==================== block 1
Fig. 1: block 1, port wiring
Drawn at 8 px/um.
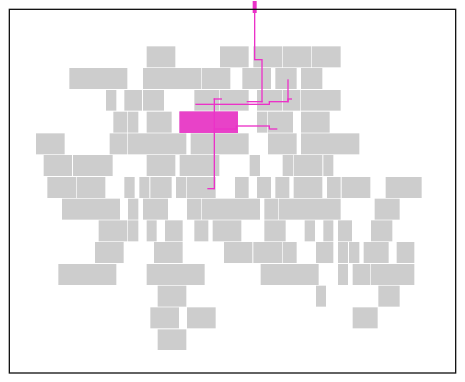
Fig. 2: block 1, M3 wires
Drawn at 4 px/um.
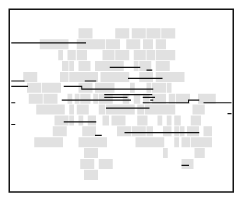
Fig. 3: block 1, routed metal per tile
Drawn at 6 px/um. The die is cut into 11 by 9 equal tiles; dark blue is low, red is high, scaled to the fullest tile. Values are wire area over tile area, all layers added.
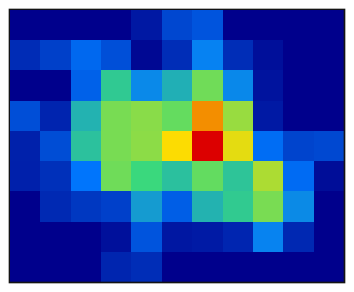
`src/rtl/bitmap_encoder_pkg.sv`:
```
// Shared types and constants for the bitmap index encoder.
//   bitmap_enc_state_t   : scan FSM states
//   BITMAP_ENC_N_DEFAULT : default bitmap width
package bitmap_encoder_pkg;

   localparam int unsigned BITMAP_ENC_N_DEFAULT = 8;

   typedef enum logic {
      S_IDLE = 1'b0,
      S_SCAN = 1'b1
   } bitmap_enc_state_t;

endpackage : bitmap_encoder_pkg

```
`src/rtl/priority_encoder.sv`:
```
// Combinational priority encoder over an N-bit vector.
//   vec    : input vector
//   index  : position of the highest-priority set bit (0 when none set)
//   found  : at least one bit set
//   single : exactly one bit set
// Priority is lowest bit first by default; defining
// BITMAP_ENCODER_MSB_FIRST_EN selects highest bit first.
module priority_encoder #(
   parameter int unsigned N = 8,
   parameter int unsigned W = $clog2(N)
) (
   input  logic [N-1:0] vec,
   output logic [W-1:0] index,
   output logic         found,
   output logic         single
);

   // Later loop iterations overwrite earlier ones, so the scan runs
   // from the lowest-priority end toward the highest-priority end.
   always_comb begin
      index = '0;
`ifdef BITMAP_ENCODER_MSB_FIRST_EN
      for (int i = 0; i < int'(N); i++) begin
         if (vec[i]) index = W'(i);
      end
`else
      for (int i = int'(N) - 1; i >= 0; i--) begin
         if (vec[i]) index = W'(i);
      end
`endif
   end

   assign found  = |vec;
   // Clearing the lowest set bit leaves zero only for a one-hot vector.
   assign single = found && ((vec & (vec - N'(1))) == '0);

endmodule : priority_encoder

```
`src/rtl/bitmap_index_encoder.sv`:
```
// Serializes an N-bit bitmap into the indices of its set bits, one per
// cycle, over valid/ready handshakes.
//   clk, rst                 : clock, synchronous active-high reset
//   in_valid/in_ready/in_bits: bitmap input handshake
//   out_valid/out_ready      : index output handshake
//   out_index, out_last      : current index, final index of the bitmap
//   done                     : one-cycle pulse after each bitmap (incl. zero)
// Emission order set by BITMAP_ENCODER_MSB_FIRST_EN (see priority_encoder).
module bitmap_index_encoder
   import bitmap_encoder_pkg::*;
#(
   parameter int unsigned N = BITMAP_ENC_N_DEFAULT,
   parameter int unsigned W = $clog2(N)
) (
   input  logic         clk,
   input  logic         rst,
   input  logic         in_valid,
   output logic         in_ready,
   input  logic [N-1:0] in_bits,
   output logic         out_valid,
   input  logic         out_ready,
   output logic [W-1:0] out_index,
   output logic         out_last,
   output logic         done
);

   bitmap_enc_state_t state, state_next;
   logic [N-1:0]      pending, pending_next;
   logic              done_next;
   logic              found;
   logic              single;

   // Index and last flag decode straight from the pending register.
   priority_encoder #(
      .N (N),
      .W (W)
   ) u_penc (
      .vec    (pending),
      .index  (out_index),
      .found  (found),
      .single (single)
   );

   assign out_last = single;

   // State, pending bitmap and handshake flags.
   always_ff @(posedge clk) begin
      if (rst) begin
         state     <= S_IDLE;
         pending   <= '0;
         done      <= 1'b0;
         in_ready  <= 1'b1;
         out_valid <= 1'b0;
      end else begin
         state     <= state_next;
         pending   <= pending_next;
         done      <= done_next;
         in_ready  <= (state_next == S_IDLE);
         out_valid <= (state_next == S_SCAN);
      end
   end

   // Next-state: capture in idle, retire one index per handshake in scan.
   always_comb begin
      state_next   = state;
      pending_next = pending;
      done_next    = 1'b0;
      case (state)
         S_IDLE: begin
            if (in_valid) begin
               pending_next = in_bits;
               if (|in_bits) state_next = S_SCAN;
               else          done_next  = 1'b1;
            end
         end
         S_SCAN: begin
            if (out_ready && found) begin
               pending_next = pending & ~(N'(1) << out_index);
               if (single) begin
                  state_next = S_IDLE;
                  done_next  = 1'b1;
               end
            end
         end
         default: begin
            state_next   = S_IDLE;
            pending_next = '0;
         end
      endcase
   end

endmodule : bitmap_index_encoder
```
`config.mk`:
```
export PLATFORM = sky130hd
export DESIGN_NAME = bitmap_index_encoder
export DESIGN_NICKNAME = d
export VERILOG_FILES = /design/src/rtl/bitmap_encoder_pkg.sv /design/src/rtl/priority_encoder.sv /design/src/rtl/bitmap_index_encoder.sv
export SDC_FILE = /design/constraint.sdc
export NUM_CORES = 1
export LEC_CHECK = 0
export ABC_AREA = 0
export CAP_MARGIN = 20
export CORE_ASPECT_RATIO = 0.8
export CORE_MARGIN = 2
export CORE_UTILIZATION = 30
export CTS_BUF_LIST = sky130_fd_sc_hd__clkbuf_8 sky130_fd_sc_hd__clkbuf_16
export DETAILED_ROUTE_END_ITERATION = 7
export MAX_ROUTING_LAYER = met4
export SETUP_SLACK_MARGIN = 0.2
export SLEW_MARGIN = 10
export SYNTH_ARGS = -nofsm -noshare
export SYNTH_HDL_FRONTEND = slang
export SYNTH_HIERARCHICAL = 1
export SYNTH_SLANG_ARGS = --single-unit
export TNS_END_PERCENT = 10
```
`constraint.sdc`:
```
create_clock -name clk -period 2.8 [get_ports clk]
set_input_delay 0.28 -clock clk [delete_from_list [all_inputs] [get_ports clk]]
set_output_delay 0.28 -clock clk [all_outputs]
set_load 0.02 [all_outputs]
```
==> flow_summary_export.csv <==
group,metric,value,unit
power_and_ir_drop,power_density,632,nW/um2
grt,grt_pass1_wl,2810,um
power_and_ir_drop,pg_seq,0.000196,W
grt,top_usage_layer,"met1",
critical_path,worstPathRequired,2.52,ns
cts,hold_buffers,0,
power_and_ir_drop,p_leak,0.344,nW
worst_hold_path,hold_path_end,"pending[3]",
floorplan,fp-row-count,14,
critical_path,reg2regPathDepth,6,
logic_synthesis,ys_ff,11,
critical_path,end_kind,"output pin",
grt,overflow,0,
final_timing,max_freq,400,MHz
critical_path,crit_type,"reg -> out",
floorplan,fp_util,0.329,
cts,cts_tree,"yes",
layout,fin_nets,109,
cts,cts_resized,0,
layout,drive_gt1_frac,0.115,
final_timing,drv_slew,0,
final_timing,final.setup_skew,0.00258,ns
detailed_routing,wl_met1,883,um
detailed_routing,met2_length,743,um
final_timing,timing.final.crit_period,2.50,ns
grt,grt_util_met1,0.212,
logic_synthesis,synth.distinct_cells,31,
placed_design,dp_hpwl,1310,um
cts,post_cts_buffers,0,
critical_path,crit_start,"pending[6]",
logic_synthesis,top_logic_kind,"simple AND/OR/NAND/NOR gates",
layout,final_cell_mix,"clkdlybuf4s50_1 (17), dfxtp_1 (11), nand2_1 (7), a32o_1 (6)",
final_timing,setup_ws,0.297,ns
power_and_ir_drop,share_seq_of_total_power,0.340,
critical_path,crit_end,"out_index[0]",
floorplan,dieArea,2520,um2
power_and_ir_drop,switchingPower,0.000202,W
run_status,status,"completed",
layout,syn_to_final_growth,43.1,%
detailed_routing,drc,0,
logic_synthesis,common_cells,"dfxtp_1 (11), nand2_1 (7), a32o_1 (6)",
cts,cts_made_buffers,3,
## Picture notes: Fig. 1
magenta -> `out_valid`  # bits 1, direction output, end cells 1, buffers 1, wire 50.8 um
I/O Pins: 19
PortBufs: 18

## Picture notes: Fig. 2
longest straight run = 18.4 um
main direction = horizontal
wire length on this layer = 168 um
share of all routed wire = 9.2%
met3 GRT Util: 0.0602
Routed WL: 1830 um
routed vias: 690

## Picture notes: Fig. 3
tiles over half the peak = 15%
mean over tiles = 0.12
nearly empty tiles = 32%
densest ninth of the die = centre
fullest tile = 0.61
routed len/inst: 15.2 um
GRT Total Usage: 0.156

## area by class of cell
| cell class | instances | area, um2 |
|---|---|---|
| clock buffers | 3 | 41.3 |
| clock inverters | 1 | 3.75 |
| fillers | 197 | 1030 |
| inverters | 5 | 18.8 |
| multi-input cells | 55 | 395 |
| flip-flops and latches | 11 | 220 |
| well taps | 24 | 30.0 |
| repair buffers | 21 | 205 |
## worst max-delay path: stages (launching register included)
cell             delay, ns
dfxtp_1               0.37
nand2b_1              0.20
a21oi_1               0.17
o21bai_1              0.09
a21oi_1               0.44
clkdlybuf4s50_1       0.71

==================== block 2
Fig. 4: block 2, routed metal, one colour a layer
Drawn at 2 px/um. Only two layers are drawn.
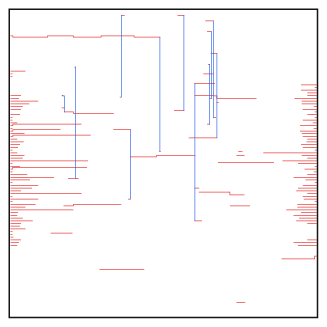
Fig. 5: block 2, M3 wires
Drawn at 2 px/um.
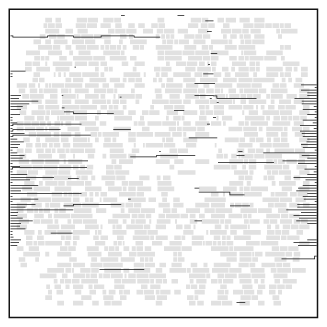
Fig. 6: block 2, port wiring
Drawn at 3 px/um.
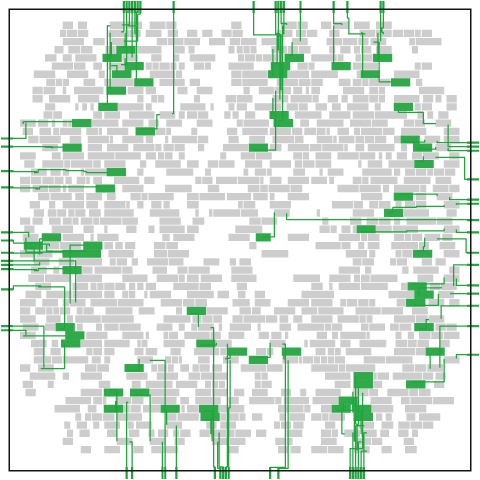
$ cat src/rtl/nic_pkg.sv
// Shared constants for the cardinal ring network interface controller:
// register map, status-bit position and the packet VC/polarity bit.
package nic_pkg;
  localparam int PAC_SIZE_DEFAULT = 64;

  localparam logic [1:0] ADDR_ICB_DATA = 2'b00;
  localparam logic [1:0] ADDR_ICB_STAT = 2'b01;
  localparam logic [1:0] ADDR_OCB_DATA = 2'b10;
  localparam logic [1:0] ADDR_OCB_STAT = 2'b11;

  localparam int STAT_FULL_BIT = 0;
  localparam int VC_BIT        = PAC_SIZE_DEFAULT - 1;
endpackage

$ cat src/rtl/nic_channel_buf.sv
// One-entry channel buffer. A load always wins over a clear.
// The data register keeps its last value after a clear.
module nic_channel_buf #(
  parameter int W = 64
) (
  input  logic         clk,
  input  logic         reset,
  input  logic         load,
  input  logic         clear,
  input  logic [W-1:0] load_data,
  output logic         full,
  output logic [W-1:0] data
);

  always_ff @(posedge clk) begin
    if (reset) begin
      full <= 1'b0;
      data <= '0;
    end else if (load) begin
      full <= 1'b1;
      data <= load_data;
    end else if (clear) begin
      full <= 1'b0;
    end
  end

endmodule

$ cat src/rtl/cardinal_nic.sv
// Network interface between a processor and one gold_router endpoint:
// four memory-mapped registers, a 1-entry output and a 1-entry input buffer.
module cardinal_nic
  import nic_pkg::*;
#(
  parameter int PAC_SIZE = 64,
  parameter int ADDR_W   = 2
) (
  input  logic                clk,
  input  logic                reset,
  input  logic [ADDR_W-1:0]   addr,
  input  logic [PAC_SIZE-1:0] d_in,
  output logic [PAC_SIZE-1:0] d_out,
  input  logic                nicEn,
  input  logic                nicWrEn,
  output logic                net_so,
  input  logic                net_ro,
  output logic [PAC_SIZE-1:0] net_do,
  input  logic                net_si,
  output logic                net_ri,
  input  logic [PAC_SIZE-1:0] net_di,
  input  logic                net_polarity
);

  localparam int VC = PAC_SIZE - 1;

  logic                ocb_full, icb_full;
  logic [PAC_SIZE-1:0] ocb_data, icb_data;
  logic                ocb_load, icb_load, icb_clear;
  logic                proc_wr, proc_rd;
  logic [PAC_SIZE-1:0] icb_stat, ocb_stat;

  assign proc_wr = nicEn & nicWrEn;
  assign proc_rd = nicEn & ~nicWrEn;

  // A write landing while the buffer is full (even if it drains this cycle) is dropped.
  assign ocb_load  = proc_wr & (addr == ADDR_W'(ADDR_OCB_DATA)) & ~ocb_full;
  assign net_so    = ocb_full & net_ro & (ocb_data[VC] == net_polarity);
  assign net_do    = ocb_data;

  assign net_ri    = ~icb_full;
  assign icb_load  = net_si & ~icb_full;
  assign icb_clear = proc_rd & (addr == ADDR_W'(ADDR_ICB_DATA)) & icb_full;

  nic_channel_buf #(.W(PAC_SIZE)) ocb (
    .clk       (clk),
    .reset     (reset),
    .load      (ocb_load),
    .clear     (net_so),
    .load_data (d_in),
    .full      (ocb_full),
    .data      (ocb_data)
  );

  nic_channel_buf #(.W(PAC_SIZE)) icb (
    .clk       (clk),
    .reset     (reset),
    .load      (icb_load),
    .clear     (icb_clear),
    .load_data (net_di),
    .full      (icb_full),
    .data      (icb_data)
  );

  always_comb begin
    icb_stat = '0;
    ocb_stat = '0;
    icb_stat[STAT_FULL_BIT] = icb_full;
    ocb_stat[STAT_FULL_BIT] = ocb_full;
  end

  always_comb begin
    d_out = '0;
    if (proc_rd) begin
      case (addr)
        ADDR_W'(ADDR_ICB_DATA): d_out = icb_data;
        ADDR_W'(ADDR_ICB_STAT): d_out = icb_stat;
        ADDR_W'(ADDR_OCB_DATA): d_out = ocb_data;
        default:                d_out = ocb_stat;
      endcase
    end
  end

endmodule
$ cat config.mk
export PLATFORM = sky130hd
export DESIGN_NAME = cardinal_nic
export DESIGN_NICKNAME = d
export VERILOG_FILES = /design/src/rtl/nic_pkg.sv /design/src/rtl/nic_channel_buf.sv /design/src/rtl/cardinal_nic.sv
export SDC_FILE = /design/constraint.sdc
export NUM_CORES = 1
export LEC_CHECK = 0
export ABC_AREA = 0
export CAP_MARGIN = 15
export CELL_PAD_IN_SITES_DETAIL_PLACEMENT = 0
export CELL_PAD_IN_SITES_GLOBAL_PLACEMENT = 1
export CORE_MARGIN = 3
export CORE_UTILIZATION = 27
export DETAILED_ROUTE_END_ITERATION = 16
export GPL_ROUTABILITY_DRIVEN = 0
export GPL_TIMING_DRIVEN = 0
export PLACE_DENSITY_LB_ADDON = 0.1
export SYNTH_ARGS = -nofsm -noshare
export SYNTH_HDL_FRONTEND = slang
export SYNTH_SLANG_ARGS = --single-unit
$ cat constraint.sdc
create_clock -name clk -period 1.1 [get_ports clk]
set_input_delay 0.165 -clock clk [delete_from_list [all_inputs] [get_ports clk]]
set_output_delay 0.165 -clock clk [all_outputs]
set_load 0.05 [all_outputs]
==> flow_summary_export.csv <==
group,metric,value,unit
layout,n_clock_buffer,20,
cts,clockBufferDepth,2,
placed_design,place_ws,-1.78,ns
detailed_routing,first_iter_violations,179,
grt,top_usage_layer,"met2",
layout,final_cells,1291,
layout,inverters_excl_clock,1,
detailed_routing,via_per_inst,4.68,
layout,diodes,0,
run_status,violations,"negative setup slack",
final_timing,timing.final.crit_period,1.69,ns
final_timing,fin_hold_ws,0.241,ns
floorplan,fp-row-count,53,
layout,nFillCells,1614,
cts,cts.clk_slew.worst_paths,0.06,ns
power_and_ir_drop,power_density,1020,nW/um2
cts,cts_resized,1429,
critical_path,crit_type,"reg -> out",
power_and_ir_drop,p_comb_frac,0.205,
final_timing,rsz0062_at_grt,"yes",
layout,clk_share,0.0461,
placed_design,dp.cells,1188,
final_timing,setup_violations,219,
power_and_ir_drop,switching_share,0.269,
placed_design,place_area,9060,um2
floorplan,die_h,153,um
cts,insertion_delay,0.42,ns
logic_synthesis,flop_cell,"dfxtp_1",
logic_synthesis,yosysSeqAreaShare,0.444,
critical_path,end_kind,"output pin",
power_and_ir_drop,p_leak,5.54,nW
detailed_routing,met2_length,13200,um
final_timing,setup_ws,-0.588,ns
logic_synthesis,synth.distinct_cells,24,
run_status,status,"complete, but fails checks",
flow_run,warnings,29,
final_timing,setup_tns,-76.00,ns
floorplan,fp_util,0.277,
logic_synthesis,top_logic_kind,"simple AND/OR/NAND/NOR gates",
layout,buffer_area_frac,0.392,
layout,layout.area.comb,4370,um2
About Fig. 4:
red -> metal 3  # wire length 1260 um
blue -> metal 4  # wire length 467 um
routed vias: 6036
routed len/inst: 19.9 um
Routed WL: 25700 um
GRT Total Usage: 0.201

About Fig. 5:
wire length on this layer = 1260 um
share of all routed wire = 4.9%
longest straight run = 38.9 um
main direction = horizontal
nets with wire on the layer = 130
met3 GRT Util: 0.0529

About Fig. 6:
green -> `d_out`  # bits 64, direction output, end cells 64, buffers 64, wire 1880 um
I/O Pins: 267
PortBufs: 265

==> power groups by stage <==
stage	combinational [W]	sequential (W)	clock, W
floorplan	0.000718	0.00527	0
global placement	0.00171	0.00513	0
detailed placement	0.00173	0.00514	0
CTS	0.00251	0.00501	0.00608
global route	0.00298	0.00502	0.00625
finish	0.00283	0.00500	0.00597
==> path summary, 6_finish.rpt <==
check / cells after the start / to / start / slack (ns)
worst min register to register: 2 / icb.data[6] / icb.data[6] / 0.47
worst max-delay path: 3 / d_out[0] / ocb.full / -0.59
worst min-delay path: 3 / ocb.data[9] / reset / 0.24
worst max register to register: 9 / icb.data[35] / icb.full / -0.48

==================== block 3
File: src/rtl/pipe_hazard_ctrl.sv
// -----------------------------------------------------------------------------
// pipe_hazard_ctrl
// Central sequencing controller for the 5-stage MIPS pipeline. Produces the
// enable/flush controls for the PC and the IF/ID, ID/EX, EX/MEM and MEM/WB
// pipeline registers. It resolves load-use hazards, data-memory wait states,
// control redirects resolved in MEM, and a halt request with pipeline drain.
//
// Ports
//   clk, reset_n             clock / asynchronous active-low reset
//   id_rs_i, id_rt_i         source register fields of the instruction in ID
//   id_uses_rt_i             ID instruction reads rt as a source
//   id_ex_memread_i          ID/EX holds a load
//   id_ex_rt_i               destination rt of that load
//   ex_mem_redirect_i        taken branch/jump resolved in EX/MEM
//   mem_req_i, mem_ready_i   data-memory access pending / completing
//   halt_req_i               level request to halt fetch and drain
//   pc_en_o .. mem_wb_en_o   pipeline register enables and flushes
//                            (combinational, same-cycle hazard response)
//   halted_o                 pipeline fully drained and frozen
//   ctrl_state_o             0=RUN 1=MEM_WAIT 2=HALT_DRAIN 3=HALTED
//   stall_count_o            saturating load-use + memory-wait cycle count
//   flush_count_o            saturating redirect event count
// -----------------------------------------------------------------------------
module pipe_hazard_ctrl #(
    parameter int unsigned REDIRECT_BUBBLES = 1,
    parameter int unsigned DRAIN_CYCLES     = 3,
    parameter int unsigned CNT_W            = 16
) (
    input  logic             clk,
    input  logic             reset_n,
    input  logic [4:0]       id_rs_i,
    input  logic [4:0]       id_rt_i,
    input  logic             id_uses_rt_i,
    input  logic             id_ex_memread_i,
    input  logic [4:0]       id_ex_rt_i,
    input  logic             ex_mem_redirect_i,
    input  logic             mem_req_i,
    input  logic             mem_ready_i,
    input  logic             halt_req_i,
    output logic             pc_en_o,
    output logic             pc_sel_redirect_o,
    output logic             if_id_en_o,
    output logic             if_id_flush_o,
    output logic             id_ex_en_o,
    output logic             id_ex_flush_o,
    output logic             ex_mem_en_o,
    output logic             ex_mem_flush_o,
    output logic             mem_wb_en_o,
    output logic             halted_o,
    output logic [1:0]       ctrl_state_o,
    output logic [CNT_W-1:0] stall_count_o,
    output logic [CNT_W-1:0] flush_count_o
);

    localparam int unsigned REG_W = 5;
    localparam int unsigned BUB_W = 3;
    localparam int unsigned DRN_W = 3;

    localparam logic [BUB_W-1:0] BUBBLE_RELOAD = BUB_W'(REDIRECT_BUBBLES);
    localparam logic [DRN_W-1:0] DRAIN_LAST    = DRN_W'(DRAIN_CYCLES - 1);

    typedef enum logic [1:0] {
        ST_RUN        = 2'd0,
        ST_MEM_WAIT   = 2'd1,
        ST_HALT_DRAIN = 2'd2,
        ST_HALTED     = 2'd3
    } state_e;

    state_e             state_q, state_d;
    logic [BUB_W-1:0]   bubble_left_q, bubble_left_d;
    logic [DRN_W-1:0]   drain_cnt_q, drain_cnt_d;
    logic [CNT_W-1:0]   stall_count_q, stall_count_d;
    logic [CNT_W-1:0]   flush_count_q, flush_count_d;

    logic               load_use;
    logic               mem_busy;
    logic               stall_evt;
    logic               flush_evt;

    // ID consumes the register an in-flight load has not yet produced; $zero never hazards
    assign load_use = id_ex_memread_i
                    & (id_ex_rt_i != REG_W'(0))
                    & ((id_ex_rt_i == id_rs_i) | (id_uses_rt_i & (id_ex_rt_i == id_rt_i)));

    // Once waiting, only mem_ready releases the freeze
    assign mem_busy = (state_q == ST_MEM_WAIT) ? ~mem_ready_i
                                               : (mem_req_i & ~mem_ready_i);

    // Next-state and pipeline control outputs
    always_comb begin
        pc_en_o           = 1'b1;
        pc_sel_redirect_o = 1'b0;
        if_id_en_o        = 1'b1;
        if_id_flush_o     = 1'b0;
        id_ex_en_o        = 1'b1;
        id_ex_flush_o     = 1'b0;
        ex_mem_en_o       = 1'b1;
        ex_mem_flush_o    = 1'b0;
        mem_wb_en_o       = 1'b1;
        state_d           = state_q;
        bubble_left_d     = bubble_left_q;
        drain_cnt_d       = drain_cnt_q;
        stall_evt         = 1'b0;
        flush_evt         = 1'b0;

        // Held in reset: present the no-hazard control values regardless of inputs
        if (reset_n) begin
            unique case (state_q)
                ST_RUN, ST_MEM_WAIT: begin
                    if (mem_busy) begin
                        pc_en_o     = 1'b0;
                        if_id_en_o  = 1'b0;
                        id_ex_en_o  = 1'b0;
                        ex_mem_en_o = 1'b0;
                        mem_wb_en_o = 1'b0;
                        stall_evt   = 1'b1;
                        state_d     = ST_MEM_WAIT;
                    end else if (ex_mem_redirect_i) begin
                        // The ID instruction is wrong-path, so any load-use hazard is moot
                        pc_sel_redirect_o = 1'b1;
                        if_id_flush_o     = 1'b1;
                        id_ex_flush_o     = 1'b1;
                        ex_mem_flush_o    = 1'b1;
                        bubble_left_d     = BUBBLE_RELOAD;
                        flush_evt         = 1'b1;
                        state_d           = ST_RUN;
                    end else begin
                        state_d = ST_RUN;
                        if (bubble_left_q != BUB_W'(0)) begin
                            // I-fetch refill: PC advances but the fetched word is dropped
                            if_id_flush_o = 1'b1;
                            bubble_left_d = bubble_left_q - BUB_W'(1);
                        end else if (load_use) begin
                            pc_en_o       = 1'b0;
                            if_id_en_o    = 1'b0;
                            id_ex_flush_o = 1'b1;
                            stall_evt     = 1'b1;
                        end
                        if (halt_req_i) begin
                            state_d     = ST_HALT_DRAIN;
                            drain_cnt_d = DRN_W'(0);
                        end
                    end
                end

                ST_HALT_DRAIN: begin
                    pc_en_o    = 1'b0;
                    if_id_en_o = 1'b0;
                    if (mem_req_i & ~mem_ready_i) begin
                        // Freeze holds the drain count until memory completes
                        id_ex_en_o  = 1'b0;
                        ex_mem_en_o = 1'b0;
                        mem_wb_en_o = 1'b0;
                        stall_evt   = 1'b1;
                    end else begin
                        id_ex_flush_o = 1'b1;
                        if (ex_mem_redirect_i) begin
                            // Redirect is squashed: fetch stays frozen, only the wrong-path
                            // EX result is cleared and the event is still counted
                            ex_mem_flush_o = 1'b1;
                            flush_evt      = 1'b1;
                        end
                        if (drain_cnt_q == DRAIN_LAST) begin
                            state_d = ST_HALTED;
                        end else begin
                            drain_cnt_d = drain_cnt_q + DRN_W'(1);
                        end
                    end
                    if (!halt_req_i) begin
                        state_d = ST_RUN;
                    end
                end

                ST_HALTED: begin
                    pc_en_o     = 1'b0;
                    if_id_en_o  = 1'b0;
                    id_ex_en_o  = 1'b0;
                    ex_mem_en_o = 1'b0;
                    mem_wb_en_o = 1'b0;
                    if (!halt_req_i) begin
                        state_d = ST_RUN;
                    end
                end
            endcase
        end
    end

    // Saturating performance counters: at most +1 per cycle
    always_comb begin
        stall_count_d = stall_count_q;
        flush_count_d = flush_count_q;
        if (stall_evt && !(&stall_count_q)) begin
            stall_count_d = stall_count_q + CNT_W'(1);
        end
        if (flush_evt && !(&flush_count_q)) begin
            flush_count_d = flush_count_q + CNT_W'(1);
        end
    end

    // State and counter registers
    always_ff @(posedge clk or negedge reset_n) begin
        if (!reset_n) begin
            state_q       <= ST_RUN;
            bubble_left_q <= BUB_W'(0);
            drain_cnt_q   <= DRN_W'(0);
            stall_count_q <= CNT_W'(0);
            flush_count_q <= CNT_W'(0);
        end else begin
            state_q       <= state_d;
            bubble_left_q <= bubble_left_d;
            drain_cnt_q   <= drain_cnt_d;
            stall_count_q <= stall_count_d;
            flush_count_q <= flush_count_d;
        end
    end

    assign halted_o      = (state_q == ST_HALTED);
    assign ctrl_state_o  = state_q;
    assign stall_count_o = stall_count_q;
    assign flush_count_o = flush_count_q;

endmodule

File: config.mk
export PLATFORM = sky130hd
export DESIGN_NAME = pipe_hazard_ctrl
export DESIGN_NICKNAME = d
export VERILOG_FILES = /design/src/rtl/pipe_hazard_ctrl.sv
export SDC_FILE = /design/constraint.sdc
export NUM_CORES = 1
export LEC_CHECK = 0
export CAP_MARGIN = 10
export CORE_AREA = 2 2 71 107
export CTS_BUF_LIST = sky130_fd_sc_hd__clkbuf_8
export DETAILED_ROUTE_END_ITERATION = 7
export DIE_AREA = 0 0 73 109
export PLACE_DENSITY_LB_ADDON = 0.25
export SLEW_MARGIN = 20
export SYNTH_ARGS = -nofsm -noshare
export SYNTH_HDL_FRONTEND = slang
export SYNTH_SLANG_ARGS = --single-unit
File: constraint.sdc
create_clock -name clk -period 3.3 [get_ports clk]
set_clock_uncertainty 0.2 [all_clocks]
set_input_delay 0.495 -clock clk [delete_from_list [all_inputs] [get_ports clk]]
set_output_delay 0.495 -clock clk [all_outputs]
set_load 0.005 [all_outputs]
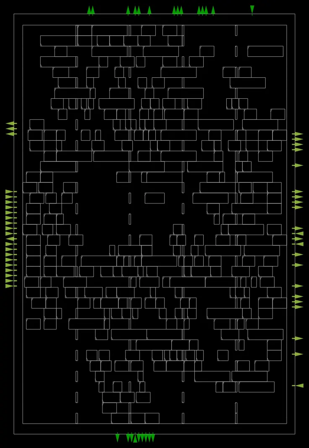
Fig. 7. Placed standard cells (block 3).
Post-Route Utilization: 0.446
FILL cells: 707
# Taps: 80
Flops: 40
non-filler cells, final: 381

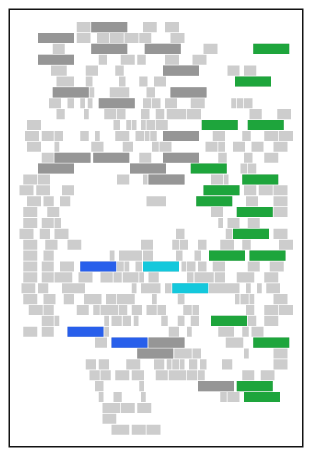
Fig. 8. Where the registers sit (block 3).
Drawn at 4 px/um. Other sequential cells in the stronger grey, the rest of the logic in the fainter grey.
cyan -> `ctrl_state_o`  # sequential cells 2
green -> `flush_count_o`  # sequential cells 16
blue -> `bubble_left_q`  # sequential cells 3
not coloured = 19
flip-flop and latch area: 1000 um2
Seq/total area: 0.316

==> flow_summary_export.csv <==
group,metric,value,unit
cts,post_cts_buffers,0,
logic_synthesis,top_area_frac,0.445,
placed_design,dp.cells,372,
layout,layout.area.comb,1180,um2
logic_synthesis,largest_area_cell,"dfrtp_1",
final_timing,setup_tns,0,ns
final_timing,setup_ws,0.258,ns
cts,cts_tree,"yes",
final_timing,tightestPinTransition,0.497,ns
logic_synthesis,top_logic_kind,"simple AND/OR/NAND/NOR gates",
cts,cts_resized,2,
floorplan,core_area,7080,um2
layout,stdcell_area,3160,um2
critical_path,worstPathRequired,2.60,ns
detailed_routing,wl_met1,2170,um
final_timing,rsz0062_at_grt,"no",
floorplan,dieWidth,73,um
grt,grt_pass1_vias,1868,
logic_synthesis,synth.distinct_cells,42,
power_and_ir_drop,power_density,480,nW/um2
run_status,status,"completed",
logic_synthesis,yosys_warnings,0,
cts,clockRootBuffer,"clkbuf_8",
critical_path,cp-start-kind,"input pin",
cts,cts.clk_slew.worst_paths,0.08,ns
flow_run,warnings,27,
logic_synthesis,aoi_share,0.0802,
detailed_routing,drc,0,
power_and_ir_drop,switching_share,0.325,
final_timing,slew_headroom,0.669,
layout,drive_gt1_frac,0.0997,
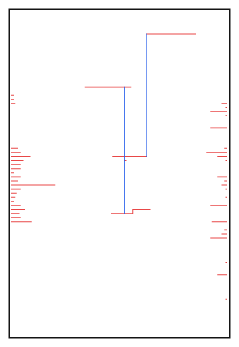
Fig. 9. Routed metal, one colour a layer (block 3).
Drawn at 3 px/um. Only two layers are drawn.
blue -> metal 4  # wire length 83.0 um
red -> metal 3  # wire length 177 um
routed len/inst: 13.8 um
Routed WL: 5240 um
routed vias: 1920
GRT Total Usage: 0.139

stage by stage:
stage	hold slack, ns	utilization
after floorplan	-0.000591	-
after global placement	0.187	0.430
after detailed placement	0.196	0.430
after CTS	0.292	0.443
after global routing	0.311	0.446
final	0.288	0.446
area by class of cell:
class,instances,area share
Multi-Input combinational cell,165,0.375
Sequential cell,40,0.316
Timing Repair Buffer,78,0.238
Tap cell,80,0.0316
Clock buffer,5,0.0218
Inverter,10,0.0119
Clock inverter,3,0.00593
flip-flops by register name (all words and copies together) (netlist names):
name and cells:
bubble_left_q 3, ctrl_state_o 2, drain_cnt_q 3, flush_count_o 16, stall_count_o 16

==================== block 4
$ cat config.mk
export PLATFORM = sky130hd
export DESIGN_NAME = seq_detect_ctrl
export DESIGN_NICKNAME = d
export VERILOG_FILES = /design/src/rtl/seq_detect_ctrl.sv
export SDC_FILE = /design/constraint.sdc
export NUM_CORES = 1
export LEC_CHECK = 0
export ABC_AREA = 0
export CORE_ASPECT_RATIO = 1.2
export CORE_MARGIN = 2
export CORE_UTILIZATION = 53
export CTS_CLUSTER_DIAMETER = 30
export DETAILED_ROUTE_END_ITERATION = 12
export PLACE_DENSITY_LB_ADDON = 0.05
export SYNTH_ARGS = -nofsm -noshare
export SYNTH_HDL_FRONTEND = slang
export SYNTH_SLANG_ARGS = --single-unit
$ cat constraint.sdc
create_clock -name clk -period 2.8 [get_ports clk]
set_input_delay 0.56 -clock clk [delete_from_list [all_inputs] [get_ports clk]]
set_output_delay 0.56 -clock clk [all_outputs]
set_load 0.02 [all_outputs]
$ cat src/rtl/seq_detect_ctrl.sv
// seq_detect_ctrl: word-to-serial sequencing controller for a serial
// sequence detector (x, reset, clk, y).
//
// A word accepted on the in_* handshake is shifted MSB-first onto det_x.
// The detector's registered y is sampled once per bit, one cycle late.
// The per-word hit count is returned on the out_* handshake.
//
// Optional build macro: SEQ_CTRL_FLUSH_EN
//   Defined: a one-cycle FLUSH state between IDLE and SHIFT pulses det_reset
//            so that every word is detected independently of history.
//   Undefined: det_reset follows only the controller reset, and detector
//            history carries across words through the idle x=1 cycles.
module seq_detect_ctrl #(
  parameter int WIDTH = 8,
  parameter int CNT_W = 4
) (
  input  logic             clk,
  input  logic             reset,
  input  logic             in_valid,
  output logic             in_ready,
  input  logic [WIDTH-1:0] in_data,
  output logic             out_valid,
  input  logic             out_ready,
  output logic [CNT_W-1:0] out_count,
  output logic             out_hit,
  output logic             det_x,
  output logic             det_reset,
  input  logic             det_y
);

  // Controller states. FLUSH exists only in the flushing build.
  typedef enum logic [2:0] {
    IDLE  = 3'd0,
`ifdef SEQ_CTRL_FLUSH_EN
    FLUSH = 3'd1,
`endif
    SHIFT = 3'd2,
    DRAIN = 3'd3,
    DONE  = 3'd4
  } state_t;

  // Index of the last bit. The bit index shares the counter width,
  // because 2^CNT_W > WIDTH guarantees that it fits.
  localparam logic [CNT_W-1:0] LAST_IDX = CNT_W'(WIDTH - 1);
  localparam logic [CNT_W-1:0] CNT_MAX  = {CNT_W{1'b1}};

  state_t           state;
  logic [WIDTH-1:0] sreg;       // word being serialized, MSB at the top
  logic [CNT_W-1:0] idx;        // bit currently on det_x during SHIFT
  logic [CNT_W-1:0] cnt;        // detections so far for this word
  logic             sample_en;  // previous cycle was SHIFT, so y is for a bit
  logic [CNT_W-1:0] cnt_nxt;

  // The line idles high. During SHIFT the MSB drives the detector directly,
  // so the bit is valid in the same cycle that it is counted in idx.
  assign det_x = (state == SHIFT) ? sreg[WIDTH-1] : 1'b1;

  // The count is presented straight from the accumulator. It is frozen
  // once the FSM reaches DONE, because sampling stops after DRAIN.
  assign out_count = cnt;

  // Next count: add one sample of y when it belongs to a shifted bit,
  // and saturate at the maximum value instead of wrapping.
  always_comb begin
    cnt_nxt = cnt;
    if (sample_en && det_y && (cnt != CNT_MAX))
      cnt_nxt = cnt + CNT_W'(1);
  end

  // Main FSM: the state, the datapath registers and all registered outputs.
  always_ff @(posedge clk) begin
    if (reset) begin
      state     <= IDLE;
      sreg      <= '0;
      idx       <= '0;
      cnt       <= '0;
      sample_en <= 1'b0;
      in_ready  <= 1'b1;
      out_valid <= 1'b0;
      out_hit   <= 1'b0;
      det_reset <= 1'b1;
    end else begin
      // Samples lag the shifted bit by one cycle, matching the detector's
      // registered y. A stale y outside that window is never counted.
      sample_en <= (state == SHIFT);
      det_reset <= 1'b0;
      cnt       <= cnt_nxt;
      case (state)
        IDLE: begin
          if (in_valid) begin
            sreg     <= in_data;
            idx      <= '0;
            cnt      <= '0;
            in_ready <= 1'b0;
`ifdef SEQ_CTRL_FLUSH_EN
            state     <= FLUSH;
            det_reset <= 1'b1;
`else
            state     <= SHIFT;
`endif
          end
        end
`ifdef SEQ_CTRL_FLUSH_EN
        // det_reset is high for this single cycle while x stays idle high,
        // so the detector starts the word from its initial state.
        FLUSH: begin
          state <= SHIFT;
        end
`endif
        SHIFT: begin
          sreg <= {sreg[WIDTH-2:0], 1'b0};
          idx  <= idx + CNT_W'(1);
          if (idx == LAST_IDX)
            state <= DRAIN;
        end
        // y for the final bit is added on the edge that leaves DRAIN.
        // out_hit therefore looks at the updated count.
        DRAIN: begin
          state     <= DONE;
          out_valid <= 1'b1;
          out_hit   <= (cnt_nxt != '0);
        end
        DONE: begin
          if (out_ready) begin
            state     <= IDLE;
            out_valid <= 1'b0;
            in_ready  <= 1'b1;
          end
        end
        default: begin
          state     <= IDLE;
          in_ready  <= 1'b1;
          out_valid <= 1'b0;
        end
      endcase
    end
  end

endmodule
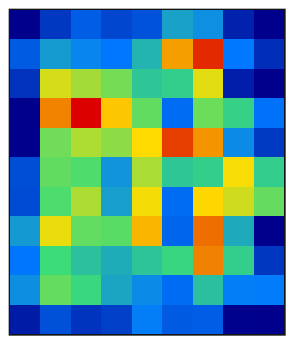
Fig. 10. Routed metal per tile (block 4).
Drawn at 6 px/um. The die is cut into 9 by 11 equal tiles; dark blue is low, red is high, scaled to the fullest tile. Values are wire area over tile area, all layers added.
fullest tile = 0.30
nearly empty tiles = 8.1%
tiles over half the peak = 34%
GRT Total Usage: 0.181
routed vias: 848

==> flow_summary_export.csv <==
group,metric,value,unit
layout,clk_share,0.0267,
layout,diodes,0,
worst_hold_path,hp-class,"reg -> reg",
logic_synthesis,yosysCellCount,110,
cts,cts_sinks,24,
layout,sh_comb_area,0.433,
logic_synthesis,synth.distinct_cells,36,
worst_hold_path,hold_path_startpoint,"out_valid",
cts,clockBufferDepth,2,
run_status,status,"completed",
flow_run,drv_cap,0,
power_and_ir_drop,p_clk,0.000178,W
power_and_ir_drop,p_comb_frac,0.161,
critical_path,crit_end,"det_x",
floorplan,dieWidth,45.7,um
logic_synthesis,synth_area,1100,um2
cts,insertion_delay,0.31,ns
detailed_routing,wl_met3,67,um
critical_path,crit_start,"state[1]",
critical_path,reg2reg_setup_slack,1.11,ns
logic_synthesis,synth_async_sr_flop_share,0,
detailed_routing,met2_length,955,um
power_and_ir_drop,pwr-share-clk,0.273,
layout,largest_register_ffs,8,
floorplan,io_pins,22,
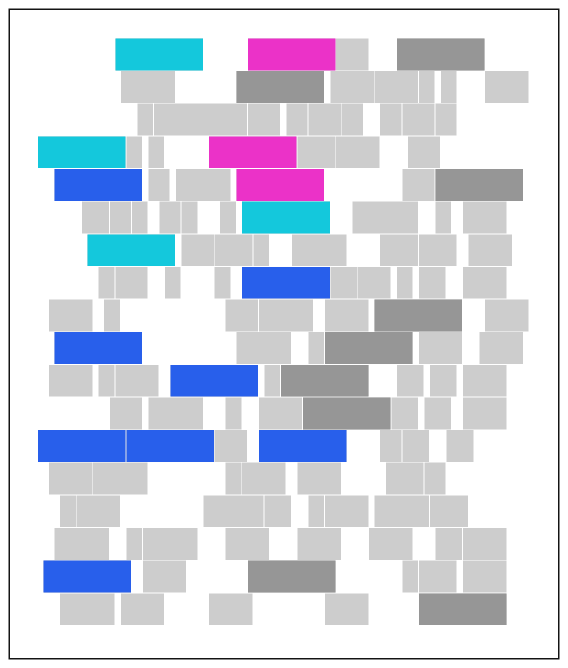
Fig. 11. Where the registers sit (block 4).
Drawn at 12 px/um. Other sequential cells in the stronger grey, the rest of the logic in the fainter grey.
cyan -> `idx`  # sequential cells 4, where upper left
magenta -> `state`  # sequential cells 3
blue -> `sreg`  # sequential cells 8
flip-flop and latch area: 480 um2
Seq/total area: 0.354
Power Sequential: 0.000370 W
Post-Route Utilization: 0.678

-- kinds of logic after synthesis --
logic type               share of synthesized area
AND/OR/NAND/NOR                              0.237
buffers and inverters                       0.0385
AND-OR/OR-AND                                0.170
XOR/XNOR                                    0.0159
multiplexers                                0.0815
adder cells (fa/ha/maj)                     0.0226
flip-flops                                   0.435
-- cells in the mapped netlist (6+ instances only) --
cell type and n:
a211oi_2 8, a21oi_1 6, dfxtp_1 24, mux2i_1 9
nor2_1 21
-- critical path, stage by stage (launching register included) --
cell and delay (ns):
dfxtp_1 0.48, nor3b_2 0.36, nand2b_1 0.10, clkdlybuf4s50_1 0.54

==================== block 5
Fig. 12: block 5, port wiring
Drawn at 4 px/um.
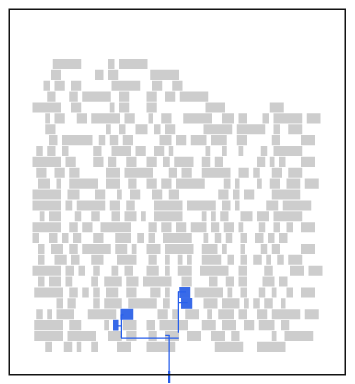
Fig. 13: block 5, where the registers sit
Drawn at 6 px/um. Other sequential cells in the stronger grey, the rest of the logic in the fainter grey.
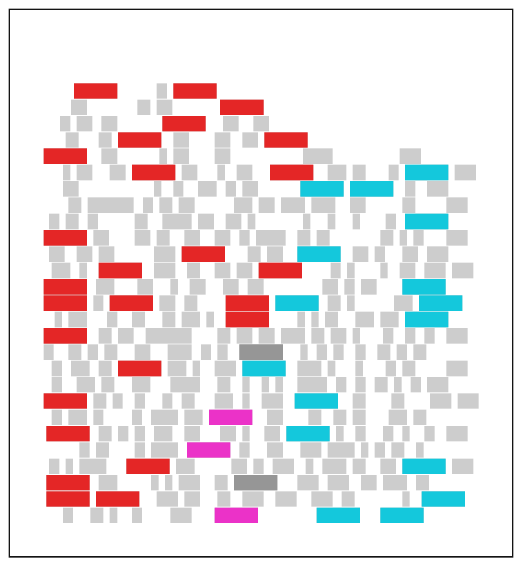
Fig. 14: block 5, routed metal, one colour a layer
Drawn at 4 px/um. Only two layers are drawn.
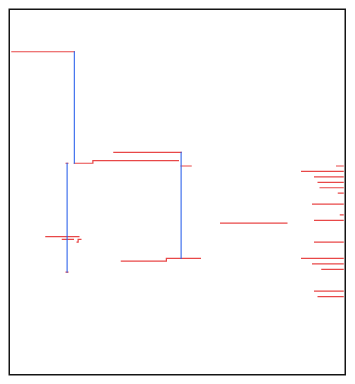
<file path="src/rtl/exec_pkg.sv">
// Shared types and defaults for the execution sequencer.
// Provides exec_state_t (BREAK only with EXEC_BREAKPOINT_EN) and width defaults.
package exec_pkg;

    localparam int EXEC_ADDR_W = 5;
    localparam int EXEC_CNT_W  = 16;

    typedef enum logic [2:0] {
        IDLE   = 3'd0,
        RUN    = 3'd1,
        HALTED = 3'd2,
`ifdef EXEC_BREAKPOINT_EN
        BREAK  = 3'd3,
`endif
        BASYS  = 3'd4
    } exec_state_t;

endpackage

</file>
<file path="src/rtl/tick_divider.sv">
// Free-running issue-rate divider for RUN mode.
// Ports: clk, reset (sync, high), clear, enable in; tick out (one cycle at count TICK_DIV-1).
module tick_divider #(
    parameter int TICK_DIV = 50_000_000
) (
    input  logic clk,
    input  logic reset,
    input  logic clear,
    input  logic enable,
    output logic tick
);

    localparam int CW = (TICK_DIV > 2) ? $clog2(TICK_DIV) : 1;
    localparam logic [CW-1:0] LAST = CW'(TICK_DIV - 1);

    logic [CW-1:0] count;

    always_ff @(posedge clk) begin
        if (reset || clear) begin
            count <= '0;
        end else if (enable) begin
            count <= (count == LAST) ? '0 : count + 1'b1;
        end
    end

    assign tick = enable && (count == LAST);

endmodule

</file>
<file path="src/rtl/exec_sequencer.sv">
// Commit sequencer: step, divided free-run, switch injection, terminal halt.
// Ports: clk, reset, stepPulse, runPulse, basysPulse, halt, currentInstructionAddress,
// breakAddress (EXEC_BREAKPOINT_EN only) in; execEnable, useBasys, state, instrCount out.
module exec_sequencer
    import exec_pkg::*;
#(
    parameter int TICK_DIV = 50_000_000,
    parameter int ADDR_W   = EXEC_ADDR_W,
    parameter int CNT_W    = EXEC_CNT_W
) (
    input  logic              clk,
    input  logic              reset,
    input  logic              stepPulse,
    input  logic              runPulse,
    input  logic              basysPulse,
    input  logic              halt,
    input  logic [ADDR_W-1:0] currentInstructionAddress,
`ifdef EXEC_BREAKPOINT_EN
    input  logic [ADDR_W-1:0] breakAddress,
`endif
    output logic              execEnable,
    output logic              useBasys,
    output logic [2:0]        state,
    output logic [CNT_W-1:0]  instrCount
);

    exec_state_t curState;
    exec_state_t nextState;
    logic        nextExec;
    logic        nextUseBasys;
    logic        issueReq;
    logic        breakHit;
    logic        tick;
    logic        tickClear;

    tick_divider #(
        .TICK_DIV(TICK_DIV)
    ) uTick (
        .clk   (clk),
        .reset (reset),
        .clear (tickClear),
        .enable(curState == RUN),
        .tick  (tick)
    );

    // Counter restarts from zero on every entry into RUN and when RUN is left.
    assign tickClear = (curState != RUN) || runPulse;

`ifdef EXEC_BREAKPOINT_EN
    logic skip;
    logic nextSkip;

    assign breakHit = (currentInstructionAddress == breakAddress) && !skip;

    always_ff @(posedge clk) begin
        if (reset) begin
            skip <= 1'b0;
        end else begin
            skip <= nextSkip;
        end
    end
`else
    logic unusedPc;

    assign unusedPc = ^currentInstructionAddress;
    assign breakHit = 1'b0;
`endif

    always_comb begin
        nextState    = curState;
        nextExec     = 1'b0;
        nextUseBasys = 1'b0;
        issueReq     = 1'b0;
`ifdef EXEC_BREAKPOINT_EN
        nextSkip     = skip;
`endif
        unique case (curState)
            IDLE: begin
                if (runPulse) begin
                    nextState = RUN;
                end else if (stepPulse) begin
                    // A step landing on a strobe cycle would give back-to-back commits.
                    issueReq = !execEnable;
                end else if (basysPulse) begin
                    nextState    = BASYS;
                    nextUseBasys = 1'b1;
                end
            end
            RUN: begin
                // A halting tick wins over runPulse; otherwise runPulse cancels the tick.
                if (tick && !breakHit && (halt || !runPulse)) begin
                    issueReq = 1'b1;
                end else if (runPulse) begin
                    nextState = IDLE;
`ifdef EXEC_BREAKPOINT_EN
                end else if (tick) begin
                    nextState = BREAK;
`endif
                end
            end
            HALTED: begin
                nextState = HALTED;
            end
`ifdef EXEC_BREAKPOINT_EN
            BREAK: begin
                if (runPulse) begin
                    nextState = RUN;
                    nextSkip  = 1'b1;
                end else if (stepPulse) begin
                    nextState = IDLE;
                    issueReq  = 1'b1;
                end
            end
`endif
            BASYS: begin
                nextState    = IDLE;
                issueReq     = 1'b1;
                nextUseBasys = 1'b1;
            end
            default: begin
                nextState = IDLE;
            end
        endcase

        if (issueReq) begin
            if (halt) begin
                nextState    = HALTED;
                nextUseBasys = 1'b0;
            end else begin
                nextExec = 1'b1;
`ifdef EXEC_BREAKPOINT_EN
                nextSkip = 1'b0;
`endif
            end
        end
    end

    always_ff @(posedge clk) begin
        if (reset) begin
            curState   <= IDLE;
            execEnable <= 1'b0;
            useBasys   <= 1'b0;
        end else begin
            curState   <= nextState;
            execEnable <= nextExec;
            useBasys   <= nextUseBasys;
        end
    end

    always_ff @(posedge clk) begin
        if (reset) begin
            instrCount <= '0;
        end else if (execEnable && (instrCount != '1)) begin
            instrCount <= instrCount + 1'b1;
        end
    end

    assign state = curState;

endmodule

</file>
<file path="config.mk">
export PLATFORM = sky130hd
export DESIGN_NAME = exec_sequencer
export DESIGN_NICKNAME = d
export VERILOG_FILES = /design/src/rtl/exec_pkg.sv /design/src/rtl/tick_divider.sv /design/src/rtl/exec_sequencer.sv
export SDC_FILE = /design/constraint.sdc
export NUM_CORES = 1
export LEC_CHECK = 0
export CELL_PAD_IN_SITES_DETAIL_PLACEMENT = 1
export CELL_PAD_IN_SITES_GLOBAL_PLACEMENT = 1
export CORE_ASPECT_RATIO = 1.1
export CORE_MARGIN = 5
export CORE_UTILIZATION = 42
export DETAILED_ROUTE_END_ITERATION = 16
export PLACE_DENSITY = 0.88
export SYNTH_ARGS = -nofsm -noshare
export SYNTH_HDL_FRONTEND = slang
export SYNTH_SLANG_ARGS = --single-unit
</file>
<file path="constraint.sdc">
create_clock -name clk -period 2.5 [get_ports clk]
set_input_delay 0.25 -clock clk [delete_from_list [all_inputs] [get_ports clk]]
set_output_delay 0.25 -clock clk [all_outputs]
set_load 0.05 [all_outputs]
</file>
==> flow_summary_export.csv <==
group,metric,value,unit
flow_run,drv_cap,0,
final_timing,fin_hold_ws,0.485,ns
final_timing,slew_headroom,0.508,
floorplan,dieArea,7610,um2
detailed_routing,met2_length,3460,um
critical_path,cp_slowest_cell,"or4_1",
flow_run,warnings,31,
cts,post_cts_buffers,0,
floorplan,die_h,91.0,um
power_and_ir_drop,pwr-share-clk,0.345,
power_and_ir_drop,vdd_drop_max,219,uV
final_timing,finalClockPeriodUsage,0.832,
run_status,status,"completed",
critical_path,reg2regPathDepth,4,
layout,layout.area.comb,1460,um2
cts,cts_made_buffers,5,
critical_path,crit_start,"uTick.count[13]",
logic_synthesis,top_logic_kind,"simple AND/OR/NAND/NOR gates",
floorplan,core_area,5770,um2
layout,sh_comb_area,0.502,
logic_synthesis,synth_area,2510,um2
final_timing,tightestPinTransition,0.738,ns
logic_synthesis,postSynthAreaPerCell,8.79,um2
placed_design,dp_hpwl,4630,um
grt,top_usage_layer,"met2",
power_and_ir_drop,p_leak,0.878,nW
final_timing,setup_tns,0,ns
detailed_routing,wl_met3,203,um
critical_path,r2r_end,"uTick.count[23]",
power_and_ir_drop,p_int,0.000984,W
grt,use_met2,0.338,
## Picture notes: Fig. 12
blue -> `runPulse`  # bits 1, direction input, end cells 4, buffers 1, wire 46.0 um
I/O Pins: 32
PortBufs: 26

## Picture notes: Fig. 13
magenta -> `state`  # sequential cells 3
cyan -> `instrCount`  # sequential cells 16
red -> `uTick.count`  # sequential cells 26
Seq/total area: 0.325
Post-Route Utilization: 0.502
flip-flop and latch area: 941 um2
Power Sequential: 0.000764 W

## Picture notes: Fig. 14
blue -> metal 4  # wire length 81.6 um
red -> metal 3  # wire length 203 um
Routed WL: 6430 um
GRT Total Usage: 0.174
routed vias: 2373
routed len/inst: 16.5 um

==> per-stage QoR <==
step	power [W]	setup WS, ns	utilization
2_1_floorplan	0.000837	0.341	-
3_3_place_gp	0.000866	0.501	0.488
3_5_place_dp	0.000868	0.425	0.488
4_1_cts	0.00132	0.408	0.502
5_1_grt	0.00137	0.268	0.502
6_report	0.00130	0.419	0.502
==> registers in the layout, summed over array words and instances, names as in the netlist <==
register,cells
uTick.count,26
instrCount,16
state,3
execEnable,1
useBasys,1

==================== block 6
Fig. 15: block 6, where the registers sit
Drawn at 4 px/um. Other sequential cells in the stronger grey, the rest of the logic in the fainter grey.
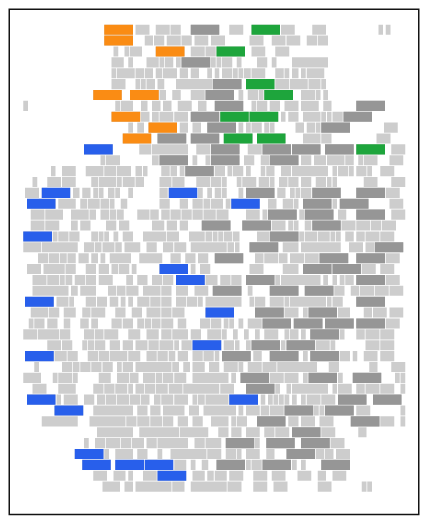
Fig. 16: block 6, routed metal, one colour a layer
Drawn at 3 px/um. Only two layers are drawn.
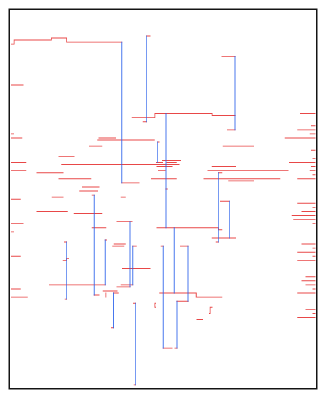
$ cat src/rtl/cdf_builder.sv
// Histogram-to-CDF scan: reads 256 bins of one histogram bank, writes running sums to the CDF bank.
// Define CDF_CLEAR_HIST_EN to zero each histogram bin right after it has been read.
module cdf_builder #(
  parameter int BINS    = 256,
  parameter int ADDR_W  = 8,
  parameter int COUNT_W = 20
) (
  input  logic               clock,
  input  logic               reset_n,
  input  logic               start,
  input  logic               bank,
  output logic               hist_rd,
  output logic [ADDR_W:0]    hist_addr,
  input  logic [COUNT_W-1:0] hist_rdata,
  output logic               hist_we,
  output logic [ADDR_W:0]    hist_waddr,
  output logic               cdf_we,
  output logic [ADDR_W:0]    cdf_waddr,
  output logic [COUNT_W-1:0] cdf_wdata,
  output logic [COUNT_W-1:0] Cdf_Min,
  output logic               cdf_valid,
  output logic               busy
);

  typedef enum logic [1:0] {
    IDLE  = 2'd0,
    SCAN  = 2'd1,
    DRAIN = 2'd2,
    DONE  = 2'd3
  } state_t;

  localparam logic [ADDR_W-1:0] LAST_BIN = ADDR_W'(BINS - 1);

  state_t              state;
  state_t              state_next;
  logic                accept;
  logic                finish;
  logic                last_wr;

  logic                bank_q;
  logic [ADDR_W-1:0]   rd_idx;
  logic                rd_valid;
  logic [ADDR_W-1:0]   rd_bin;
  logic [COUNT_W-1:0]  sum_q;
  logic [COUNT_W-1:0]  sum_next;
  logic [COUNT_W-1:0]  min_acc;
  logic                found;

  assign hist_rd   = (state == SCAN);
  assign hist_addr = {bank_q, rd_idx};
  assign busy      = (state != IDLE);
  assign sum_next  = sum_q + hist_rdata;
  assign last_wr   = cdf_we && (cdf_waddr[ADDR_W-1:0] == LAST_BIN);

  // NOTE: every signal written here gets a default first, so no path can infer a latch.
  always_comb begin
    state_next = state;
    accept     = 1'b0;
    finish     = 1'b0;
    unique case (state)
      IDLE: begin
        if (start) begin
          accept     = 1'b1;
          state_next = SCAN;
        end
      end
      SCAN: begin
        if (rd_idx == LAST_BIN) state_next = DRAIN;
      end
      DRAIN: begin
        if (last_wr) begin
          finish     = 1'b1;
          state_next = DONE;
        end
      end
      DONE: begin
        // The completion cycle doubles as a decision point so scans can run back to back.
        if (start) begin
          accept     = 1'b1;
          state_next = SCAN;
        end else begin
          state_next = IDLE;
        end
      end
      default: state_next = IDLE;
    endcase
  end

  // NOTE: reset is synchronous and all state uses non-blocking assignments.
  always_ff @(posedge clock) begin
    if (!reset_n) state <= IDLE;
    else          state <= state_next;
  end

  always_ff @(posedge clock) begin
    if (!reset_n) begin
      bank_q    <= 1'b0;
      rd_idx    <= '0;
      rd_valid  <= 1'b0;
      rd_bin    <= '0;
      sum_q     <= '0;
      min_acc   <= '0;
      found     <= 1'b0;
      cdf_we    <= 1'b0;
      cdf_waddr <= '0;
      cdf_wdata <= '0;
      Cdf_Min   <= '0;
      cdf_valid <= 1'b0;
    end else begin
      // Read data lags the strobe by one cycle; carry the bin index alongside it.
      rd_valid  <= hist_rd;
      rd_bin    <= rd_idx;
      cdf_we    <= rd_valid;
      cdf_valid <= finish;

      if (accept) begin
        bank_q <= bank;
        rd_idx <= '0;
      end else if (hist_rd) begin
        rd_idx <= rd_idx + 1'b1;
      end

      if (accept) begin
        sum_q   <= '0;
        min_acc <= '0;
        found   <= 1'b0;
      end else if (rd_valid) begin
        sum_q     <= sum_next;
        cdf_waddr <= {bank_q, rd_bin};
        cdf_wdata <= sum_next;
        if (!found && (sum_next != '0)) begin
          found   <= 1'b1;
          min_acc <= sum_next;
        end
      end

      if (finish) Cdf_Min <= min_acc;
    end
  end

`ifdef CDF_CLEAR_HIST_EN
  // The clear write trails the read by one cycle, on the RAM's separate write port.
  assign hist_we    = rd_valid;
  assign hist_waddr = {bank_q, rd_bin};
`else
  assign hist_we    = 1'b0;
  assign hist_waddr = '0;
`endif

  a_valid_single: assert property (@(posedge clock) disable iff (!reset_n)
    cdf_valid |=> !cdf_valid);
  a_strobe_busy: assert property (@(posedge clock) disable iff (!reset_n)
    (hist_rd || cdf_we) |-> busy);

endmodule
$ cat config.mk
export PLATFORM = sky130hd
export DESIGN_NAME = cdf_builder
export DESIGN_NICKNAME = d
export VERILOG_FILES = /design/src/rtl/cdf_builder.sv
export SDC_FILE = /design/constraint.sdc
export NUM_CORES = 1
export LEC_CHECK = 0
export ABC_CLOCK_PERIOD_IN_PS = 3500
export CAP_MARGIN = 20
export CORE_ASPECT_RATIO = 1.25
export CORE_MARGIN = 3
export CORE_UTILIZATION = 48
export DETAILED_ROUTE_END_ITERATION = 12
export HOLD_SLACK_MARGIN = 0.08
export PLACE_DENSITY = 0.76
export SLEW_MARGIN = 10
export SYNTH_ARGS = -nofsm -noshare
export SYNTH_HDL_FRONTEND = slang
export SYNTH_SLANG_ARGS = --single-unit
$ cat constraint.sdc
create_clock -name clock -period 3.5 [get_ports clock]
set_input_delay 0.7 -clock clock [delete_from_list [all_inputs] [get_ports clock]]
set_output_delay 0.7 -clock clock [all_outputs]
set_load 0.1 [all_outputs]
==> flow_summary_export.csv <==
group,metric,value,unit
run_status,status,"completed",
cts,insertion_delay,0.35,ns
logic_synthesis,synth-edff-count,0,
logic_synthesis,yosys_warnings,0,
grt,grt_pass1_wl,23700,um
detailed_routing,firstDrtPassIters,4,
power_and_ir_drop,p_comb_frac,0.431,
flow_run,drv_cap,0,
placed_design,gp_congestion,0.904,
layout,stdcell_area,7680,um2
layout,nFillCells,854,
critical_path,reg2reg_setup_slack,0.20,ns
grt,antenna_found_initial,0,
placed_design,place_area,7020,um2
critical_path,crit_type,"in -> reg",
logic_synthesis,ys_chip_area,5530,um2
floorplan,dieArea,12800,um2
logic_synthesis,synth.distinct_cells,62,
layout,drive_gt1_frac,0.219,
logic_synthesis,aoi_share,0.134,
detailed_routing,drc,0,
power_and_ir_drop,p_comb,0.00182,W
worst_hold_path,hold_path_end,"cdf_waddr[5]",
critical_path,crit_start,"hist_rdata[3]",
logic_synthesis,flop_cell,"dfxtp_1",
power_and_ir_drop,p_clk,0.000946,W
power_and_ir_drop,vdd_drop_max,282,uV
About Fig. 15:
green -> `cdf_waddr`  # sequential cells 9
blue -> `sum_q`  # sequential cells 20
orange -> `rd_idx`  # sequential cells 8
not coloured = 75
Power Sequential: 0.00146 W
Seq/total area: 0.292
Post-Route Utilization: 0.686
flip-flop and latch area: 2240 um2

About Fig. 16:
red -> metal 3  # wire length 617 um
blue -> metal 4  # wire length 411 um
GRT Total Usage: 0.232
routed len/inst: 16.6 um
Routed WL: 15200 um
routed vias: 4978

per-stage QoR:
step           setup slack (ns)  cells  TNS [ns]
3_5_place_dp             -0.532    892    -10.29
4_1_cts               0.0000946    916         0
6_report                 0.0865    917         0
2_1_floorplan           0.00704    634         0
3_3_place_gp             -0.449    892     -8.77
5_1_grt                 -0.0165    917   -0.0317
metal layers:
layer | vias up | GRT usage | share of wire
met5 | - | 0 | 0
met3 | 38 | 0.0427 | 0.041
met4 | 0 | 0.0811 | 0.027
li1 | 2438 | - | -
met2 | 153 | 0.404 | 0.51
met1 | 2349 | 0.283 | 0.42

==================== block 7
Fig. 17: block 7, routed metal per tile
Drawn at 2 px/um. The die is cut into 31 by 31 equal tiles; dark blue is low, red is high, scaled to the fullest tile. Values are wire area over tile area, all layers added.
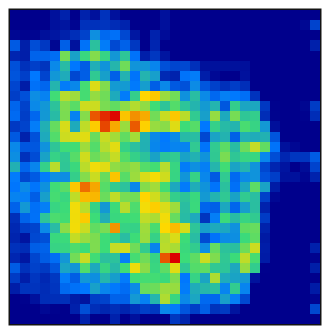
`src/rtl/irq_ctrl.sv`:
```
// irq_ctrl: memory-mapped external interrupt controller with per-source edge/level
// capture, priority/threshold arbitration and claim/complete in-service tracking.
module irq_ctrl #(
  parameter int NUM_SRC     = 16,
  parameter int PRIO_WIDTH  = 3,
  parameter int SYNC_STAGES = 2,
  parameter int ADDR_WIDTH  = 6
) (
  input  logic                  i_clk,
  input  logic                  i_rst,
  input  logic [NUM_SRC-1:0]    i_src,
  input  logic                  i_rd_en,
  input  logic                  i_wr_en,
  input  logic [ADDR_WIDTH-1:0] i_addr,
  input  logic [31:0]           i_wr_data,
  input  logic [3:0]            i_wr_strobe,
  output logic [31:0]           o_rd_data,
  output logic                  o_irq
);

  localparam logic [ADDR_WIDTH-1:0] A_PENDING   = ADDR_WIDTH'(0);
  localparam logic [ADDR_WIDTH-1:0] A_ENABLE    = ADDR_WIDTH'(1);
  localparam logic [ADDR_WIDTH-1:0] A_EDGE_MODE = ADDR_WIDTH'(2);
  localparam logic [ADDR_WIDTH-1:0] A_THRESHOLD = ADDR_WIDTH'(3);
  localparam logic [ADDR_WIDTH-1:0] A_CLAIM     = ADDR_WIDTH'(4);
  localparam int                    A_PRIO_BASE = 8;

  logic [NUM_SRC-1:0]    r_sync [SYNC_STAGES];
  logic [NUM_SRC-1:0]    r_synced_q;
  logic [NUM_SRC-1:0]    r_pending;
  logic [NUM_SRC-1:0]    r_enable;
  logic [NUM_SRC-1:0]    r_edge_mode;
  logic [NUM_SRC-1:0]    r_in_service;
  logic [PRIO_WIDTH-1:0] r_threshold;
  logic [PRIO_WIDTH-1:0] r_prio [NUM_SRC];
  logic                  r_irq;

  logic [NUM_SRC-1:0]    w_synced;
  logic [NUM_SRC-1:0]    w_rise;
  logic [NUM_SRC-1:0]    w_eligible;
  logic [NUM_SRC-1:0]    w_claim_mask;
  logic [NUM_SRC-1:0]    w_complete_mask;
  logic [NUM_SRC-1:0]    w_pending_next;
  logic [5:0]            w_best_id;
  logic [PRIO_WIDTH-1:0] w_best_prio;
  logic [31:0]           w_byte_mask;
  logic                  w_claim;
  logic                  w_complete;

  function automatic logic [31:0] merge_bytes(input logic [31:0] old_v,
                                              input logic [31:0] new_v,
                                              input logic [31:0] mask);
    return (old_v & ~mask) | (new_v & mask);
  endfunction

  assign w_synced    = r_sync[SYNC_STAGES-1];
  assign w_rise      = w_synced & ~r_synced_q;
  assign w_byte_mask = {{8{i_wr_strobe[3]}}, {8{i_wr_strobe[2]}},
                        {8{i_wr_strobe[1]}}, {8{i_wr_strobe[0]}}};
  // A CLAIM read that coincides with a CLAIM write is treated as a complete only.
  assign w_claim     = i_rd_en & (i_addr == A_CLAIM) & ~i_wr_en & (w_best_id != 6'd0);
  assign w_complete  = i_wr_en & (i_addr == A_CLAIM) & i_wr_strobe[0];
  assign o_irq       = r_irq;

  always_ff @(posedge i_clk or posedge i_rst) begin
    if (i_rst) begin
      for (int s = 0; s < SYNC_STAGES; s++) r_sync[s] <= '0;
      r_synced_q <= '0;
    end else begin
      r_sync[0] <= i_src;
      for (int s = 1; s < SYNC_STAGES; s++) r_sync[s] <= r_sync[s-1];
      r_synced_q <= w_synced;
    end
  end

  // Ties resolve to the lowest ID because only a strictly higher priority replaces the winner.
  always_comb begin
    w_eligible  = '0;
    w_best_id   = '0;
    w_best_prio = '0;
    for (int i = 0; i < NUM_SRC; i++) begin
      w_eligible[i] = r_pending[i] & r_enable[i] & ~r_in_service[i] & (r_prio[i] > r_threshold);
      if (w_eligible[i] && (r_prio[i] > w_best_prio)) begin
        w_best_prio = r_prio[i];
        w_best_id   = 6'(i + 1);
      end
    end
  end

  always_comb begin
    w_claim_mask    = '0;
    w_complete_mask = '0;
    w_pending_next  = '0;
    for (int i = 0; i < NUM_SRC; i++) begin
      w_claim_mask[i]    = w_claim & (w_best_id == 6'(i + 1));
      w_complete_mask[i] = w_complete & (i_wr_data[5:0] == 6'(i + 1));
      if (r_edge_mode[i])
        w_pending_next[i] = w_claim_mask[i] ? w_rise[i] : (r_pending[i] | w_rise[i]);
      else
        w_pending_next[i] = w_synced[i] & ~r_in_service[i] & ~w_claim_mask[i];
    end
  end

  always_ff @(posedge i_clk or posedge i_rst) begin
    if (i_rst) begin
      r_pending    <= '0;
      r_in_service <= '0;
      r_enable     <= '0;
      r_edge_mode  <= '0;
      r_threshold  <= '0;
      r_irq        <= 1'b0;
      for (int i = 0; i < NUM_SRC; i++) r_prio[i] <= '0;
    end else begin
      r_pending    <= w_pending_next;
      r_in_service <= (r_in_service | w_claim_mask) & ~w_complete_mask;
      r_irq        <= (w_best_id != 6'd0);
      if (i_wr_en) begin
        if (i_addr == A_ENABLE)
          r_enable <= NUM_SRC'(merge_bytes(32'(r_enable), i_wr_data, w_byte_mask));
        if (i_addr == A_EDGE_MODE)
          r_edge_mode <= NUM_SRC'(merge_bytes(32'(r_edge_mode), i_wr_data, w_byte_mask));
        if (i_addr == A_THRESHOLD)
          r_threshold <= PRIO_WIDTH'(merge_bytes(32'(r_threshold), i_wr_data, w_byte_mask));
        for (int i = 0; i < NUM_SRC; i++)
          if (i_addr == ADDR_WIDTH'(A_PRIO_BASE + i))
            r_prio[i] <= PRIO_WIDTH'(merge_bytes(32'(r_prio[i]), i_wr_data, w_byte_mask));
      end
    end
  end

  always_comb begin
    o_rd_data = '0;
    if (i_rd_en) begin
      case (i_addr)
        A_PENDING:   o_rd_data = 32'(r_pending);
        A_ENABLE:    o_rd_data = 32'(r_enable);
        A_EDGE_MODE: o_rd_data = 32'(r_edge_mode);
        A_THRESHOLD: o_rd_data = 32'(r_threshold);
        A_CLAIM:     o_rd_data = 32'(w_best_id);
        default: begin
          for (int i = 0; i < NUM_SRC; i++)
            if (i_addr == ADDR_WIDTH'(A_PRIO_BASE + i)) o_rd_data = 32'(r_prio[i]);
        end
      endcase
    end
  end

endmodule
```
`config.mk`:
```
export PLATFORM = sky130hd
export DESIGN_NAME = irq_ctrl
export DESIGN_NICKNAME = d
export VERILOG_FILES = /design/src/rtl/irq_ctrl.sv
export SDC_FILE = /design/constraint.sdc
export NUM_CORES = 1
export LEC_CHECK = 0
export CORE_AREA = 4 4 151 153
export DETAILED_ROUTE_END_ITERATION = 7
export DIE_AREA = 0 0 155 157
export PLACE_DENSITY = 0.8
export SLEW_MARGIN = 20
export SYNTH_ARGS = -nofsm -noshare
export SYNTH_HDL_FRONTEND = slang
export SYNTH_SLANG_ARGS = --single-unit
```
`constraint.sdc`:
```
create_clock -name i_clk -period 37 [get_ports i_clk]
set_clock_uncertainty 0.2 [all_clocks]
set_input_delay 7.4 -clock i_clk [delete_from_list [all_inputs] [get_ports i_clk]]
set_output_delay 7.4 -clock i_clk [all_outputs]
set_load 0.02 [all_outputs]
```
==> flow_summary_export.csv <==
group,metric,value,unit
run_status,status,"completed",
placed_design,gp_congestion,0.980,
power_and_ir_drop,share_seq_of_total_power,0.447,
power_and_ir_drop,power_density,38.4,nW/um2
floorplan,dieArea,24300,um2
power_and_ir_drop,p_int,0.000320,W
power_and_ir_drop,maxPowerGroup,"registers",
detailed_routing,vias,9422,
grt,overflow,0,
logic_synthesis,synth_async_sr_flop_share,1.00,
critical_path,cp_common_cell,"ha_1",
cts,post_cts_buffers,0,
critical_path,crit_fanout,18,
power_and_ir_drop,vdd_drop_max,40.6,uV
final_timing,timing.final.crit_period,34.81,ns
detailed_routing,first_iter_violations,911,
final_timing,slew_headroom,0.300,
worst_hold_path,worstHoldPathCells,0,
critical_path,critPathArrivalTime,27.21,ns
layout,diodes,1,
cts,clockRootBuffer,"clkbuf_16",
final_timing,setup_tns,0,ns
floorplan,io_pins,95,
detailed_routing,wl_met1,12600,um
logic_synthesis,synth.area.top_cells,"dfrtp_1 (39%), ha_1 (8.6%), mux2_2 (8.6%)",
layout,n_clock_buffer,19,
logic_synthesis,synthXorXnorAreaFrac,0,
logic_synthesis,postSynthAreaPerCell,9.69,um2
critical_path,crit_end,"o_rd_data[2]",
cts,insertion_delay,0.43,ns
floorplan,tap_cells,280,
layout,buffers_excl_clock,69,
power_and_ir_drop,p_leak,5.39,nW
power_and_ir_drop,pg_seq,0.000207,W
detailed_routing,wl_met3,2410,um
layout,final_cells,1452,
placed_design,place_area,11500,um2
logic_synthesis,yosysSeqAreaShare,0.386,
critical_path,end_kind,"output pin",
power_and_ir_drop,p_comb,0.0000819,W
critical_path,cp-start-kind,"register",
grt,grt_pass1_vias,9345,
layout,buffer_area_frac,0.0556,
worst_hold_path,hold_path_end,"w_synced[4]",
cts,cts_tree,"yes",
Notes on Fig. 17 above:
tiles over half the peak = 21%
fullest tile = 0.77
mean over tiles = 0.21
nearly empty tiles = 26%
GRT Total Usage: 0.253
Routed WL: 30700 um
routed len/inst: 21.2 um

==> placed cells by master, fill, tap and decap left out, types with 21 or more instances in the layout <==
master,count
and3_1,26
dfrtp_1,164
clkdlybuf4s50_1,60
a22oi_1,29
nor3_1,22
a21oi_1,65
nand2_1,124
mux2_2,81
o21ai_0,46
inv_1,41
nand3_1,21
ha_1,73
nor2_1,73
a31oi_1,33
==> worst max-delay path, delay by kind of cell (launching register included) <==
kind | cells | cell delay (ns)
compound gates | 38 | 9.49
simple gates | 42 | 7.38
fa+ha+maj | 22 | 6.73
mux | 5 | 1.88
buf+inv | 3 | 0.90
flops | 1 | 0.37

==================== block 8
Fig. 18: block 8, where the registers sit
Drawn at 4 px/um. Other sequential cells in the stronger grey, the rest of the logic in the fainter grey.
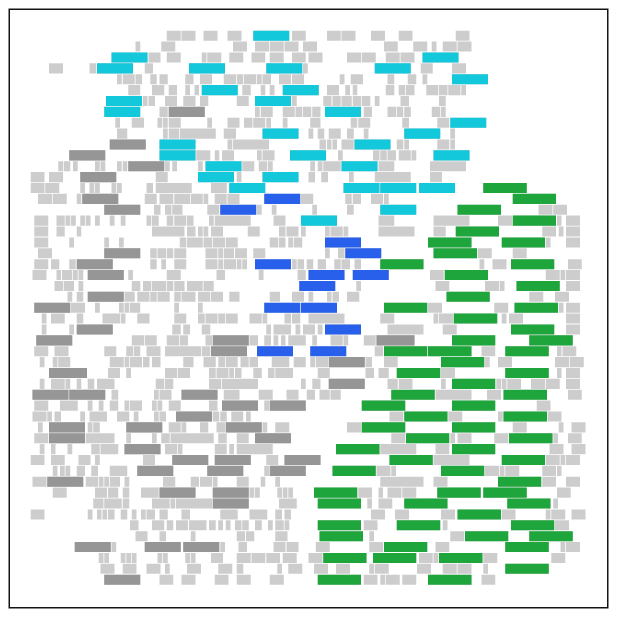
Fig. 19: block 8, routed metal, one colour a layer
Drawn at 2 px/um. Only two layers are drawn.
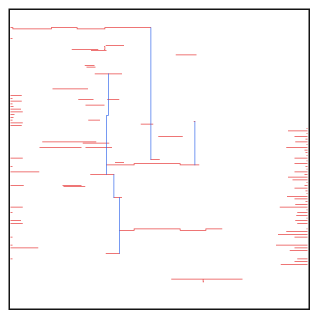
Fig. 20: block 8, placed standard cells
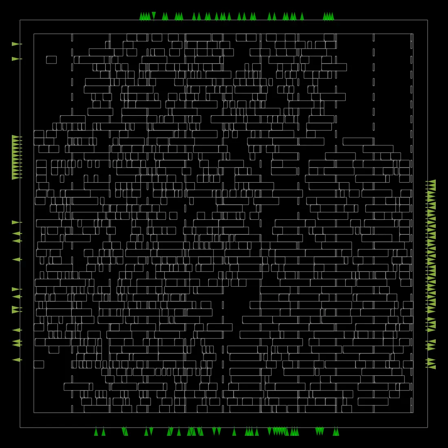
### config.mk
export PLATFORM = sky130hd
export DESIGN_NAME = pe_instr_sequencer
export DESIGN_NICKNAME = d
export VERILOG_FILES = /design/src/rtl/pe_instr_sequencer.sv
export SDC_FILE = /design/constraint.sdc
export NUM_CORES = 1
export LEC_CHECK = 0
export CORE_MARGIN = 5
export CORE_UTILIZATION = 40
export DETAILED_ROUTE_END_ITERATION = 7
export SYNTH_ARGS = -nofsm -noshare
export SYNTH_HDL_FRONTEND = slang
export SYNTH_SLANG_ARGS = --single-unit
### constraint.sdc
create_clock -name clk_i -period 3.8 [get_ports clk_i]
set_input_delay 0.38 -clock clk_i [delete_from_list [all_inputs] [get_ports clk_i]]
set_output_delay 0.38 -clock clk_i [all_outputs]
set_load 0.01 [all_outputs]
### src/rtl/pe_instr_sequencer.sv
// pe_instr_sequencer
//   Fetches a contiguous program for one PE from instruction memory and feeds it to the
//   functional unit over an instr/instr_req/instr_ack handshake. A small prefetch FIFO with
//   credit-based read issue keeps one instruction per cycle flowing while acks continue.
// Ports
//   clk_i, rst_i            clock, asynchronous active-high reset
//   start_i                 launch program (ignored while busy)
//   start_addr_i            first instruction address, sampled on accepted start
//   instr_cnt_i             program length, sampled on accepted start
//   busy_o, done_o          program in progress / 1-cycle retire-complete pulse
//   stall_cycles_o          cycles with instr_req_o=1 and instr_ack_i=0 since last start
//   imem_rd_en_o/addr_o     instruction memory read request
//   imem_rd_data_i          read data, valid one cycle after imem_rd_en_o
//   instr_o, instr_req_o    head-of-FIFO instruction and its valid
//   instr_ack_i             functional unit retired the presented instruction
module pe_instr_sequencer #(
  parameter int unsigned INSTR_W     = 32,
  parameter int unsigned IMEM_ADDR_W = 12,
  parameter int unsigned FIFO_DEPTH  = 2,
  parameter int unsigned CNT_W       = 13
) (
  input  logic                   clk_i,
  input  logic                   rst_i,
  input  logic                   start_i,
  input  logic [IMEM_ADDR_W-1:0] start_addr_i,
  input  logic [CNT_W-1:0]       instr_cnt_i,
  output logic                   busy_o,
  output logic                   done_o,
  output logic [31:0]            stall_cycles_o,
  output logic                   imem_rd_en_o,
  output logic [IMEM_ADDR_W-1:0] imem_rd_addr_o,
  input  logic [INSTR_W-1:0]     imem_rd_data_i,
  output logic [INSTR_W-1:0]     instr_o,
  output logic                   instr_req_o,
  input  logic                   instr_ack_i
);

  localparam int unsigned PtrW = (FIFO_DEPTH > 1) ? $clog2(FIFO_DEPTH) : 1;
  localparam int unsigned OccW = PtrW + 1;
  localparam logic [OccW:0] DepthC = (OccW + 1)'(FIFO_DEPTH);

  typedef enum logic [1:0] {StIdle, StFetch, StDrain} state_e;

  state_e                 state_q, state_d;
  logic [IMEM_ADDR_W-1:0] addr_q, addr_d;
  logic [CNT_W-1:0]       cnt_q, cnt_d;
  logic [CNT_W-1:0]       issued_q, issued_d;
  logic [CNT_W-1:0]       retired_q, retired_d;
  logic [31:0]            stall_q, stall_d;
  logic                   done_q, done_d;
  logic                   inflight_q;
  logic [INSTR_W-1:0]     fifo_q [FIFO_DEPTH];
  logic [PtrW-1:0]        wr_ptr_q, rd_ptr_q;
  logic [OccW-1:0]        occ_q, occ_d;

  logic                   push, pop;
  logic [OccW:0]          credit_used, credit_avail;

  // Data for the read issued last cycle lands this cycle; reset clears inflight_q, so a
  // read launched before reset is never pushed.
  assign push        = inflight_q;
  assign instr_req_o = (occ_q != '0);
  assign pop         = instr_req_o & instr_ack_i;

  // Credit check written as occ + inflight < depth + pop to avoid an unsigned underflow.
  assign credit_used  = {1'b0, occ_q} + {{OccW{1'b0}}, inflight_q};
  assign credit_avail = DepthC + {{OccW{1'b0}}, pop};

  assign imem_rd_en_o   = (state_q == StFetch) && (credit_used < credit_avail);
  assign imem_rd_addr_o = addr_q + issued_q[IMEM_ADDR_W-1:0];
  assign instr_o        = instr_req_o ? fifo_q[rd_ptr_q] : '0;
  assign busy_o         = (state_q != StIdle);
  assign done_o         = done_q;
  assign stall_cycles_o = stall_q;

  always_comb begin
    state_d   = state_q;
    addr_d    = addr_q;
    cnt_d     = cnt_q;
    issued_d  = issued_q;
    retired_d = retired_q;
    stall_d   = stall_q;
    done_d    = 1'b0;

    if (instr_req_o && !instr_ack_i && (stall_q != '1)) stall_d = stall_q + 32'd1;
    if (imem_rd_en_o) issued_d = issued_q + CNT_W'(1);
    if (pop) retired_d = retired_q + CNT_W'(1);

    unique case (state_q)
      StIdle: begin
        if (start_i) begin
          stall_d = '0;
          if (instr_cnt_i != '0) begin
            state_d   = StFetch;
            addr_d    = start_addr_i;
            cnt_d     = instr_cnt_i;
            issued_d  = '0;
            retired_d = '0;
          end else begin
            done_d = 1'b1;
          end
        end
      end
      StFetch: begin
        if (imem_rd_en_o && (issued_q == cnt_q - CNT_W'(1))) state_d = StDrain;
      end
      StDrain: begin
        if (pop && (retired_q == cnt_q - CNT_W'(1))) begin
          state_d = StIdle;
          done_d  = 1'b1;
        end
      end
      default: state_d = StIdle;
    endcase
  end

  always_comb begin
    occ_d = occ_q;
    unique case ({push, pop})
      2'b10:   occ_d = occ_q + OccW'(1);
      2'b01:   occ_d = occ_q - OccW'(1);
      default: occ_d = occ_q;
    endcase
  end

  always_ff @(posedge clk_i or posedge rst_i) begin
    if (rst_i) begin
      state_q    <= StIdle;
      addr_q     <= '0;
      cnt_q      <= '0;
      issued_q   <= '0;
      retired_q  <= '0;
      stall_q    <= '0;
      done_q     <= 1'b0;
      inflight_q <= 1'b0;
      wr_ptr_q   <= '0;
      rd_ptr_q   <= '0;
      occ_q      <= '0;
    end else begin
      state_q    <= state_d;
      addr_q     <= addr_d;
      cnt_q      <= cnt_d;
      issued_q   <= issued_d;
      retired_q  <= retired_d;
      stall_q    <= stall_d;
      done_q     <= done_d;
      inflight_q <= imem_rd_en_o;
      occ_q      <= occ_d;
      if (push) wr_ptr_q <= wr_ptr_q + PtrW'(1);
      if (pop) rd_ptr_q <= rd_ptr_q + PtrW'(1);
    end
  end

  // Storage needs no reset: instr_o is masked whenever the FIFO is empty.
  always_ff @(posedge clk_i) begin
    if (push) fifo_q[wr_ptr_q] <= imem_rd_data_i;
  end

endmodule

==> flow_summary_export.csv <==
group,metric,value,unit
run_status,status,"completed",
placed_design,place_area,9430,um2
logic_synthesis,flop_cell,"dfrtp_1",
power_and_ir_drop,p_comb,0.00325,W
critical_path,critPathArrivalTime,3.11,ns
final_timing,setup_violations,0,
floorplan,fp_util,0.402,
cts,cts_sinks,155,
layout,fin_nets,964,
logic_synthesis,yosysSeqAreaShare,0.542,
critical_path,crit_buf_inv,2,
power_and_ir_drop,switchingPower,0.00285,W
final_timing,fin_hold_ws,0.364,ns
final_timing,max_freq,286,MHz
critical_path,crit_start,"issued_q[0]",
cts,insertion_delay,0.43,ns
logic_synthesis,yosysCellCount,750,
power_and_ir_drop,pwr-share-clk,0.224,
logic_synthesis,simple_gate_share,0.200,
cts,htreeDepth,4,
critical_path,timing.rr.start,"cnt_q[2]",
final_timing,drv_slew,0,
placed_design,gp_congestion,0.868,
grt,antenna_found_initial,0,
cts,post_cts_buffers,0,
placed_design,port_buffers,140,
logic_synthesis,synthCells,750,
critical_path,critical_path_depth,11,
cts,clockBufferDepth,2,
layout,regMostFlops,"fifo_q",
critical_path,cp_slowest_cell,"clkdlybuf4s50_1",
critical_path,cp-start-kind,"register",
logic_synthesis,synthXorXnorAreaFrac,0.105,
final_timing,setup_tns,0,ns
critical_path,crit_end,"imem_rd_addr_o[10]",
critical_path,end_kind,"output pin",
cts,cts_resized,0,
placed_design,dp_hpwl,12800,um
layout,syn_to_final_growth,29.5,%
critical_path,crit_type,"reg -> out",
logic_synthesis,synth.distinct_cells,52,
final_timing,setup_ws,0.310,ns
floorplan,fp-row-count,51,
logic_synthesis,ys_chip_area,7750,um2
Notes on Fig. 18 above:
green -> `fifo_q`  # sequential cells 64
cyan -> `stall_cycles_o`  # sequential cells 32
blue -> `retired_q`  # sequential cells 13, where centre
not coloured = 46
flip-flop and latch area: 4200 um2
Power Sequential: 0.00278 W
Seq/total area: 0.418

Notes on Fig. 19 above:
red -> metal 3  # wire length 783 um
blue -> metal 4  # wire length 178 um
routed len/inst: 15.5 um
routed vias: 5762

Notes on Fig. 20 above:
FILL cells: 1806
non-filler cells, final: 1162
Post-Route Utilization: 0.521

[final cells by class]
cell class / instances / area [um2]
Multi-Input combinational cell: 540 / 3360
Sequential cell: 155 / 4200
Clock buffer: 18 / 429
Inverter: 21 / 80.1
Fill cell: 1806 / 9230
Timing Repair Buffer: 149 / 1470
Tap cell: 265 / 332
Clock inverter: 14 / 173
[layer usage]
layer	track usage	up-vias	routed length, um	share of wire
met2	0.264	133	8520	0.47
met4	0.0449	0	178	0.0099
met3	0.0340	13	782	0.043
met1	0.229	2747	8530	0.47
li1	-	2869	-	-
met5	0	-	0	0

==================== block 9
Fig. 21: block 9, placed standard cells
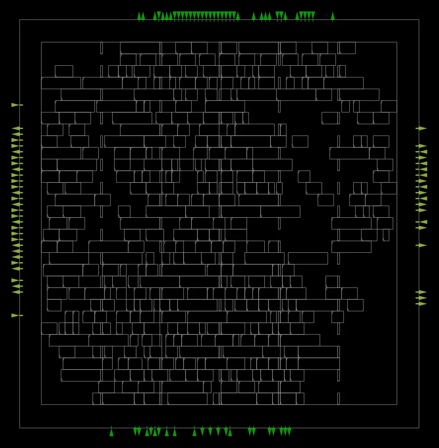
Fig. 22: block 9, port wiring
Drawn at 4 px/um.
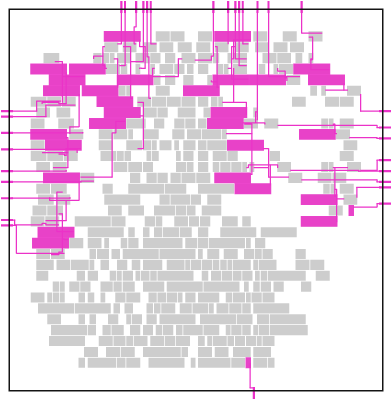
## src/rtl/instr_stream_encoder_if.sv

```systemverilog
// Bundles the field-tuple stream, session control and instruction-memory write port
// of instr_stream_encoder. The encoder uses the slave modport; the loader side uses master.
interface instr_stream_encoder_if #(
    parameter int unsigned ADDR_W = 8
);
    logic              start;
    logic [ADDR_W-1:0] base_addr;
    logic              in_valid;
    logic              in_ready;
    logic              in_last;
    logic [2:0]        in_kind;
    logic [4:0]        in_rd;
    logic [4:0]        in_rs1;
    logic [4:0]        in_rs2;
    logic [2:0]        in_funct3;
    logic [6:0]        in_funct7;
    logic [12:0]       in_imm;
    logic              imem_we;
    logic [ADDR_W-1:0] imem_addr;
    logic [31:0]       imem_wdata;
    logic              busy;
    logic              done;
    logic              err;
    logic [ADDR_W:0]   count;

    modport master (
        output start, base_addr, in_valid, in_last, in_kind, in_rd, in_rs1, in_rs2,
               in_funct3, in_funct7, in_imm,
        input  in_ready, imem_we, imem_addr, imem_wdata, busy, done, err, count
    );

    modport slave (
        input  start, base_addr, in_valid, in_last, in_kind, in_rd, in_rs1, in_rs2,
               in_funct3, in_funct7, in_imm,
        output in_ready, imem_we, imem_addr, imem_wdata, busy, done, err, count
    );
endinterface

```

## src/rtl/instr_stream_encoder.sv

```systemverilog
// Packs decoded RV32I field tuples (R, I-ALU, LOAD, STORE, BRANCH) into instruction words
// and writes them to consecutive imem addresses. Define ENCODER_RANGE_CHECK_EN to reject
// out-of-range immediates and odd branch offsets.
module instr_stream_encoder #(
    parameter int unsigned ADDR_W = 8
) (
    input logic                  clk,
    input logic                  rst_n,
    instr_stream_encoder_if.slave bus
);
    localparam logic [6:0] OpR      = 7'b0110011;
    localparam logic [6:0] OpIAlu   = 7'b0010011;
    localparam logic [6:0] OpLoad   = 7'b0000011;
    localparam logic [6:0] OpStore  = 7'b0100011;
    localparam logic [6:0] OpBranch = 7'b1100011;

    typedef enum logic [1:0] {StIdle, StAccept, StWrite, StDone} state_e;

    state_e            state_q, state_d;
    logic [ADDR_W-1:0] addr_q, addr_d;
    logic [ADDR_W:0]   count_q, count_d;
    logic [31:0]       wdata_q, wdata_d;
    logic              err_q, err_d;
    logic              last_q, last_d;

    logic [31:0] enc_word;
    logic        kind_ok;
    logic        imm_ok;
    logic        legal;

    always_comb begin
        enc_word = '0;
        case (bus.in_kind)
            3'd0: enc_word = {bus.in_funct7, bus.in_rs2, bus.in_rs1, bus.in_funct3,
                              bus.in_rd, OpR};
            3'd1: enc_word = {bus.in_imm[11:0], bus.in_rs1, bus.in_funct3, bus.in_rd, OpIAlu};
            3'd2: enc_word = {bus.in_imm[11:0], bus.in_rs1, bus.in_funct3, bus.in_rd, OpLoad};
            3'd3: enc_word = {bus.in_imm[11:5], bus.in_rs2, bus.in_rs1, bus.in_funct3,
                              bus.in_imm[4:0], OpStore};
            3'd4: enc_word = {bus.in_imm[12], bus.in_imm[10:5], bus.in_rs2, bus.in_rs1,
                              bus.in_funct3, bus.in_imm[4:1], bus.in_imm[11], OpBranch};
            default: enc_word = '0;
        endcase
    end

    assign kind_ok = (bus.in_kind <= 3'd4);

`ifdef ENCODER_RANGE_CHECK_EN
    always_comb begin
        imm_ok = 1'b1;
        if (bus.in_kind inside {3'd1, 3'd2, 3'd3}) begin
            imm_ok = (bus.in_imm[12] == bus.in_imm[11]);
        end else if (bus.in_kind == 3'd4) begin
            imm_ok = ~bus.in_imm[0];
        end
    end
`else
    // Branch offsets are halfword multiples; bit 0 carries no information when unchecked.
    logic unused_imm0;
    assign unused_imm0 = bus.in_imm[0];
    assign imm_ok      = 1'b1;
`endif

    assign legal = kind_ok & imm_ok;

    always_comb begin
        state_d = state_q;
        addr_d  = addr_q;
        count_d = count_q;
        wdata_d = wdata_q;
        err_d   = err_q;
        last_d  = last_q;
        unique case (state_q)
            StIdle: begin
                if (bus.start) begin
                    addr_d  = bus.base_addr;
                    count_d = '0;
                    err_d   = 1'b0;
                    state_d = StAccept;
                end
            end
            StAccept: begin
                if (bus.in_valid) begin
                    if (legal) begin
                        wdata_d = enc_word;
                        last_d  = bus.in_last;
                        state_d = StWrite;
                    end else begin
                        err_d = 1'b1;
                        if (bus.in_last) begin
                            state_d = StDone;
                        end
                    end
                end
            end
            StWrite: begin
                count_d = count_q + 1'b1;
                // The top word is the last one that fits; the session ends without wrapping.
                if (&addr_q) begin
                    err_d   = 1'b1;
                    state_d = StDone;
                end else begin
                    addr_d  = addr_q + 1'b1;
                    state_d = last_q ? StDone : StAccept;
                end
            end
            StDone: begin
                state_d = StIdle;
            end
            default: begin
                state_d = StIdle;
            end
        endcase
    end

    always_ff @(posedge clk or negedge rst_n) begin
        if (!rst_n) begin
            state_q <= StIdle;
            addr_q  <= '0;
            count_q <= '0;
            wdata_q <= '0;
            err_q   <= 1'b0;
            last_q  <= 1'b0;
        end else begin
            state_q <= state_d;
            addr_q  <= addr_d;
            count_q <= count_d;
            wdata_q <= wdata_d;
            err_q   <= err_d;
            last_q  <= last_d;
        end
    end

    assign bus.in_ready   = (state_q == StAccept);
    assign bus.imem_we    = (state_q == StWrite);
    assign bus.imem_addr  = addr_q;
    assign bus.imem_wdata = wdata_q;
    assign bus.busy       = (state_q != StIdle);
    assign bus.done       = (state_q == StDone);
    assign bus.err        = err_q;
    assign bus.count      = count_q;
endmodule

```

## src/flat_wrapper.sv

```systemverilog
// flat-port wrapper written by rule: the top's interface ports become plain ports
module instr_stream_encoder_flat 
#(
    parameter int unsigned ADDR_W = 8
)
  (clk, rst_n, bus_start, bus_base_addr, bus_in_valid, bus_in_last, bus_in_kind, bus_in_rd, bus_in_rs1, bus_in_rs2, bus_in_funct3, bus_in_funct7, bus_in_imm, bus_in_ready, bus_imem_we, bus_imem_addr, bus_imem_wdata, bus_busy, bus_done, bus_err, bus_count);
  instr_stream_encoder_if #(.ADDR_W(ADDR_W)) bus_i ();
  input logic clk;
  input logic rst_n;
  input wire logic [$bits(bus_i.start)-1:0] bus_start;
  input wire logic [$bits(bus_i.base_addr)-1:0] bus_base_addr;
  input wire logic [$bits(bus_i.in_valid)-1:0] bus_in_valid;
  input wire logic [$bits(bus_i.in_last)-1:0] bus_in_last;
  input wire logic [$bits(bus_i.in_kind)-1:0] bus_in_kind;
  input wire logic [$bits(bus_i.in_rd)-1:0] bus_in_rd;
  input wire logic [$bits(bus_i.in_rs1)-1:0] bus_in_rs1;
  input wire logic [$bits(bus_i.in_rs2)-1:0] bus_in_rs2;
  input wire logic [$bits(bus_i.in_funct3)-1:0] bus_in_funct3;
  input wire logic [$bits(bus_i.in_funct7)-1:0] bus_in_funct7;
  input wire logic [$bits(bus_i.in_imm)-1:0] bus_in_imm;
  output wire logic [$bits(bus_i.in_ready)-1:0] bus_in_ready;
  output wire logic [$bits(bus_i.imem_we)-1:0] bus_imem_we;
  output wire logic [$bits(bus_i.imem_addr)-1:0] bus_imem_addr;
  output wire logic [$bits(bus_i.imem_wdata)-1:0] bus_imem_wdata;
  output wire logic [$bits(bus_i.busy)-1:0] bus_busy;
  output wire logic [$bits(bus_i.done)-1:0] bus_done;
  output wire logic [$bits(bus_i.err)-1:0] bus_err;
  output wire logic [$bits(bus_i.count)-1:0] bus_count;
  assign bus_i.start = bus_start;
  assign bus_i.base_addr = bus_base_addr;
  assign bus_i.in_valid = bus_in_valid;
  assign bus_i.in_last = bus_in_last;
  assign bus_i.in_kind = bus_in_kind;
  assign bus_i.in_rd = bus_in_rd;
  assign bus_i.in_rs1 = bus_in_rs1;
  assign bus_i.in_rs2 = bus_in_rs2;
  assign bus_i.in_funct3 = bus_in_funct3;
  assign bus_i.in_funct7 = bus_in_funct7;
  assign bus_i.in_imm = bus_in_imm;
  assign bus_in_ready = bus_i.in_ready;
  assign bus_imem_we = bus_i.imem_we;
  assign bus_imem_addr = bus_i.imem_addr;
  assign bus_imem_wdata = bus_i.imem_wdata;
  assign bus_busy = bus_i.busy;
  assign bus_done = bus_i.done;
  assign bus_err = bus_i.err;
  assign bus_count = bus_i.count;
  instr_stream_encoder #(.ADDR_W(ADDR_W)) u_core (.clk(clk), .rst_n(rst_n), .bus(bus_i));
endmodule
```

## config.mk

```make
export PLATFORM = sky130hd
export DESIGN_NAME = instr_stream_encoder_flat
export DESIGN_NICKNAME = d
export VERILOG_FILES = /design/src/rtl/instr_stream_encoder_if.sv /design/src/rtl/instr_stream_encoder.sv /design/src/flat_wrapper.sv
export SDC_FILE = /design/constraint.sdc
export NUM_CORES = 1
export LEC_CHECK = 0
export CORE_AREA = 5 5 88 90
export CTS_CLUSTER_SIZE = 8
export DETAILED_ROUTE_END_ITERATION = 8
export DIE_AREA = 0 0 93 95
export PLACE_DENSITY = 0.81
export SLEW_MARGIN = 20
export SYNTH_ARGS = -nofsm -noshare
export SYNTH_HDL_FRONTEND = slang
export SYNTH_SLANG_ARGS = --single-unit
```

## constraint.sdc

```tcl
create_clock -name clk -period 1.8 [get_ports clk]
set_input_delay 0.54 -clock clk [delete_from_list [all_inputs] [get_ports clk]]
set_output_delay 0.54 -clock clk [all_outputs]
set_load 0.005 [all_outputs]
```

==> flow_summary_export.csv <==
group,metric,value,unit
placed_design,place_ws,-0.342,ns
cts,post_cts_buffers,12,
grt,grt_util_met1,0.190,
grt,met3_usage,0.0566,
layout,syn_to_final_growth,65.1,%
run_status,status,"completed",
critical_path,crit_buf_inv,3,
logic_synthesis,most_common_cell,"dfrtp_1",
logic_synthesis,top_logic_kind,"AND-OR/OR-AND gates",
logic_synthesis,postSynthAreaPerCell,10.0,um2
layout,lay_top_count,"clkdlybuf4s50_1",
critical_path,crit_fanout,4,
final_timing,rsz0062_at_grt,"yes",
logic_synthesis,synthXorXnorAreaFrac,0.0135,
logic_synthesis,synthCells,259,
power_and_ir_drop,p_comb_frac,0.596,
floorplan,dieArea,8840,um2
power_and_ir_drop,vdd_drop_max,729,uV
detailed_routing,met2_length,3950,um
grt,grt_pass1_vias,2553,
layout,drive_gt1_frac,0.245,
power_and_ir_drop,power_density,1420,nW/um2
placed_design,dp_hpwl,5400,um
final_timing,setup_violations,0,
final_timing,fin_hold_ws,0.192,ns
layout,fin_nets,469,
logic_synthesis,yosysCellCount,259,
logic_synthesis,synth.distinct_cells,46,
final_timing,finalClockPeriodUsage,0.989,
detailed_routing,totalWireLength,7800,um
detailed_routing,via_per_inst,5.10,
final_timing,hold_violations,0,
logic_synthesis,largest_area_cell,"dfrtp_1",
cts,cts.clk_slew.worst_paths,0.09,ns
cts,clockRootBuffer,"clkbuf_8",
critical_path,critical_path_depth,8,
floorplan,fp-row-count,31,
detailed_routing,wl_met1,3140,um
grt,grt_max_degree,51,
About Fig. 21:
Core Area: 6980 um2
Post-Route Utilization: 0.615
# Taps: 82
non-filler cells, final: 490

About Fig. 22:
magenta -> `bus_imem_wdata`  # bits 32, direction output, end cells 31, buffers 30, wire 865 um
I/O Pins: 108
PortBufs: 105

[worst reg2reg max path: cells and delay by family (launching register included)]
family	cells	cell delay, ns
AND/OR/NAND/NOR	2	0.53
adder cells (fa/ha/maj)	1	0.18
flip-flops	1	0.37
buffers and inverters	3	0.33
multiplexers	1	0.20
AND-OR/OR-AND	1	0.11
[final cells by class]
class | count | area [um2]
multi-input combinational | 182 | 1340
fill | 553 | 2690
tap | 82 | 103
sequential | 50 | 1250
clock buffer | 5 | 68.8
inverter | 10 | 42.5
clock inverter | 2 | 10.0
timing repair buffer | 159 | 1480

==================== block 10
Fig. 23: block 10, port wiring
Drawn at 10 px/um.
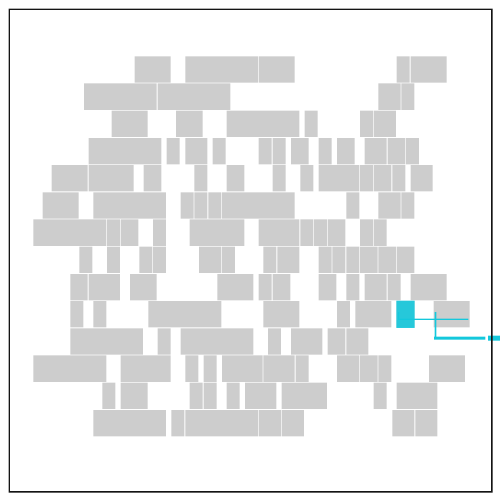
Fig. 24: block 10, placed standard cells
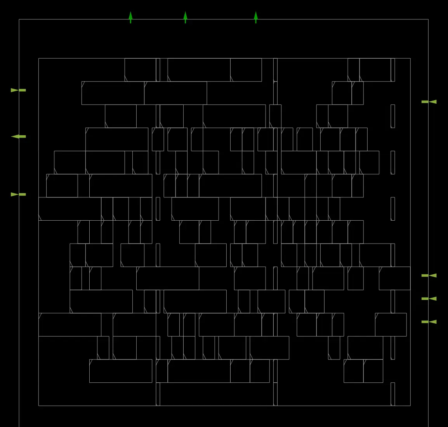
--- config.mk ---
export PLATFORM = sky130hd
export DESIGN_NAME = spi_fsm
export DESIGN_NICKNAME = d
export VERILOG_FILES = /design/src/rtl/spi_pkg.sv /design/src/rtl/spi_edge_counter.sv /design/src/rtl/spi_fsm.sv
export SDC_FILE = /design/constraint.sdc
export NUM_CORES = 1
export LEC_CHECK = 0
export ABC_AREA = 1
export CORE_MARGIN = 2
export CORE_UTILIZATION = 42
export DETAILED_ROUTE_END_ITERATION = 8
export PLACE_DENSITY_LB_ADDON = 0.08
export SYNTH_ARGS = -nofsm -noshare
export SYNTH_HDL_FRONTEND = slang
export SYNTH_SLANG_ARGS = --single-unit
--- constraint.sdc ---
create_clock -name clk -period 2.25 [get_ports clk]
set_clock_uncertainty 0.2 [all_clocks]
set_input_delay 0.3375 -clock clk [delete_from_list [all_inputs] [get_ports clk]]
set_output_delay 0.3375 -clock clk [all_outputs]
set_load 0.05 [all_outputs]
--- src/rtl/spi_pkg.sv ---
// Shared types and constants for the SPI memory transaction controller:
// state encoding, default frame geometry and the per-state output decode.
package spi_pkg;

    localparam int SPI_WIDTH  = 8;
    localparam int SPI_SETTLE = 2;

    typedef enum logic [3:0] {
        IDLE         = 4'd0,
        GET          = 4'd1,
        GOT          = 4'd2,
        ADDR         = 4'd3,
        READ_LOAD    = 4'd4,
        READ_SHIFT   = 4'd5,
        WRITE_GET    = 4'd6,
        WRITE_SETTLE = 4'd7,
        WRITE_COMMIT = 4'd8,
        DONE         = 4'd9
    } state_t;

    typedef struct packed {
        logic sr_we;
        logic addr_we;
        logic dm_we;
        logic miso_bufe;
    } fsm_out_t;

    // Outputs are a pure function of the state being entered.
    function automatic fsm_out_t decode_outputs(input state_t state);
        fsm_out_t o;
        o           = '0;
        o.sr_we     = (state == READ_LOAD);
        o.addr_we   = (state == ADDR);
        o.dm_we     = (state == WRITE_COMMIT);
        o.miso_bufe = (state == READ_SHIFT);
        return o;
    endfunction

endpackage

--- src/rtl/spi_edge_counter.sv ---
// Strobe counter with clear and enable; done_o flags the enabled strobe that
// brings the count to LIMIT. Used both for sclk bits and for clk settle waits.
module spi_edge_counter #(
    parameter int LIMIT = 8
) (
    input  logic clk,
    input  logic reset,
    input  logic clr_i,
    input  logic en_i,
    output logic done_o
);

    localparam int           W    = $clog2(LIMIT) + 1;
    localparam logic [W-1:0] LAST = W'(LIMIT - 1);

    logic [W-1:0] count_q;
    logic [W-1:0] count_d;

    always_comb begin
        // NOTE: default first so every path assigns count_d and no latch is inferred.
        count_d = count_q;
        if (clr_i) begin
            count_d = '0;
        end else if (en_i) begin
            count_d = count_q + W'(1);
        end
    end

    always_ff @(posedge clk) begin
        // NOTE: non-blocking so every register samples pre-edge values.
        if (reset) begin
            count_q <= '0;
        end else begin
            count_q <= count_d;
        end
    end

    assign done_o = en_i && (count_q == LAST);

endmodule

--- src/rtl/spi_fsm.sv ---
// SPI memory transaction controller: address/RW byte, then read or write byte.
// Define SPI_FSM_TXN_COUNT_EN to add the txnCount completed-frame counter.
module spi_fsm
    import spi_pkg::*;
#(
    parameter int width  = SPI_WIDTH,
    parameter int settle = SPI_SETTLE
) (
    input  logic       clk,
    input  logic       reset,
    input  logic       csConditioned,
    input  logic       sclkPosEdge,
    input  logic       sclkNegEdge,
    input  logic       rwBit,
    output logic       srWe,
    output logic       addrWe,
    output logic       dmWe,
    output logic       misoBufe
`ifdef SPI_FSM_TXN_COUNT_EN
    ,
    output logic [7:0] txnCount
`endif
);

    state_t   state_q;
    state_t   state_d;
    fsm_out_t out_q;
    fsm_out_t out_d;

    logic bit_en;
    logic bit_clr;
    logic bit_done;
    logic settle_en;
    logic settle_clr;
    logic settle_done;

    // Each counting state listens to one sclk edge type only.
    assign bit_en = ((state_q == GET || state_q == WRITE_GET) && sclkPosEdge) ||
                    ((state_q == READ_SHIFT) && sclkNegEdge);
    assign settle_en = (state_q == GOT) || (state_q == WRITE_SETTLE);

    // Any state change (including abort) restarts both counters from zero.
    assign bit_clr    = (state_d != state_q);
    assign settle_clr = (state_d != state_q);

    spi_edge_counter #(
        .LIMIT (width)
    ) u_bit_counter (
        .clk    (clk),
        .reset  (reset),
        .clr_i  (bit_clr),
        .en_i   (bit_en),
        .done_o (bit_done)
    );

    spi_edge_counter #(
        .LIMIT (settle)
    ) u_settle_counter (
        .clk    (clk),
        .reset  (reset),
        .clr_i  (settle_clr),
        .en_i   (settle_en),
        .done_o (settle_done)
    );

    always_ff @(posedge clk) begin
        if (reset) begin
            state_q <= IDLE;
            out_q   <= '0;
        end else begin
            state_q <= state_d;
            out_q   <= out_d;
        end
    end

    always_comb begin
        state_d = state_q;
        if (state_q != IDLE && csConditioned) begin
            state_d = IDLE;
        end else begin
            case (state_q)
                IDLE:         if (!csConditioned) state_d = GET;
                GET:          if (bit_done)       state_d = GOT;
                GOT:          if (settle_done)    state_d = ADDR;
                ADDR:         state_d = rwBit ? READ_LOAD : WRITE_GET;
                READ_LOAD:    state_d = READ_SHIFT;
                READ_SHIFT:   if (bit_done)       state_d = DONE;
                WRITE_GET:    if (bit_done)       state_d = WRITE_SETTLE;
                WRITE_SETTLE: if (settle_done)    state_d = WRITE_COMMIT;
                WRITE_COMMIT: state_d = DONE;
                DONE:         state_d = DONE;
                default:      state_d = IDLE;
            endcase
        end
    end

    // Decoding the next state keeps the registered outputs aligned with the state.
    always_comb begin
        out_d = decode_outputs(state_d);
    end

    assign srWe     = out_q.sr_we;
    assign addrWe   = out_q.addr_we;
    assign dmWe     = out_q.dm_we;
    assign misoBufe = out_q.miso_bufe;

`ifdef SPI_FSM_TXN_COUNT_EN
    logic [7:0] txn_q;

    always_ff @(posedge clk) begin
        if (reset) begin
            txn_q <= '0;
        end else if (state_d == DONE && state_q != DONE) begin
            txn_q <= txn_q + 8'd1;
        end
    end

    assign txnCount = txn_q;
`endif

endmodule

==> flow_summary_export.csv <==
group,metric,value,unit
worst_hold_path,hold_path_startpoint,"u_settle_counter.count_q[1]",
cts,cts.clk_slew.worst_paths,0.08,ns
worst_hold_path,worstHoldPathCells,2,
grt,track_usage,0.165,
cts,clockRootBuffer,"clkbuf_4",
layout,buffers_excl_clock,9,
logic_synthesis,common_cells,"nand2_1 (21), nor2_1 (16), dfxtp_1 (14)",
layout,buffer_area_frac,0.0933,
critical_path,timing.rr.start,"state_q[1]",
critical_path,crit_buf_inv,2,
logic_synthesis,yosysCellCount,115,
layout,clk_share,0.0376,
logic_synthesis,aoi_share,0.0306,
logic_synthesis,postSynthAreaPerCell,7.10,um2
logic_synthesis,muxShareOfSynthArea,0.0138,
power_and_ir_drop,power_density,504,nW/um2
floorplan,dieArea,2310,um2
floorplan,dieWidth,48.1,um
critical_path,cp_common_cell,"nand2_1",
critical_path,end_kind,"register",
final_timing,drv_slew,0,
layout,fin_nets,135,
layout,sh_comb_area,0.484,
grt,overflow,0,
power_and_ir_drop,vdd_drop_max,448,uV
final_timing,setup_tns,0,ns
floorplan,fp-row-count,15,
cts,insertion_delay,0.28,ns
layout,final_cells,151,
logic_synthesis,top_area_frac,0.343,
detailed_routing,via_per_inst,4.78,
power_and_ir_drop,total_power,0.000487,W
logic_synthesis,largest_area_cell,"dfxtp_1",
critical_path,crit_family,"simple AND/OR/NAND/NOR gates",
layout,reg.largest.list,"state_q (4), u_bit_counter.count_q (4), u_settle_counter.count_q (2)",
critical_path,max_stage_delay,0.46,ns
cts,cts_made_buffers,3,
layout,diodes,0,
critical_path,crit_type,"reg -> reg",
run_status,status,"completed",
final_timing,slew_headroom,0.668,
cts,htreeDepth,1,
layout,stdcell_area,966,um2
layout,inverters_excl_clock,16,
flow_run,warnings,26,
About Fig. 23:
cyan -> `sclkNegEdge`  # bits 1, direction input, end cells 1, buffers 1, wire 15.0 um
I/O Pins: 10
PortBufs: 9

About Fig. 24:
Core Area: 1780 um2
Post-Route Utilization: 0.542
# Taps: 25
FILL cells: 196

==> layer usage <==
metal,vias to the layer above,global-route usage,part of all wire
li1,384,-,-
met1,321,0.205,0.48
met2,13,0.264,0.44
met3,4,0.0222,0.045
met4,0,0.114,0.024
met5,-,0,0
==> report_power, final <==
part / internal, W / switching, W / total, W
combinational: 0.0000231 / 0.0000343 / 0.0000574
sequential: 0.000250 / 0.00000457 / 0.000255
clock: 0.0000984 / 0.0000762 / 0.000175
total: 0.000372 / 0.000115 / 0.000487

==================== block 11
Fig. 25: block 11, routed metal per tile
Drawn at 1.5 px/um. The die is cut into 28 by 28 equal tiles; dark blue is low, red is high, scaled to the fullest tile. Values are wire area over tile area, all layers added.
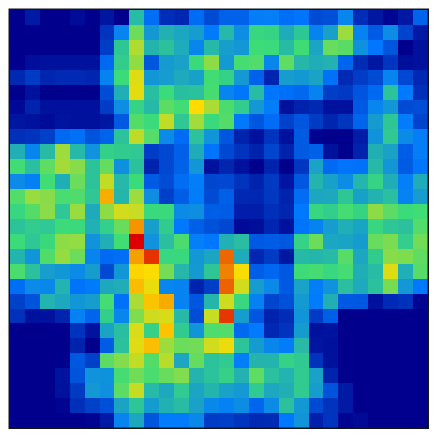
Fig. 26: block 11, routed metal, one colour a layer
Drawn at 1.5 px/um. Only two layers are drawn.
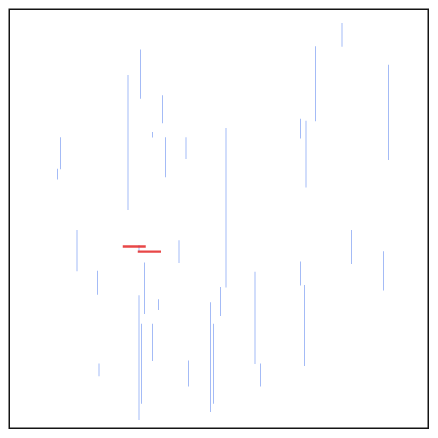
$ cat src/rtl/polaris_fetch_unit.sv
`default_nettype none
// ============================================================================
// Module   : polaris_fetch_unit
// Purpose  : Instruction fetch with prefetch queue, redirect flush and
//            optional misaligned-redirect trap (POLARIS_MISALIGN_TRAP_EN).
// Revision : 1.0
// ============================================================================
module polaris_fetch_unit #(
    parameter int unsigned    AW           = 64,
    parameter int unsigned    DEPTH        = 4,
    parameter logic [AW-1:0]  RESET_VECTOR = AW'(64'hFFFF_FFFF_FFFF_FF00)
) (
    input  logic                     clk_i,
    input  logic                     reset_i,
    input  logic                     iack_i,
    input  logic [31:0]              idat_i,
    output logic [AW-1:0]            iadr_o,
    output logic [1:0]               isiz_o,
    input  logic                     redirect_i,
    input  logic [AW-1:0]            redirect_adr_i,
    output logic                     ir_valid_o,
    output logic [31:0]              ir_o,
    output logic [AW-1:0]            ir_pc_o,
    input  logic                     ir_take_i,
    output logic [$clog2(DEPTH):0]   level_o,
    output logic                     fault_o
);

    localparam int unsigned PW = $clog2(DEPTH);
    localparam int unsigned LW = PW + 1;

    localparam logic [1:0] S_RESET = 2'd0;
    localparam logic [1:0] S_FETCH = 2'd1;
    localparam logic [1:0] S_FULL  = 2'd2;
    localparam logic [1:0] S_FAULT = 2'd3;

    logic [1:0]     state_q, state_d;
    logic [AW-1:0]  fpc_q;
    logic [LW-1:0]  level_q, level_d;
    logic [PW-1:0]  head_q, tail_q;
    logic [AW-1:0]  pc_mem_q  [DEPTH];
    logic [31:0]    ins_mem_q [DEPTH];

    logic           do_push;
    logic           do_pop;
    logic           misaligned;
    logic           trap_en;
    logic [AW-1:0]  redir_adr;

`ifdef POLARIS_MISALIGN_TRAP_EN
    assign trap_en    = 1'b1;
    assign misaligned = (redirect_adr_i[1:0] != 2'b00);
    assign redir_adr  = redirect_adr_i;
`else
    assign trap_en    = 1'b0;
    assign misaligned = 1'b0;
    assign redir_adr  = redirect_adr_i & ~AW'(3);
`endif

    // Redirect discards both the coincident acknowledge and the coincident pop.
    assign do_push = (state_q == S_FETCH) & iack_i & ~redirect_i;
    assign do_pop  = ir_take_i & (level_q != '0) & ~redirect_i;
    assign level_d = level_q + LW'(do_push) - LW'(do_pop);

    always_ff @(posedge clk_i) begin
        if (reset_i) begin
            state_q <= S_RESET;
        end else begin
            state_q <= state_d;
        end
    end

    always_comb begin
        state_d = state_q;
        if (redirect_i) begin
            state_d = misaligned ? S_FAULT : S_FETCH;
        end else begin
            case (state_q)
                S_RESET: state_d = S_FETCH;
                S_FETCH: if (level_d == LW'(DEPTH)) state_d = S_FULL;
                S_FULL:  if (level_d != LW'(DEPTH)) state_d = S_FETCH;
                default: state_d = state_q;
            endcase
        end
    end

    always_comb begin
        isiz_o  = 2'b00;
        iadr_o  = '0;
        fault_o = 1'b0;
        case (state_q)
            S_FETCH: begin
                isiz_o = 2'b10;
                iadr_o = fpc_q;
            end
            S_FAULT: fault_o = trap_en;
            default: ;
        endcase
    end

    always_ff @(posedge clk_i) begin
        if (reset_i) begin
            fpc_q   <= RESET_VECTOR;
            head_q  <= '0;
            tail_q  <= '0;
            level_q <= '0;
        end else if (redirect_i) begin
            fpc_q   <= redir_adr;
            head_q  <= '0;
            tail_q  <= '0;
            level_q <= '0;
        end else begin
            level_q <= level_d;
            if (do_push) begin
                fpc_q  <= fpc_q + AW'(4);
                tail_q <= tail_q + PW'(1);
            end
            if (do_pop) begin
                head_q <= head_q + PW'(1);
            end
        end
    end

    always_ff @(posedge clk_i) begin
        if (do_push && !reset_i) begin
            pc_mem_q[tail_q]  <= fpc_q;
            ins_mem_q[tail_q] <= idat_i;
        end
    end

    assign ir_valid_o = (level_q != '0);
    assign ir_o       = ir_valid_o ? ins_mem_q[head_q] : '0;
    assign ir_pc_o    = ir_valid_o ? pc_mem_q[head_q]  : '0;
    assign level_o    = level_q;

endmodule
`default_nettype wire

$ cat config.mk
export PLATFORM = sky130hd
export DESIGN_NAME = polaris_fetch_unit
export DESIGN_NICKNAME = d
export VERILOG_FILES = /design/src/rtl/polaris_fetch_unit.sv
export SDC_FILE = /design/constraint.sdc
export NUM_CORES = 1
export LEC_CHECK = 0
export CAP_MARGIN = 20
export CORE_MARGIN = 2
export CORE_UTILIZATION = 25
export CTS_CLUSTER_DIAMETER = 60
export DETAILED_ROUTE_END_ITERATION = 16
export PLACE_DENSITY_LB_ADDON = 0.3
export RECOVER_POWER = 50
export SLEW_MARGIN = 20
export SYNTH_ARGS = -nofsm -noshare
export SYNTH_HDL_FRONTEND = slang
export SYNTH_SLANG_ARGS = --single-unit
$ cat constraint.sdc
create_clock -name clk_i -period 3.26 [get_ports clk_i]
set_input_delay 0.326 -clock clk_i [delete_from_list [all_inputs] [get_ports clk_i]]
set_output_delay 0.326 -clock clk_i [all_outputs]
set_load 0.005 [all_outputs]
==> flow_summary_export.csv <==
group,metric,value,unit
logic_synthesis,synth_async_sr_flop_share,0,
floorplan,dieArea,77500,um2
critical_path,reg2reg_setup_slack,0.45,ns
worst_hold_path,hp-class,"in -> reg",
grt,grt_util_met1,0.191,
logic_synthesis,common_cells,"edfxtp_1 (376), and2_1 (166), mux4_2 (94)",
grt,met3_usage,0.0265,
logic_synthesis,most_common_cell,"edfxtp_1",
layout,final_cells,2496,
logic_synthesis,muxShareOfSynthArea,0.117,
flow_run,drv_cap,0,
run_status,status,"completed",
power_and_ir_drop,p_leak,7.80,nW
grt,antenna_found_initial,4,
cts,cts_made_buffers,55,
critical_path,timing.rr.start,"level_o[1]",
final_timing,finalClockPeriodUsage,0.938,
logic_synthesis,yosysSeqAreaShare,0.678,
power_and_ir_drop,pwr-share-clk,0.454,
critical_path,crit_type,"reg -> out",
critical_path,cp-start-kind,"register",
logic_synthesis,yosys_warnings,0,
Notes on Fig. 25 above:
nearly empty tiles = 14%
fullest tile = 0.39
densest ninth of the die = middle left
emptiest ninth of the die = lower right
mean over tiles = 0.11
routed len/inst: 22.0 um
GRT Total Usage: 0.139
Routed WL: 55000 um
routed vias: 11600

Notes on Fig. 26 above:
blue -> metal 4  # wire length 1130 um
red -> metal 5  # wire length 27.6 um

[layout make-up]
class / instances / area share
well taps: 969 / 0.0494
diodes: 2 / 0.000204
clock buffers: 77 / 0.0632
inverters: 9 / 0.00138
clock inverters: 25 / 0.0105
repair buffers: 308 / 0.123
flip-flops and latches: 449 / 0.520
multi-input cells: 657 / 0.233
[timing repair]
action	4_1_cts	5_1_grt
setup endpoints to repair	17	0
buffers inserted	1	0
gates resized	1	0
[flip-flops by register name, indices dropped and copies added, names as in the netlist, named ones only]
name	count
pc_mem_q	248
tail_q	2
level_o	3
ins_mem_q	128
fpc_q	62
state_q	2
head_q	2

==================== block 12
$ cat src/rtl/onehot_scan_decoder.sv
// Registered one-hot strobe generator: direct decode of a loaded select value,
// or an auto-scan across all outputs with programmable dwell and direction.
//
// state | meaning
// IDLE  | direct decode active, or scan stopped (out blank in scan mode)
// RUN   | scan sequencing; busy high
module onehot_scan_decoder #(
  parameter int SEL_W   = 4,
  parameter int DWELL_W = 8
) (
  input  logic                  clk,
  input  logic                  rst,
  input  logic                  en,
  input  logic                  mode,
  input  logic [SEL_W-1:0]      sel,
  input  logic                  load,
  input  logic                  start,
  input  logic                  stop,
  input  logic                  dir,
  input  logic [DWELL_W-1:0]    dwell,
  output logic [2**SEL_W-1:0]   out,
  output logic [SEL_W-1:0]      idx,
  output logic                  busy,
  output logic                  wrap
);

  localparam int OUT_W = 2**SEL_W;
  localparam logic IDLE = 1'b0;
  localparam logic RUN  = 1'b1;
  localparam logic [OUT_W-1:0] ONE = {{(OUT_W-1){1'b0}}, 1'b1};

  logic               state, state_n;
  logic [SEL_W-1:0]   idx_n;
  logic [DWELL_W-1:0] cnt, cnt_n;
  logic [DWELL_W-1:0] dwell_r, dwell_n;
  logic               blank, blank_n;
  logic               wrap_n;
  logic               show;
  logic               hold_out;
  logic [OUT_W-1:0]   out_n;

  always_comb begin
    state_n  = state;
    idx_n    = idx;
    cnt_n    = cnt;
    dwell_n  = dwell_r;
    blank_n  = blank;
    wrap_n   = 1'b0;
    show     = 1'b0;
    hold_out = 1'b0;
    if (!mode) begin
      state_n = IDLE;
      // Leaving a scan freezes the last strobe; direct rules resume next cycle.
      if (state == RUN) begin
        hold_out = 1'b1;
      end else if (!en) begin
        blank_n = 1'b1;
      end else if (load) begin
        idx_n   = sel;
        show    = 1'b1;
        blank_n = 1'b0;
      end else if (blank) begin
        show    = 1'b1;
        blank_n = 1'b0;
      end else begin
        hold_out = 1'b1;
      end
    end else if (stop) begin
      state_n = IDLE;
    end else if (start && en) begin
      state_n = RUN;
      idx_n   = sel;
      cnt_n   = dwell;
      dwell_n = dwell;
      show    = 1'b1;
    end else if (state == RUN && en) begin
      show = 1'b1;
      if (cnt != '0) begin
        cnt_n = cnt - 1'b1;
      end else begin
        idx_n  = dir ? idx - 1'b1 : idx + 1'b1;
        cnt_n  = dwell_r;
        wrap_n = dir ? (idx == '0) : (&idx);
      end
    end
    out_n = hold_out ? out : (show ? (ONE << idx_n) : '0);
  end

  always_ff @(posedge clk) begin
    if (rst) begin
      state   <= IDLE;
      idx     <= '0;
      cnt     <= '0;
      dwell_r <= '0;
      blank   <= 1'b0;
      wrap    <= 1'b0;
      out     <= '0;
    end else begin
      state   <= state_n;
      idx     <= idx_n;
      cnt     <= cnt_n;
      dwell_r <= dwell_n;
      blank   <= blank_n;
      wrap    <= wrap_n;
      out     <= out_n;
    end
  end

  assign busy = (state == RUN);

endmodule
$ cat config.mk
export PLATFORM = sky130hd
export DESIGN_NAME = onehot_scan_decoder
export DESIGN_NICKNAME = d
export VERILOG_FILES = /design/src/rtl/onehot_scan_decoder.sv
export SDC_FILE = /design/constraint.sdc
export NUM_CORES = 1
export LEC_CHECK = 0
export CORE_UTILIZATION = 35
export CTS_CLUSTER_DIAMETER = 50
export CTS_CLUSTER_SIZE = 12
export DETAILED_ROUTE_END_ITERATION = 12
export SYNTH_ARGS = -nofsm -noshare
export SYNTH_HDL_FRONTEND = slang
export SYNTH_SLANG_ARGS = --single-unit
$ cat constraint.sdc
create_clock -name clk -period 3 [get_ports clk]
set_input_delay 0.6 -clock clk [delete_from_list [all_inputs] [get_ports clk]]
set_output_delay 0.6 -clock clk [all_outputs]
set_load 0.005 [all_outputs]
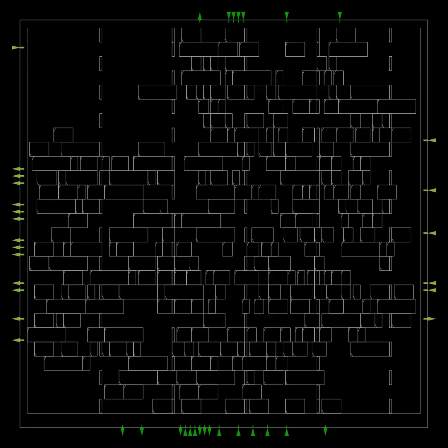
Fig. 27. Placed standard cells (block 12).
Site Rows: 27
non-filler cells, final: 362
Seq/total area: 0.297
Core Area: 5510 um2

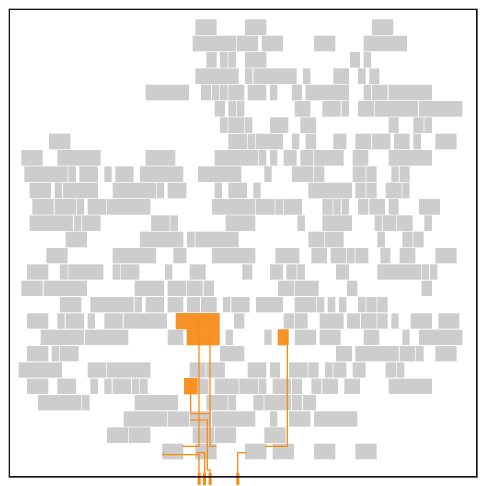
Fig. 28. Port wiring (block 12).
Drawn at 6 px/um.
orange -> `sel`  # bits 4, direction input, end cells 5, buffers 4, wire 107 um
I/O Pins: 42
PortBufs: 41

==> flow_summary_export.csv <==
group,metric,value,unit
run_status,status,"completed",
floorplan,tap_cells,72,
layout,drive_gt1_frac,0.0966,
logic_synthesis,synth.area.top_cells,"dfxtp_1 (39%), nand2_1 (7.9%), o41ai_1 (6.1%)",
grt,grt_pass1_vias,1811,
detailed_routing,vias,1934,
layout,buffer_area_frac,0.196,
layout,regArea,781,um2
floorplan,fp_util,0.364,
logic_synthesis,top_area_frac,0.390,
detailed_routing,wl_met1,2660,um
grt,top_usage_layer,"met2",
final_timing,fin_hold_ws,0.456,ns
logic_synthesis,aoi_share,0.258,
logic_synthesis,flop_cell,"dfxtp_1",
logic_synthesis,largest_area_cell,"dfxtp_1",
detailed_routing,ant_nets,0,
power_and_ir_drop,total_power,0.00111,W
grt,grt_util_met1,0.251,
logic_synthesis,most_common_cell,"nand2_1",
logic_synthesis,synth-adder-area-share,0.0287,
grt,track_usage,0.189,
detailed_routing,via_per_inst,5.34,
layout,layout.area.comb,1140,um2
[final timing paths]
kind              depth (start not counted)          to  slack (ns)  startpoint
setup / recovery                          7      out[4]        0.32      cnt[0]
hold / removal                            2  dwell_r[7]        0.46  dwell_r[7]
setup reg to reg                          7      out[4]        0.32      cnt[0]
hold reg to reg                           2  dwell_r[7]        0.46  dwell_r[7]
[power breakdown]
part           switching, W  internal [W]
clock              0.000186      0.000159
combinational      0.000118     0.0000986
sequential        0.0000144      0.000530
[sequential cells by signal, summed over array words and instances, names as in the netlist]
name,cells
out,16
cnt,8
dwell_r,8
idx,4
blank,1
busy,1
wrap,1

==================== block 13
Fig. 29: block 13, port wiring
Drawn at 3 px/um.
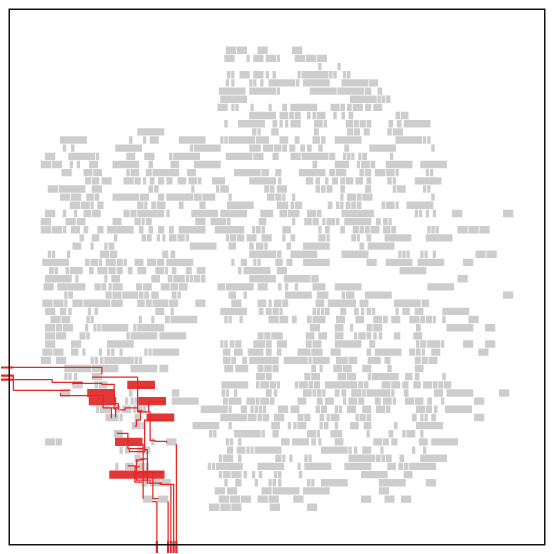
Fig. 30: block 13, M3 wires
Drawn at 1.5 px/um.
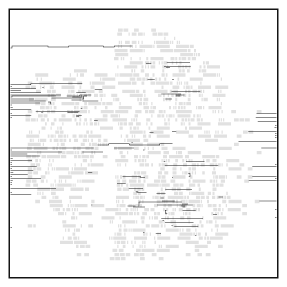
==> src/rtl/acq_pkg.sv <==
// Shared types and default widths for the multi-shot acquisition window controller.
package acq_pkg;

    localparam int ACQ_CNT_W  = 16;
    localparam int ACQ_SHOT_W = 16;
    localparam int ACQ_MISS_W = 8;

    typedef enum logic [2:0] {
        ST_IDLE    = 3'd0,
        ST_ARMED   = 3'd1,
        ST_DELAY   = 3'd2,
        ST_CAPTURE = 3'd3,
        ST_DONE    = 3'd4
    } acq_state_t;

endpackage

==> src/rtl/acq_window_ctrl_if.sv <==
// Control/status bundle between the trigger/config side and the acquisition window controller.
interface acq_window_ctrl_if #(
    parameter int CNT_W  = acq_pkg::ACQ_CNT_W,
    parameter int SHOT_W = acq_pkg::ACQ_SHOT_W,
    parameter int MISS_W = acq_pkg::ACQ_MISS_W
) ();

    logic              arm;
    logic              abort;
    logic              trigger_start;
    logic [CNT_W-1:0]  delay_cfg;
    logic [CNT_W-1:0]  length_cfg;
    logic [SHOT_W-1:0] shots_cfg;

    logic              window_en;
    logic              first_sample;
    logic              last_sample;
    logic [CNT_W-1:0]  sample_idx;
    logic [SHOT_W-1:0] shot_idx;
    logic              busy;
    logic              acq_done;
    logic [MISS_W-1:0] missed_cnt;

    modport master (
        output arm, abort, trigger_start, delay_cfg, length_cfg, shots_cfg,
        input  window_en, first_sample, last_sample, sample_idx, shot_idx,
               busy, acq_done, missed_cnt
    );

    modport slave (
        input  arm, abort, trigger_start, delay_cfg, length_cfg, shots_cfg,
        output window_en, first_sample, last_sample, sample_idx, shot_idx,
               busy, acq_done, missed_cnt
    );

endinterface

==> src/rtl/acq_sat_counter.sv <==
// Saturating up-counter with synchronous clear; clear wins over increment.
module acq_sat_counter #(
    parameter int W = 8
) (
    input  logic         clk,
    input  logic         rst,
    input  logic         i_clr,
    input  logic         i_inc,
    output logic [W-1:0] o_cnt
);

    localparam logic [W-1:0] MAX_VAL = '1;

    logic [W-1:0] r_cnt;

    // Count up on i_inc, stick at all-ones, clear on i_clr
    always_ff @(posedge clk or posedge rst) begin
        if (rst) begin
            r_cnt <= '0;
        end else if (i_clr) begin
            r_cnt <= '0;
        end else if (i_inc && (r_cnt != MAX_VAL)) begin
            r_cnt <= r_cnt + W'(1);
        end
    end

    assign o_cnt = r_cnt;

endmodule

==> src/rtl/acq_window_ctrl.sv <==
// Multi-shot acquisition window controller: per trigger, waits the latched delay,
// then opens a capture window of the latched length; repeats for the latched shot count.
module acq_window_ctrl
    import acq_pkg::*;
#(
    parameter int CNT_W  = ACQ_CNT_W,
    parameter int SHOT_W = ACQ_SHOT_W,
    parameter int MISS_W = ACQ_MISS_W
) (
    input  logic             clk,
    input  logic             rst,
    acq_window_ctrl_if.slave bus
);

    acq_state_t        r_state;
    acq_state_t        w_state_nxt;

    logic [CNT_W-1:0]  r_dly;
    logic [CNT_W-1:0]  r_len;
    logic [SHOT_W-1:0] r_shots;

    logic [CNT_W-1:0]  r_dly_cnt;
    logic [CNT_W-1:0]  w_dly_cnt_nxt;
    logic [CNT_W-1:0]  r_sample;
    logic [CNT_W-1:0]  w_sample_nxt;
    logic [SHOT_W-1:0] r_shot;
    logic [SHOT_W-1:0] w_shot_nxt;

    logic              w_latch;
    logic              w_miss_inc;
    logic              w_miss_clr;

    logic              r_window_en;
    logic              r_first;
    logic              r_last;
    logic              r_busy;
    logic              r_done;

    // Next-state, counter and missed-trigger decisions; abort overrides everything
    always_comb begin
        w_state_nxt   = r_state;
        w_dly_cnt_nxt = r_dly_cnt;
        w_sample_nxt  = '0;
        w_shot_nxt    = r_shot;
        w_latch       = 1'b0;
        w_miss_inc    = 1'b0;
        w_miss_clr    = 1'b0;

        if (bus.abort) begin
            w_state_nxt = ST_IDLE;
        end else begin
            case (r_state)
                ST_IDLE: begin
                    if (bus.arm) begin
                        w_latch     = 1'b1;
                        w_miss_clr  = 1'b1;
                        w_shot_nxt  = '0;
                        w_state_nxt = ST_ARMED;
                    end
                end
                ST_ARMED: begin
                    if (bus.trigger_start) begin
                        if (r_dly != '0) begin
                            w_dly_cnt_nxt = r_dly - CNT_W'(1);
                            w_state_nxt   = ST_DELAY;
                        end else begin
                            w_state_nxt   = ST_CAPTURE;
                        end
                    end
                end
                ST_DELAY: begin
                    w_miss_inc = bus.trigger_start;
                    if (r_dly_cnt == '0) begin
                        w_state_nxt = ST_CAPTURE;
                    end else begin
                        w_dly_cnt_nxt = r_dly_cnt - CNT_W'(1);
                    end
                end
                ST_CAPTURE: begin
                    w_miss_inc = bus.trigger_start;
                    if (r_sample == (r_len - CNT_W'(1))) begin
                        if (r_shot == (r_shots - SHOT_W'(1))) begin
                            w_state_nxt = ST_DONE;
                        end else begin
                            w_shot_nxt  = r_shot + SHOT_W'(1);
                            w_state_nxt = ST_ARMED;
                        end
                    end else begin
                        w_sample_nxt = r_sample + CNT_W'(1);
                    end
                end
                ST_DONE: begin
                    w_miss_inc  = bus.trigger_start;
                    w_state_nxt = ST_IDLE;
                end
                default: begin
                    w_state_nxt = ST_IDLE;
                end
            endcase
        end
    end

    // State and counter registers
    always_ff @(posedge clk or posedge rst) begin
        if (rst) begin
            r_state   <= ST_IDLE;
            r_dly_cnt <= '0;
            r_sample  <= '0;
            r_shot    <= '0;
        end else begin
            r_state   <= w_state_nxt;
            r_dly_cnt <= w_dly_cnt_nxt;
            r_sample  <= w_sample_nxt;
            r_shot    <= w_shot_nxt;
        end
    end

    // Config is captured only on an accepted arm; zero length/shots become one here
    always_ff @(posedge clk or posedge rst) begin
        if (rst) begin
            r_dly   <= '0;
            r_len   <= CNT_W'(1);
            r_shots <= SHOT_W'(1);
        end else if (w_latch) begin
            r_dly   <= bus.delay_cfg;
            r_len   <= (bus.length_cfg == '0) ? CNT_W'(1) : bus.length_cfg;
            r_shots <= (bus.shots_cfg == '0) ? SHOT_W'(1) : bus.shots_cfg;
        end
    end

    // Registered status outputs, decoded from the upcoming state so they align with it
    always_ff @(posedge clk or posedge rst) begin
        if (rst) begin
            r_window_en <= 1'b0;
            r_first     <= 1'b0;
            r_last      <= 1'b0;
            r_busy      <= 1'b0;
            r_done      <= 1'b0;
        end else begin
            r_window_en <= (w_state_nxt == ST_CAPTURE);
            r_first     <= (w_state_nxt == ST_CAPTURE) && (w_sample_nxt == '0);
            r_last      <= (w_state_nxt == ST_CAPTURE) && (w_sample_nxt == (r_len - CNT_W'(1)));
            r_busy      <= (w_state_nxt != ST_IDLE);
            r_done      <= (w_state_nxt == ST_DONE);
        end
    end

    acq_sat_counter #(
        .W (MISS_W)
    ) u_missed_cnt (
        .clk   (clk),
        .rst   (rst),
        .i_clr (w_miss_clr),
        .i_inc (w_miss_inc),
        .o_cnt (bus.missed_cnt)
    );

    assign bus.window_en    = r_window_en;
    assign bus.first_sample = r_first;
    assign bus.last_sample  = r_last;
    assign bus.sample_idx   = r_sample;
    assign bus.shot_idx     = r_shot;
    assign bus.busy         = r_busy;
    assign bus.acq_done     = r_done;

endmodule
==> src/flat_wrapper.sv <==
// flat-port wrapper written by rule: the top's interface ports become plain ports
module acq_window_ctrl_flat import acq_pkg::*;
#(
    parameter int CNT_W  = ACQ_CNT_W,
    parameter int SHOT_W = ACQ_SHOT_W,
    parameter int MISS_W = ACQ_MISS_W
)
  (clk, rst, bus_arm, bus_abort, bus_trigger_start, bus_delay_cfg, bus_length_cfg, bus_shots_cfg, bus_window_en, bus_first_sample, bus_last_sample, bus_sample_idx, bus_shot_idx, bus_busy, bus_acq_done, bus_missed_cnt);
  acq_window_ctrl_if #(.CNT_W(CNT_W), .SHOT_W(SHOT_W), .MISS_W(MISS_W)) bus_i ();
  input  logic clk;
  input  logic rst;
  input wire logic [$bits(bus_i.arm)-1:0] bus_arm;
  input wire logic [$bits(bus_i.abort)-1:0] bus_abort;
  input wire logic [$bits(bus_i.trigger_start)-1:0] bus_trigger_start;
  input wire logic [$bits(bus_i.delay_cfg)-1:0] bus_delay_cfg;
  input wire logic [$bits(bus_i.length_cfg)-1:0] bus_length_cfg;
  input wire logic [$bits(bus_i.shots_cfg)-1:0] bus_shots_cfg;
  output wire logic [$bits(bus_i.window_en)-1:0] bus_window_en;
  output wire logic [$bits(bus_i.first_sample)-1:0] bus_first_sample;
  output wire logic [$bits(bus_i.last_sample)-1:0] bus_last_sample;
  output wire logic [$bits(bus_i.sample_idx)-1:0] bus_sample_idx;
  output wire logic [$bits(bus_i.shot_idx)-1:0] bus_shot_idx;
  output wire logic [$bits(bus_i.busy)-1:0] bus_busy;
  output wire logic [$bits(bus_i.acq_done)-1:0] bus_acq_done;
  output wire logic [$bits(bus_i.missed_cnt)-1:0] bus_missed_cnt;
  assign bus_i.arm = bus_arm;
  assign bus_i.abort = bus_abort;
  assign bus_i.trigger_start = bus_trigger_start;
  assign bus_i.delay_cfg = bus_delay_cfg;
  assign bus_i.length_cfg = bus_length_cfg;
  assign bus_i.shots_cfg = bus_shots_cfg;
  assign bus_window_en = bus_i.window_en;
  assign bus_first_sample = bus_i.first_sample;
  assign bus_last_sample = bus_i.last_sample;
  assign bus_sample_idx = bus_i.sample_idx;
  assign bus_shot_idx = bus_i.shot_idx;
  assign bus_busy = bus_i.busy;
  assign bus_acq_done = bus_i.acq_done;
  assign bus_missed_cnt = bus_i.missed_cnt;
  acq_window_ctrl #(.CNT_W(CNT_W), .SHOT_W(SHOT_W), .MISS_W(MISS_W)) u_core (.clk(clk), .rst(rst), .bus(bus_i));
endmodule
==> config.mk <==
export PLATFORM = sky130hd
export DESIGN_NAME = acq_window_ctrl_flat
export DESIGN_NICKNAME = d
export VERILOG_FILES = /design/src/rtl/acq_pkg.sv /design/src/rtl/acq_window_ctrl_if.sv /design/src/rtl/acq_sat_counter.sv /design/src/rtl/acq_window_ctrl.sv /design/src/flat_wrapper.sv
export SDC_FILE = /design/constraint.sdc
export NUM_CORES = 1
export LEC_CHECK = 0
export CAP_MARGIN = 20
export CORE_MARGIN = 10
export CORE_UTILIZATION = 30
export DETAILED_ROUTE_END_ITERATION = 7
export HOLD_SLACK_MARGIN = 0.03
export PLACE_DENSITY = 0.56
export SYNTH_ARGS = -nofsm -noshare
export SYNTH_HDL_FRONTEND = slang
export SYNTH_SLANG_ARGS = --single-unit
==> constraint.sdc <==
create_clock -name clk -period 4.3 [get_ports clk]
set_clock_uncertainty 0.15 [all_clocks]
set_input_delay 0.86 -clock clk [delete_from_list [all_inputs] [get_ports clk]]
set_output_delay 0.86 -clock clk [all_outputs]
set_load 0.01 [all_outputs]
==> flow_summary_export.csv <==
group,metric,value,unit
detailed_routing,routed.top_layer,"met5",
logic_synthesis,common_cells,"nand2_1 (176), dfrtp_1 (110), nor2_1 (95)",
final_timing,setup_tns,0,ns
power_and_ir_drop,power_density,375,nW/um2
layout,n_clock_buffer,10,
logic_synthesis,synth.distinct_cells,84,
final_timing,slew_headroom,0.550,
grt,grt_util_met1,0.195,
logic_synthesis,simple_gate_share,0.303,
layout,buffers_excl_clock,109,
critical_path,end_kind,"register",
logic_synthesis,most_common_cell,"nand2_1",
layout,buffer_area_frac,0.119,
grt,top_usage_layer,"met2",
critical_path,max_stage_delay,0.49,ns
critical_path,r2r_end,"u_core.bus.shot_idx[12]",
logic_synthesis,synth_async_sr_flop_share,1.00,
logic_synthesis,top_area_frac,0.368,
layout,syn_to_final_growth,21.6,%
logic_synthesis,synth.area.top_cells,"dfrtp_1 (37%), nand2_1 (8.8%), xor2_1 (5.7%)",
grt,overflow,0,
run_status,status,"completed",
worst_hold_path,hold_path_startpoint,"u_core.r_shots[15]",
layout,diodes,0,
grt,use_met2,0.224,
layout,fin_util,0.372,
detailed_routing,wl_met3,1320,um
logic_synthesis,synthCells,901,
logic_synthesis,aoi_share,0.143,
grt,grt_pass1_vias,6723,
worst_hold_path,worstHoldPathCells,2,
power_and_ir_drop,p_comb,0.000938,W
logic_synthesis,postSynthAreaPerCell,8.31,um2
cts,clockBufferDepth,2,
layout,nFillCells,2546,
final_timing,rsz0062_at_grt,"no",
critical_path,cp_slowest_cell,"a32oi_4",
power_and_ir_drop,switching_share,0.355,
logic_synthesis,ys_ff,112,
logic_synthesis,largest_area_cell,"dfrtp_1",
placed_design,dp_hpwl,17000,um
critical_path,crit_buf_inv,1,
About Fig. 29:
red -> `bus_missed_cnt`  # bits 8, direction output, end cells 8, buffers 8, wire 445 um
I/O Pins: 98
PortBufs: 97

About Fig. 30:
main direction = horizontal
longest straight run = 55.2 um
share of all routed wire = 5.8%
nets with wire on the layer = 111
wire length on this layer = 1320 um
routed vias: 6830
Routed WL: 22700 um

==> flip-flops by register name (all words and copies together), names as in the netlist <==
name	count
u_core.bus.shot_idx	16
u_core.bus.busy	1
u_core.bus.sample_idx	16
u_core.bus.first_sample	1
u_core.r_dly_cnt	16
u_core.r_state	3
u_core.bus.acq_done	1
u_core.bus.last_sample	1
u_core.r_len	16
u_core.r_dly	16
u_core.u_missed_cnt.o_cnt	8
u_core.r_shots	16
u_core.bus.window_en	1

==================== block 14
Fig. 31: block 14, port wiring
Drawn at 8 px/um.
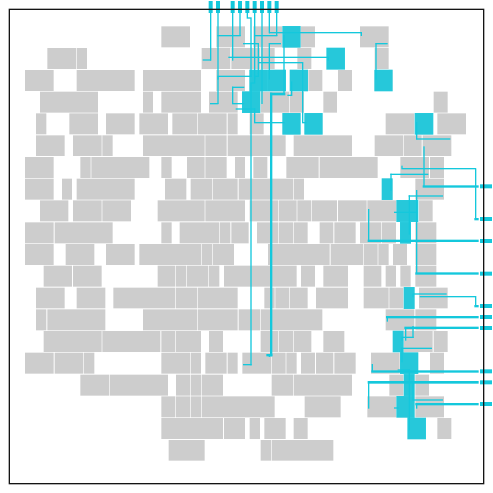
--- config.mk ---
export PLATFORM = sky130hd
export DESIGN_NAME = sram_boot_cfg_loader
export DESIGN_NICKNAME = d
export VERILOG_FILES = /design/src/rtl/sram_boot_cfg_loader.sv
export SDC_FILE = /design/constraint.sdc
export NUM_CORES = 1
export LEC_CHECK = 0
export ABC_CLOCK_PERIOD_IN_PS = 1500
export CAP_MARGIN = 15
export CORE_MARGIN = 1.5
export CORE_UTILIZATION = 35
export CTS_BUF_LIST = sky130_fd_sc_hd__clkbuf_8
export DETAILED_ROUTE_END_ITERATION = 16
export PLACE_DENSITY = 0.77
export SYNTH_ARGS = -nofsm -noshare
export SYNTH_HDL_FRONTEND = slang
export SYNTH_SLANG_ARGS = --single-unit
export TNS_END_PERCENT = 100
--- constraint.sdc ---
create_clock -name clk_sys -period 1.5 [get_ports clk_sys]
set_clock_uncertainty 0.05 [all_clocks]
set_input_delay 0.15 -clock clk_sys [delete_from_list [all_inputs] [get_ports clk_sys]]
set_output_delay 0.15 -clock clk_sys [all_outputs]
set_load 0.02 [all_outputs]
--- src/rtl/sram_boot_cfg_loader.sv ---
// sram_boot_cfg_loader
//
// Boot-time configuration fetcher. While loading, it holds the machine core in
// reset and owns the SRAM address/WE lines. It reads NUM_BYTES consecutive
// bytes starting at CFG_BASE, then releases the core and hands the SRAM bus
// back. In RUN, a reload pulse restarts the fetch.
//
// Optional feature (macro BOOT_CFG_CHECKSUM_EN): one extra checksum byte is
// read at CFG_BASE+NUM_BYTES. On a mismatch the image is replaced by
// DEFAULT_CFG and cfg_error is raised.
//
// Ports:
//   clk_sys       in   system clock
//   reset_n       in   synchronous active-low reset
//   reload        in   single-cycle re-load request (honoured only in RUN)
//   core_addr     in   core's SRAM address
//   core_we_n     in   core's SRAM write enable, active-low
//   sram_data_in  in   data read from SRAM
//   sram_addr     out  address to SRAM pins
//   sram_we_n     out  write enable to SRAM pins, active-low
//   core_reset_n  out  reset to the machine core, active-low
//   cfg_bytes     out  captured config; byte i at [8i+7:8i]
//   cfg_valid     out  high while cfg_bytes holds a completed load
//   cfg_error     out  checksum failure flag (0 when the feature is off)

module sram_boot_cfg_loader #(
  parameter int unsigned       ADDR_W        = 19,
  parameter logic [ADDR_W-1:0] CFG_BASE      = 19'h08FD5,
  parameter int unsigned       NUM_BYTES     = 1,
  parameter int unsigned       SETTLE_CYCLES = 2,
  parameter logic [63:0]       DEFAULT_CFG   = 64'h0
) (
  input  logic                   clk_sys,
  input  logic                   reset_n,
  input  logic                   reload,
  input  logic [ADDR_W-1:0]      core_addr,
  input  logic                   core_we_n,
  input  logic [7:0]             sram_data_in,
  output logic [ADDR_W-1:0]      sram_addr,
  output logic                   sram_we_n,
  output logic                   core_reset_n,
  output logic [8*NUM_BYTES-1:0] cfg_bytes,
  output logic                   cfg_valid,
  output logic                   cfg_error
);

  // Index of the last byte fetched; the checksum byte sits just past the image.
`ifdef BOOT_CFG_CHECKSUM_EN
  localparam logic [3:0] LastIdx = 4'(NUM_BYTES);
`else
  localparam logic [3:0] LastIdx = 4'(NUM_BYTES - 1);
`endif
  localparam logic [3:0] CntMax = 4'(SETTLE_CYCLES);

  typedef enum logic [1:0] {StLoad, StDone, StRun} state_e;

  state_e                 state_q, state_d;
  logic [3:0]             idx_q, idx_d;
  logic [3:0]             cnt_q, cnt_d;
  logic [8*NUM_BYTES-1:0] cfg_q, cfg_d;
  logic                   valid_q, valid_d;
  logic                   core_rst_n_q, core_rst_n_d;
  logic                   err_q, err_d;

`ifdef BOOT_CFG_CHECKSUM_EN
  logic [7:0] chk_q, chk_d;
  logic [7:0] xor_sum;
`else
  logic unused_default_cfg;
  assign unused_default_cfg = ^DEFAULT_CFG;
`endif

  // SRAM bus ownership: the loader drives it outside RUN, the core inside RUN.
  always_comb begin
    sram_addr = CFG_BASE + ADDR_W'(idx_q);
    sram_we_n = 1'b1;
    if (state_q == StRun) begin
      sram_addr = core_addr;
      sram_we_n = core_we_n;
    end
  end

  always_comb begin
    state_d      = state_q;
    idx_d        = idx_q;
    cnt_d        = cnt_q;
    cfg_d        = cfg_q;
    valid_d      = valid_q;
    core_rst_n_d = core_rst_n_q;
    err_d        = err_q;
`ifdef BOOT_CFG_CHECKSUM_EN
    chk_d   = chk_q;
    xor_sum = 8'hA5;
    for (int unsigned i = 0; i < NUM_BYTES; i++) begin
      xor_sum = xor_sum ^ cfg_q[8*i +: 8];
    end
`endif

    unique case (state_q)
      StLoad: begin
        if (cnt_q == CntMax) begin
          cnt_d = '0;
          for (int unsigned i = 0; i < NUM_BYTES; i++) begin
            if (idx_q == 4'(i)) cfg_d[8*i +: 8] = sram_data_in;
          end
`ifdef BOOT_CFG_CHECKSUM_EN
          if (idx_q == 4'(NUM_BYTES)) chk_d = sram_data_in;
`endif
          if (idx_q == LastIdx) begin
            state_d = StDone;
          end else begin
            idx_d = idx_q + 4'd1;
          end
        end else begin
          cnt_d = cnt_q + 4'd1;
        end
      end
      StDone: begin
        valid_d      = 1'b1;
        core_rst_n_d = 1'b1;
        state_d      = StRun;
`ifdef BOOT_CFG_CHECKSUM_EN
        if (xor_sum != chk_q) begin
          cfg_d = DEFAULT_CFG[8*NUM_BYTES-1:0];
          err_d = 1'b1;
        end else begin
          err_d = 1'b0;
        end
`endif
      end
      StRun: begin
        if (reload) begin
          core_rst_n_d = 1'b0;
          valid_d      = 1'b0;
          idx_d        = '0;
          cnt_d        = '0;
          err_d        = 1'b0;
          state_d      = StLoad;
        end
      end
      default: state_d = StLoad;
    endcase
  end

  always_ff @(posedge clk_sys) begin
    if (!reset_n) begin
      state_q      <= StLoad;
      idx_q        <= '0;
      cnt_q        <= '0;
      cfg_q        <= '0;
      valid_q      <= 1'b0;
      core_rst_n_q <= 1'b0;
      err_q        <= 1'b0;
`ifdef BOOT_CFG_CHECKSUM_EN
      chk_q        <= '0;
`endif
    end else begin
      state_q      <= state_d;
      idx_q        <= idx_d;
      cnt_q        <= cnt_d;
      cfg_q        <= cfg_d;
      valid_q      <= valid_d;
      core_rst_n_q <= core_rst_n_d;
      err_q        <= err_d;
`ifdef BOOT_CFG_CHECKSUM_EN
      chk_q        <= chk_d;
`endif
    end
  end

  assign cfg_bytes    = cfg_q;
  assign cfg_valid    = valid_q;
  assign core_reset_n = core_rst_n_q;
`ifdef BOOT_CFG_CHECKSUM_EN
  assign cfg_error    = err_q;
`else
  assign cfg_error    = 1'b0;
`endif

endmodule

==> flow_summary_export.csv <==
group,metric,value,unit
power_and_ir_drop,p_leak,0.820,nW
final_timing,timing.final.crit_period,1.62,ns
layout,fin_nets,245,
critical_path,crit_start,"idx_q[0]",
final_timing,max_freq,619,MHz
layout,inverters_excl_clock,6,
power_and_ir_drop,p_int,0.00128,W
power_and_ir_drop,switching_share,0.378,
final_timing,drv_slew,0,
grt,grt_pass1_vias,1171,
layout,logic_gates,102,
logic_synthesis,synthXorXnorAreaFrac,0.00795,
worst_hold_path,hold_path_startpoint,"sram_data_in[0]",
flow_run,drv_cap,0,
grt,grt_max_degree,26,
logic_synthesis,syn_nets,169,
run_status,status,"complete, but fails checks",
cts,cts_tree,"yes",
layout,n_clock_buffer,3,
layout,buffer_area_frac,0.351,
logic_synthesis,flop_cell,"dfxtp_1",
run_status,violations,"negative setup slack",
final_timing,setup_ws,-0.115,ns
logic_synthesis,yosysSeqAreaShare,0.345,
detailed_routing,ant_nets,0,
power_and_ir_drop,power_density,1090,nW/um2
logic_synthesis,simple_gate_share,0.321,
floorplan,tap_cells,44,
floorplan,fp_util,0.364,
critical_path,crit_chain,"buf_6 > inv_4 > ha_4 > or4b_4 > and3_4 > nand4_1 > a21oi_1",
critical_path,end_kind,"register",
cts,cts_resized,91,
logic_synthesis,synth.distinct_cells,39,
final_timing,setup_violations,16,
logic_synthesis,synth-adder-area-share,0.0454,
logic_synthesis,synth.area.top_cells,"dfxtp_1 (35%), mux2i_1 (7.3%), nor2_1 (6.1%)",
worst_hold_path,hold_path_end,"cfg_bytes[0]",
logic_synthesis,top_logic_kind,"simple AND/OR/NAND/NOR gates",
critical_path,critPathArrivalTime,1.71,ns
logic_synthesis,synth-edff-count,0,
layout,nFillCells,278,
power_and_ir_drop,maxPowerGroup,"combinational logic",
About Fig. 31:
cyan -> `core_addr`  # bits 19, direction input, end cells 19, buffers 19, wire 407 um
I/O Pins: 62
PortBufs: 60

routing by layer:
metal / part of all wire / vias to the layer above / global-route usage
met5: 0 / - / 0
met4: 0.019 / 0 / 0.0552
li1: - / 608 / -
met1: 0.40 / 551 / 0.227
met2: 0.50 / 64 / 0.359
met3: 0.090 / 7 / 0.0437
synth_stat cells (2+ instances only):
cell type  count
dfxtp_1       19
nand2_1        9
nor2b_1        2
o21a_1         2
ha_1           4
o21ai_0        6
inv_1          5
o21ai_1        2
buf_4          2
nand2b_1      10
and2_1         7
nand4_1        4
clkbuf_1       3
nor2_1        18
a21oi_1        7
nor3_1         2
nand3_1        3
mux2i_1        8

==================== block 15
Fig. 32: block 15, routed metal per tile
Drawn at 1.5 px/um. The die is cut into 25 by 25 equal tiles; dark blue is low, red is high, scaled to the fullest tile. Values are wire area over tile area, all layers added.
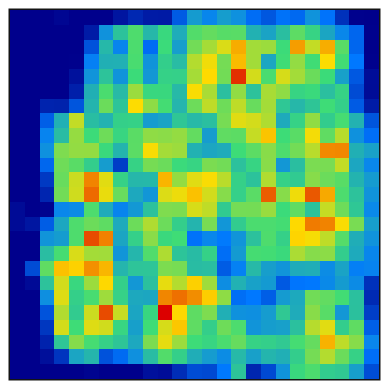
## src/rtl/conv_pkg.sv

```systemverilog
// Shared types and helpers for the conv tile scheduler and related address generators.
package conv_pkg;

    localparam int unsigned DATA_W = 16;

    typedef enum logic [2:0] {
        IDLE,
        ISSUE,
        WAIT,
        DRAIN,
        FIN
    } sched_state_t;

    function automatic int unsigned out_dim(input int unsigned img, input int unsigned ker);
        return img - ker + 1;
    endfunction

    function automatic logic signed [DATA_W-1:0] relu(input logic signed [DATA_W-1:0] x);
        return x[DATA_W-1] ? '0 : x;
    endfunction

endpackage

```

## src/rtl/window_raster_counter.sv

```systemverilog
// Raster (row, col) window pointer over an OUT x OUT grid with advance-by-n and a last flag.
module window_raster_counter #(
    parameter int unsigned OUT      = 4,
    parameter int unsigned ADDR_W   = 16,
    parameter int unsigned MAX_STEP = 4,
    parameter int unsigned CNT_W    = $clog2(OUT * OUT + 1),
    parameter int unsigned STEP_W   = $clog2(MAX_STEP + 1)
) (
    input  logic              clock,
    input  logic              nreset,
    input  logic              clear,
    input  logic              advance,
    input  logic [STEP_W-1:0] step_n,
    output logic [ADDR_W-1:0] row,
    output logic [ADDR_W-1:0] col,
    output logic [CNT_W-1:0]  count,
    output logic              last
);

    localparam logic [CNT_W-1:0]  TotalC   = CNT_W'(OUT * OUT);
    localparam logic [ADDR_W-1:0] OutLastC = ADDR_W'(OUT - 1);

    logic [ADDR_W-1:0] row_q, row_d;
    logic [ADDR_W-1:0] col_q, col_d;
    logic [CNT_W-1:0]  count_q, count_d;

    always_comb begin
        row_d   = row_q;
        col_d   = col_q;
        count_d = count_q;
        if (clear) begin
            row_d   = '0;
            col_d   = '0;
            count_d = '0;
        end else if (advance) begin
            for (int unsigned i = 0; i < MAX_STEP; i++) begin
                if (STEP_W'(i) < step_n && count_d < TotalC) begin
                    count_d = count_d + CNT_W'(1);
                    // The pointer parks on the final window instead of wrapping past OUT-1.
                    if (count_d < TotalC) begin
                        if (col_d == OutLastC) begin
                            col_d = '0;
                            row_d = row_d + ADDR_W'(1);
                        end else begin
                            col_d = col_d + ADDR_W'(1);
                        end
                    end
                end
            end
        end
    end

    always_ff @(posedge clock or posedge nreset) begin
        if (nreset) begin
            row_q   <= '0;
            col_q   <= '0;
            count_q <= '0;
        end else begin
            row_q   <= row_d;
            col_q   <= col_d;
            count_q <= count_d;
        end
    end

    assign row   = row_q;
    assign col   = col_q;
    assign count = count_q;
    assign last  = (count_q == TotalC);

endmodule

```

## src/rtl/conv_tile_scheduler.sv

```systemverilog
// Issues 3x3 window origins to NCORE conv cores in raster batches, captures results,
// applies ReLU and streams them out over a valid/ready write port.
module conv_tile_scheduler
    import conv_pkg::*;
#(
    parameter int unsigned IMG_SIZE  = 320,
    parameter int unsigned KER_SIZE  = 3,
    parameter int unsigned WIDTH_BIT = DATA_W,
    parameter int unsigned NCORE     = 4,
    parameter int unsigned CORE_LAT  = 1,
    parameter int unsigned ADDR_W    = 16
) (
    input  logic                             clock,
    input  logic                             nreset,
    input  logic                             start,
    output logic [NCORE-1:0]                 issue_valid,
    output logic [NCORE-1:0][ADDR_W-1:0]     issue_row,
    output logic [NCORE-1:0][ADDR_W-1:0]     issue_col,
    input  logic [NCORE-1:0][WIDTH_BIT-1:0]  core_result,
    output logic                             wr_valid,
    input  logic                             wr_ready,
    output logic [ADDR_W-1:0]                wr_row,
    output logic [ADDR_W-1:0]                wr_col,
    output logic [WIDTH_BIT-1:0]             wr_data,
    output logic                             busy,
    output logic                             done
);

    localparam int unsigned OUT    = out_dim(IMG_SIZE, KER_SIZE);
    localparam int unsigned TOTAL  = OUT * OUT;
    localparam int unsigned CNT_W  = $clog2(TOTAL + 1);
    localparam int unsigned STEP_W = $clog2(NCORE + 1);
    localparam int unsigned IDX_W  = (NCORE > 1) ? $clog2(NCORE) : 1;
    localparam int unsigned LAT_W  = (CORE_LAT > 1) ? $clog2(CORE_LAT) : 1;
    localparam int unsigned CMP_W  = (CNT_W > STEP_W) ? CNT_W : STEP_W;

    localparam logic [STEP_W-1:0] NcoreC   = STEP_W'(NCORE);
    localparam logic [LAT_W-1:0]  LatLastC = LAT_W'(CORE_LAT - 1);
    localparam logic [CNT_W-1:0]  TotalC   = CNT_W'(TOTAL);
    localparam logic [ADDR_W-1:0] OutLastC = ADDR_W'(OUT - 1);

    sched_state_t                   state_q, state_d;
    logic [STEP_W-1:0]              batch_q, batch_d;
    logic [LAT_W-1:0]               lat_q, lat_d;
    logic [IDX_W-1:0]               idx_q, idx_d;
    logic [NCORE-1:0][WIDTH_BIT-1:0] res_q, res_d;
    logic [NCORE-1:0][ADDR_W-1:0]   wrow_q, wrow_d;
    logic [NCORE-1:0][ADDR_W-1:0]   wcol_q, wcol_d;

    logic [ADDR_W-1:0]              ptr_row, ptr_col;
    logic [CNT_W-1:0]               issued;
    logic                           all_issued;
    logic [CMP_W-1:0]               remaining;
    logic [STEP_W-1:0]              batch_now;
    logic [NCORE-1:0][ADDR_W-1:0]   cand_row, cand_col;
    logic [ADDR_W-1:0]              win_r, win_c;

    window_raster_counter #(
        .OUT      (OUT),
        .ADDR_W   (ADDR_W),
        .MAX_STEP (NCORE),
        .CNT_W    (CNT_W),
        .STEP_W   (STEP_W)
    ) u_raster (
        .clock   (clock),
        .nreset  (nreset),
        .clear   (state_q == IDLE && start),
        .advance (state_q == ISSUE),
        .step_n  (batch_now),
        .row     (ptr_row),
        .col     (ptr_col),
        .count   (issued),
        .last    (all_issued)
    );

    assign remaining = CMP_W'(TotalC - issued);
    assign batch_now = (remaining >= CMP_W'(NCORE)) ? NcoreC : STEP_W'(remaining);

    // Successive raster windows starting at the pointer, one per core slot.
    always_comb begin
        win_r    = ptr_row;
        win_c    = ptr_col;
        cand_row = '0;
        cand_col = '0;
        for (int unsigned k = 0; k < NCORE; k++) begin
            cand_row[k] = win_r;
            cand_col[k] = win_c;
            if (win_c == OutLastC) begin
                win_c = '0;
                win_r = win_r + ADDR_W'(1);
            end else begin
                win_c = win_c + ADDR_W'(1);
            end
        end
    end

    always_comb begin
        state_d     = state_q;
        batch_d     = batch_q;
        lat_d       = lat_q;
        idx_d       = idx_q;
        res_d       = res_q;
        wrow_d      = wrow_q;
        wcol_d      = wcol_q;
        issue_valid = '0;
        issue_row   = '0;
        issue_col   = '0;
        done        = 1'b0;
        unique case (state_q)
            IDLE: begin
                if (start) state_d = ISSUE;
            end
            ISSUE: begin
                batch_d = batch_now;
                lat_d   = '0;
                state_d = WAIT;
                for (int unsigned k = 0; k < NCORE; k++) begin
                    if (STEP_W'(k) < batch_now) begin
                        issue_valid[k] = 1'b1;
                        issue_row[k]   = cand_row[k];
                        issue_col[k]   = cand_col[k];
                        wrow_d[k]      = cand_row[k];
                        wcol_d[k]      = cand_col[k];
                    end else begin
                        wrow_d[k] = '0;
                        wcol_d[k] = '0;
                    end
                end
            end
            WAIT: begin
                if (lat_q == LatLastC) begin
                    for (int unsigned k = 0; k < NCORE; k++) begin
                        res_d[k] = (STEP_W'(k) < batch_q) ? core_result[k] : '0;
                    end
                    idx_d   = '0;
                    state_d = DRAIN;
                end else begin
                    lat_d = lat_q + LAT_W'(1);
                end
            end
            DRAIN: begin
                if (wr_ready) begin
                    if ((STEP_W'(idx_q) + STEP_W'(1)) == batch_q) begin
                        state_d = all_issued ? FIN : ISSUE;
                    end else begin
                        idx_d = idx_q + IDX_W'(1);
                    end
                end
            end
            FIN: begin
                done    = 1'b1;
                state_d = IDLE;
            end
            default: state_d = IDLE;
        endcase
    end

    always_ff @(posedge clock or posedge nreset) begin
        if (nreset) begin
            state_q <= IDLE;
            batch_q <= '0;
            lat_q   <= '0;
            idx_q   <= '0;
            res_q   <= '0;
            wrow_q  <= '0;
            wcol_q  <= '0;
        end else begin
            state_q <= state_d;
            batch_q <= batch_d;
            lat_q   <= lat_d;
            idx_q   <= idx_d;
            res_q   <= res_d;
            wrow_q  <= wrow_d;
            wcol_q  <= wcol_d;
        end
    end

    assign wr_valid = (state_q == DRAIN);
    assign wr_row   = wr_valid ? wrow_q[idx_q] : '0;
    assign wr_col   = wr_valid ? wcol_q[idx_q] : '0;
    assign wr_data  = wr_valid ? relu(res_q[idx_q]) : '0;
    assign busy     = (state_q == ISSUE) || (state_q == WAIT) || (state_q == DRAIN);

endmodule
```

## config.mk

```make
export PLATFORM = sky130hd
export DESIGN_NAME = conv_tile_scheduler
export DESIGN_NICKNAME = d
export VERILOG_FILES = /design/src/rtl/conv_pkg.sv /design/src/rtl/window_raster_counter.sv /design/src/rtl/conv_tile_scheduler.sv
export SDC_FILE = /design/constraint.sdc
export NUM_CORES = 1
export LEC_CHECK = 0
export ABC_AREA = 1
export CORE_MARGIN = 2
export CORE_UTILIZATION = 40
export DETAILED_ROUTE_END_ITERATION = 6
export HOLD_SLACK_MARGIN = 0.12
export PLACE_DENSITY = 0.65
export SLEW_MARGIN = 20
export SYNTH_ARGS = -nofsm -noshare
export SYNTH_HDL_FRONTEND = slang
export SYNTH_HIERARCHICAL = 1
export SYNTH_SLANG_ARGS = --single-unit
```

## constraint.sdc

```tcl
create_clock -name clock -period 6.49 [get_ports clock]
set_input_delay 1.298 -clock clock [delete_from_list [all_inputs] [get_ports clock]]
set_output_delay 1.298 -clock clock [all_outputs]
set_load 0.05 [all_outputs]
```

==> flow_summary_export.csv <==
group,metric,value,unit
placed_design,place_area,28600,um2
critical_path,r2r_end,"u_raster/row[11]",
final_timing,final.setup_skew,0.0234,ns
final_timing,slew_headroom,0.263,
layout,final_cell_mix,"nand2_1 (1228), inv_1 (504), nor2_1 (422), buf_4 (374), nand3_1 (350)",
worst_hold_path,hold_path_startpoint,"res_q[13]",
layout,inverters_excl_clock,535,
layout,diodes,2,
final_timing,setup_ws,-0.0875,ns
run_status,violations,"negative setup slack",
cts,clockRootBuffer,"clkbuf_16",
final_timing,setup_violations,17,
layout,numSequentialCells,249,
logic_synthesis,common_cells,"nand2_1 (1291), inv_1 (508), nor2_1 (479)",
placed_design,dp_hpwl,67300,um
run_status,status,"complete, but fails checks",
layout,buffers_excl_clock,613,
critical_path,crit_type,"reg -> reg",
power_and_ir_drop,pwr-share-clk,0.143,
floorplan,core_area,57800,um2
logic_synthesis,largest_area_cell,"dfrtp_1",
Notes on Fig. 32 above:
nearly empty tiles = 12%
emptiest ninth of the die = upper left
mean over tiles = 0.24
GRT Total Usage: 0.283
routed vias: 27700
routed len/inst: 16.7 um

==> per-stage QoR <==
| stage | util | setup TNS, ns |
|---|---|---|
| after global placement | 0.495 | -0.0692 |
| final | 0.536 | -0.810 |
| after detailed placement | 0.495 | -1.57 |
| after global routing | 0.536 | -17.02 |
| after CTS | 0.513 | 0 |
| after floorplan | - | 0 |
==> routing by layer <==
layer	track usage	wire length [um]	vias to the layer above
li1	-	-	13800
met1	0.397	39800	12700
met2	0.454	40200	985
met3	0.0294	5610	154
met4	0.0906	2920	0
met5	0	0	-

==================== block 16
[src/rtl/i2c_pkg.sv]
// Shared definitions for the I2C gain-register controller: FSM states,
// gain register addresses and the R/W bit values.
package i2c_pkg;

   typedef enum logic [3:0] {
      IDLE,
      START,
      TX_BIT,
      RX_ACK,
      RESTART,
      RX_BIT,
      TX_NACK,
      STOP,
      DONE
   } state_e;

   localparam logic [7:0] K_P_ADDR = 8'd0;
   localparam logic [7:0] K_I_ADDR = 8'd1;
   localparam logic [7:0] K_D_ADDR = 8'd2;

   localparam logic RW_WRITE = 1'b0;
   localparam logic RW_READ  = 1'b1;

   function automatic logic [7:0] addrByte(input logic [6:0] dev, input logic rw);
      return {dev, rw};
   endfunction

endpackage

[src/rtl/i2c_quarter_tick.sv]
// SCL quarter-period prescaler: one-cycle tick every CLK_DIV enabled cycles
// plus a free-running 2-bit quarter index, both cleared on command accept.
module i2c_quarter_tick #(
   parameter int CLK_DIV = 4
) (
   input  logic       clk_i,
   input  logic       rst_ni,
   input  logic       ena_i,
   input  logic       clear_i,
   output logic       tick_o,
   output logic [1:0] quarter_o
);

   logic [7:0] cnt_q, cnt_d;
   logic [1:0] quarter_q, quarter_d;

   always_comb begin
      tick_o    = ena_i && (cnt_q == 8'(CLK_DIV - 1));
      cnt_d     = cnt_q;
      quarter_d = quarter_q;
      if (clear_i) begin
         cnt_d     = 8'd0;
         quarter_d = 2'd0;
      end else if (tick_o) begin
         cnt_d     = 8'd0;
         quarter_d = quarter_q + 2'd1;
      end else if (ena_i) begin
         cnt_d = cnt_q + 8'd1;
      end
   end

   always_ff @(posedge clk_i) begin
      if (!rst_ni) begin
         cnt_q     <= 8'd0;
         quarter_q <= 2'd0;
      end else begin
         cnt_q     <= cnt_d;
         quarter_q <= quarter_d;
      end
   end

   assign quarter_o = quarter_q;

endmodule

[src/rtl/i2c_gain_master.sv]
// Bit-level I2C initiator that writes/reads the 6-bit PID gain registers of a
// target, one command at a time, over open-drain SCL/SDA.
module i2c_gain_master
   import i2c_pkg::*;
#(
   parameter int         CLK_DIV  = 4,
   parameter logic [6:0] DEV_ADDR = 7'h2A
) (
   input  logic       clk,
   input  logic       rst_n,
   input  logic       ena,
   input  logic       cmd_valid,
   output logic       cmd_ready,
   input  logic       cmd_rw,
   input  logic [7:0] cmd_reg_addr,
   input  logic [5:0] cmd_wdata,
   output logic       rsp_valid,
   output logic [5:0] rsp_rdata,
   output logic       rsp_nack,
   output logic       busy,
   output logic       scl_oe,
   output logic       sda_oe,
   input  logic       sda_in
);

   state_e     state_q, state_d;
   logic [2:0] bitCnt_q, bitCnt_d;
   logic [1:0] byteIdx_q, byteIdx_d;
   logic       nack_q, nack_d;
   logic [5:0] rx_q, rx_d;
   logic [5:0] rdata_q, rdata_d;
   logic       rw_q;
   logic [7:0] regAddr_q;
   logic [5:0] wdata_q;

   logic       tick, lastQ, sampleQ, accept;
   logic [1:0] quarter;
   logic [7:0] curByte;
   logic       sclLow, sdaLow;

   i2c_quarter_tick #(.CLK_DIV(CLK_DIV)) uTick (
      .clk_i     (clk),
      .rst_ni    (rst_n),
      .ena_i     (ena),
      .clear_i   (accept),
      .tick_o    (tick),
      .quarter_o (quarter)
   );

   assign cmd_ready = rst_n && ena && (state_q == IDLE);
   assign accept    = cmd_valid && cmd_ready;
   assign lastQ     = tick && (quarter == 2'd3);
   assign sampleQ   = tick && (quarter == 2'd2);

   // Byte index 2 is the data byte on writes and the repeated address on reads.
   always_comb begin
      case (byteIdx_q)
         2'd0:    curByte = addrByte(DEV_ADDR, RW_WRITE);
         2'd1:    curByte = regAddr_q;
         2'd2:    curByte = (rw_q == RW_READ) ? addrByte(DEV_ADDR, RW_READ) : {2'b00, wdata_q};
         default: curByte = 8'h00;
      endcase
   end

   always_comb begin
      state_d   = state_q;
      bitCnt_d  = bitCnt_q;
      byteIdx_d = byteIdx_q;
      nack_d    = nack_q;
      rx_d      = rx_q;
      rdata_d   = rdata_q;
      case (state_q)
         IDLE: begin
            if (accept) begin
               state_d = START;
               nack_d  = 1'b0;
            end
         end
         START: begin
            if (lastQ) begin
               state_d   = TX_BIT;
               bitCnt_d  = 3'd7;
               byteIdx_d = 2'd0;
            end
         end
         TX_BIT: begin
            if (lastQ) begin
               if (bitCnt_q == 3'd0) state_d = RX_ACK;
               else                  bitCnt_d = bitCnt_q - 3'd1;
            end
         end
         RX_ACK: begin
            if (sampleQ && sda_in) nack_d = 1'b1;
            if (lastQ) begin
               bitCnt_d = 3'd7;
               if (nack_q) begin
                  state_d = STOP;
               end else begin
                  case (byteIdx_q)
                     2'd0: begin
                        state_d   = TX_BIT;
                        byteIdx_d = 2'd1;
                     end
                     2'd1: begin
                        if (rw_q == RW_READ) begin
                           state_d = RESTART;
                        end else begin
                           state_d   = TX_BIT;
                           byteIdx_d = 2'd2;
                        end
                     end
                     default: state_d = (rw_q == RW_READ) ? RX_BIT : STOP;
                  endcase
               end
            end
         end
         RESTART: begin
            if (lastQ) begin
               state_d   = TX_BIT;
               bitCnt_d  = 3'd7;
               byteIdx_d = 2'd2;
            end
         end
         RX_BIT: begin
            if (sampleQ) rx_d = {rx_q[4:0], sda_in};
            if (lastQ) begin
               if (bitCnt_q == 3'd0) state_d = TX_NACK;
               else                  bitCnt_d = bitCnt_q - 3'd1;
            end
         end
         TX_NACK: begin
            if (lastQ) state_d = STOP;
         end
         STOP: begin
            if (lastQ) begin
               state_d = DONE;
               if (rw_q == RW_READ && !nack_q) rdata_d = rx_q;
            end
         end
         DONE: begin
            if (ena) state_d = IDLE;
         end
         default: state_d = IDLE;
      endcase
   end

   always_comb begin
      sclLow = 1'b0;
      sdaLow = 1'b0;
      case (state_q)
         START: begin
            sdaLow = quarter[1];
            sclLow = (quarter == 2'd3);
         end
         TX_BIT: begin
            sclLow = ~quarter[1];
            sdaLow = ~curByte[bitCnt_q];
         end
         RX_ACK, RX_BIT, TX_NACK: sclLow = ~quarter[1];
         RESTART: begin
            sclLow = (quarter == 2'd0) || (quarter == 2'd3);
            sdaLow = quarter[1];
         end
         STOP: begin
            sclLow = (quarter == 2'd0);
            sdaLow = ~quarter[1];
         end
         default: ;
      endcase
   end

   always_ff @(posedge clk) begin
      if (!rst_n) begin
         state_q   <= IDLE;
         bitCnt_q  <= 3'd0;
         byteIdx_q <= 2'd0;
         nack_q    <= 1'b0;
         rx_q      <= 6'd0;
         rdata_q   <= 6'd0;
      end else begin
         state_q   <= state_d;
         bitCnt_q  <= bitCnt_d;
         byteIdx_q <= byteIdx_d;
         nack_q    <= nack_d;
         rx_q      <= rx_d;
         rdata_q   <= rdata_d;
      end
   end

   always_ff @(posedge clk) begin
      if (!rst_n) begin
         rw_q      <= RW_WRITE;
         regAddr_q <= 8'd0;
         wdata_q   <= 6'd0;
      end else if (accept) begin
         rw_q      <= cmd_rw;
         regAddr_q <= cmd_reg_addr;
         wdata_q   <= cmd_wdata;
      end
   end

   // Gating with rst_n releases the bus in the very cycle reset is asserted.
   assign scl_oe    = rst_n && sclLow;
   assign sda_oe    = rst_n && sdaLow;
   assign rsp_valid = rst_n && (state_q == DONE);
   assign rsp_nack  = rsp_valid && nack_q;
   assign rsp_rdata = rdata_q;
   assign busy      = rst_n && ((state_q != IDLE) || accept);

endmodule

[config.mk]
export PLATFORM = sky130hd
export DESIGN_NAME = i2c_gain_master
export DESIGN_NICKNAME = d
export VERILOG_FILES = /design/src/rtl/i2c_pkg.sv /design/src/rtl/i2c_quarter_tick.sv /design/src/rtl/i2c_gain_master.sv
export SDC_FILE = /design/constraint.sdc
export NUM_CORES = 1
export LEC_CHECK = 0
export CAP_MARGIN = 10
export CORE_MARGIN = 5
export CORE_UTILIZATION = 44
export DETAILED_ROUTE_END_ITERATION = 16
export PLACE_DENSITY = 0.66
export REMOVE_ABC_BUFFERS = 1
export SLEW_MARGIN = 25
export SYNTH_ARGS = -nofsm -noshare
export SYNTH_HDL_FRONTEND = slang
export SYNTH_SLANG_ARGS = --single-unit
export TNS_END_PERCENT = 100
[constraint.sdc]
create_clock -name clk -period 2.3 [get_ports clk]
set_input_delay 0.46 -clock clk [delete_from_list [all_inputs] [get_ports clk]]
set_output_delay 0.46 -clock clk [all_outputs]
set_load 0.005 [all_outputs]
==> flow_summary_export.csv <==
group,metric,value,unit
run_status,status,"complete, but fails checks",
run_status,violations,"negative setup slack",
cts,cts.clk_slew.worst_paths,0.10,ns
placed_design,dp_hpwl,4220,um
layout,final_cells,435,
critical_path,crit_fanout,4,
placed_design,gp_congestion,0.874,
layout,lay_top_count,"dfxtp_1",
final_timing,setup_ws,-0.122,ns
layout,nFillCells,496,
floorplan,fp-row-count,27,
detailed_routing,met2_length,2820,um
logic_synthesis,top_logic_kind,"simple AND/OR/NAND/NOR gates",
layout,reg.largest.list,"regAddr_q (8), uTick.cnt_q (8)",
critical_path,cp-start-kind,"register",
floorplan,die_h,84.9,um
power_and_ir_drop,total_power,0.00222,W
critical_path,crit_type,"reg -> out",
critical_path,critPathArrivalTime,1.96,ns
logic_synthesis,common_cells,"dfxtp_1 (47), nand2_1 (41), nor2_1 (27)",
final_timing,final.setup_skew,0.0176,ns
final_timing,setup_tns,-0.122,ns
critical_path,crit_buf_inv,4,
power_and_ir_drop,p_leak,1.43,nW
logic_synthesis,synthXorXnorAreaFrac,0.0319,
critical_path,max_stage_delay,0.38,ns
cts,cts_tree,"yes",
power_and_ir_drop,switching_share,0.275,
floorplan,fp_util,0.452,
final_timing,rsz0062_at_grt,"yes",
final_timing,setup_violations,1,
power_and_ir_drop,pwr-share-clk,0.326,
power_and_ir_drop,vdd_drop_max,367,uV
cts,cts_made_buffers,5,
grt,grt_pass1_vias,2114,
cts,post_cts_buffers,4,
critical_path,cp_common_cell,"buf_6",
power_and_ir_drop,p_comb,0.000585,W
power_and_ir_drop,maxPowerGroup,"registers",
cts,htreeDepth,2,
placed_design,dp.cells,420,
cell type report:
class                   instances  area [um2]  share of cell area
inverters                      15        56.3              0.0165
clock inverters                 2        60.1              0.0176
flip-flops and latches         47         957               0.280
multi-input cells             215        1490               0.435
well taps                      72        90.1              0.0263
clock buffers                   6        72.6              0.0212
repair buffers                 78         697               0.204
path summary, 6_finish.rpt:
path                 from          end  slack [ns]  cells after the start
max          byteIdx_q[0]       sda_oe       -0.12                      8
min reg2reg    wdata_q[0]   wdata_q[0]        0.46                      2
max reg2reg    state_q[1]  bitCnt_q[2]        0.22                      6
min            wdata_q[0]   wdata_q[0]        0.46                      2
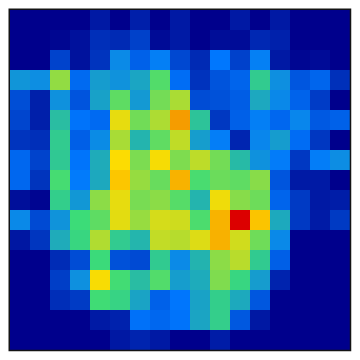
Fig. 33. Routed metal per tile (block 16).
Drawn at 4 px/um. The die is cut into 17 by 17 equal tiles; dark blue is low, red is high, scaled to the fullest tile. Values are wire area over tile area, all layers added.
nearly empty tiles = 23%
densest ninth of the die = centre
mean over tiles = 0.13
emptiest ninth of the die = lower right
routed len/inst: 13.9 um
GRT Total Usage: 0.169
routed vias: 2257

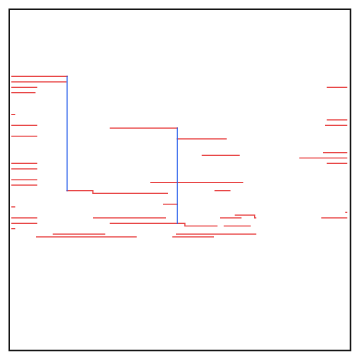
Fig. 34. Routed metal, one colour a layer (block 16).
Drawn at 4 px/um. Only two layers are drawn.
blue -> metal 4  # wire length 52.4 um
red -> metal 3  # wire length 359 um
Routed WL: 6060 um


==================== block 17
Fig. 35: block 17, where the registers sit
Drawn at 8 px/um. Other sequential cells in the stronger grey, the rest of the logic in the fainter grey.
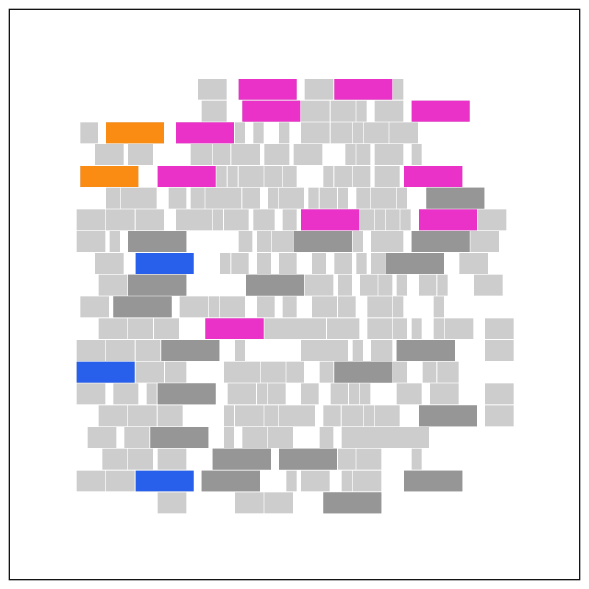
Fig. 36: block 17, port wiring
Drawn at 6 px/um.
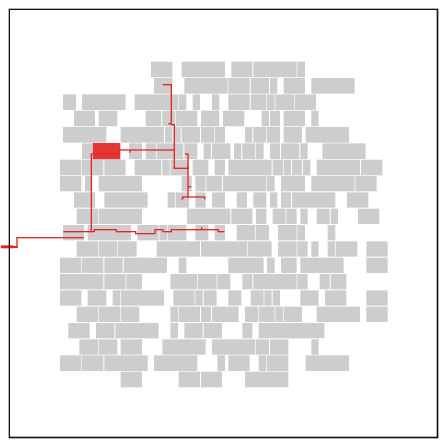
<file path="src/rtl/vga_pkg.sv">
// Shared VGA 640x480@60 timing constants, colour type and a window-compare helper.
// The top module exposes these as overridable parameter defaults.
package vga_pkg;

  localparam int H_ACTIVE_DEF = 640;
  localparam int H_FP_DEF     = 16;
  localparam int H_SYNC_DEF   = 96;
  localparam int H_BP_DEF     = 48;
  localparam int H_TOTAL_DEF  = H_ACTIVE_DEF + H_FP_DEF + H_SYNC_DEF + H_BP_DEF;

  localparam int V_ACTIVE_DEF = 480;
  localparam int V_FP_DEF     = 10;
  localparam int V_SYNC_DEF   = 2;
  localparam int V_BP_DEF     = 33;
  localparam int V_TOTAL_DEF  = V_ACTIVE_DEF + V_FP_DEF + V_SYNC_DEF + V_BP_DEF;

  localparam int RGB_W = 3;

  typedef struct packed {
    logic [RGB_W-1:0] r;
    logic [RGB_W-1:0] g;
    logic [RGB_W-1:0] b;
  } rgb_t;

  // True when v lies in [lo, lo+len); unsigned compare on the 10-bit counter.
  function automatic logic in_window(input logic [9:0] v, input int lo, input int len);
    return (int'(v) >= lo) && (int'(v) < lo + len);
  endfunction

endpackage

</file>
<file path="src/rtl/pixel_tick_div.sv">
// Clock divider producing a one-clk strobe on the last clk of every CLK_DIV-clk pixel period.
module pixel_tick_div #(
  parameter int CLK_DIV = 4
) (
  input  logic clk,
  input  logic srst,
  output logic tick
);

  localparam int DW = (CLK_DIV > 2) ? $clog2(CLK_DIV) : 1;
  localparam logic [DW-1:0] DIV_LAST = DW'(CLK_DIV - 1);

  logic [DW-1:0] div_reg;
  logic [DW-1:0] div_next;

  always_comb begin
    div_next = div_reg + 1'b1;
    if (div_reg == DIV_LAST) begin
      div_next = '0;
    end
  end

  always_ff @(posedge clk) begin
    if (srst) begin
      div_reg <= '0;
    end else begin
      div_reg <= div_next;
    end
  end

  assign tick = (div_reg == DIV_LAST);

endmodule

</file>
<file path="src/rtl/vga_raster_gen.sv">
// VGA raster source: h/v pixel counters, registered syncs and blanked 3-3-3 colour,
// one pixel period behind the coordinates presented to the renderer.
module vga_raster_gen
  import vga_pkg::*;
#(
  parameter int   CLK_DIV  = 4,
  parameter int   H_ACTIVE = H_ACTIVE_DEF,
  parameter int   H_FP     = H_FP_DEF,
  parameter int   H_SYNC   = H_SYNC_DEF,
  parameter int   H_BP     = H_BP_DEF,
  parameter int   V_ACTIVE = V_ACTIVE_DEF,
  parameter int   V_FP     = V_FP_DEF,
  parameter int   V_SYNC   = V_SYNC_DEF,
  parameter int   V_BP     = V_BP_DEF,
  parameter logic SYNC_POL = 1'b0
) (
  input  logic               clk,
  input  logic               clr,
  input  logic [3*RGB_W-1:0] rgb_in,
  output logic [9:0]         pix_x,
  output logic [9:0]         pix_y,
  output logic               pix_active,
  output logic               pix_tick,
  output logic               frame_start,
  output logic               hsync,
  output logic               vsync,
  output logic [RGB_W-1:0]   red,
  output logic [RGB_W-1:0]   green,
  output logic [RGB_W-1:0]   blue
);

  localparam int H_TOTAL = H_ACTIVE + H_FP + H_SYNC + H_BP;
  localparam int V_TOTAL = V_ACTIVE + V_FP + V_SYNC + V_BP;

  logic       tick;
  logic [9:0] x_reg, x_next;
  logic [9:0] y_reg, y_next;
  logic       fs_reg, fs_next;
  logic       hs_reg, hs_next;
  logic       vs_reg, vs_next;
  rgb_t       rgb_reg, rgb_next;
  logic       active;
  logic       line_end;
  logic       frame_end;

  pixel_tick_div #(
    .CLK_DIV (CLK_DIV)
  ) u_div (
    .clk  (clk),
    .srst (clr),
    .tick (tick)
  );

  assign active    = (x_reg < 10'(H_ACTIVE)) && (y_reg < 10'(V_ACTIVE));
  assign line_end  = (x_reg == 10'(H_TOTAL - 1));
  assign frame_end = line_end && (y_reg == 10'(V_TOTAL - 1));

  // Everything advances only on the tick, so pins hold steady for the whole pixel period.
  always_comb begin
    x_next   = x_reg;
    y_next   = y_reg;
    fs_next  = 1'b0;
    hs_next  = hs_reg;
    vs_next  = vs_reg;
    rgb_next = rgb_reg;
    if (tick) begin
      rgb_next = active ? rgb_t'(rgb_in) : '0;
      hs_next  = in_window(x_reg, H_ACTIVE + H_FP, H_SYNC) ? SYNC_POL : ~SYNC_POL;
      vs_next  = in_window(y_reg, V_ACTIVE + V_FP, V_SYNC) ? SYNC_POL : ~SYNC_POL;
      if (line_end) begin
        x_next = '0;
        if (frame_end) begin
          y_next  = '0;
          fs_next = 1'b1;
        end else begin
          y_next = y_reg + 10'd1;
        end
      end else begin
        x_next = x_reg + 10'd1;
      end
    end
  end

  always_ff @(posedge clk) begin
    if (clr) begin
      x_reg   <= '0;
      y_reg   <= '0;
      fs_reg  <= 1'b0;
      hs_reg  <= ~SYNC_POL;
      vs_reg  <= ~SYNC_POL;
      rgb_reg <= '0;
    end else begin
      x_reg   <= x_next;
      y_reg   <= y_next;
      fs_reg  <= fs_next;
      hs_reg  <= hs_next;
      vs_reg  <= vs_next;
      rgb_reg <= rgb_next;
    end
  end

  assign pix_x       = x_reg;
  assign pix_y       = y_reg;
  assign pix_active  = active;
  assign pix_tick    = tick;
  assign frame_start = fs_reg;
  assign hsync       = hs_reg;
  assign vsync       = vs_reg;
  assign red         = rgb_reg.r;
  assign green       = rgb_reg.g;
  assign blue        = rgb_reg.b;

endmodule

</file>
<file path="config.mk">
export PLATFORM = sky130hd
export DESIGN_NAME = vga_raster_gen
export DESIGN_NICKNAME = d
export VERILOG_FILES = /design/src/rtl/vga_pkg.sv /design/src/rtl/pixel_tick_div.sv /design/src/rtl/vga_raster_gen.sv
export SDC_FILE = /design/constraint.sdc
export NUM_CORES = 1
export LEC_CHECK = 0
export CAP_MARGIN = 5
export CORE_MARGIN = 8
export CORE_UTILIZATION = 50
export CTS_CLUSTER_DIAMETER = 80
export CTS_CLUSTER_SIZE = 12
export DETAILED_ROUTE_END_ITERATION = 6
export PLACE_DENSITY = 0.84
export SYNTH_ARGS = -nofsm -noshare
export SYNTH_HDL_FRONTEND = slang
export SYNTH_SLANG_ARGS = --single-unit
</file>
<file path="constraint.sdc">
create_clock -name clk -period 4.3 [get_ports clk]
set_input_delay 0.645 -clock clk [delete_from_list [all_inputs] [get_ports clk]]
set_output_delay 0.645 -clock clk [all_outputs]
set_load 0.01 [all_outputs]
</file>
==> flow_summary_export.csv <==
group,metric,value,unit
run_status,status,"completed",
flow_run,drv_cap,0,
layout,largestClassByArea,"logic gates",
critical_path,crit_end,"pix_tick",
logic_synthesis,simple_gate_share,0.281,
floorplan,tap_cells,33,
cts,clockRootBuffer,"clkbuf_4",
logic_synthesis,synth-adder-area-share,0.0412,
layout,sh_comb_area,0.380,
final_timing,fin_hold_ws,0.443,ns
cts,cts.clk_slew.worst_paths,0.10,ns
grt,antenna_found_initial,0,
cts,cts_tree,"yes",
critical_path,reg2regPathDepth,5,
final_timing,max_freq,413,MHz
logic_synthesis,most_common_cell,"dfxtp_1",
cts,htreeDepth,2,
critical_path,cp_slowest_cell,"clkdlybuf4s50_1",
placed_design,gp_congestion,0.867,
grt,grt_max_degree,15,
critical_path,critPathArrivalTime,1.78,ns
layout,n_clock_buffer,7,
logic_synthesis,synth.distinct_cells,37,
critical_path,crit_buf_inv,1,
grt,overflow,0,
logic_synthesis,synthXorXnorAreaFrac,0.0807,
floorplan,core_area,2980,um2
final_timing,slew_headroom,0.589,
layout,lay_top_count,"clkdlybuf4s50_1",
floorplan,dieWidth,71.1,um
detailed_routing,ant_nets,0,
layout,inverters_excl_clock,8,
final_timing,finalClockPeriodUsage,0.563,
detailed_routing,firstDrtPassIters,4,
About Fig. 35:
blue -> `blue`  # sequential cells 3
magenta -> `pix_x`  # sequential cells 10, where top centre
orange -> `u_div.div_reg`  # sequential cells 2
not coloured = 19
Post-Route Utilization: 0.687
Power Sequential: 0.000325 W
Seq/total area: 0.333
flip-flop and latch area: 681 um2

About Fig. 36:
red -> `pix_tick`  # bits 1, direction output, end cells 1, buffers 1, wire 102 um
PortBufs: 44
I/O Pins: 45

[through the flow]
stage	total power (W)	instances	area (um2)
floorplan	0.000350	165	1520
global placement	0.000372	236	1970
detailed placement	0.000374	236	1970
CTS	0.000599	244	2050
global route	0.000617	244	2050
finish	0.000595	244	2050
[worst register-to-register path: stages, from the launching register on]
cell	delay, ns
dfxtp_1	0.35
ha_1	0.45
nand3_1	0.38
nor4_1	0.51
nand4bb_1	0.16
a21oi_1	0.19
[where the power goes]
group	total [W]	switching, W	internal, W
Combinational	0.0000410	0.0000181	0.0000229
Sequential	0.000325	0.00000402	0.000321
Clock	0.000229	0.000105	0.000123

==================== block 18
Fig. 37: block 18, where the registers sit
Drawn at 2 px/um. Other sequential cells in the stronger grey, the rest of the logic in the fainter grey.
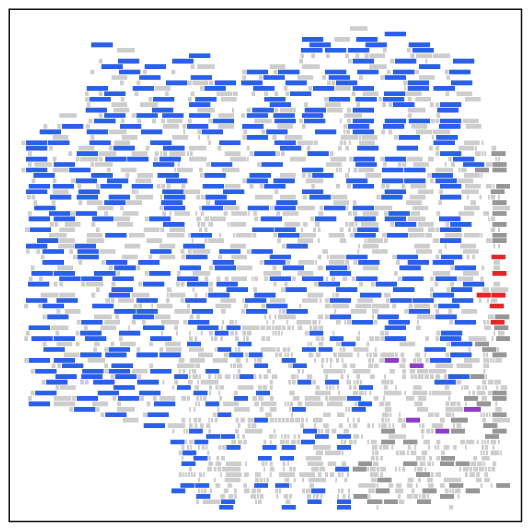
Fig. 38: block 18, routed metal per tile
Drawn at 1.5 px/um. The die is cut into 26 by 26 equal tiles; dark blue is low, red is high, scaled to the fullest tile. Values are wire area over tile area, all layers added.
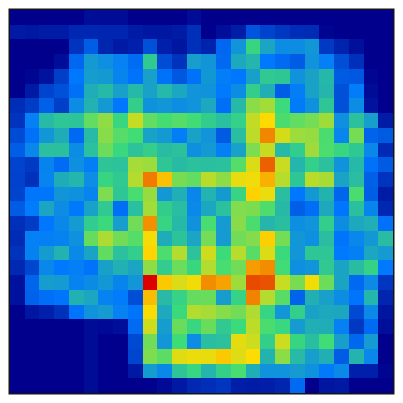
Fig. 39: block 18, port wiring
Drawn at 2 px/um.
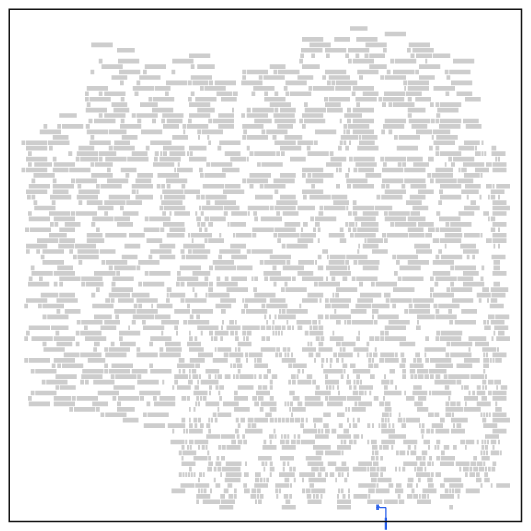
## src/rtl/active_list_pkg.sv

```systemverilog
// Shared widths, entry layout and FSM encoding for the active list.
package active_list_pkg;

  localparam int DEPTH  = 32;
  localparam int TAG_W  = $clog2(DEPTH);
  localparam int CNT_W  = TAG_W + 1;
  localparam int PHYS_W = 6;
  localparam int ARCH_W = 5;

  typedef logic [TAG_W-1:0]  tag_t;
  typedef logic [CNT_W-1:0]  cnt_t;
  typedef logic [PHYS_W-1:0] phys_t;
  typedef logic [ARCH_W-1:0] arch_t;

  typedef struct packed {
    logic  valid;
    logic  done;
    arch_t arch_rd;
    phys_t new_phys;
    phys_t old_phys;
  } al_entry_t;

  typedef enum logic [1:0] {
    AL_RUN    = 2'd0,
    AL_WALK   = 2'd1,
    AL_REVERT = 2'd2
  } al_state_t;

  // Ring-buffer pointer advance; wraps naturally because DEPTH is a power of two.
  function automatic tag_t tag_inc(input tag_t t);
    return t + tag_t'(1);
  endfunction

  function automatic tag_t tag_dec(input tag_t t);
    return t - tag_t'(1);
  endfunction

endpackage

```

## src/rtl/active_list_if.sv

```systemverilog
// Rename/execute/free-list side signals of the active list, grouped as one bundle.
interface active_list_if;
  import active_list_pkg::*;

  logic  alloc_valid;
  logic  alloc_ready;
  arch_t alloc_arch_rd;
  phys_t alloc_new_phys;
  phys_t alloc_old_phys;
  tag_t  alloc_tag;

  logic  done_valid;
  tag_t  done_tag;

  logic  flush_valid;
  tag_t  flush_tag;

  logic  free_w_en;
  phys_t free_dat;

  logic  restore_valid;
  arch_t restore_arch_rd;
  phys_t restore_phys;

  logic  revert;
  cnt_t  revert_cnt;

  logic  busy;
  logic  empty;
  logic  full;

  modport slave (
    input  alloc_valid, alloc_arch_rd, alloc_new_phys, alloc_old_phys,
    input  done_valid, done_tag, flush_valid, flush_tag,
    output alloc_ready, alloc_tag, free_w_en, free_dat,
    output restore_valid, restore_arch_rd, restore_phys,
    output revert, revert_cnt, busy, empty, full
  );

  modport master (
    output alloc_valid, alloc_arch_rd, alloc_new_phys, alloc_old_phys,
    output done_valid, done_tag, flush_valid, flush_tag,
    input  alloc_ready, alloc_tag, free_w_en, free_dat,
    input  restore_valid, restore_arch_rd, restore_phys,
    input  revert, revert_cnt, busy, empty, full
  );

endinterface

```

## src/rtl/active_list.sv

```systemverilog
// In-order tracker of renamed instructions: commits return old phys regs to the
// free list, flushes walk younger entries back and emit map-table restores.
//
// state     | meaning
// AL_RUN    | normal operation: alloc, done, commit, flush accept
// AL_WALK   | squash one younger entry per cycle from the tail, restoring its mapping
// AL_REVERT | one-cycle revert pulse to the free list, then back to AL_RUN
module active_list
  import active_list_pkg::*;
(
  input  logic         clk,
  input  logic         rst_n,
  active_list_if.slave bus
);

  al_state_t state_q, state_d;
  tag_t      head_q, head_d;
  tag_t      tail_q, tail_d;
  tag_t      stop_q, stop_d;
  cnt_t      count_q, count_d;
  cnt_t      walk_cnt_q, walk_cnt_d;
  al_entry_t mem_q [DEPTH];

  logic  free_w_en_q, free_w_en_d;
  phys_t free_dat_q, free_dat_d;
  logic  restore_valid_q, restore_valid_d;
  arch_t restore_arch_q, restore_arch_d;
  phys_t restore_phys_q, restore_phys_d;
  logic  revert_q, revert_d;
  cnt_t  revert_cnt_q, revert_cnt_d;

  logic alloc_ready;
  logic alloc_fire;
  logic commit;
  logic flush_acc;
  logic walk_step;
  tag_t walk_idx;
  tag_t flush_stop;

  assign alloc_ready = (count_q != cnt_t'(DEPTH)) && (state_q == AL_RUN);
  assign flush_acc   = (state_q == AL_RUN) && bus.flush_valid && mem_q[bus.flush_tag].valid;
  // A flush in the same cycle squashes the incoming alloc; rename drops it too.
  assign alloc_fire  = bus.alloc_valid && alloc_ready && !flush_acc;
  assign commit      = (state_q == AL_RUN) && (count_q != '0) &&
                       mem_q[head_q].valid && mem_q[head_q].done;
  assign walk_idx    = tag_dec(tail_q);
  assign flush_stop  = tag_inc(bus.flush_tag);

  always_comb begin
    state_d         = state_q;
    head_d          = head_q;
    tail_d          = tail_q;
    stop_d          = stop_q;
    walk_cnt_d      = walk_cnt_q;
    walk_step       = 1'b0;
    free_w_en_d     = 1'b0;
    free_dat_d      = free_dat_q;
    restore_valid_d = 1'b0;
    restore_arch_d  = restore_arch_q;
    restore_phys_d  = restore_phys_q;
    revert_d        = 1'b0;
    revert_cnt_d    = revert_cnt_q;

    case (state_q)
      AL_RUN: begin
        if (commit) begin
          free_w_en_d = 1'b1;
          free_dat_d  = mem_q[head_q].old_phys;
          head_d      = tag_inc(head_q);
        end
        if (alloc_fire) begin
          tail_d = tag_inc(tail_q);
        end
        if (flush_acc) begin
          stop_d     = flush_stop;
          walk_cnt_d = '0;
          // Flushing the youngest entry leaves nothing to walk.
          state_d    = (tail_q == flush_stop) ? AL_REVERT : AL_WALK;
        end
      end
      AL_WALK: begin
        walk_step       = 1'b1;
        restore_valid_d = 1'b1;
        restore_arch_d  = mem_q[walk_idx].arch_rd;
        restore_phys_d  = mem_q[walk_idx].old_phys;
        tail_d          = walk_idx;
        walk_cnt_d      = walk_cnt_q + cnt_t'(1);
        if (walk_idx == stop_q) begin
          state_d = AL_REVERT;
        end
      end
      AL_REVERT: begin
        revert_d     = 1'b1;
        revert_cnt_d = walk_cnt_q;
        state_d      = AL_RUN;
      end
      default: begin
        state_d = AL_RUN;
      end
    endcase

    count_d = count_q;
    if (alloc_fire && !commit) begin
      count_d = count_q + cnt_t'(1);
    end else if (commit && !alloc_fire) begin
      count_d = count_q - cnt_t'(1);
    end
    if (walk_step) begin
      count_d = count_q - cnt_t'(1);
    end
  end

  always_ff @(posedge clk) begin
    if (!rst_n) begin
      state_q         <= AL_RUN;
      head_q          <= '0;
      tail_q          <= '0;
      stop_q          <= '0;
      count_q         <= '0;
      walk_cnt_q      <= '0;
      free_w_en_q     <= 1'b0;
      free_dat_q      <= '0;
      restore_valid_q <= 1'b0;
      restore_arch_q  <= '0;
      restore_phys_q  <= '0;
      revert_q        <= 1'b0;
      revert_cnt_q    <= '0;
    end else begin
      state_q         <= state_d;
      head_q          <= head_d;
      tail_q          <= tail_d;
      stop_q          <= stop_d;
      count_q         <= count_d;
      walk_cnt_q      <= walk_cnt_d;
      free_w_en_q     <= free_w_en_d;
      free_dat_q      <= free_dat_d;
      restore_valid_q <= restore_valid_d;
      restore_arch_q  <= restore_arch_d;
      restore_phys_q  <= restore_phys_d;
      revert_q        <= revert_d;
      revert_cnt_q    <= revert_cnt_d;
    end
  end

  // Later assignments win: a squashed or committed slot ends invalid even if done lands the same cycle.
  always_ff @(posedge clk) begin
    if (!rst_n) begin
      for (int i = 0; i < DEPTH; i++) begin
        mem_q[i] <= '0;
      end
    end else begin
      if (bus.done_valid && mem_q[bus.done_tag].valid) begin
        mem_q[bus.done_tag].done <= 1'b1;
      end
      if (commit) begin
        mem_q[head_q].valid <= 1'b0;
      end
      if (walk_step) begin
        mem_q[walk_idx].valid <= 1'b0;
      end
      if (alloc_fire) begin
        mem_q[tail_q] <= '{valid:    1'b1,
                           done:     1'b0,
                           arch_rd:  bus.alloc_arch_rd,
                           new_phys: bus.alloc_new_phys,
                           old_phys: bus.alloc_old_phys};
      end
    end
  end

  assign bus.alloc_ready     = alloc_ready;
  assign bus.alloc_tag       = tail_q;
  assign bus.free_w_en       = free_w_en_q;
  assign bus.free_dat        = free_dat_q;
  assign bus.restore_valid   = restore_valid_q;
  assign bus.restore_arch_rd = restore_arch_q;
  assign bus.restore_phys    = restore_phys_q;
  assign bus.revert          = revert_q;
  assign bus.revert_cnt      = revert_cnt_q;
  assign bus.busy            = (state_q != AL_RUN);
  assign bus.empty           = (count_q == '0);
  assign bus.full            = (count_q == cnt_t'(DEPTH));

endmodule

```

## src/flat_wrapper.sv

```systemverilog
// flat-port wrapper written by rule: the top's interface ports become plain ports
module active_list_flat import active_list_pkg::*;
  (clk, rst_n, bus_alloc_valid, bus_alloc_arch_rd, bus_alloc_new_phys, bus_alloc_old_phys, bus_done_valid, bus_done_tag, bus_flush_valid, bus_flush_tag, bus_alloc_ready, bus_alloc_tag, bus_free_w_en, bus_free_dat, bus_restore_valid, bus_restore_arch_rd, bus_restore_phys, bus_revert, bus_revert_cnt, bus_busy, bus_empty, bus_full);
  active_list_if bus_i ();
  input  logic clk;
  input  logic rst_n;
  input wire logic [$bits(bus_i.alloc_valid)-1:0] bus_alloc_valid;
  input wire logic [$bits(bus_i.alloc_arch_rd)-1:0] bus_alloc_arch_rd;
  input wire logic [$bits(bus_i.alloc_new_phys)-1:0] bus_alloc_new_phys;
  input wire logic [$bits(bus_i.alloc_old_phys)-1:0] bus_alloc_old_phys;
  input wire logic [$bits(bus_i.done_valid)-1:0] bus_done_valid;
  input wire logic [$bits(bus_i.done_tag)-1:0] bus_done_tag;
  input wire logic [$bits(bus_i.flush_valid)-1:0] bus_flush_valid;
  input wire logic [$bits(bus_i.flush_tag)-1:0] bus_flush_tag;
  output wire logic [$bits(bus_i.alloc_ready)-1:0] bus_alloc_ready;
  output wire logic [$bits(bus_i.alloc_tag)-1:0] bus_alloc_tag;
  output wire logic [$bits(bus_i.free_w_en)-1:0] bus_free_w_en;
  output wire logic [$bits(bus_i.free_dat)-1:0] bus_free_dat;
  output wire logic [$bits(bus_i.restore_valid)-1:0] bus_restore_valid;
  output wire logic [$bits(bus_i.restore_arch_rd)-1:0] bus_restore_arch_rd;
  output wire logic [$bits(bus_i.restore_phys)-1:0] bus_restore_phys;
  output wire logic [$bits(bus_i.revert)-1:0] bus_revert;
  output wire logic [$bits(bus_i.revert_cnt)-1:0] bus_revert_cnt;
  output wire logic [$bits(bus_i.busy)-1:0] bus_busy;
  output wire logic [$bits(bus_i.empty)-1:0] bus_empty;
  output wire logic [$bits(bus_i.full)-1:0] bus_full;
  assign bus_i.alloc_valid = bus_alloc_valid;
  assign bus_i.alloc_arch_rd = bus_alloc_arch_rd;
  assign bus_i.alloc_new_phys = bus_alloc_new_phys;
  assign bus_i.alloc_old_phys = bus_alloc_old_phys;
  assign bus_i.done_valid = bus_done_valid;
  assign bus_i.done_tag = bus_done_tag;
  assign bus_i.flush_valid = bus_flush_valid;
  assign bus_i.flush_tag = bus_flush_tag;
  assign bus_alloc_ready = bus_i.alloc_ready;
  assign bus_alloc_tag = bus_i.alloc_tag;
  assign bus_free_w_en = bus_i.free_w_en;
  assign bus_free_dat = bus_i.free_dat;
  assign bus_restore_valid = bus_i.restore_valid;
  assign bus_restore_arch_rd = bus_i.restore_arch_rd;
  assign bus_restore_phys = bus_i.restore_phys;
  assign bus_revert = bus_i.revert;
  assign bus_revert_cnt = bus_i.revert_cnt;
  assign bus_busy = bus_i.busy;
  assign bus_empty = bus_i.empty;
  assign bus_full = bus_i.full;
  active_list u_core (.clk(clk), .rst_n(rst_n), .bus(bus_i));
endmodule
```

## config.mk

```make
export PLATFORM = sky130hd
export DESIGN_NAME = active_list_flat
export DESIGN_NICKNAME = d
export VERILOG_FILES = /design/src/rtl/active_list_pkg.sv /design/src/rtl/active_list_if.sv /design/src/rtl/active_list.sv /design/src/flat_wrapper.sv
export SDC_FILE = /design/constraint.sdc
export NUM_CORES = 1
export LEC_CHECK = 0
export CORE_MARGIN = 5
export CORE_UTILIZATION = 40
export CTS_CLUSTER_DIAMETER = 60
export CTS_CLUSTER_SIZE = 8
export DETAILED_ROUTE_END_ITERATION = 8
export DONT_BUFFER_PORTS = 1
export PLACE_DENSITY_LB_ADDON = 0.12
export SYNTH_ARGS = -nofsm -noshare
export SYNTH_HDL_FRONTEND = slang
export SYNTH_SLANG_ARGS = --single-unit
export TNS_END_PERCENT = 10
```

## constraint.sdc

```tcl
create_clock -name clk -period 8.8 [get_ports clk]
set_clock_uncertainty 0.1 [all_clocks]
set_input_delay 1.32 -clock clk [delete_from_list [all_inputs] [get_ports clk]]
set_output_delay 1.32 -clock clk [all_outputs]
set_load 0.01 [all_outputs]
```

==> flow_summary_export.csv <==
group,metric,value,unit
logic_synthesis,common_cells,"edfxtp_1 (352), and2_1 (276), mux4_2 (177)",
detailed_routing,ant_nets,0,
floorplan,dieArea,65200,um2
worst_hold_path,hp-class,"reg -> reg",
grt,grt_max_degree,123,
worst_hold_path,hold_path_end,"u_core.mem_q[21][17]",
grt,overflow,0,
logic_synthesis,flop_cell,"edfxtp_1",
cts,hold_buffers,0,
placed_design,gp_congestion,0.879,
layout,stdcell_area,26900,um2
grt,use_met2,0.401,
grt,met3_usage,0.0561,
power_and_ir_drop,share_seq_of_total_power,0.414,
layout,nFillCells,5417,
critical_path,crit_buf_inv,0,
critical_path,worstPathRequired,9.17,ns
layout,regMostFlops,"u_core.mem_q",
power_and_ir_drop,total_power,0.00618,W
logic_synthesis,most_common_cell,"edfxtp_1",
run_status,status,"completed",
final_timing,slew_headroom,0.209,
final_timing,finalClockPeriodUsage,0.548,
worst_hold_path,worstHoldPathCells,2,
layout,layout.area.comb,10400,um2
critical_path,critPathArrivalTime,5.19,ns
critical_path,crit_start,"bus_flush_tag[0]",
critical_path,crit_chain,"mux4_1 > mux2_2 > mux4_2 > nand3_2 > nand4_4 > nor2_1 > and2_1",
final_timing,setup_ws,3.98,ns
cts,cts_tree,"yes",
cts,htreeDepth,3,
critical_path,max_stage_delay,1.10,ns
placed_design,place_ws,3.40,ns
logic_synthesis,synth-adder-area-share,0.00571,
floorplan,fp-row-count,90,
final_timing,timing.final.crit_period,4.82,ns
power_and_ir_drop,p_clk,0.00253,W
critical_path,cp_slowest_cell,"nor2_1",
critical_path,reg2reg_setup_slack,4.01,ns
power_and_ir_drop,p_int,0.00445,W
floorplan,fp_util,0.401,
logic_synthesis,ys_ff,476,
final_timing,setup_violations,0,
Notes on Fig. 37 above:
purple -> `u_core.bus.alloc_tag`  # sequential cells 5, where lower right
red -> `u_core.bus.free_dat`  # sequential cells 6, where middle right
blue -> `u_core.mem_q`  # sequential cells 416, where all over the die
Post-Route Utilization: 0.447
Power Sequential: 0.00256 W
flip-flop and latch area: 13100 um2
Seq/total area: 0.486

Notes on Fig. 38 above:
emptiest ninth of the die = lower left
mean over tiles = 0.20
fullest tile = 0.62
Routed WL: 80100 um
routed vias: 16300
GRT Total Usage: 0.241
routed len/inst: 30.3 um

Notes on Fig. 39 above:
blue -> `bus_done_valid`  # bits 1, direction input, end cells 1, buffers 0, wire 11.6 um
PortBufs: 0
I/O Pins: 67

[worst register-to-register path, stage by stage (launching register included)]
cell       delay [ns]
dfxtp_4          0.72
buf_4            0.80
nand3_1          0.20
o211ai_1         0.14
o21ai_0          0.17
a2111oi_4        1.10
o21ai_0          0.64
a21oi_1          0.63
a31oi_1          0.17
[layout make-up]
| type | count | area share |
|---|---|---|
| clock inverter | 6 | 0.00256 |
| multi-input combinational | 1214 | 0.386 |
| timing repair buffer | 53 | 0.0148 |
| sequential | 476 | 0.486 |
| inverter | 17 | 0.00238 |
| clock buffer | 94 | 0.0717 |
| tap | 782 | 0.0364 |

==================== block 19
Fig. 40: block 19, placed standard cells
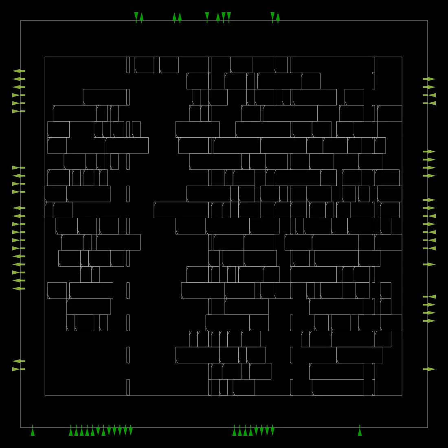
Fig. 41: block 19, routed metal, one colour a layer
Drawn at 6 px/um. Only two layers are drawn.
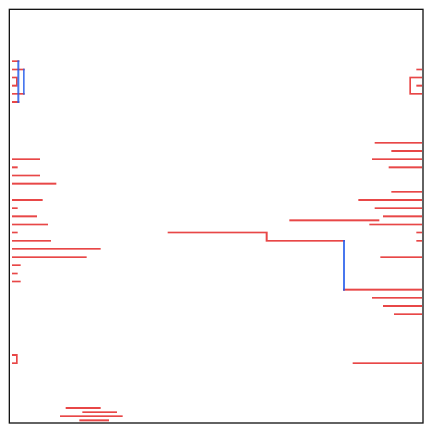
## config.mk

```make
export PLATFORM = sky130hd
export DESIGN_NAME = icache_fill_fsm
export DESIGN_NICKNAME = d
export VERILOG_FILES = /design/src/rtl/icache_pkg.sv /design/src/rtl/fill_counter.sv /design/src/rtl/icache_fill_fsm.sv
export SDC_FILE = /design/constraint.sdc
export NUM_CORES = 1
export LEC_CHECK = 0
export CORE_MARGIN = 4
export CORE_UTILIZATION = 32
export DETAILED_ROUTE_END_ITERATION = 12
export GPL_ROUTABILITY_DRIVEN = 0
export PLACE_DENSITY = 0.75
export SETUP_SLACK_MARGIN = 0.1
export SLEW_MARGIN = 30
export SYNTH_ARGS = -nofsm -noshare
export SYNTH_HDL_FRONTEND = slang
export SYNTH_SLANG_ARGS = --single-unit
```

## constraint.sdc

```tcl
create_clock -name clk -period 1.3 [get_ports clk]
set_input_delay 0.26 -clock clk [delete_from_list [all_inputs] [get_ports clk]]
set_output_delay 0.26 -clock clk [all_outputs]
set_load 0.01 [all_outputs]
```

## src/rtl/icache_pkg.sv

```systemverilog
`default_nettype none
// ============================================================================
// Module : icache_pkg
// Brief  : Shared block geometry and fill-state encoding for the I-cache
//          miss-handling controller.
// Rev    : 1.0  initial release
// ============================================================================
package icache_pkg;

    localparam int WORDS_PER_BLOCK = 8;
    localparam int BLOCK_OFFSET_W  = 4;
    localparam int WORD_SEL_W      = 3;

    typedef enum logic [0:0] {
        IDLE = 1'b0,
        FILL = 1'b1
    } fill_state_t;

endpackage
`default_nettype wire

```

## src/rtl/fill_counter.sv

```systemverilog
`default_nettype none
// ============================================================================
// Module : fill_counter
// Brief  : Word counter with synchronous clear, enable and a sticky done flag
//          that rises on the enabled step past the last word.
// Rev    : 1.0  initial release
// ============================================================================
module fill_counter
    import icache_pkg::*;
#(
    parameter int WIDTH = WORD_SEL_W
) (
    input  logic             clk,
    input  logic             rst,
    input  logic             i_clr,
    input  logic             i_en,
    output logic [WIDTH-1:0] o_count,
    output logic             o_done
);

    logic [WIDTH-1:0] r_count;
    logic             r_done;

    // The count parks on the last word once done, so address/select decodes
    // that depend on it keep showing the final word.
    always_ff @(posedge clk) begin
        if (rst || i_clr) begin
            r_count <= '0;
            r_done  <= 1'b0;
        end else if (i_en && !r_done) begin
            if (r_count == {WIDTH{1'b1}}) begin
                r_done <= 1'b1;
            end else begin
                r_count <= r_count + 1'b1;
            end
        end
    end

    assign o_count = r_count;
    assign o_done  = r_done;

endmodule
`default_nettype wire

```

## src/rtl/icache_fill_fsm.sv

```systemverilog
`default_nettype none
// ============================================================================
// Module : icache_fill_fsm
// Brief  : I-cache miss fill controller: requests a whole block from memory,
//          writes each returned word, then pulses the tag write.
//          Optional macro ICACHE_CRITICAL_WORD_FIRST_EN fetches the missed
//          word first and wraps around the block.
// Rev    : 1.0  initial release
// ============================================================================
module icache_fill_fsm #(
    parameter int WORDS_PER_BLOCK = icache_pkg::WORDS_PER_BLOCK,
    parameter int ADDR_W          = 16
) (
    input  logic                              clk,
    input  logic                              rst,
    input  logic                              miss_detected,
    input  logic [ADDR_W-1:0]                 miss_address,
    input  logic                              memory_data_valid,
    input  logic [15:0]                       memory_data,
    output logic                              fsm_busy,
    output logic                              mem_read_req,
    output logic [ADDR_W-1:0]                 memory_address,
    output logic                              write_data_array,
    output logic [icache_pkg::WORD_SEL_W-1:0] array_word_sel,
    output logic [15:0]                       array_data,
    output logic                              write_tag_array,
    output logic                              crit_word_valid
);

    import icache_pkg::*;

    localparam int c_sel_w = $clog2(WORDS_PER_BLOCK);

    fill_state_t        r_state;
    fill_state_t        w_next_state;
    logic [ADDR_W-1:0]  r_base;
    logic [c_sel_w-1:0] r_miss_off;
    logic [c_sel_w-1:0] w_start;
    logic [c_sel_w-1:0] w_issue_cnt;
    logic [c_sel_w-1:0] w_recv_cnt;
    logic [c_sel_w-1:0] w_issue_sel;
    logic [c_sel_w-1:0] w_recv_sel;
    logic               w_issue_done;
    logic               w_recv_done;
    logic               w_miss_accept;
    logic               w_issue;
    logic               w_write;
    logic               w_last;
    logic               w_crit;
    logic               w_unused;

    assign w_unused      = miss_address[0];
    assign w_miss_accept = (r_state == IDLE) && miss_detected;
    assign w_issue       = (r_state == FILL) && !w_issue_done;
    assign w_write       = (r_state == FILL) && memory_data_valid && !w_recv_done;
    assign w_last        = w_write && (w_recv_cnt == {c_sel_w{1'b1}});

    // Word offsets wrap naturally inside the block through c_sel_w-bit adds.
    assign w_issue_sel = w_start + w_issue_cnt;
    assign w_recv_sel  = w_start + w_recv_cnt;

`ifdef ICACHE_CRITICAL_WORD_FIRST_EN
    assign w_start = r_miss_off;
    assign w_crit  = w_write && (w_recv_cnt == '0);
`else
    assign w_start = '0;
    assign w_crit  = w_write && (w_recv_sel == r_miss_off);
`endif

    fill_counter #(.WIDTH(c_sel_w)) u_issue_cnt (
        .clk     (clk),
        .rst     (rst),
        .i_clr   (w_miss_accept),
        .i_en    (w_issue),
        .o_count (w_issue_cnt),
        .o_done  (w_issue_done)
    );

    fill_counter #(.WIDTH(c_sel_w)) u_recv_cnt (
        .clk     (clk),
        .rst     (rst),
        .i_clr   (w_miss_accept),
        .i_en    (w_write),
        .o_count (w_recv_cnt),
        .o_done  (w_recv_done)
    );

    always_ff @(posedge clk) begin
        if (rst) begin
            r_state <= IDLE;
        end else begin
            r_state <= w_next_state;
        end
    end

    // Block base and miss offset are captured only when a fill is accepted.
    always_ff @(posedge clk) begin
        if (rst) begin
            r_base     <= '0;
            r_miss_off <= '0;
        end else if (w_miss_accept) begin
            r_base     <= {miss_address[ADDR_W-1:BLOCK_OFFSET_W], {BLOCK_OFFSET_W{1'b0}}};
            r_miss_off <= miss_address[BLOCK_OFFSET_W-1:1];
        end
    end

    always_comb begin
        w_next_state = r_state;
        case (r_state)
            IDLE:    if (miss_detected) w_next_state = FILL;
            FILL:    if (w_last)        w_next_state = IDLE;
            default: w_next_state = IDLE;
        endcase
    end

    always_comb begin
        fsm_busy         = (r_state == FILL);
        mem_read_req     = w_issue;
        memory_address   = r_base | ADDR_W'({w_issue_sel, 1'b0});
        write_data_array = w_write;
        array_word_sel   = '0;
        if (w_write) begin
            array_word_sel = WORD_SEL_W'(w_recv_sel);
        end
        array_data       = memory_data;
        write_tag_array  = w_last;
        crit_word_valid  = w_crit;
    end

endmodule
`default_nettype wire

```

==> flow_summary_export.csv <==
group,metric,value,unit
run_status,status,"complete, but fails checks",
run_status,violations,"negative setup slack",
cts,clockRootBuffer,"clkbuf_8",
grt,grt_util_met1,0.132,
placed_design,dp.cells,209,
critical_path,crit_chain,"ha_4 > ha_4 > buf_6 > and4bb_2 > mux2i_1 > nor2_1",
layout,regMostFlops,"r_base",
logic_synthesis,ys_ff,24,
critical_path,end_kind,"register",
layout,final_cell_mix,"nand2_1 (27), clkdlybuf4s50_1 (16), dfxtp_1 (16), buf_4 (13), dlygate4sd2_1 (12)",
detailed_routing,first_iter_violations,27,
layout,final_cells,220,
logic_synthesis,ys_chip_area,1180,um2
final_timing,setup_ws,-0.192,ns
logic_synthesis,synth-edff-count,0,
layout,fin_nets,215,
power_and_ir_drop,p_comb_frac,0.199,
logic_synthesis,synth_async_sr_flop_share,0,
final_timing,setup_violations,8,
final_timing,hold_violations,0,
power_and_ir_drop,share_seq_of_total_power,0.494,
power_and_ir_drop,power_density,891,nW/um2
detailed_routing,wl_met1,1070,um
detailed_routing,firstDrtPassIters,4,
layout,buffer_area_frac,0.330,
layout,largest_register_ffs,12,
power_and_ir_drop,p_comb,0.000318,W
detailed_routing,drc,0,
power_and_ir_drop,pg_seq,0.000788,W
layout,diodes,0,
placed_design,dp_hpwl,2060,um
grt,antenna_found_initial,0,
grt,grt_pass1_wl,4350,um
critical_path,crit_family,"simple AND/OR/NAND/NOR gates",
floorplan,dieArea,4720,um2
About Fig. 40:
Core Area: 3440 um2
# Taps: 46
Site Rows: 21

About Fig. 41:
red -> metal 3  # wire length 272 um
blue -> metal 4  # wire length 19.0 um
routed vias: 978
GRT Total Usage: 0.123
Routed WL: 2790 um

-- kinds of logic (layout without fill, tap and decap cells) --
group / after synthesis / after routing / synth area share
AND-OR/OR-AND: 18 / 18 / 0.0891
XOR/XNOR: 5 / 5 / 0.0371
adder cells (fa/ha/maj): 4 / 4 / 0.0424
buffers and inverters: 24 / 66 / 0.163
flip-flops: 24 / 24 / 0.407
multiplexers: 4 / 4 / 0.0339
other: 1 / 1 / 0.00318
AND/OR/NAND/NOR: 52 / 52 / 0.224

==================== block 20
Fig. 42: block 20, placed standard cells
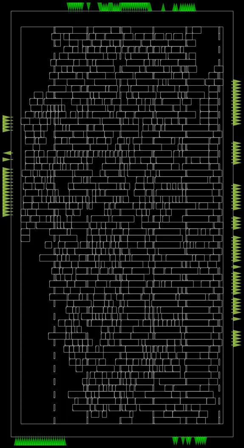
Fig. 43: block 20, routed metal per tile
Drawn at 3 px/um. The die is cut into 19 by 36 equal tiles; dark blue is low, red is high, scaled to the fullest tile. Values are wire area over tile area, all layers added.
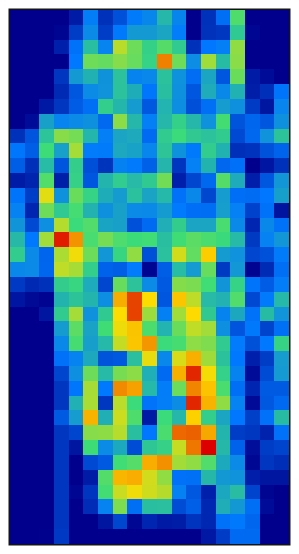
## src/rtl/io_pkg.sv

```systemverilog
// Shared opcodes, 7-segment patterns, sequencer state encoding and address
// constants for the board I/O sequencer.
package io_pkg;

  localparam logic [5:0] OP_OUT = 6'b011100;
  localparam logic [5:0] OP_IN  = 6'b011011;

  // Active-low patterns, bit0 = segment g.
  localparam logic [6:0] SEG_0     = 7'b0000001;
  localparam logic [6:0] SEG_1     = 7'b1001111;
  localparam logic [6:0] SEG_2     = 7'b0010010;
  localparam logic [6:0] SEG_3     = 7'b0000110;
  localparam logic [6:0] SEG_4     = 7'b1001100;
  localparam logic [6:0] SEG_5     = 7'b0100100;
  localparam logic [6:0] SEG_6     = 7'b0100000;
  localparam logic [6:0] SEG_7     = 7'b0001111;
  localparam logic [6:0] SEG_8     = 7'b0000000;
  localparam logic [6:0] SEG_9     = 7'b0001100;
  localparam logic [6:0] SEG_MINUS = 7'b1111110;
  localparam logic [6:0] SEG_BLANK = 7'b1111111;

  localparam logic [4:0] ADDR_SW_MAX = 5'd17;
  localparam logic [4:0] ADDR_KEY1   = 5'd19;
  localparam logic [4:0] ADDR_KEY2   = 5'd20;
  localparam logic [4:0] ADDR_KEY3   = 5'd21;

  typedef enum logic [2:0] {IDLE, CONV, READ, WRITE, FIN} state_t;

  function automatic logic [6:0] seg_encode(input logic [3:0] digit);
    case (digit)
      4'd0:    return SEG_0;
      4'd1:    return SEG_1;
      4'd2:    return SEG_2;
      4'd3:    return SEG_3;
      4'd4:    return SEG_4;
      4'd5:    return SEG_5;
      4'd6:    return SEG_6;
      4'd7:    return SEG_7;
      4'd8:    return SEG_8;
      4'd9:    return SEG_9;
      default: return SEG_BLANK;
    endcase
  endfunction

endpackage

```

## src/rtl/io_bcd_serial.sv

```systemverilog
// Serial double-dabble: binary magnitude to three BCD digits, one bit per cycle,
// MSB first, with add-3 correction applied before every shift.
module io_bcd_serial #(
  parameter int unsigned CONV_BITS = 10
) (
  input  logic                 i_clock,
  input  logic                 i_reset,
  input  logic                 i_start,
  input  logic [CONV_BITS-1:0] i_mag,
  output logic                 o_last,
  output logic [3:0]           o_hundreds,
  output logic [3:0]           o_tens,
  output logic [3:0]           o_units
);

  localparam int unsigned CW = $clog2(CONV_BITS + 1);

  logic [CONV_BITS-1:0] r_bin;
  logic [11:0]          r_bcd;
  logic [CW-1:0]        r_cnt;
  logic [11:0]          w_adj;

  always_comb begin
    w_adj = r_bcd;
    for (int unsigned i = 0; i < 3; i++) begin
      if (r_bcd[4*i +: 4] > 4'd4) w_adj[4*i +: 4] = r_bcd[4*i +: 4] + 4'd3;
    end
  end

  always_ff @(posedge i_clock) begin
    if (i_reset) begin
      r_bin <= '0;
      r_bcd <= '0;
      r_cnt <= '0;
    end else if (i_start) begin
      r_bin <= i_mag;
      r_bcd <= '0;
      r_cnt <= CW'(CONV_BITS);
    end else if (r_cnt != '0) begin
      {r_bcd, r_bin} <= {w_adj, r_bin} << 1;
      r_cnt          <= r_cnt - CW'(1);
    end
  end

  // High during the cycle whose closing edge performs the final shift.
  assign o_last     = (r_cnt == CW'(1));
  assign o_hundreds = r_bcd[11:8];
  assign o_tens     = r_bcd[7:4];
  assign o_units    = r_bcd[3:0];

endmodule

```

## src/rtl/io_sequencer.sv

```systemverilog
// Board I/O controller: one CPU IN/OUT request at a time; OUT converts to BCD and
// updates 7-seg displays, IN samples synchronized switches/keys.
module io_sequencer
  import io_pkg::*;
#(
  parameter int unsigned CONV_BITS   = 10,
  parameter int unsigned SYNC_STAGES = 2
) (
  input  logic        clock,
  input  logic        reset,
  input  logic        req,
  input  logic [5:0]  opcode,
  input  logic [4:0]  address,
  input  logic [31:0] data,
  input  logic [17:0] sw,
  input  logic [2:0]  key,
  output logic        busy,
  output logic        done,
  output logic [31:0] in_data,
  output logic [6:0]  hex0,
  output logic [6:0]  hex1,
  output logic [6:0]  hex2,
  output logic [6:0]  hex3,
  output logic [6:0]  hex4,
  output logic [6:0]  hex5,
  output logic [6:0]  hex6,
  output logic [6:0]  hex7
);

  state_t        r_state;
  logic          r_busy, r_done, r_neg;
  logic [4:0]    r_addr;
  logic [31:0]   r_in_data;
  logic [6:0]    r_hex [8];
  logic [17:0]   r_sw_pipe  [SYNC_STAGES];
  logic [2:0]    r_key_pipe [SYNC_STAGES];

  logic                 w_accept, w_start, w_last, w_unused_data;
  logic [CONV_BITS-1:0] w_mag;
  logic [3:0]           w_hun, w_ten, w_unit;
  logic [17:0]          w_sw_s;
  logic [2:0]           w_key_s;
  logic [31:0]          w_in_word;

  // The done cycle is still IDLE but busy, so req there is ignored.
  assign w_accept      = (r_state == IDLE) && req && !r_busy;
  assign w_start       = w_accept && (opcode == OP_OUT);
  // A CONV_BITS-bit two's complement negation yields 2^(N-1) for the most negative value.
  assign w_mag         = data[CONV_BITS-1] ? (~data[CONV_BITS-1:0] + CONV_BITS'(1))
                                           : data[CONV_BITS-1:0];
  assign w_unused_data = ^data[31:CONV_BITS];

  io_bcd_serial #(.CONV_BITS(CONV_BITS)) u_bcd (
    .i_clock   (clock),
    .i_reset   (reset),
    .i_start   (w_start),
    .i_mag     (w_mag),
    .o_last    (w_last),
    .o_hundreds(w_hun),
    .o_tens    (w_ten),
    .o_units   (w_unit)
  );

  always_ff @(posedge clock) begin
    if (reset) begin
      for (int unsigned i = 0; i < SYNC_STAGES; i++) begin
        r_sw_pipe[i]  <= '0;
        r_key_pipe[i] <= '0;
      end
    end else begin
      r_sw_pipe[0]  <= sw;
      r_key_pipe[0] <= key;
      for (int unsigned i = 1; i < SYNC_STAGES; i++) begin
        r_sw_pipe[i]  <= r_sw_pipe[i-1];
        r_key_pipe[i] <= r_key_pipe[i-1];
      end
    end
  end

  assign w_sw_s  = r_sw_pipe[SYNC_STAGES-1];
  assign w_key_s = r_key_pipe[SYNC_STAGES-1];

  always_comb begin
    w_in_word = '0;
    if (r_addr <= ADDR_SW_MAX) w_in_word = {{14{w_sw_s[17]}}, w_sw_s};
    else if (r_addr == ADDR_KEY1) w_in_word = {31'b0, w_key_s[0]};
    else if (r_addr == ADDR_KEY2) w_in_word = {31'b0, w_key_s[1]};
    else if (r_addr == ADDR_KEY3) w_in_word = {31'b0, w_key_s[2]};
  end

  always_ff @(posedge clock) begin
    if (reset) begin
      r_state   <= IDLE;
      r_busy    <= 1'b0;
      r_done    <= 1'b0;
      r_neg     <= 1'b0;
      r_addr    <= '0;
      r_in_data <= '0;
      for (int unsigned i = 0; i < 8; i++) r_hex[i] <= SEG_0;
    end else begin
      case (r_state)
        IDLE: begin
          r_done <= 1'b0;
          r_busy <= w_accept;
          if (w_accept) begin
            r_addr <= address;
            r_neg  <= data[CONV_BITS-1];
            if (opcode == OP_OUT)     r_state <= CONV;
            else if (opcode == OP_IN) r_state <= READ;
            else                      r_state <= FIN;
          end
        end
        CONV: if (w_last) r_state <= WRITE;
        WRITE: begin
          case (r_addr)
            5'd0: begin
              r_hex[0] <= seg_encode(w_unit);
              r_hex[1] <= seg_encode(w_ten);
              r_hex[2] <= seg_encode(w_hun);
              r_hex[3] <= r_neg ? SEG_MINUS : SEG_BLANK;
            end
            5'd1, 5'd2, 5'd3, 5'd5, 5'd7: r_hex[r_addr[2:0]] <= seg_encode(w_unit);
            5'd4: begin
              r_hex[4] <= seg_encode(w_unit);
              r_hex[5] <= seg_encode(w_ten);
            end
            5'd6: begin
              r_hex[6] <= seg_encode(w_unit);
              r_hex[7] <= seg_encode(w_ten);
            end
            default: ;
          endcase
          r_done  <= 1'b1;
          r_state <= IDLE;
        end
        READ: begin
          r_in_data <= w_in_word;
          r_done    <= 1'b1;
          r_state   <= IDLE;
        end
        FIN: begin
          r_done  <= 1'b1;
          r_state <= IDLE;
        end
        default: r_state <= IDLE;
      endcase
    end
  end

  assign busy    = r_busy;
  assign done    = r_done;
  assign in_data = r_in_data;
  assign hex0    = r_hex[0];
  assign hex1    = r_hex[1];
  assign hex2    = r_hex[2];
  assign hex3    = r_hex[3];
  assign hex4    = r_hex[4];
  assign hex5    = r_hex[5];
  assign hex6    = r_hex[6];
  assign hex7    = r_hex[7];

endmodule

```

## config.mk

```make
export PLATFORM = sky130hd
export DESIGN_NAME = io_sequencer
export DESIGN_NICKNAME = d
export VERILOG_FILES = /design/src/rtl/io_pkg.sv /design/src/rtl/io_bcd_serial.sv /design/src/rtl/io_sequencer.sv
export SDC_FILE = /design/constraint.sdc
export NUM_CORES = 1
export LEC_CHECK = 0
export ABC_CLOCK_PERIOD_IN_PS = 3690
export CAP_MARGIN = 20
export CORE_ASPECT_RATIO = 2
export CORE_MARGIN = 4
export CORE_UTILIZATION = 51
export CTS_CLUSTER_DIAMETER = 120
export DETAILED_ROUTE_END_ITERATION = 16
export PLACE_DENSITY = 0.8
export SYNTH_ARGS = -nofsm -noshare
export SYNTH_HDL_FRONTEND = slang
export SYNTH_SLANG_ARGS = --single-unit
```

## constraint.sdc

```tcl
create_clock -name clock -period 3.69 [get_ports clock]
set_input_delay 1.107 -clock clock [delete_from_list [all_inputs] [get_ports clock]]
set_output_delay 1.107 -clock clock [all_outputs]
set_load 0.05 [all_outputs]
```

==> flow_summary_export.csv <==
group,metric,value,unit
final_timing,setup_violations,0,
logic_synthesis,yosysSeqAreaShare,0.549,
logic_synthesis,synth.area.top_cells,"dfxtp_1 (32%), edfxtp_1 (23%), nand2_1 (4.0%)",
critical_path,cp_slowest_cell,"clkdlybuf4s50_1",
layout,drive_gt1_frac,0.0790,
layout,n_clock_buffer,18,
final_timing,tightestPinTransition,1.00,ns
layout,regArea,4040,um2
placed_design,place_area,8730,um2
final_timing,slew_headroom,0.324,
cts,cts_tree,"yes",
layout,clk_share,0.0629,
layout,buffer_area_frac,0.156,
grt,grt_util_met1,0.199,
run_status,status,"completed",
flow_run,warnings,61,
critical_path,critical_path_depth,10,
logic_synthesis,most_common_cell,"dfxtp_1",
final_timing,rsz0062_at_grt,"no",
worst_hold_path,hold_path_startpoint,"r_key_pipe[0][2]",
cts,htreeDepth,4,
detailed_routing,totalWireLength,16800,um
layout,buffers_excl_clock,149,
flow_run,drv_cap,0,
cts,clockRootBuffer,"clkbuf_16",
grt,antenna_found_initial,0,
critical_path,end_kind,"register",
critical_path,critPathArrivalTime,3.40,ns
Notes on Fig. 42 above:
Site Rows: 61
FILL cells: 1075
non-filler cells, final: 1037

Notes on Fig. 43 above:
nearly empty tiles = 17%
emptiest ninth of the die = lower left
mean over tiles = 0.16
tiles over half the peak = 20%
fullest tile = 0.55
GRT Total Usage: 0.205
routed vias: 5763

[where the power goes]
group / switching [W] / internal [W]
sequential: 0.000117 / 0.00212
clock: 0.000816 / 0.000923
combinational: 0.000839 / 0.000447
[cell families (layout without fill, tap and decap cells)]
| kind of cell | Yosys count | in the layout | share of synthesized area |
|---|---|---|---|
| AND/OR/NAND/NOR | 254 | 254 | 0.178 |
| AND-OR/OR-AND | 176 | 176 | 0.169 |
| flip-flops | 174 | 174 | 0.549 |
| buffers and inverters | 89 | 216 | 0.0606 |
| adder cells (fa/ha/maj) | 20 | 20 | 0.0340 |
| XOR/XNOR | 8 | 8 | 0.00951 |

==================== block 21
$ cat src/rtl/song_pkg.sv
// song_pkg: shared definitions for the song reader.
//   - state_t : playback FSM states
//   - HP_LSB / DUR_LSB / dur_lsb() : field positions inside a song entry
//     {duration, half_period}
//   - END_MARKER : duration value that terminates a song
package song_pkg;

    typedef enum logic [2:0] {
        StIdle,
        StFetch,
        StLoad,
        StPlay,
        StDone
    } state_t;

    localparam int unsigned DEF_PERIOD_W = 12;

    // The half period sits in the low bits and the duration directly above it.
    localparam int unsigned HP_LSB = 0;

    function automatic int unsigned dur_lsb(input int unsigned period_w);
        return period_w;
    endfunction

    localparam int unsigned DUR_LSB    = dur_lsb(DEF_PERIOD_W);
    localparam int unsigned END_MARKER = 0;

endpackage

$ cat src/rtl/tone_gen.sv
// tone_gen: square-wave generator for one note.
//   i_clk          : system clock
//   i_rst          : asynchronous reset, active low
//   i_en           : run enable; counter and output clear while low
//   i_half_period  : half period in clk cycles, 0 means silence
//   o_tone         : square wave, low whenever disabled or resting
module tone_gen #(
    parameter int unsigned PERIOD_W = 12
) (
    input  logic                i_clk,
    input  logic                i_rst,
    input  logic                i_en,
    input  logic [PERIOD_W-1:0] i_half_period,
    output logic                o_tone
);

    logic [PERIOD_W-1:0] r_cnt;
    logic                r_tone;
    logic [PERIOD_W-1:0] w_hp_last;

    assign w_hp_last = i_half_period - PERIOD_W'(1);

    always_ff @(posedge i_clk or negedge i_rst) begin
        if (!i_rst) begin
            r_cnt  <= '0;
            r_tone <= 1'b0;
        end else if (!i_en || (i_half_period == '0)) begin
            r_cnt  <= '0;
            r_tone <= 1'b0;
        end else if (r_cnt == w_hp_last) begin
            r_cnt  <= '0;
            r_tone <= ~r_tone;
        end else begin
            r_cnt <= r_cnt + PERIOD_W'(1);
        end
    end

    // The toggle on the last enabled cycle would otherwise leak into the
    // first disabled cycle, so the output is masked by the enable.
    assign o_tone = r_tone & i_en;

endmodule

$ cat src/rtl/song_reader.sv
// song_reader: reads note entries from the song RAM and plays them as a
// square wave.
//   i_clk, i_rst   : clock and asynchronous active-low reset
//   i_start        : pulse, starts playback at address 0 when idle
//   i_stop         : pulse, aborts playback
//   o_mem_rd       : read strobe to song RAM (1-cycle read latency)
//   o_mem_addr     : read address
//   i_mem_data     : entry {duration, half_period}, valid the cycle after o_mem_rd
//   o_busy         : high in every state except idle
//   o_done         : one-cycle pulse at end of song or abort
//   o_tone_out     : speaker output
module song_reader
    import song_pkg::*;
#(
    parameter int unsigned ADDR_W      = 5,
    parameter int unsigned PERIOD_W    = 12,
    parameter int unsigned DUR_W       = 4,
    parameter int unsigned BEAT_CYCLES = 1000
) (
    input  logic                      i_clk,
    input  logic                      i_rst,
    input  logic                      i_start,
    input  logic                      i_stop,
    output logic                      o_mem_rd,
    output logic [ADDR_W-1:0]         o_mem_addr,
    input  logic [DUR_W+PERIOD_W-1:0] i_mem_data,
    output logic                      o_busy,
    output logic                      o_done,
    output logic                      o_tone_out
);

    localparam int unsigned CYC_W     = (BEAT_CYCLES > 1) ? $clog2(BEAT_CYCLES) : 1;
    localparam int unsigned DUR_POS   = dur_lsb(PERIOD_W);
    localparam logic [CYC_W-1:0] CYC_LAST = CYC_W'(BEAT_CYCLES - 1);

    state_t              r_state;
    logic                r_mem_rd;
    logic [ADDR_W-1:0]   r_mem_addr;
    logic                r_busy;
    logic                r_done;
    logic [DUR_W-1:0]    r_dur;
    logic [PERIOD_W-1:0] r_hp;
    logic [DUR_W-1:0]    r_beat_cnt;
    logic [CYC_W-1:0]    r_cyc_cnt;

    logic [DUR_W-1:0]    w_dur_in;
    logic [PERIOD_W-1:0] w_hp_in;
    logic [DUR_W-1:0]    w_dur_last;
    logic                w_note_end;
    logic                w_en;

    assign w_dur_in   = i_mem_data[DUR_POS +: DUR_W];
    assign w_hp_in    = i_mem_data[HP_LSB +: PERIOD_W];
    assign w_dur_last = r_dur - DUR_W'(1);
    assign w_note_end = (r_beat_cnt == w_dur_last) && (r_cyc_cnt == CYC_LAST);
    assign w_en       = (r_state == StPlay);

    always_ff @(posedge i_clk or negedge i_rst) begin
        if (!i_rst) begin
            r_state    <= StIdle;
            r_mem_rd   <= 1'b0;
            r_mem_addr <= '0;
            r_busy     <= 1'b0;
            r_done     <= 1'b0;
            r_dur      <= '0;
            r_hp       <= '0;
            r_beat_cnt <= '0;
            r_cyc_cnt  <= '0;
        end else begin
            // Strobes are high only in the state they are set on entry to.
            r_mem_rd <= 1'b0;
            r_done   <= 1'b0;
            unique case (r_state)
                StIdle: begin
                    // Stop wins over a simultaneous start.
                    if (i_start && !i_stop) begin
                        r_state    <= StFetch;
                        r_mem_addr <= '0;
                        r_mem_rd   <= 1'b1;
                        r_busy     <= 1'b1;
                    end
                end
                StFetch: begin
                    if (i_stop) begin
                        r_state <= StDone;
                        r_done  <= 1'b1;
                    end else begin
                        r_state <= StLoad;
                    end
                end
                StLoad: begin
                    r_dur      <= w_dur_in;
                    r_hp       <= w_hp_in;
                    r_beat_cnt <= '0;
                    r_cyc_cnt  <= '0;
                    if (i_stop || (w_dur_in == DUR_W'(END_MARKER))) begin
                        r_state <= StDone;
                        r_done  <= 1'b1;
                    end else begin
                        r_state <= StPlay;
                    end
                end
                StPlay: begin
                    if (i_stop) begin
                        r_state <= StDone;
                        r_done  <= 1'b1;
                    end else if (w_note_end) begin
                        // The last slot ends the song instead of wrapping to 0.
                        if (r_mem_addr == '1) begin
                            r_state <= StDone;
                            r_done  <= 1'b1;
                        end else begin
                            r_state    <= StFetch;
                            r_mem_addr <= r_mem_addr + ADDR_W'(1);
                            r_mem_rd   <= 1'b1;
                        end
                    end else if (r_cyc_cnt == CYC_LAST) begin
                        r_cyc_cnt  <= '0;
                        r_beat_cnt <= r_beat_cnt + DUR_W'(1);
                    end else begin
                        r_cyc_cnt <= r_cyc_cnt + CYC_W'(1);
                    end
                end
                StDone: begin
                    r_state <= StIdle;
                    r_busy  <= 1'b0;
                end
                default: begin
                    r_state <= StIdle;
                    r_busy  <= 1'b0;
                end
            endcase
        end
    end

    tone_gen #(
        .PERIOD_W (PERIOD_W)
    ) u_tone_gen (
        .i_clk         (i_clk),
        .i_rst         (i_rst),
        .i_en          (w_en),
        .i_half_period (r_hp),
        .o_tone        (o_tone_out)
    );

    assign o_mem_rd   = r_mem_rd;
    assign o_mem_addr = r_mem_addr;
    assign o_busy     = r_busy;
    assign o_done     = r_done;

endmodule

$ cat config.mk
export PLATFORM = sky130hd
export DESIGN_NAME = song_reader
export DESIGN_NICKNAME = d
export VERILOG_FILES = /design/src/rtl/song_pkg.sv /design/src/rtl/tone_gen.sv /design/src/rtl/song_reader.sv
export SDC_FILE = /design/constraint.sdc
export NUM_CORES = 1
export LEC_CHECK = 0
export CELL_PAD_IN_SITES_DETAIL_PLACEMENT = 1
export CELL_PAD_IN_SITES_GLOBAL_PLACEMENT = 1
export CORE_MARGIN = 3
export CORE_UTILIZATION = 45
export CTS_CLUSTER_SIZE = 12
export DETAILED_ROUTE_END_ITERATION = 6
export GPL_TIMING_DRIVEN = 0
export PLACE_DENSITY_LB_ADDON = 0.1
export SYNTH_ARGS = -nofsm -noshare
export SYNTH_HDL_FRONTEND = slang
export SYNTH_SLANG_ARGS = --single-unit
$ cat constraint.sdc
create_clock -name i_clk -period 3.2 [get_ports i_clk]
set_input_delay 0.48 -clock i_clk [delete_from_list [all_inputs] [get_ports i_clk]]
set_output_delay 0.48 -clock i_clk [all_outputs]
set_load 0.1 [all_outputs]
==> flow_summary_export.csv <==
group,metric,value,unit
run_status,status,"completed",
grt,grt_max_degree,30,
logic_synthesis,synthXorXnorAreaFrac,0.0886,
flow_run,drv_cap,0,
logic_synthesis,flop_cell,"dfrtp_1",
logic_synthesis,synth-edff-count,0,
final_timing,timing.final.crit_period,3.08,ns
cts,clockBufferDepth,2,
floorplan,dieWidth,89.9,um
final_timing,drv_slew,0,
cts,cts.clk_slew.worst_paths,0.11,ns
final_timing,rsz0062_at_grt,"no",
critical_path,timing.rr.start,"r_hp[4]",
floorplan,fp_util,0.482,
power_and_ir_drop,p_clk,0.000474,W
critical_path,cp-start-kind,"register",
critical_path,r2r_end,"u_tone_gen.r_cnt[3]",
power_and_ir_drop,switching_share,0.430,
layout,nFillCells,762,
grt,met3_usage,0.0334,
logic_synthesis,ys_ff,54,
cts,htreeDepth,2,
layout,syn_to_final_growth,16.4,%
detailed_routing,wl_met1,4070,um
logic_synthesis,synth_area,3160,um2
power_and_ir_drop,vdd_drop_max,519,uV
placed_design,gp_congestion,0.811,
detailed_routing,met2_length,3780,um
## final cells by class
class	instances	area (um2)	area share
Multi-Input combinational cell	255	1700	0.461
Sequential cell	54	1350	0.367
Timing Repair Buffer	28	284	0.0771
Tap cell	93	116	0.0316
Buffer	16	80.1	0.0217
Clock buffer	6	72.6	0.0197
Inverter	12	45.0	0.0122
Clock inverter	2	37.5	0.0102
## worst reg2reg max path, cell delays in order, from the launching register on
cell	delay (ns)
dfrtp_1	0.37
buf_2	0.17
or4_4	0.52
buf_6	0.15
o31a_1	0.30
or4_1	0.47
and3_4	0.18
nor4_4	0.37
buf_4	0.25
nor3_1	0.07
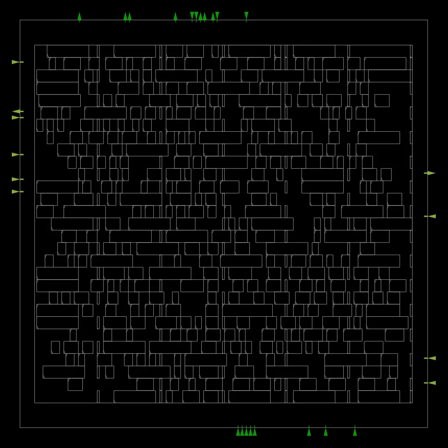
Fig. 44. Placed standard cells (block 21).
# Taps: 93
Flops: 54
Core Area: 6570 um2

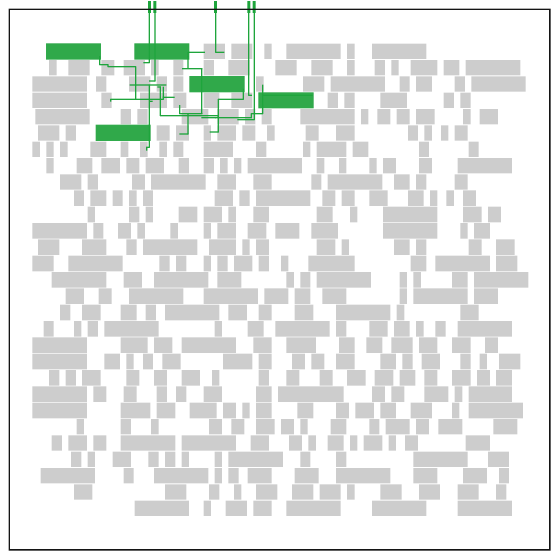
Fig. 45. Port wiring (block 21).
Drawn at 6 px/um.
green -> `o_mem_addr`  # bits 5, direction output, end cells 5, buffers 5, wire 186 um
I/O Pins: 29
PortBufs: 27


==================== block 22
Fig. 46: block 22, routed metal per tile
Drawn at 6 px/um. The die is cut into 14 by 14 equal tiles; dark blue is low, red is high, scaled to the fullest tile. Values are wire area over tile area, all layers added.
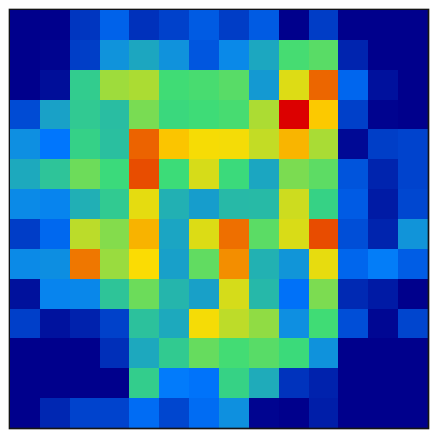
Fig. 47: block 22, routed metal, one colour a layer
Drawn at 6 px/um. Only two layers are drawn.
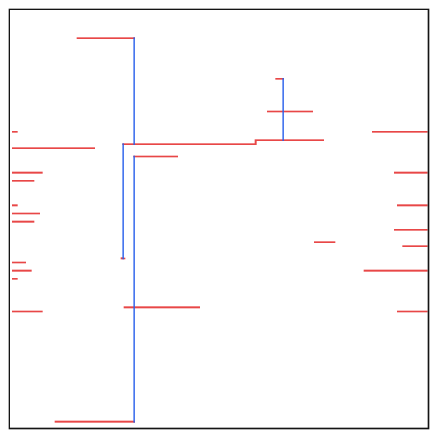
### config.mk
export PLATFORM = sky130hd
export DESIGN_NAME = lsl16bit_seq
export DESIGN_NICKNAME = d
export VERILOG_FILES = /design/src/rtl/alu_pkg.sv /design/src/rtl/lsl16bit_seq.sv
export SDC_FILE = /design/constraint.sdc
export NUM_CORES = 1
export LEC_CHECK = 0
export CORE_MARGIN = 2
export CORE_UTILIZATION = 41
export DETAILED_ROUTE_END_ITERATION = 16
export PLACE_DENSITY = 0.75
export SKIP_LAST_GASP = 1
export SYNTH_ARGS = -nofsm -noshare
export SYNTH_HDL_FRONTEND = slang
export SYNTH_SLANG_ARGS = --single-unit
export TNS_END_PERCENT = 30
### constraint.sdc
create_clock -name clk -period 1.55 [get_ports clk]
set_clock_uncertainty 0.05 [all_clocks]
set_input_delay 0.155 -clock clk [delete_from_list [all_inputs] [get_ports clk]]
set_output_delay 0.155 -clock clk [all_outputs]
set_load 0.05 [all_outputs]
### src/rtl/alu_pkg.sv
// Shared ALU definitions: datapath widths, shifter FSM states, status-word flag positions.
// Pure declarations; no logic, no latency, no flow control.
package alu_pkg;

   localparam int ALU_WIDTH   = 16;
   localparam int SHIFT_AMT_W = 4;

   // Bit positions of carry and signed-overflow in the ALU status word.
   localparam int FLAG_C_IDX = 0;
   localparam int FLAG_V_IDX = 1;

   typedef enum logic {
      IDLE  = 1'b0,
      SHIFT = 1'b1
   } shft_state_t;

endpackage

### src/rtl/lsl16bit_seq.sv
// Multi-cycle logical shift-left, one bit per clock, with carry-out and signed-overflow flags.
// Latency: done N+1 cycles after start is sampled (N = shift amount, 0..15); N=0 completes next cycle.
// Backpressure: start is ignored while busy; a new start is accepted in the done cycle.
module lsl16bit_seq
   import alu_pkg::*;
#(
   parameter int WIDTH = ALU_WIDTH,
   parameter int SHW   = SHIFT_AMT_W
) (
   input  logic             clk,
   input  logic             rst,
   input  logic             start,
   input  logic [WIDTH-1:0] inp,
   input  logic [15:0]      shift_value,
   output logic             busy,
   output logic             done,
   output logic [WIDTH-1:0] out,
   output logic             carry_out,
   output logic             overflow
);

   shft_state_t      state, state_nxt;
   logic [WIDTH-1:0] acc;
   logic [SHW-1:0]   cnt;
   logic             ovf_sticky;
   logic [SHW-1:0]   shamt;
   logic             step_ovf;
   logic             unused_shift_hi;

   assign shamt           = shift_value[SHW-1:0];
   assign unused_shift_hi = ^shift_value[15:SHW];
   // A shift changes the sign whenever the top two bits differ before it.
   assign step_ovf        = acc[WIDTH-1] ^ acc[WIDTH-2];

   always_ff @(posedge clk) begin
      if (rst) state <= IDLE;
      else     state <= state_nxt;
   end

   always_comb begin
      state_nxt = state;
      case (state)
         IDLE:    if (start && (shamt != '0)) state_nxt = SHIFT;
         SHIFT:   if (cnt == SHW'(1))         state_nxt = IDLE;
         default: state_nxt = IDLE;
      endcase
   end

   always_ff @(posedge clk) begin
      if (rst) begin
         acc        <= '0;
         cnt        <= '0;
         ovf_sticky <= 1'b0;
         busy       <= 1'b0;
         done       <= 1'b0;
         out        <= '0;
         carry_out  <= 1'b0;
         overflow   <= 1'b0;
      end else begin
         done <= 1'b0;
         case (state)
            IDLE: begin
               if (start) begin
                  acc        <= inp;
                  cnt        <= shamt;
                  ovf_sticky <= 1'b0;
                  if (shamt == '0) begin
                     out       <= inp;
                     carry_out <= 1'b0;
                     overflow  <= 1'b0;
                     done      <= 1'b1;
                  end else begin
                     busy <= 1'b1;
                  end
               end
            end
            SHIFT: begin
               acc        <= {acc[WIDTH-2:0], 1'b0};
               ovf_sticky <= ovf_sticky | step_ovf;
               cnt        <= cnt - SHW'(1);
               if (cnt == SHW'(1)) begin
                  out       <= {acc[WIDTH-2:0], 1'b0};
                  carry_out <= acc[WIDTH-1];
                  overflow  <= ovf_sticky | step_ovf;
                  done      <= 1'b1;
                  busy      <= 1'b0;
               end
            end
            default: ;
         endcase
      end
   end

endmodule
==> flow_summary_export.csv <==
group,metric,value,unit
cts,htreeDepth,2,
critical_path,worstPathRequired,1.73,ns
cts,post_cts_buffers,0,
grt,top_usage_layer,"met2",
final_timing,timing.final.crit_period,1.53,ns
floorplan,fp-row-count,23,
logic_synthesis,synth.distinct_cells,32,
layout,sh_comb_area,0.357,
run_status,status,"completed",
critical_path,reg2reg_setup_slack,0.02,ns
logic_synthesis,most_common_cell,"dfxtp_1",
critical_path,crit_type,"reg -> reg",
cts,cts_resized,0,
logic_synthesis,top_area_frac,0.476,
placed_design,place_ws,-0.269,ns
layout,seqAreaFraction,0.334,
logic_synthesis,yosys_warnings,0,
critical_path,crit_fanout,5,
critical_path,end_kind,"register",
cts,cts_made_buffers,5,
layout,logic_gates,122,
final_timing,setup_ws,0.0214,ns
grt,overflow,0,
floorplan,dieWidth,69.6,um
cts,clockBufferDepth,2,
detailed_routing,firstDrtPassIters,4,
logic_synthesis,ys_ff,42,
cts,insertion_delay,0.29,ns
layout,stdcell_area,2520,um2
critical_path,critical_path_depth,6,
## Picture notes: Fig. 46
densest ninth of the die = centre
emptiest ninth of the die = lower right
nearly empty tiles = 18%
fullest tile = 0.43
mean over tiles = 0.14
tiles over half the peak = 28%
Routed WL: 4280 um
routed vias: 1582
routed len/inst: 14.6 um
GRT Total Usage: 0.178

## Picture notes: Fig. 47
red -> metal 3  # wire length 173 um
blue -> metal 4  # wire length 91.1 um

where the power goes:
part           switching [W]  internal (W)  leakage, nW
clock network       0.000358      0.000359       0.0482
registers          0.0000580       0.00116        0.345
logic               0.000302      0.000261        0.597
total               0.000718       0.00178        0.990
cells by family after synthesis:
family                     after synthesis  share of synthesized area
xor gates and xnor gates                 1                    0.00496
and+or+nand+nor                         52                      0.140
muxes                                   16                     0.0907
adders and majority gates                2                     0.0142
buffers and inverters                   20                     0.0546
AOI/OAI and AO/OA                       51                      0.219
DFF                                     42                      0.476

==================== block 23
<file path="src/rtl/regfile_pkg.sv">
// Shared register-file definitions: default widths, register count, x0 index
// and the scan-reader state encoding. Also used by the register file and by
// the hazard/forwarding logic.
package regfile_pkg;

    localparam int DEF_DATA_WIDTH = 32;
    localparam int DEF_ADDR_WIDTH = 5;
    localparam int NUM_REGS       = 2 ** DEF_ADDR_WIDTH;
    localparam int X0_INDEX       = 0;

    typedef enum logic [1:0] {
        SCAN_IDLE   = 2'd0,
        SCAN_RUN    = 2'd1,
        SCAN_FINISH = 2'd2
    } scan_state_e;

endpackage

</file>
<file path="src/rtl/regfile_scan_reader_if.sv">
// Valid/ready word stream produced by the scan reader.
interface regfile_scan_reader_if #(
    parameter int DATA_WIDTH = 32,
    parameter int ADDR_WIDTH = 5
);
    logic                  out_valid;
    logic                  out_ready;
    logic [DATA_WIDTH-1:0] out_data;
    logic [ADDR_WIDTH-1:0] out_reg;
    logic                  out_last;

    modport master (
        output out_valid, out_data, out_reg, out_last,
        input  out_ready
    );

    modport slave (
        input  out_valid, out_data, out_reg, out_last,
        output out_ready
    );
endinterface

</file>
<file path="src/rtl/regfile_scan_outreg.sv">
// Single-entry valid/ready output register. load_en captures a new word,
// pop retires the held word, clear drops it (abort) without touching data.
module regfile_scan_outreg #(
    parameter int DATA_WIDTH = 32,
    parameter int ADDR_WIDTH = 5
) (
    input  logic                  clock,
    input  logic                  reset,
    input  logic                  load_en,
    input  logic                  pop,
    input  logic                  clear,
    input  logic [DATA_WIDTH-1:0] load_data,
    input  logic [ADDR_WIDTH-1:0] load_reg,
    input  logic                  load_last,
    output logic                  valid,
    output logic [DATA_WIDTH-1:0] data,
    output logic [ADDR_WIDTH-1:0] reg_idx,
    output logic                  last
);

    logic                  valid_q, valid_d;
    logic [DATA_WIDTH-1:0] data_q, data_d;
    logic [ADDR_WIDTH-1:0] reg_q, reg_d;
    logic                  last_q, last_d;

    // Next-state: clear beats load, load beats pop (refill in the pop cycle)
    always_comb begin
        valid_d = valid_q;
        data_d  = data_q;
        reg_d   = reg_q;
        last_d  = last_q;
        if (clear) begin
            valid_d = 1'b0;
            last_d  = 1'b0;
        end else if (load_en) begin
            valid_d = 1'b1;
            data_d  = load_data;
            reg_d   = load_reg;
            last_d  = load_last;
        end else if (pop) begin
            valid_d = 1'b0;
        end
    end

    // Output slice registers
    always_ff @(posedge clock) begin
        if (reset) begin
            valid_q <= 1'b0;
            data_q  <= '0;
            reg_q   <= '0;
            last_q  <= 1'b0;
        end else begin
            valid_q <= valid_d;
            data_q  <= data_d;
            reg_q   <= reg_d;
            last_q  <= last_d;
        end
    end

    assign valid   = valid_q;
    assign data    = data_q;
    assign reg_idx = reg_q;
    assign last    = last_q;

endmodule

</file>
<file path="src/rtl/regfile_scan_reader.sv">
// Reads a contiguous (wrapping) range of registers through one RF read port
// and streams them out one word per cycle with valid/ready backpressure.
module regfile_scan_reader
    import regfile_pkg::*;
#(
    parameter int DATA_WIDTH = DEF_DATA_WIDTH,
    parameter int ADDR_WIDTH = DEF_ADDR_WIDTH,
    parameter bit ZERO_X0    = 1'b1
) (
    input  logic                  clock,
    input  logic                  reset,
    input  logic                  start,
    input  logic [ADDR_WIDTH-1:0] first_reg,
    input  logic [ADDR_WIDTH-1:0] last_reg,
    input  logic                  abort,
    output logic [ADDR_WIDTH-1:0] rd_addr,
    input  logic [DATA_WIDTH-1:0] rd_data,
    regfile_scan_reader_if.master out_if,
    output logic                  busy,
    output logic                  done
);

    scan_state_e           state_q, state_d;
    logic [ADDR_WIDTH-1:0] ptr_q, ptr_d;
    logic [ADDR_WIDTH-1:0] end_q, end_d;
    logic                  issued_last_q, issued_last_d;

    logic                  load_en;
    logic                  pop;
    logic                  clear;
    logic                  handshake;
    logic                  at_end;
    logic [DATA_WIDTH-1:0] cap_data;

    logic                  o_valid;
    logic [DATA_WIDTH-1:0] o_data;
    logic [ADDR_WIDTH-1:0] o_reg;
    logic                  o_last;

    assign handshake = o_valid && out_if.out_ready;
    assign at_end    = (ptr_q == end_q);
    // The register file has no hard-wired x0, so it is masked here
    assign cap_data  = (ZERO_X0 && ptr_q == ADDR_WIDTH'(X0_INDEX)) ? '0 : rd_data;

    // Scan sequencing: start latch, pointer advance, abort and completion
    always_comb begin
        state_d       = state_q;
        ptr_d         = ptr_q;
        end_d         = end_q;
        issued_last_d = issued_last_q;
        load_en       = 1'b0;
        pop           = 1'b0;
        clear         = 1'b0;
        case (state_q)
            SCAN_IDLE: begin
                if (start) begin
                    ptr_d         = first_reg;
                    end_d         = last_reg;
                    issued_last_d = 1'b0;
                    state_d       = SCAN_RUN;
                end
            end
            SCAN_RUN: begin
                if (abort) begin
                    // abort wins over a handshake in the same cycle
                    clear   = 1'b1;
                    state_d = SCAN_IDLE;
                end else begin
                    load_en = !issued_last_q && (!o_valid || out_if.out_ready);
                    pop     = handshake;
                    if (load_en) begin
                        if (at_end) issued_last_d = 1'b1;
                        else        ptr_d = ptr_q + ADDR_WIDTH'(1);
                    end
                    if (handshake && o_last) state_d = SCAN_FINISH;
                end
            end
            SCAN_FINISH: state_d = SCAN_IDLE;
            default:     state_d = SCAN_IDLE;
        endcase
    end

    // Control registers
    always_ff @(posedge clock) begin
        if (reset) begin
            state_q       <= SCAN_IDLE;
            ptr_q         <= '0;
            end_q         <= '0;
            issued_last_q <= 1'b0;
        end else begin
            state_q       <= state_d;
            ptr_q         <= ptr_d;
            end_q         <= end_d;
            issued_last_q <= issued_last_d;
        end
    end

    regfile_scan_outreg #(
        .DATA_WIDTH (DATA_WIDTH),
        .ADDR_WIDTH (ADDR_WIDTH)
    ) u_outreg (
        .clock     (clock),
        .reset     (reset),
        .load_en   (load_en),
        .pop       (pop),
        .clear     (clear),
        .load_data (cap_data),
        .load_reg  (ptr_q),
        .load_last (at_end),
        .valid     (o_valid),
        .data      (o_data),
        .reg_idx   (o_reg),
        .last      (o_last)
    );

    assign rd_addr          = ptr_q;
    assign out_if.out_valid = o_valid;
    assign out_if.out_data  = o_data;
    assign out_if.out_reg   = o_reg;
    assign out_if.out_last  = o_last;
    assign busy             = (state_q != SCAN_IDLE);
    assign done             = (state_q == SCAN_FINISH);

endmodule

</file>
<file path="src/flat_wrapper.sv">
// flat-port wrapper written by rule: the top's interface ports become plain ports
module regfile_scan_reader_flat import regfile_pkg::*;
#(
    parameter int DATA_WIDTH = DEF_DATA_WIDTH,
    parameter int ADDR_WIDTH = DEF_ADDR_WIDTH,
    parameter bit ZERO_X0    = 1'b1
)
  (clock, reset, start, first_reg, last_reg, abort, rd_addr, rd_data, busy, done, out_if_out_valid, out_if_out_data, out_if_out_reg, out_if_out_last, out_if_out_ready);
  regfile_scan_reader_if #(.DATA_WIDTH(DATA_WIDTH), .ADDR_WIDTH(ADDR_WIDTH)) out_if_i ();
  input  logic clock;
  input  logic reset;
  input  logic start;
  input  logic [ADDR_WIDTH-1:0] first_reg;
  input  logic [ADDR_WIDTH-1:0] last_reg;
  input  logic abort;
  output logic [ADDR_WIDTH-1:0] rd_addr;
  input  logic [DATA_WIDTH-1:0] rd_data;
  output logic busy;
  output logic done;
  output wire logic [$bits(out_if_i.out_valid)-1:0] out_if_out_valid;
  output wire logic [$bits(out_if_i.out_data)-1:0] out_if_out_data;
  output wire logic [$bits(out_if_i.out_reg)-1:0] out_if_out_reg;
  output wire logic [$bits(out_if_i.out_last)-1:0] out_if_out_last;
  input wire logic [$bits(out_if_i.out_ready)-1:0] out_if_out_ready;
  assign out_if_out_valid = out_if_i.out_valid;
  assign out_if_out_data = out_if_i.out_data;
  assign out_if_out_reg = out_if_i.out_reg;
  assign out_if_out_last = out_if_i.out_last;
  assign out_if_i.out_ready = out_if_out_ready;
  regfile_scan_reader #(.DATA_WIDTH(DATA_WIDTH), .ADDR_WIDTH(ADDR_WIDTH), .ZERO_X0(ZERO_X0)) u_core (.clock(clock), .reset(reset), .start(start), .first_reg(first_reg), .last_reg(last_reg), .abort(abort), .rd_addr(rd_addr), .rd_data(rd_data), .out_if(out_if_i), .busy(busy), .done(done));
endmodule
</file>
<file path="config.mk">
export PLATFORM = sky130hd
export DESIGN_NAME = regfile_scan_reader_flat
export DESIGN_NICKNAME = d
export VERILOG_FILES = /design/src/rtl/regfile_pkg.sv /design/src/rtl/regfile_scan_reader_if.sv /design/src/rtl/regfile_scan_outreg.sv /design/src/rtl/regfile_scan_reader.sv /design/src/flat_wrapper.sv
export SDC_FILE = /design/constraint.sdc
export NUM_CORES = 1
export LEC_CHECK = 0
export CORE_MARGIN = 1
export CORE_UTILIZATION = 61
export CTS_CLUSTER_SIZE = 8
export DETAILED_ROUTE_END_ITERATION = 10
export DONT_BUFFER_PORTS = 1
export PLACE_DENSITY = 0.74
export SYNTH_ARGS = -nofsm -noshare
export SYNTH_HDL_FRONTEND = slang
export SYNTH_SLANG_ARGS = --single-unit
</file>
<file path="constraint.sdc">
create_clock -name clock -period 2.25 [get_ports clock]
set_clock_uncertainty 0.15 [all_clocks]
set_input_delay 0.225 -clock clock [delete_from_list [all_inputs] [get_ports clock]]
set_output_delay 0.225 -clock clock [all_outputs]
set_load 0.01 [all_outputs]
</file>
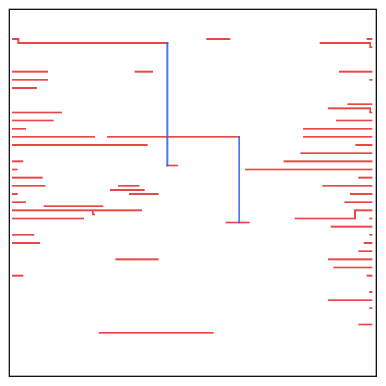
Fig. 48. Routed metal, one colour a layer (block 23).
Drawn at 6 px/um. Only two layers are drawn.
red -> metal 3  # wire length 407 um
blue -> metal 4  # wire length 34.7 um
routed len/inst: 15.7 um
routed vias: 2021
Routed WL: 5600 um

==> flow_summary_export.csv <==
group,metric,value,unit
layout,diodes,0,
power_and_ir_drop,total_power,0.00178,W
layout,buffers_excl_clock,62,
layout,fin_util,0.828,
power_and_ir_drop,p_clk,0.000434,W
critical_path,reg2reg_setup_slack,0.06,ns
cts,insertion_delay,0.37,ns
layout,n_clock_buffer,6,
cts,htreeDepth,2,
critical_path,crit_buf_inv,3,
floorplan,die_h,60.9,um
layout,numSequentialCells,52,
placed_design,gp_congestion,0.925,
critical_path,crit_type,"reg -> reg",
critical_path,critPathArrivalTime,2.36,ns
critical_path,crit_start,"u_core.u_outreg.valid",
logic_synthesis,postSynthAreaPerCell,8.09,um2
run_status,status,"completed",
cts,cts_resized,0,
logic_synthesis,synth-edff-count,0,
power_and_ir_drop,power_density,645,nW/um2
layout,largestClassByArea,"registers",
power_and_ir_drop,pg_seq,0.00100,W
critical_path,worstPathRequired,2.43,ns
layout,regArea,1040,um2
detailed_routing,first_iter_violations,116,
logic_synthesis,top_area_frac,0.491,
logic_synthesis,muxShareOfSynthArea,0.0284,
floorplan,core_area,3340,um2
placed_design,dp_hpwl,3100,um
logic_synthesis,synth_area,2120,um2
critical_path,cp-start-kind,"register",
cts,cts_made_buffers,5,
final_timing,drv_slew,0,
flow_run,drv_cap,0,
worst_hold_path,hold_path_startpoint,"abort",
logic_synthesis,synth.distinct_cells,32,
floorplan,fp-row-count,21,
grt,grt_max_degree,53,
metal layers:
metal,GRT usage,share of wire,vias up
li1,-,-,987
met1,0.329,0.42,954
met2,0.513,0.50,76
met3,0.0981,0.073,4
met4,0.0812,0.0061,0
met5,0,0,-
cell usage in the layout (no fill, tap or decap), types with 3 or more instances in the layout:
cell type      count
xnor2_1            5
mux2i_1            6
buf_4             12
nand3_1           37
dlygate4sd3_1     47
clkbuf_4           5
inv_1              9
nand2_1           48
a21oi_1           44
o22ai_1            3
dfxtp_1           52
nor2_1            13

==================== block 24
Fig. 49: block 24, where the registers sit
Drawn at 6 px/um. Other sequential cells in the stronger grey, the rest of the logic in the fainter grey.
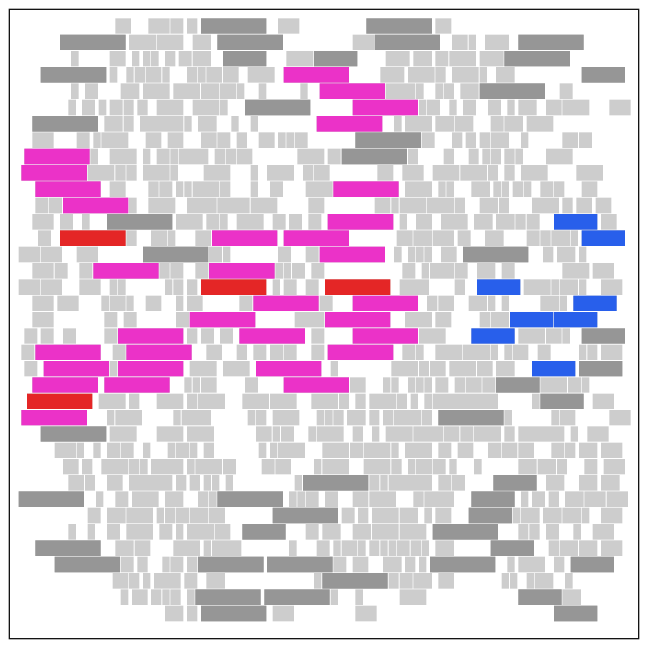
Fig. 50: block 24, port wiring
Drawn at 4 px/um.
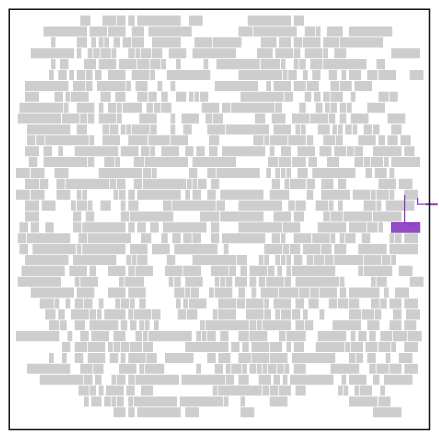
===== src/rtl/acker_pwm_bank_if.sv =====
// rtl/acker_pwm_bank_if.sv - duty-write bus for the acker_pwm_bank PWM generator
//
// Carries one duty write per cycle from the control logic into the PWM bank.
//   write    : one-cycle write strobe (master -> slave)
//   channel  : target channel index, CH_BITS wide (master -> slave)
//   voltage  : new target duty, WIDTH wide (master -> slave)
//   slew     : 1 = ramp toward the target, 0 = jump at the next boundary (master -> slave)
//   writeAck : one-cycle pulse in the cycle after an accepted write (slave -> master)

interface acker_pwm_bank_if #(
    parameter int WIDTH   = 8,
    parameter int CH_BITS = 2
);
    logic               write;
    logic [CH_BITS-1:0] channel;
    logic [WIDTH-1:0]   voltage;
    logic               slew;
    logic               writeAck;

    modport master (
        output write,
        output channel,
        output voltage,
        output slew,
        input  writeAck
    );

    modport slave (
        input  write,
        input  channel,
        input  voltage,
        input  slew,
        output writeAck
    );
endinterface


===== src/rtl/acker_pwm_bank.sv =====
// rtl/acker_pwm_bank.sv - multi-channel PWM bank with shared period counter and double-buffered duties
//
// Drives CHANNELS PWM outputs from one prescaled period counter of 2^WIDTH-1 ticks.
// Every channel keeps a target duty (written over the bus) and an active duty
// (used for comparison). The active duty changes only at a period boundary,
// either jumping to the target or stepping one count toward it.
//
// Ports:
//   clock        : rising-edge clock
//   reset        : synchronous, active-low reset
//   power        : global run enable; when low the counters are held and outputs forced low
//   prescale     : counter advances once every prescale+1 clocks
//   bus          : duty write bus (write/channel/voltage/slew in, writeAck out)
//   periodStart  : one-cycle pulse at the start of each period and on power-up
//   settled      : per channel, active duty equals target duty
//   analogOutput : registered PWM outputs, one clock behind the counter

module acker_pwm_bank #(
    parameter int WIDTH    = 8,
    parameter int CHANNELS = 4,
    parameter int CH_BITS  = 2
) (
    input  logic                clock,
    input  logic                reset,
    input  logic                power,
    input  logic [7:0]          prescale,
    acker_pwm_bank_if.slave     bus,
    output logic                periodStart,
    output logic [CHANNELS-1:0] settled,
    output logic [CHANNELS-1:0] analogOutput
);

    // Last counter value of a period; the period is PMAX+1 = 2^WIDTH-1 ticks,
    // so a duty of 2^WIDTH-1 is above every counter value and stays high.
    localparam logic [WIDTH-1:0]   PMAX     = {{(WIDTH-1){1'b1}}, 1'b0};
    localparam logic [CH_BITS:0]   CH_LIMIT = (CH_BITS+1)'(CHANNELS);

    logic [7:0]       pre;
    logic [WIDTH-1:0] cnt;
    logic             power_q;
    logic             write_ack;

    logic [WIDTH-1:0] target [CHANNELS];
    logic [WIDTH-1:0] active [CHANNELS];
    logic             mode   [CHANNELS];

    logic             tick;
    logic             boundary;
    logic             write_ok;

    // pre wraps modulo 256 on its own, so a prescale lowered below the current
    // pre value simply waits for the wrap before the next tick.
    assign tick     = power && (pre == prescale);
    assign boundary = tick && (cnt == PMAX);
    assign write_ok = bus.write && ({1'b0, bus.channel} < CH_LIMIT);

    assign bus.writeAck = write_ack;

    always_comb begin
        settled = '0;
        for (int i = 0; i < CHANNELS; i++) begin
            settled[i] = (active[i] == target[i]);
        end
    end

    always_ff @(posedge clock) begin
        if (!reset) begin
            pre          <= '0;
            cnt          <= '0;
            power_q      <= 1'b0;
            write_ack    <= 1'b0;
            periodStart  <= 1'b0;
            analogOutput <= '0;
            for (int i = 0; i < CHANNELS; i++) begin
                target[i] <= '0;
                active[i] <= '0;
                mode[i]   <= 1'b0;
            end
        end else begin
            power_q   <= power;
            write_ack <= write_ok;

            // A clear power_q marks the first powered edge, which also covers
            // the first edge after reset release with power already high.
            periodStart <= power && (boundary || !power_q);

            if (!power) begin
                pre <= '0;
                cnt <= '0;
            end else if (tick) begin
                pre <= '0;
                cnt <= boundary ? '0 : cnt + 1'b1;
            end else begin
                pre <= pre + 1'b1;
            end

            for (int i = 0; i < CHANNELS; i++) begin
                analogOutput[i] <= power && (cnt < active[i]);

                // The boundary reads the pre-edge target and mode, so a write
                // landing on the boundary edge waits for the next boundary.
                if (boundary) begin
                    if (mode[i]) begin
                        if (active[i] < target[i]) begin
                            active[i] <= active[i] + 1'b1;
                        end else if (active[i] > target[i]) begin
                            active[i] <= active[i] - 1'b1;
                        end
                    end else begin
                        active[i] <= target[i];
                    end
                end

                if (write_ok && (bus.channel == CH_BITS'(i))) begin
                    target[i] <= bus.voltage;
                    mode[i]   <= bus.slew;
                end
            end
        end
    end

endmodule


===== src/flat_wrapper.sv =====
// flat-port wrapper written by rule: the top's interface ports become plain ports
module acker_pwm_bank_flat 
#(
    parameter int WIDTH    = 8,
    parameter int CHANNELS = 4,
    parameter int CH_BITS  = 2
)
  (clock, reset, power, prescale, periodStart, settled, analogOutput, bus_write, bus_channel, bus_voltage, bus_slew, bus_writeAck);
  acker_pwm_bank_if #(.WIDTH(WIDTH), .CH_BITS(CH_BITS)) bus_i ();
  input  logic clock;
  input  logic reset;
  input  logic power;
  input  logic [7:0] prescale;
  output logic periodStart;
  output logic [CHANNELS-1:0] settled;
  output logic [CHANNELS-1:0] analogOutput;
  input wire logic [$bits(bus_i.write)-1:0] bus_write;
  input wire logic [$bits(bus_i.channel)-1:0] bus_channel;
  input wire logic [$bits(bus_i.voltage)-1:0] bus_voltage;
  input wire logic [$bits(bus_i.slew)-1:0] bus_slew;
  output wire logic [$bits(bus_i.writeAck)-1:0] bus_writeAck;
  assign bus_i.write = bus_write;
  assign bus_i.channel = bus_channel;
  assign bus_i.voltage = bus_voltage;
  assign bus_i.slew = bus_slew;
  assign bus_writeAck = bus_i.writeAck;
  acker_pwm_bank #(.WIDTH(WIDTH), .CHANNELS(CHANNELS), .CH_BITS(CH_BITS)) u_core (.clock(clock), .reset(reset), .power(power), .prescale(prescale), .bus(bus_i), .periodStart(periodStart), .settled(settled), .analogOutput(analogOutput));
endmodule

===== config.mk =====
export PLATFORM = sky130hd
export DESIGN_NAME = acker_pwm_bank_flat
export DESIGN_NICKNAME = d
export VERILOG_FILES = /design/src/rtl/acker_pwm_bank_if.sv /design/src/rtl/acker_pwm_bank.sv /design/src/flat_wrapper.sv
export SDC_FILE = /design/constraint.sdc
export NUM_CORES = 1
export LEC_CHECK = 0
export CAP_MARGIN = 10
export CORE_UTILIZATION = 60
export CTS_CLUSTER_DIAMETER = 100
export DETAILED_ROUTE_END_ITERATION = 12
export HOLD_SLACK_MARGIN = 0.03
export PLACE_DENSITY_LB_ADDON = 0.1
export SLEW_MARGIN = 20
export SYNTH_ARGS = -nofsm -noshare
export SYNTH_HDL_FRONTEND = slang
export SYNTH_SLANG_ARGS = --single-unit

===== constraint.sdc =====
create_clock -name clock -period 4.35 [get_ports clock]
set_input_delay 0.6525 -clock clock [delete_from_list [all_inputs] [get_ports clock]]
set_output_delay 0.6525 -clock clock [all_outputs]
set_load 0.02 [all_outputs]

==> flow_summary_export.csv <==
group,metric,value,unit
detailed_routing,routed.top_layer,"met4",
layout,fin_nets,800,
layout,diodes,0,
logic_synthesis,common_cells,"ha_1 (83), inv_1 (75), edfxtp_1 (68)",
layout,logic_gates,474,
final_timing,final.setup_skew,0.00666,ns
critical_path,cp_slowest_cell,"clkdlybuf4s50_1",
logic_synthesis,top_logic_kind,"simple AND/OR/NAND/NOR gates",
detailed_routing,totalWireLength,14300,um
layout,reg.largest.list,"u_core.active (32), u_core.target (32)",
critical_path,crit_end,"u_core.active[0][15]",
critical_path,crit_start,"prescale[1]",
layout,final_cell_mix,"ha_1 (83), inv_1 (75), edfxtp_1 (68), nor2_1 (52)",
cts,cts_resized,0,
logic_synthesis,muxShareOfSynthArea,0.00871,
cts,cts_made_buffers,9,
logic_synthesis,synth-adder-area-share,0.174,
logic_synthesis,syn_nets,757,
critical_path,crit_chain,"clkdlybuf4s50_1 > xnor2_1 > nand4_1 > nor4_4 > buf_4 > o2111ai_2 > inv_1 > ha_1 > a21o_1 > a21oi_1 > o21ai_0 > nor4_1 > nor3_1 > xnor2_1 > a211oi_1",
placed_design,place_ws,0.219,ns
logic_synthesis,simple_gate_share,0.182,
cts,clockBufferDepth,2,
layout,clk_share,0.0260,
logic_synthesis,aoi_share,0.123,
run_status,status,"completed",
critical_path,cp-start-kind,"input pin",
cts,cts_tree,"yes",
Notes on Fig. 49 above:
blue -> `u_core.cnt`  # sequential cells 8, where middle right
red -> `u_core.mode`  # sequential cells 4
magenta -> `u_core.target`  # sequential cells 32
not coloured = 47
flip-flop and latch area: 2500 um2
Power Sequential: 0.00103 W
Seq/total area: 0.356
Post-Route Utilization: 0.684

Notes on Fig. 50 above:
purple -> `periodStart`  # bits 1, direction output, end cells 1, buffers 1, wire 14.9 um
PortBufs: 32
I/O Pins: 33

power groups by stage:
stage | clock network [W] | registers [W] | logic [W]
after detailed placement | 0 | 0.00105 | 0.000258
after floorplan | 0 | 0.00103 | 0.000177
after global routing | 0.000595 | 0.00103 | 0.000293
after CTS | 0.000565 | 0.00103 | 0.000262
after global placement | 0 | 0.00105 | 0.000245
final | 0.000563 | 0.00103 | 0.000262
stage by stage:
step | area [um2] | cells
after floorplan | 6320 | 648
after global placement | 6840 | 816
after detailed placement | 6840 | 816
after CTS | 7030 | 832
after global routing | 7030 | 832
final | 7030 | 832


==> screenshots <==
Where the registers sit.
panel A
Drawn at 8 px/um. Other sequential cells in the stronger grey, the rest of the logic in the fainter grey.
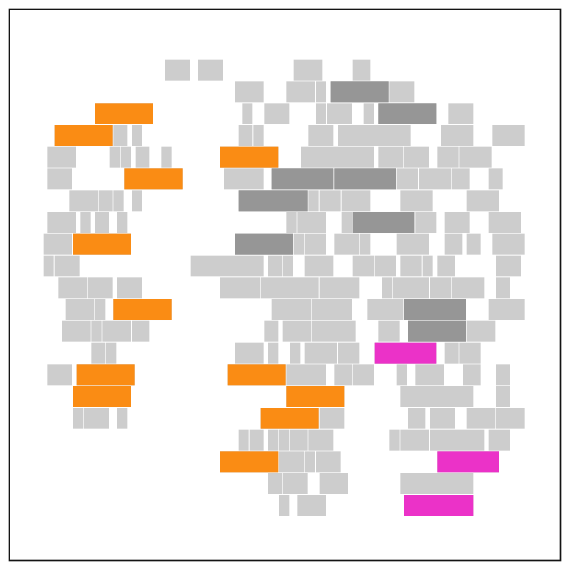
panel B
Drawn at 4 px/um. Other sequential cells in the stronger grey, the rest of the logic in the fainter grey.
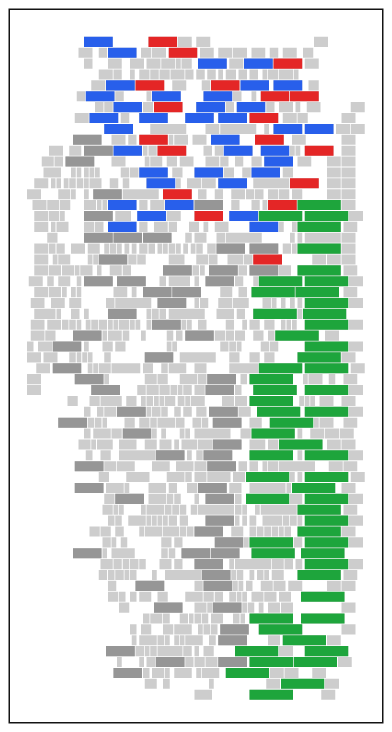
panel C
Drawn at 2 px/um. Other sequential cells in the stronger grey, the rest of the logic in the fainter grey.
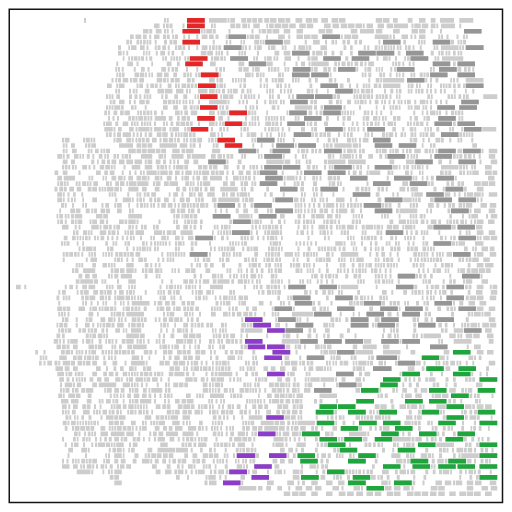
panel D
Drawn at 12 px/um. Other sequential cells in the stronger grey, the rest of the logic in the fainter grey.
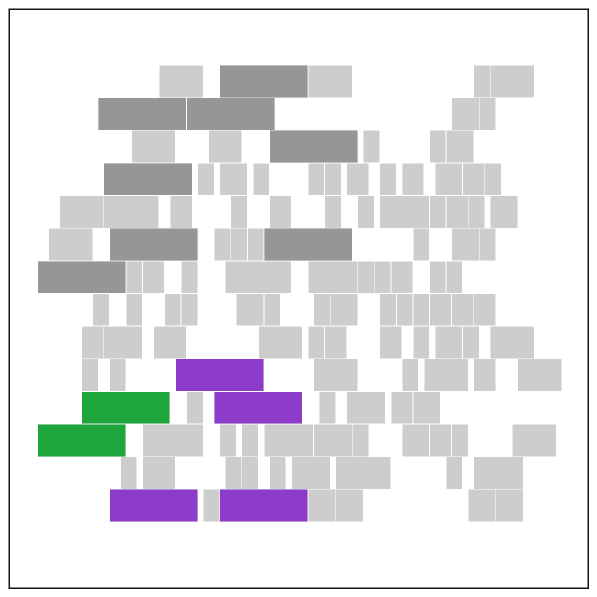
panel E
Drawn at 6 px/um. Other sequential cells in the stronger grey, the rest of the logic in the fainter grey.
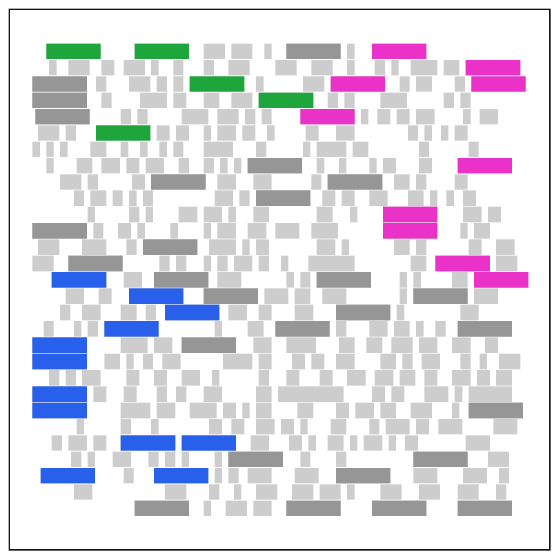
panel F
Drawn at 6 px/um. Other sequential cells in the stronger grey, the rest of the logic in the fainter grey.
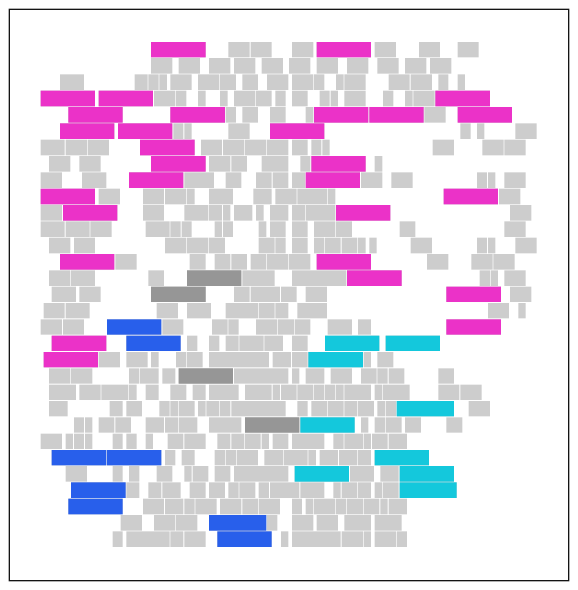
panel D -> block 10
panel B -> block 20
panel E -> block 21
panel F -> block 9
panel A -> block 19
panel C -> block 15
The one with the most sequential cells is panel C.

Key to panel D:
green -> `u_settle_counter.count_q`  # sequential cells 2
purple -> `u_bit_counter.count_q`  # sequential cells 4, where bottom centre


==> screenshots <==
Routed metal, one colour a layer.
picture 1
Drawn at 4 px/um. Only two layers are drawn.
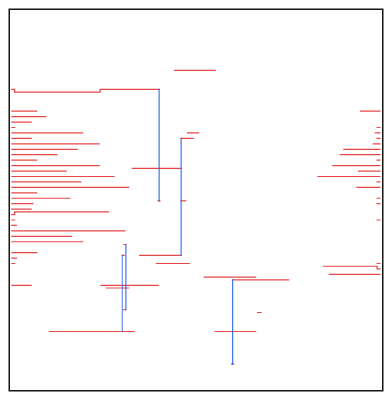
picture 2
Drawn at 6 px/um. Only two layers are drawn.
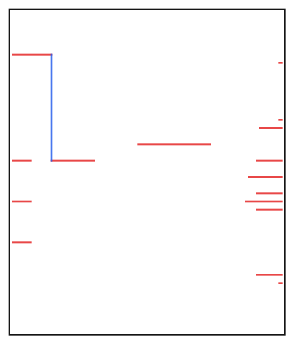
picture 3
Drawn at 2 px/um. Only two layers are drawn.
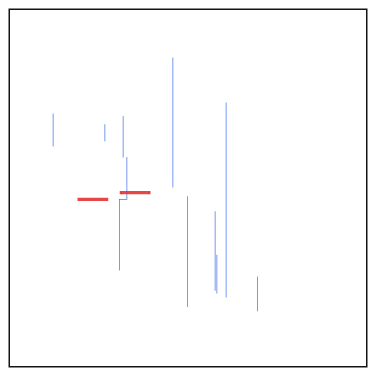
picture 4
Drawn at 1.5 px/um. Only two layers are drawn.
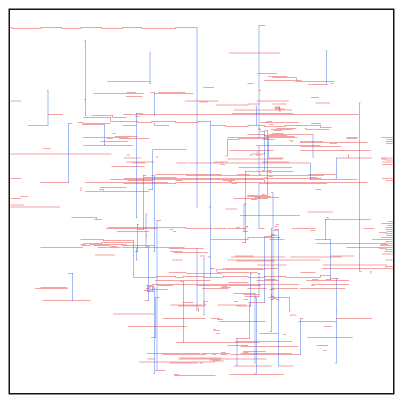
picture 5
Drawn at 1.5 px/um. Only two layers are drawn.
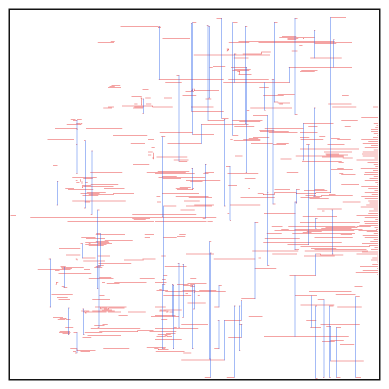
| from | picture |
|---|---|
| block 9 | picture 1 |
| block 4 | picture 2 |
| block 15 | picture 5 |
| block 18 | picture 4 |
| block 13 | picture 3 |
The one with the least wire is picture 2.
The one with the smallest die is picture 2.

No activity file was given, so power comes from the tool's default toggle rates.
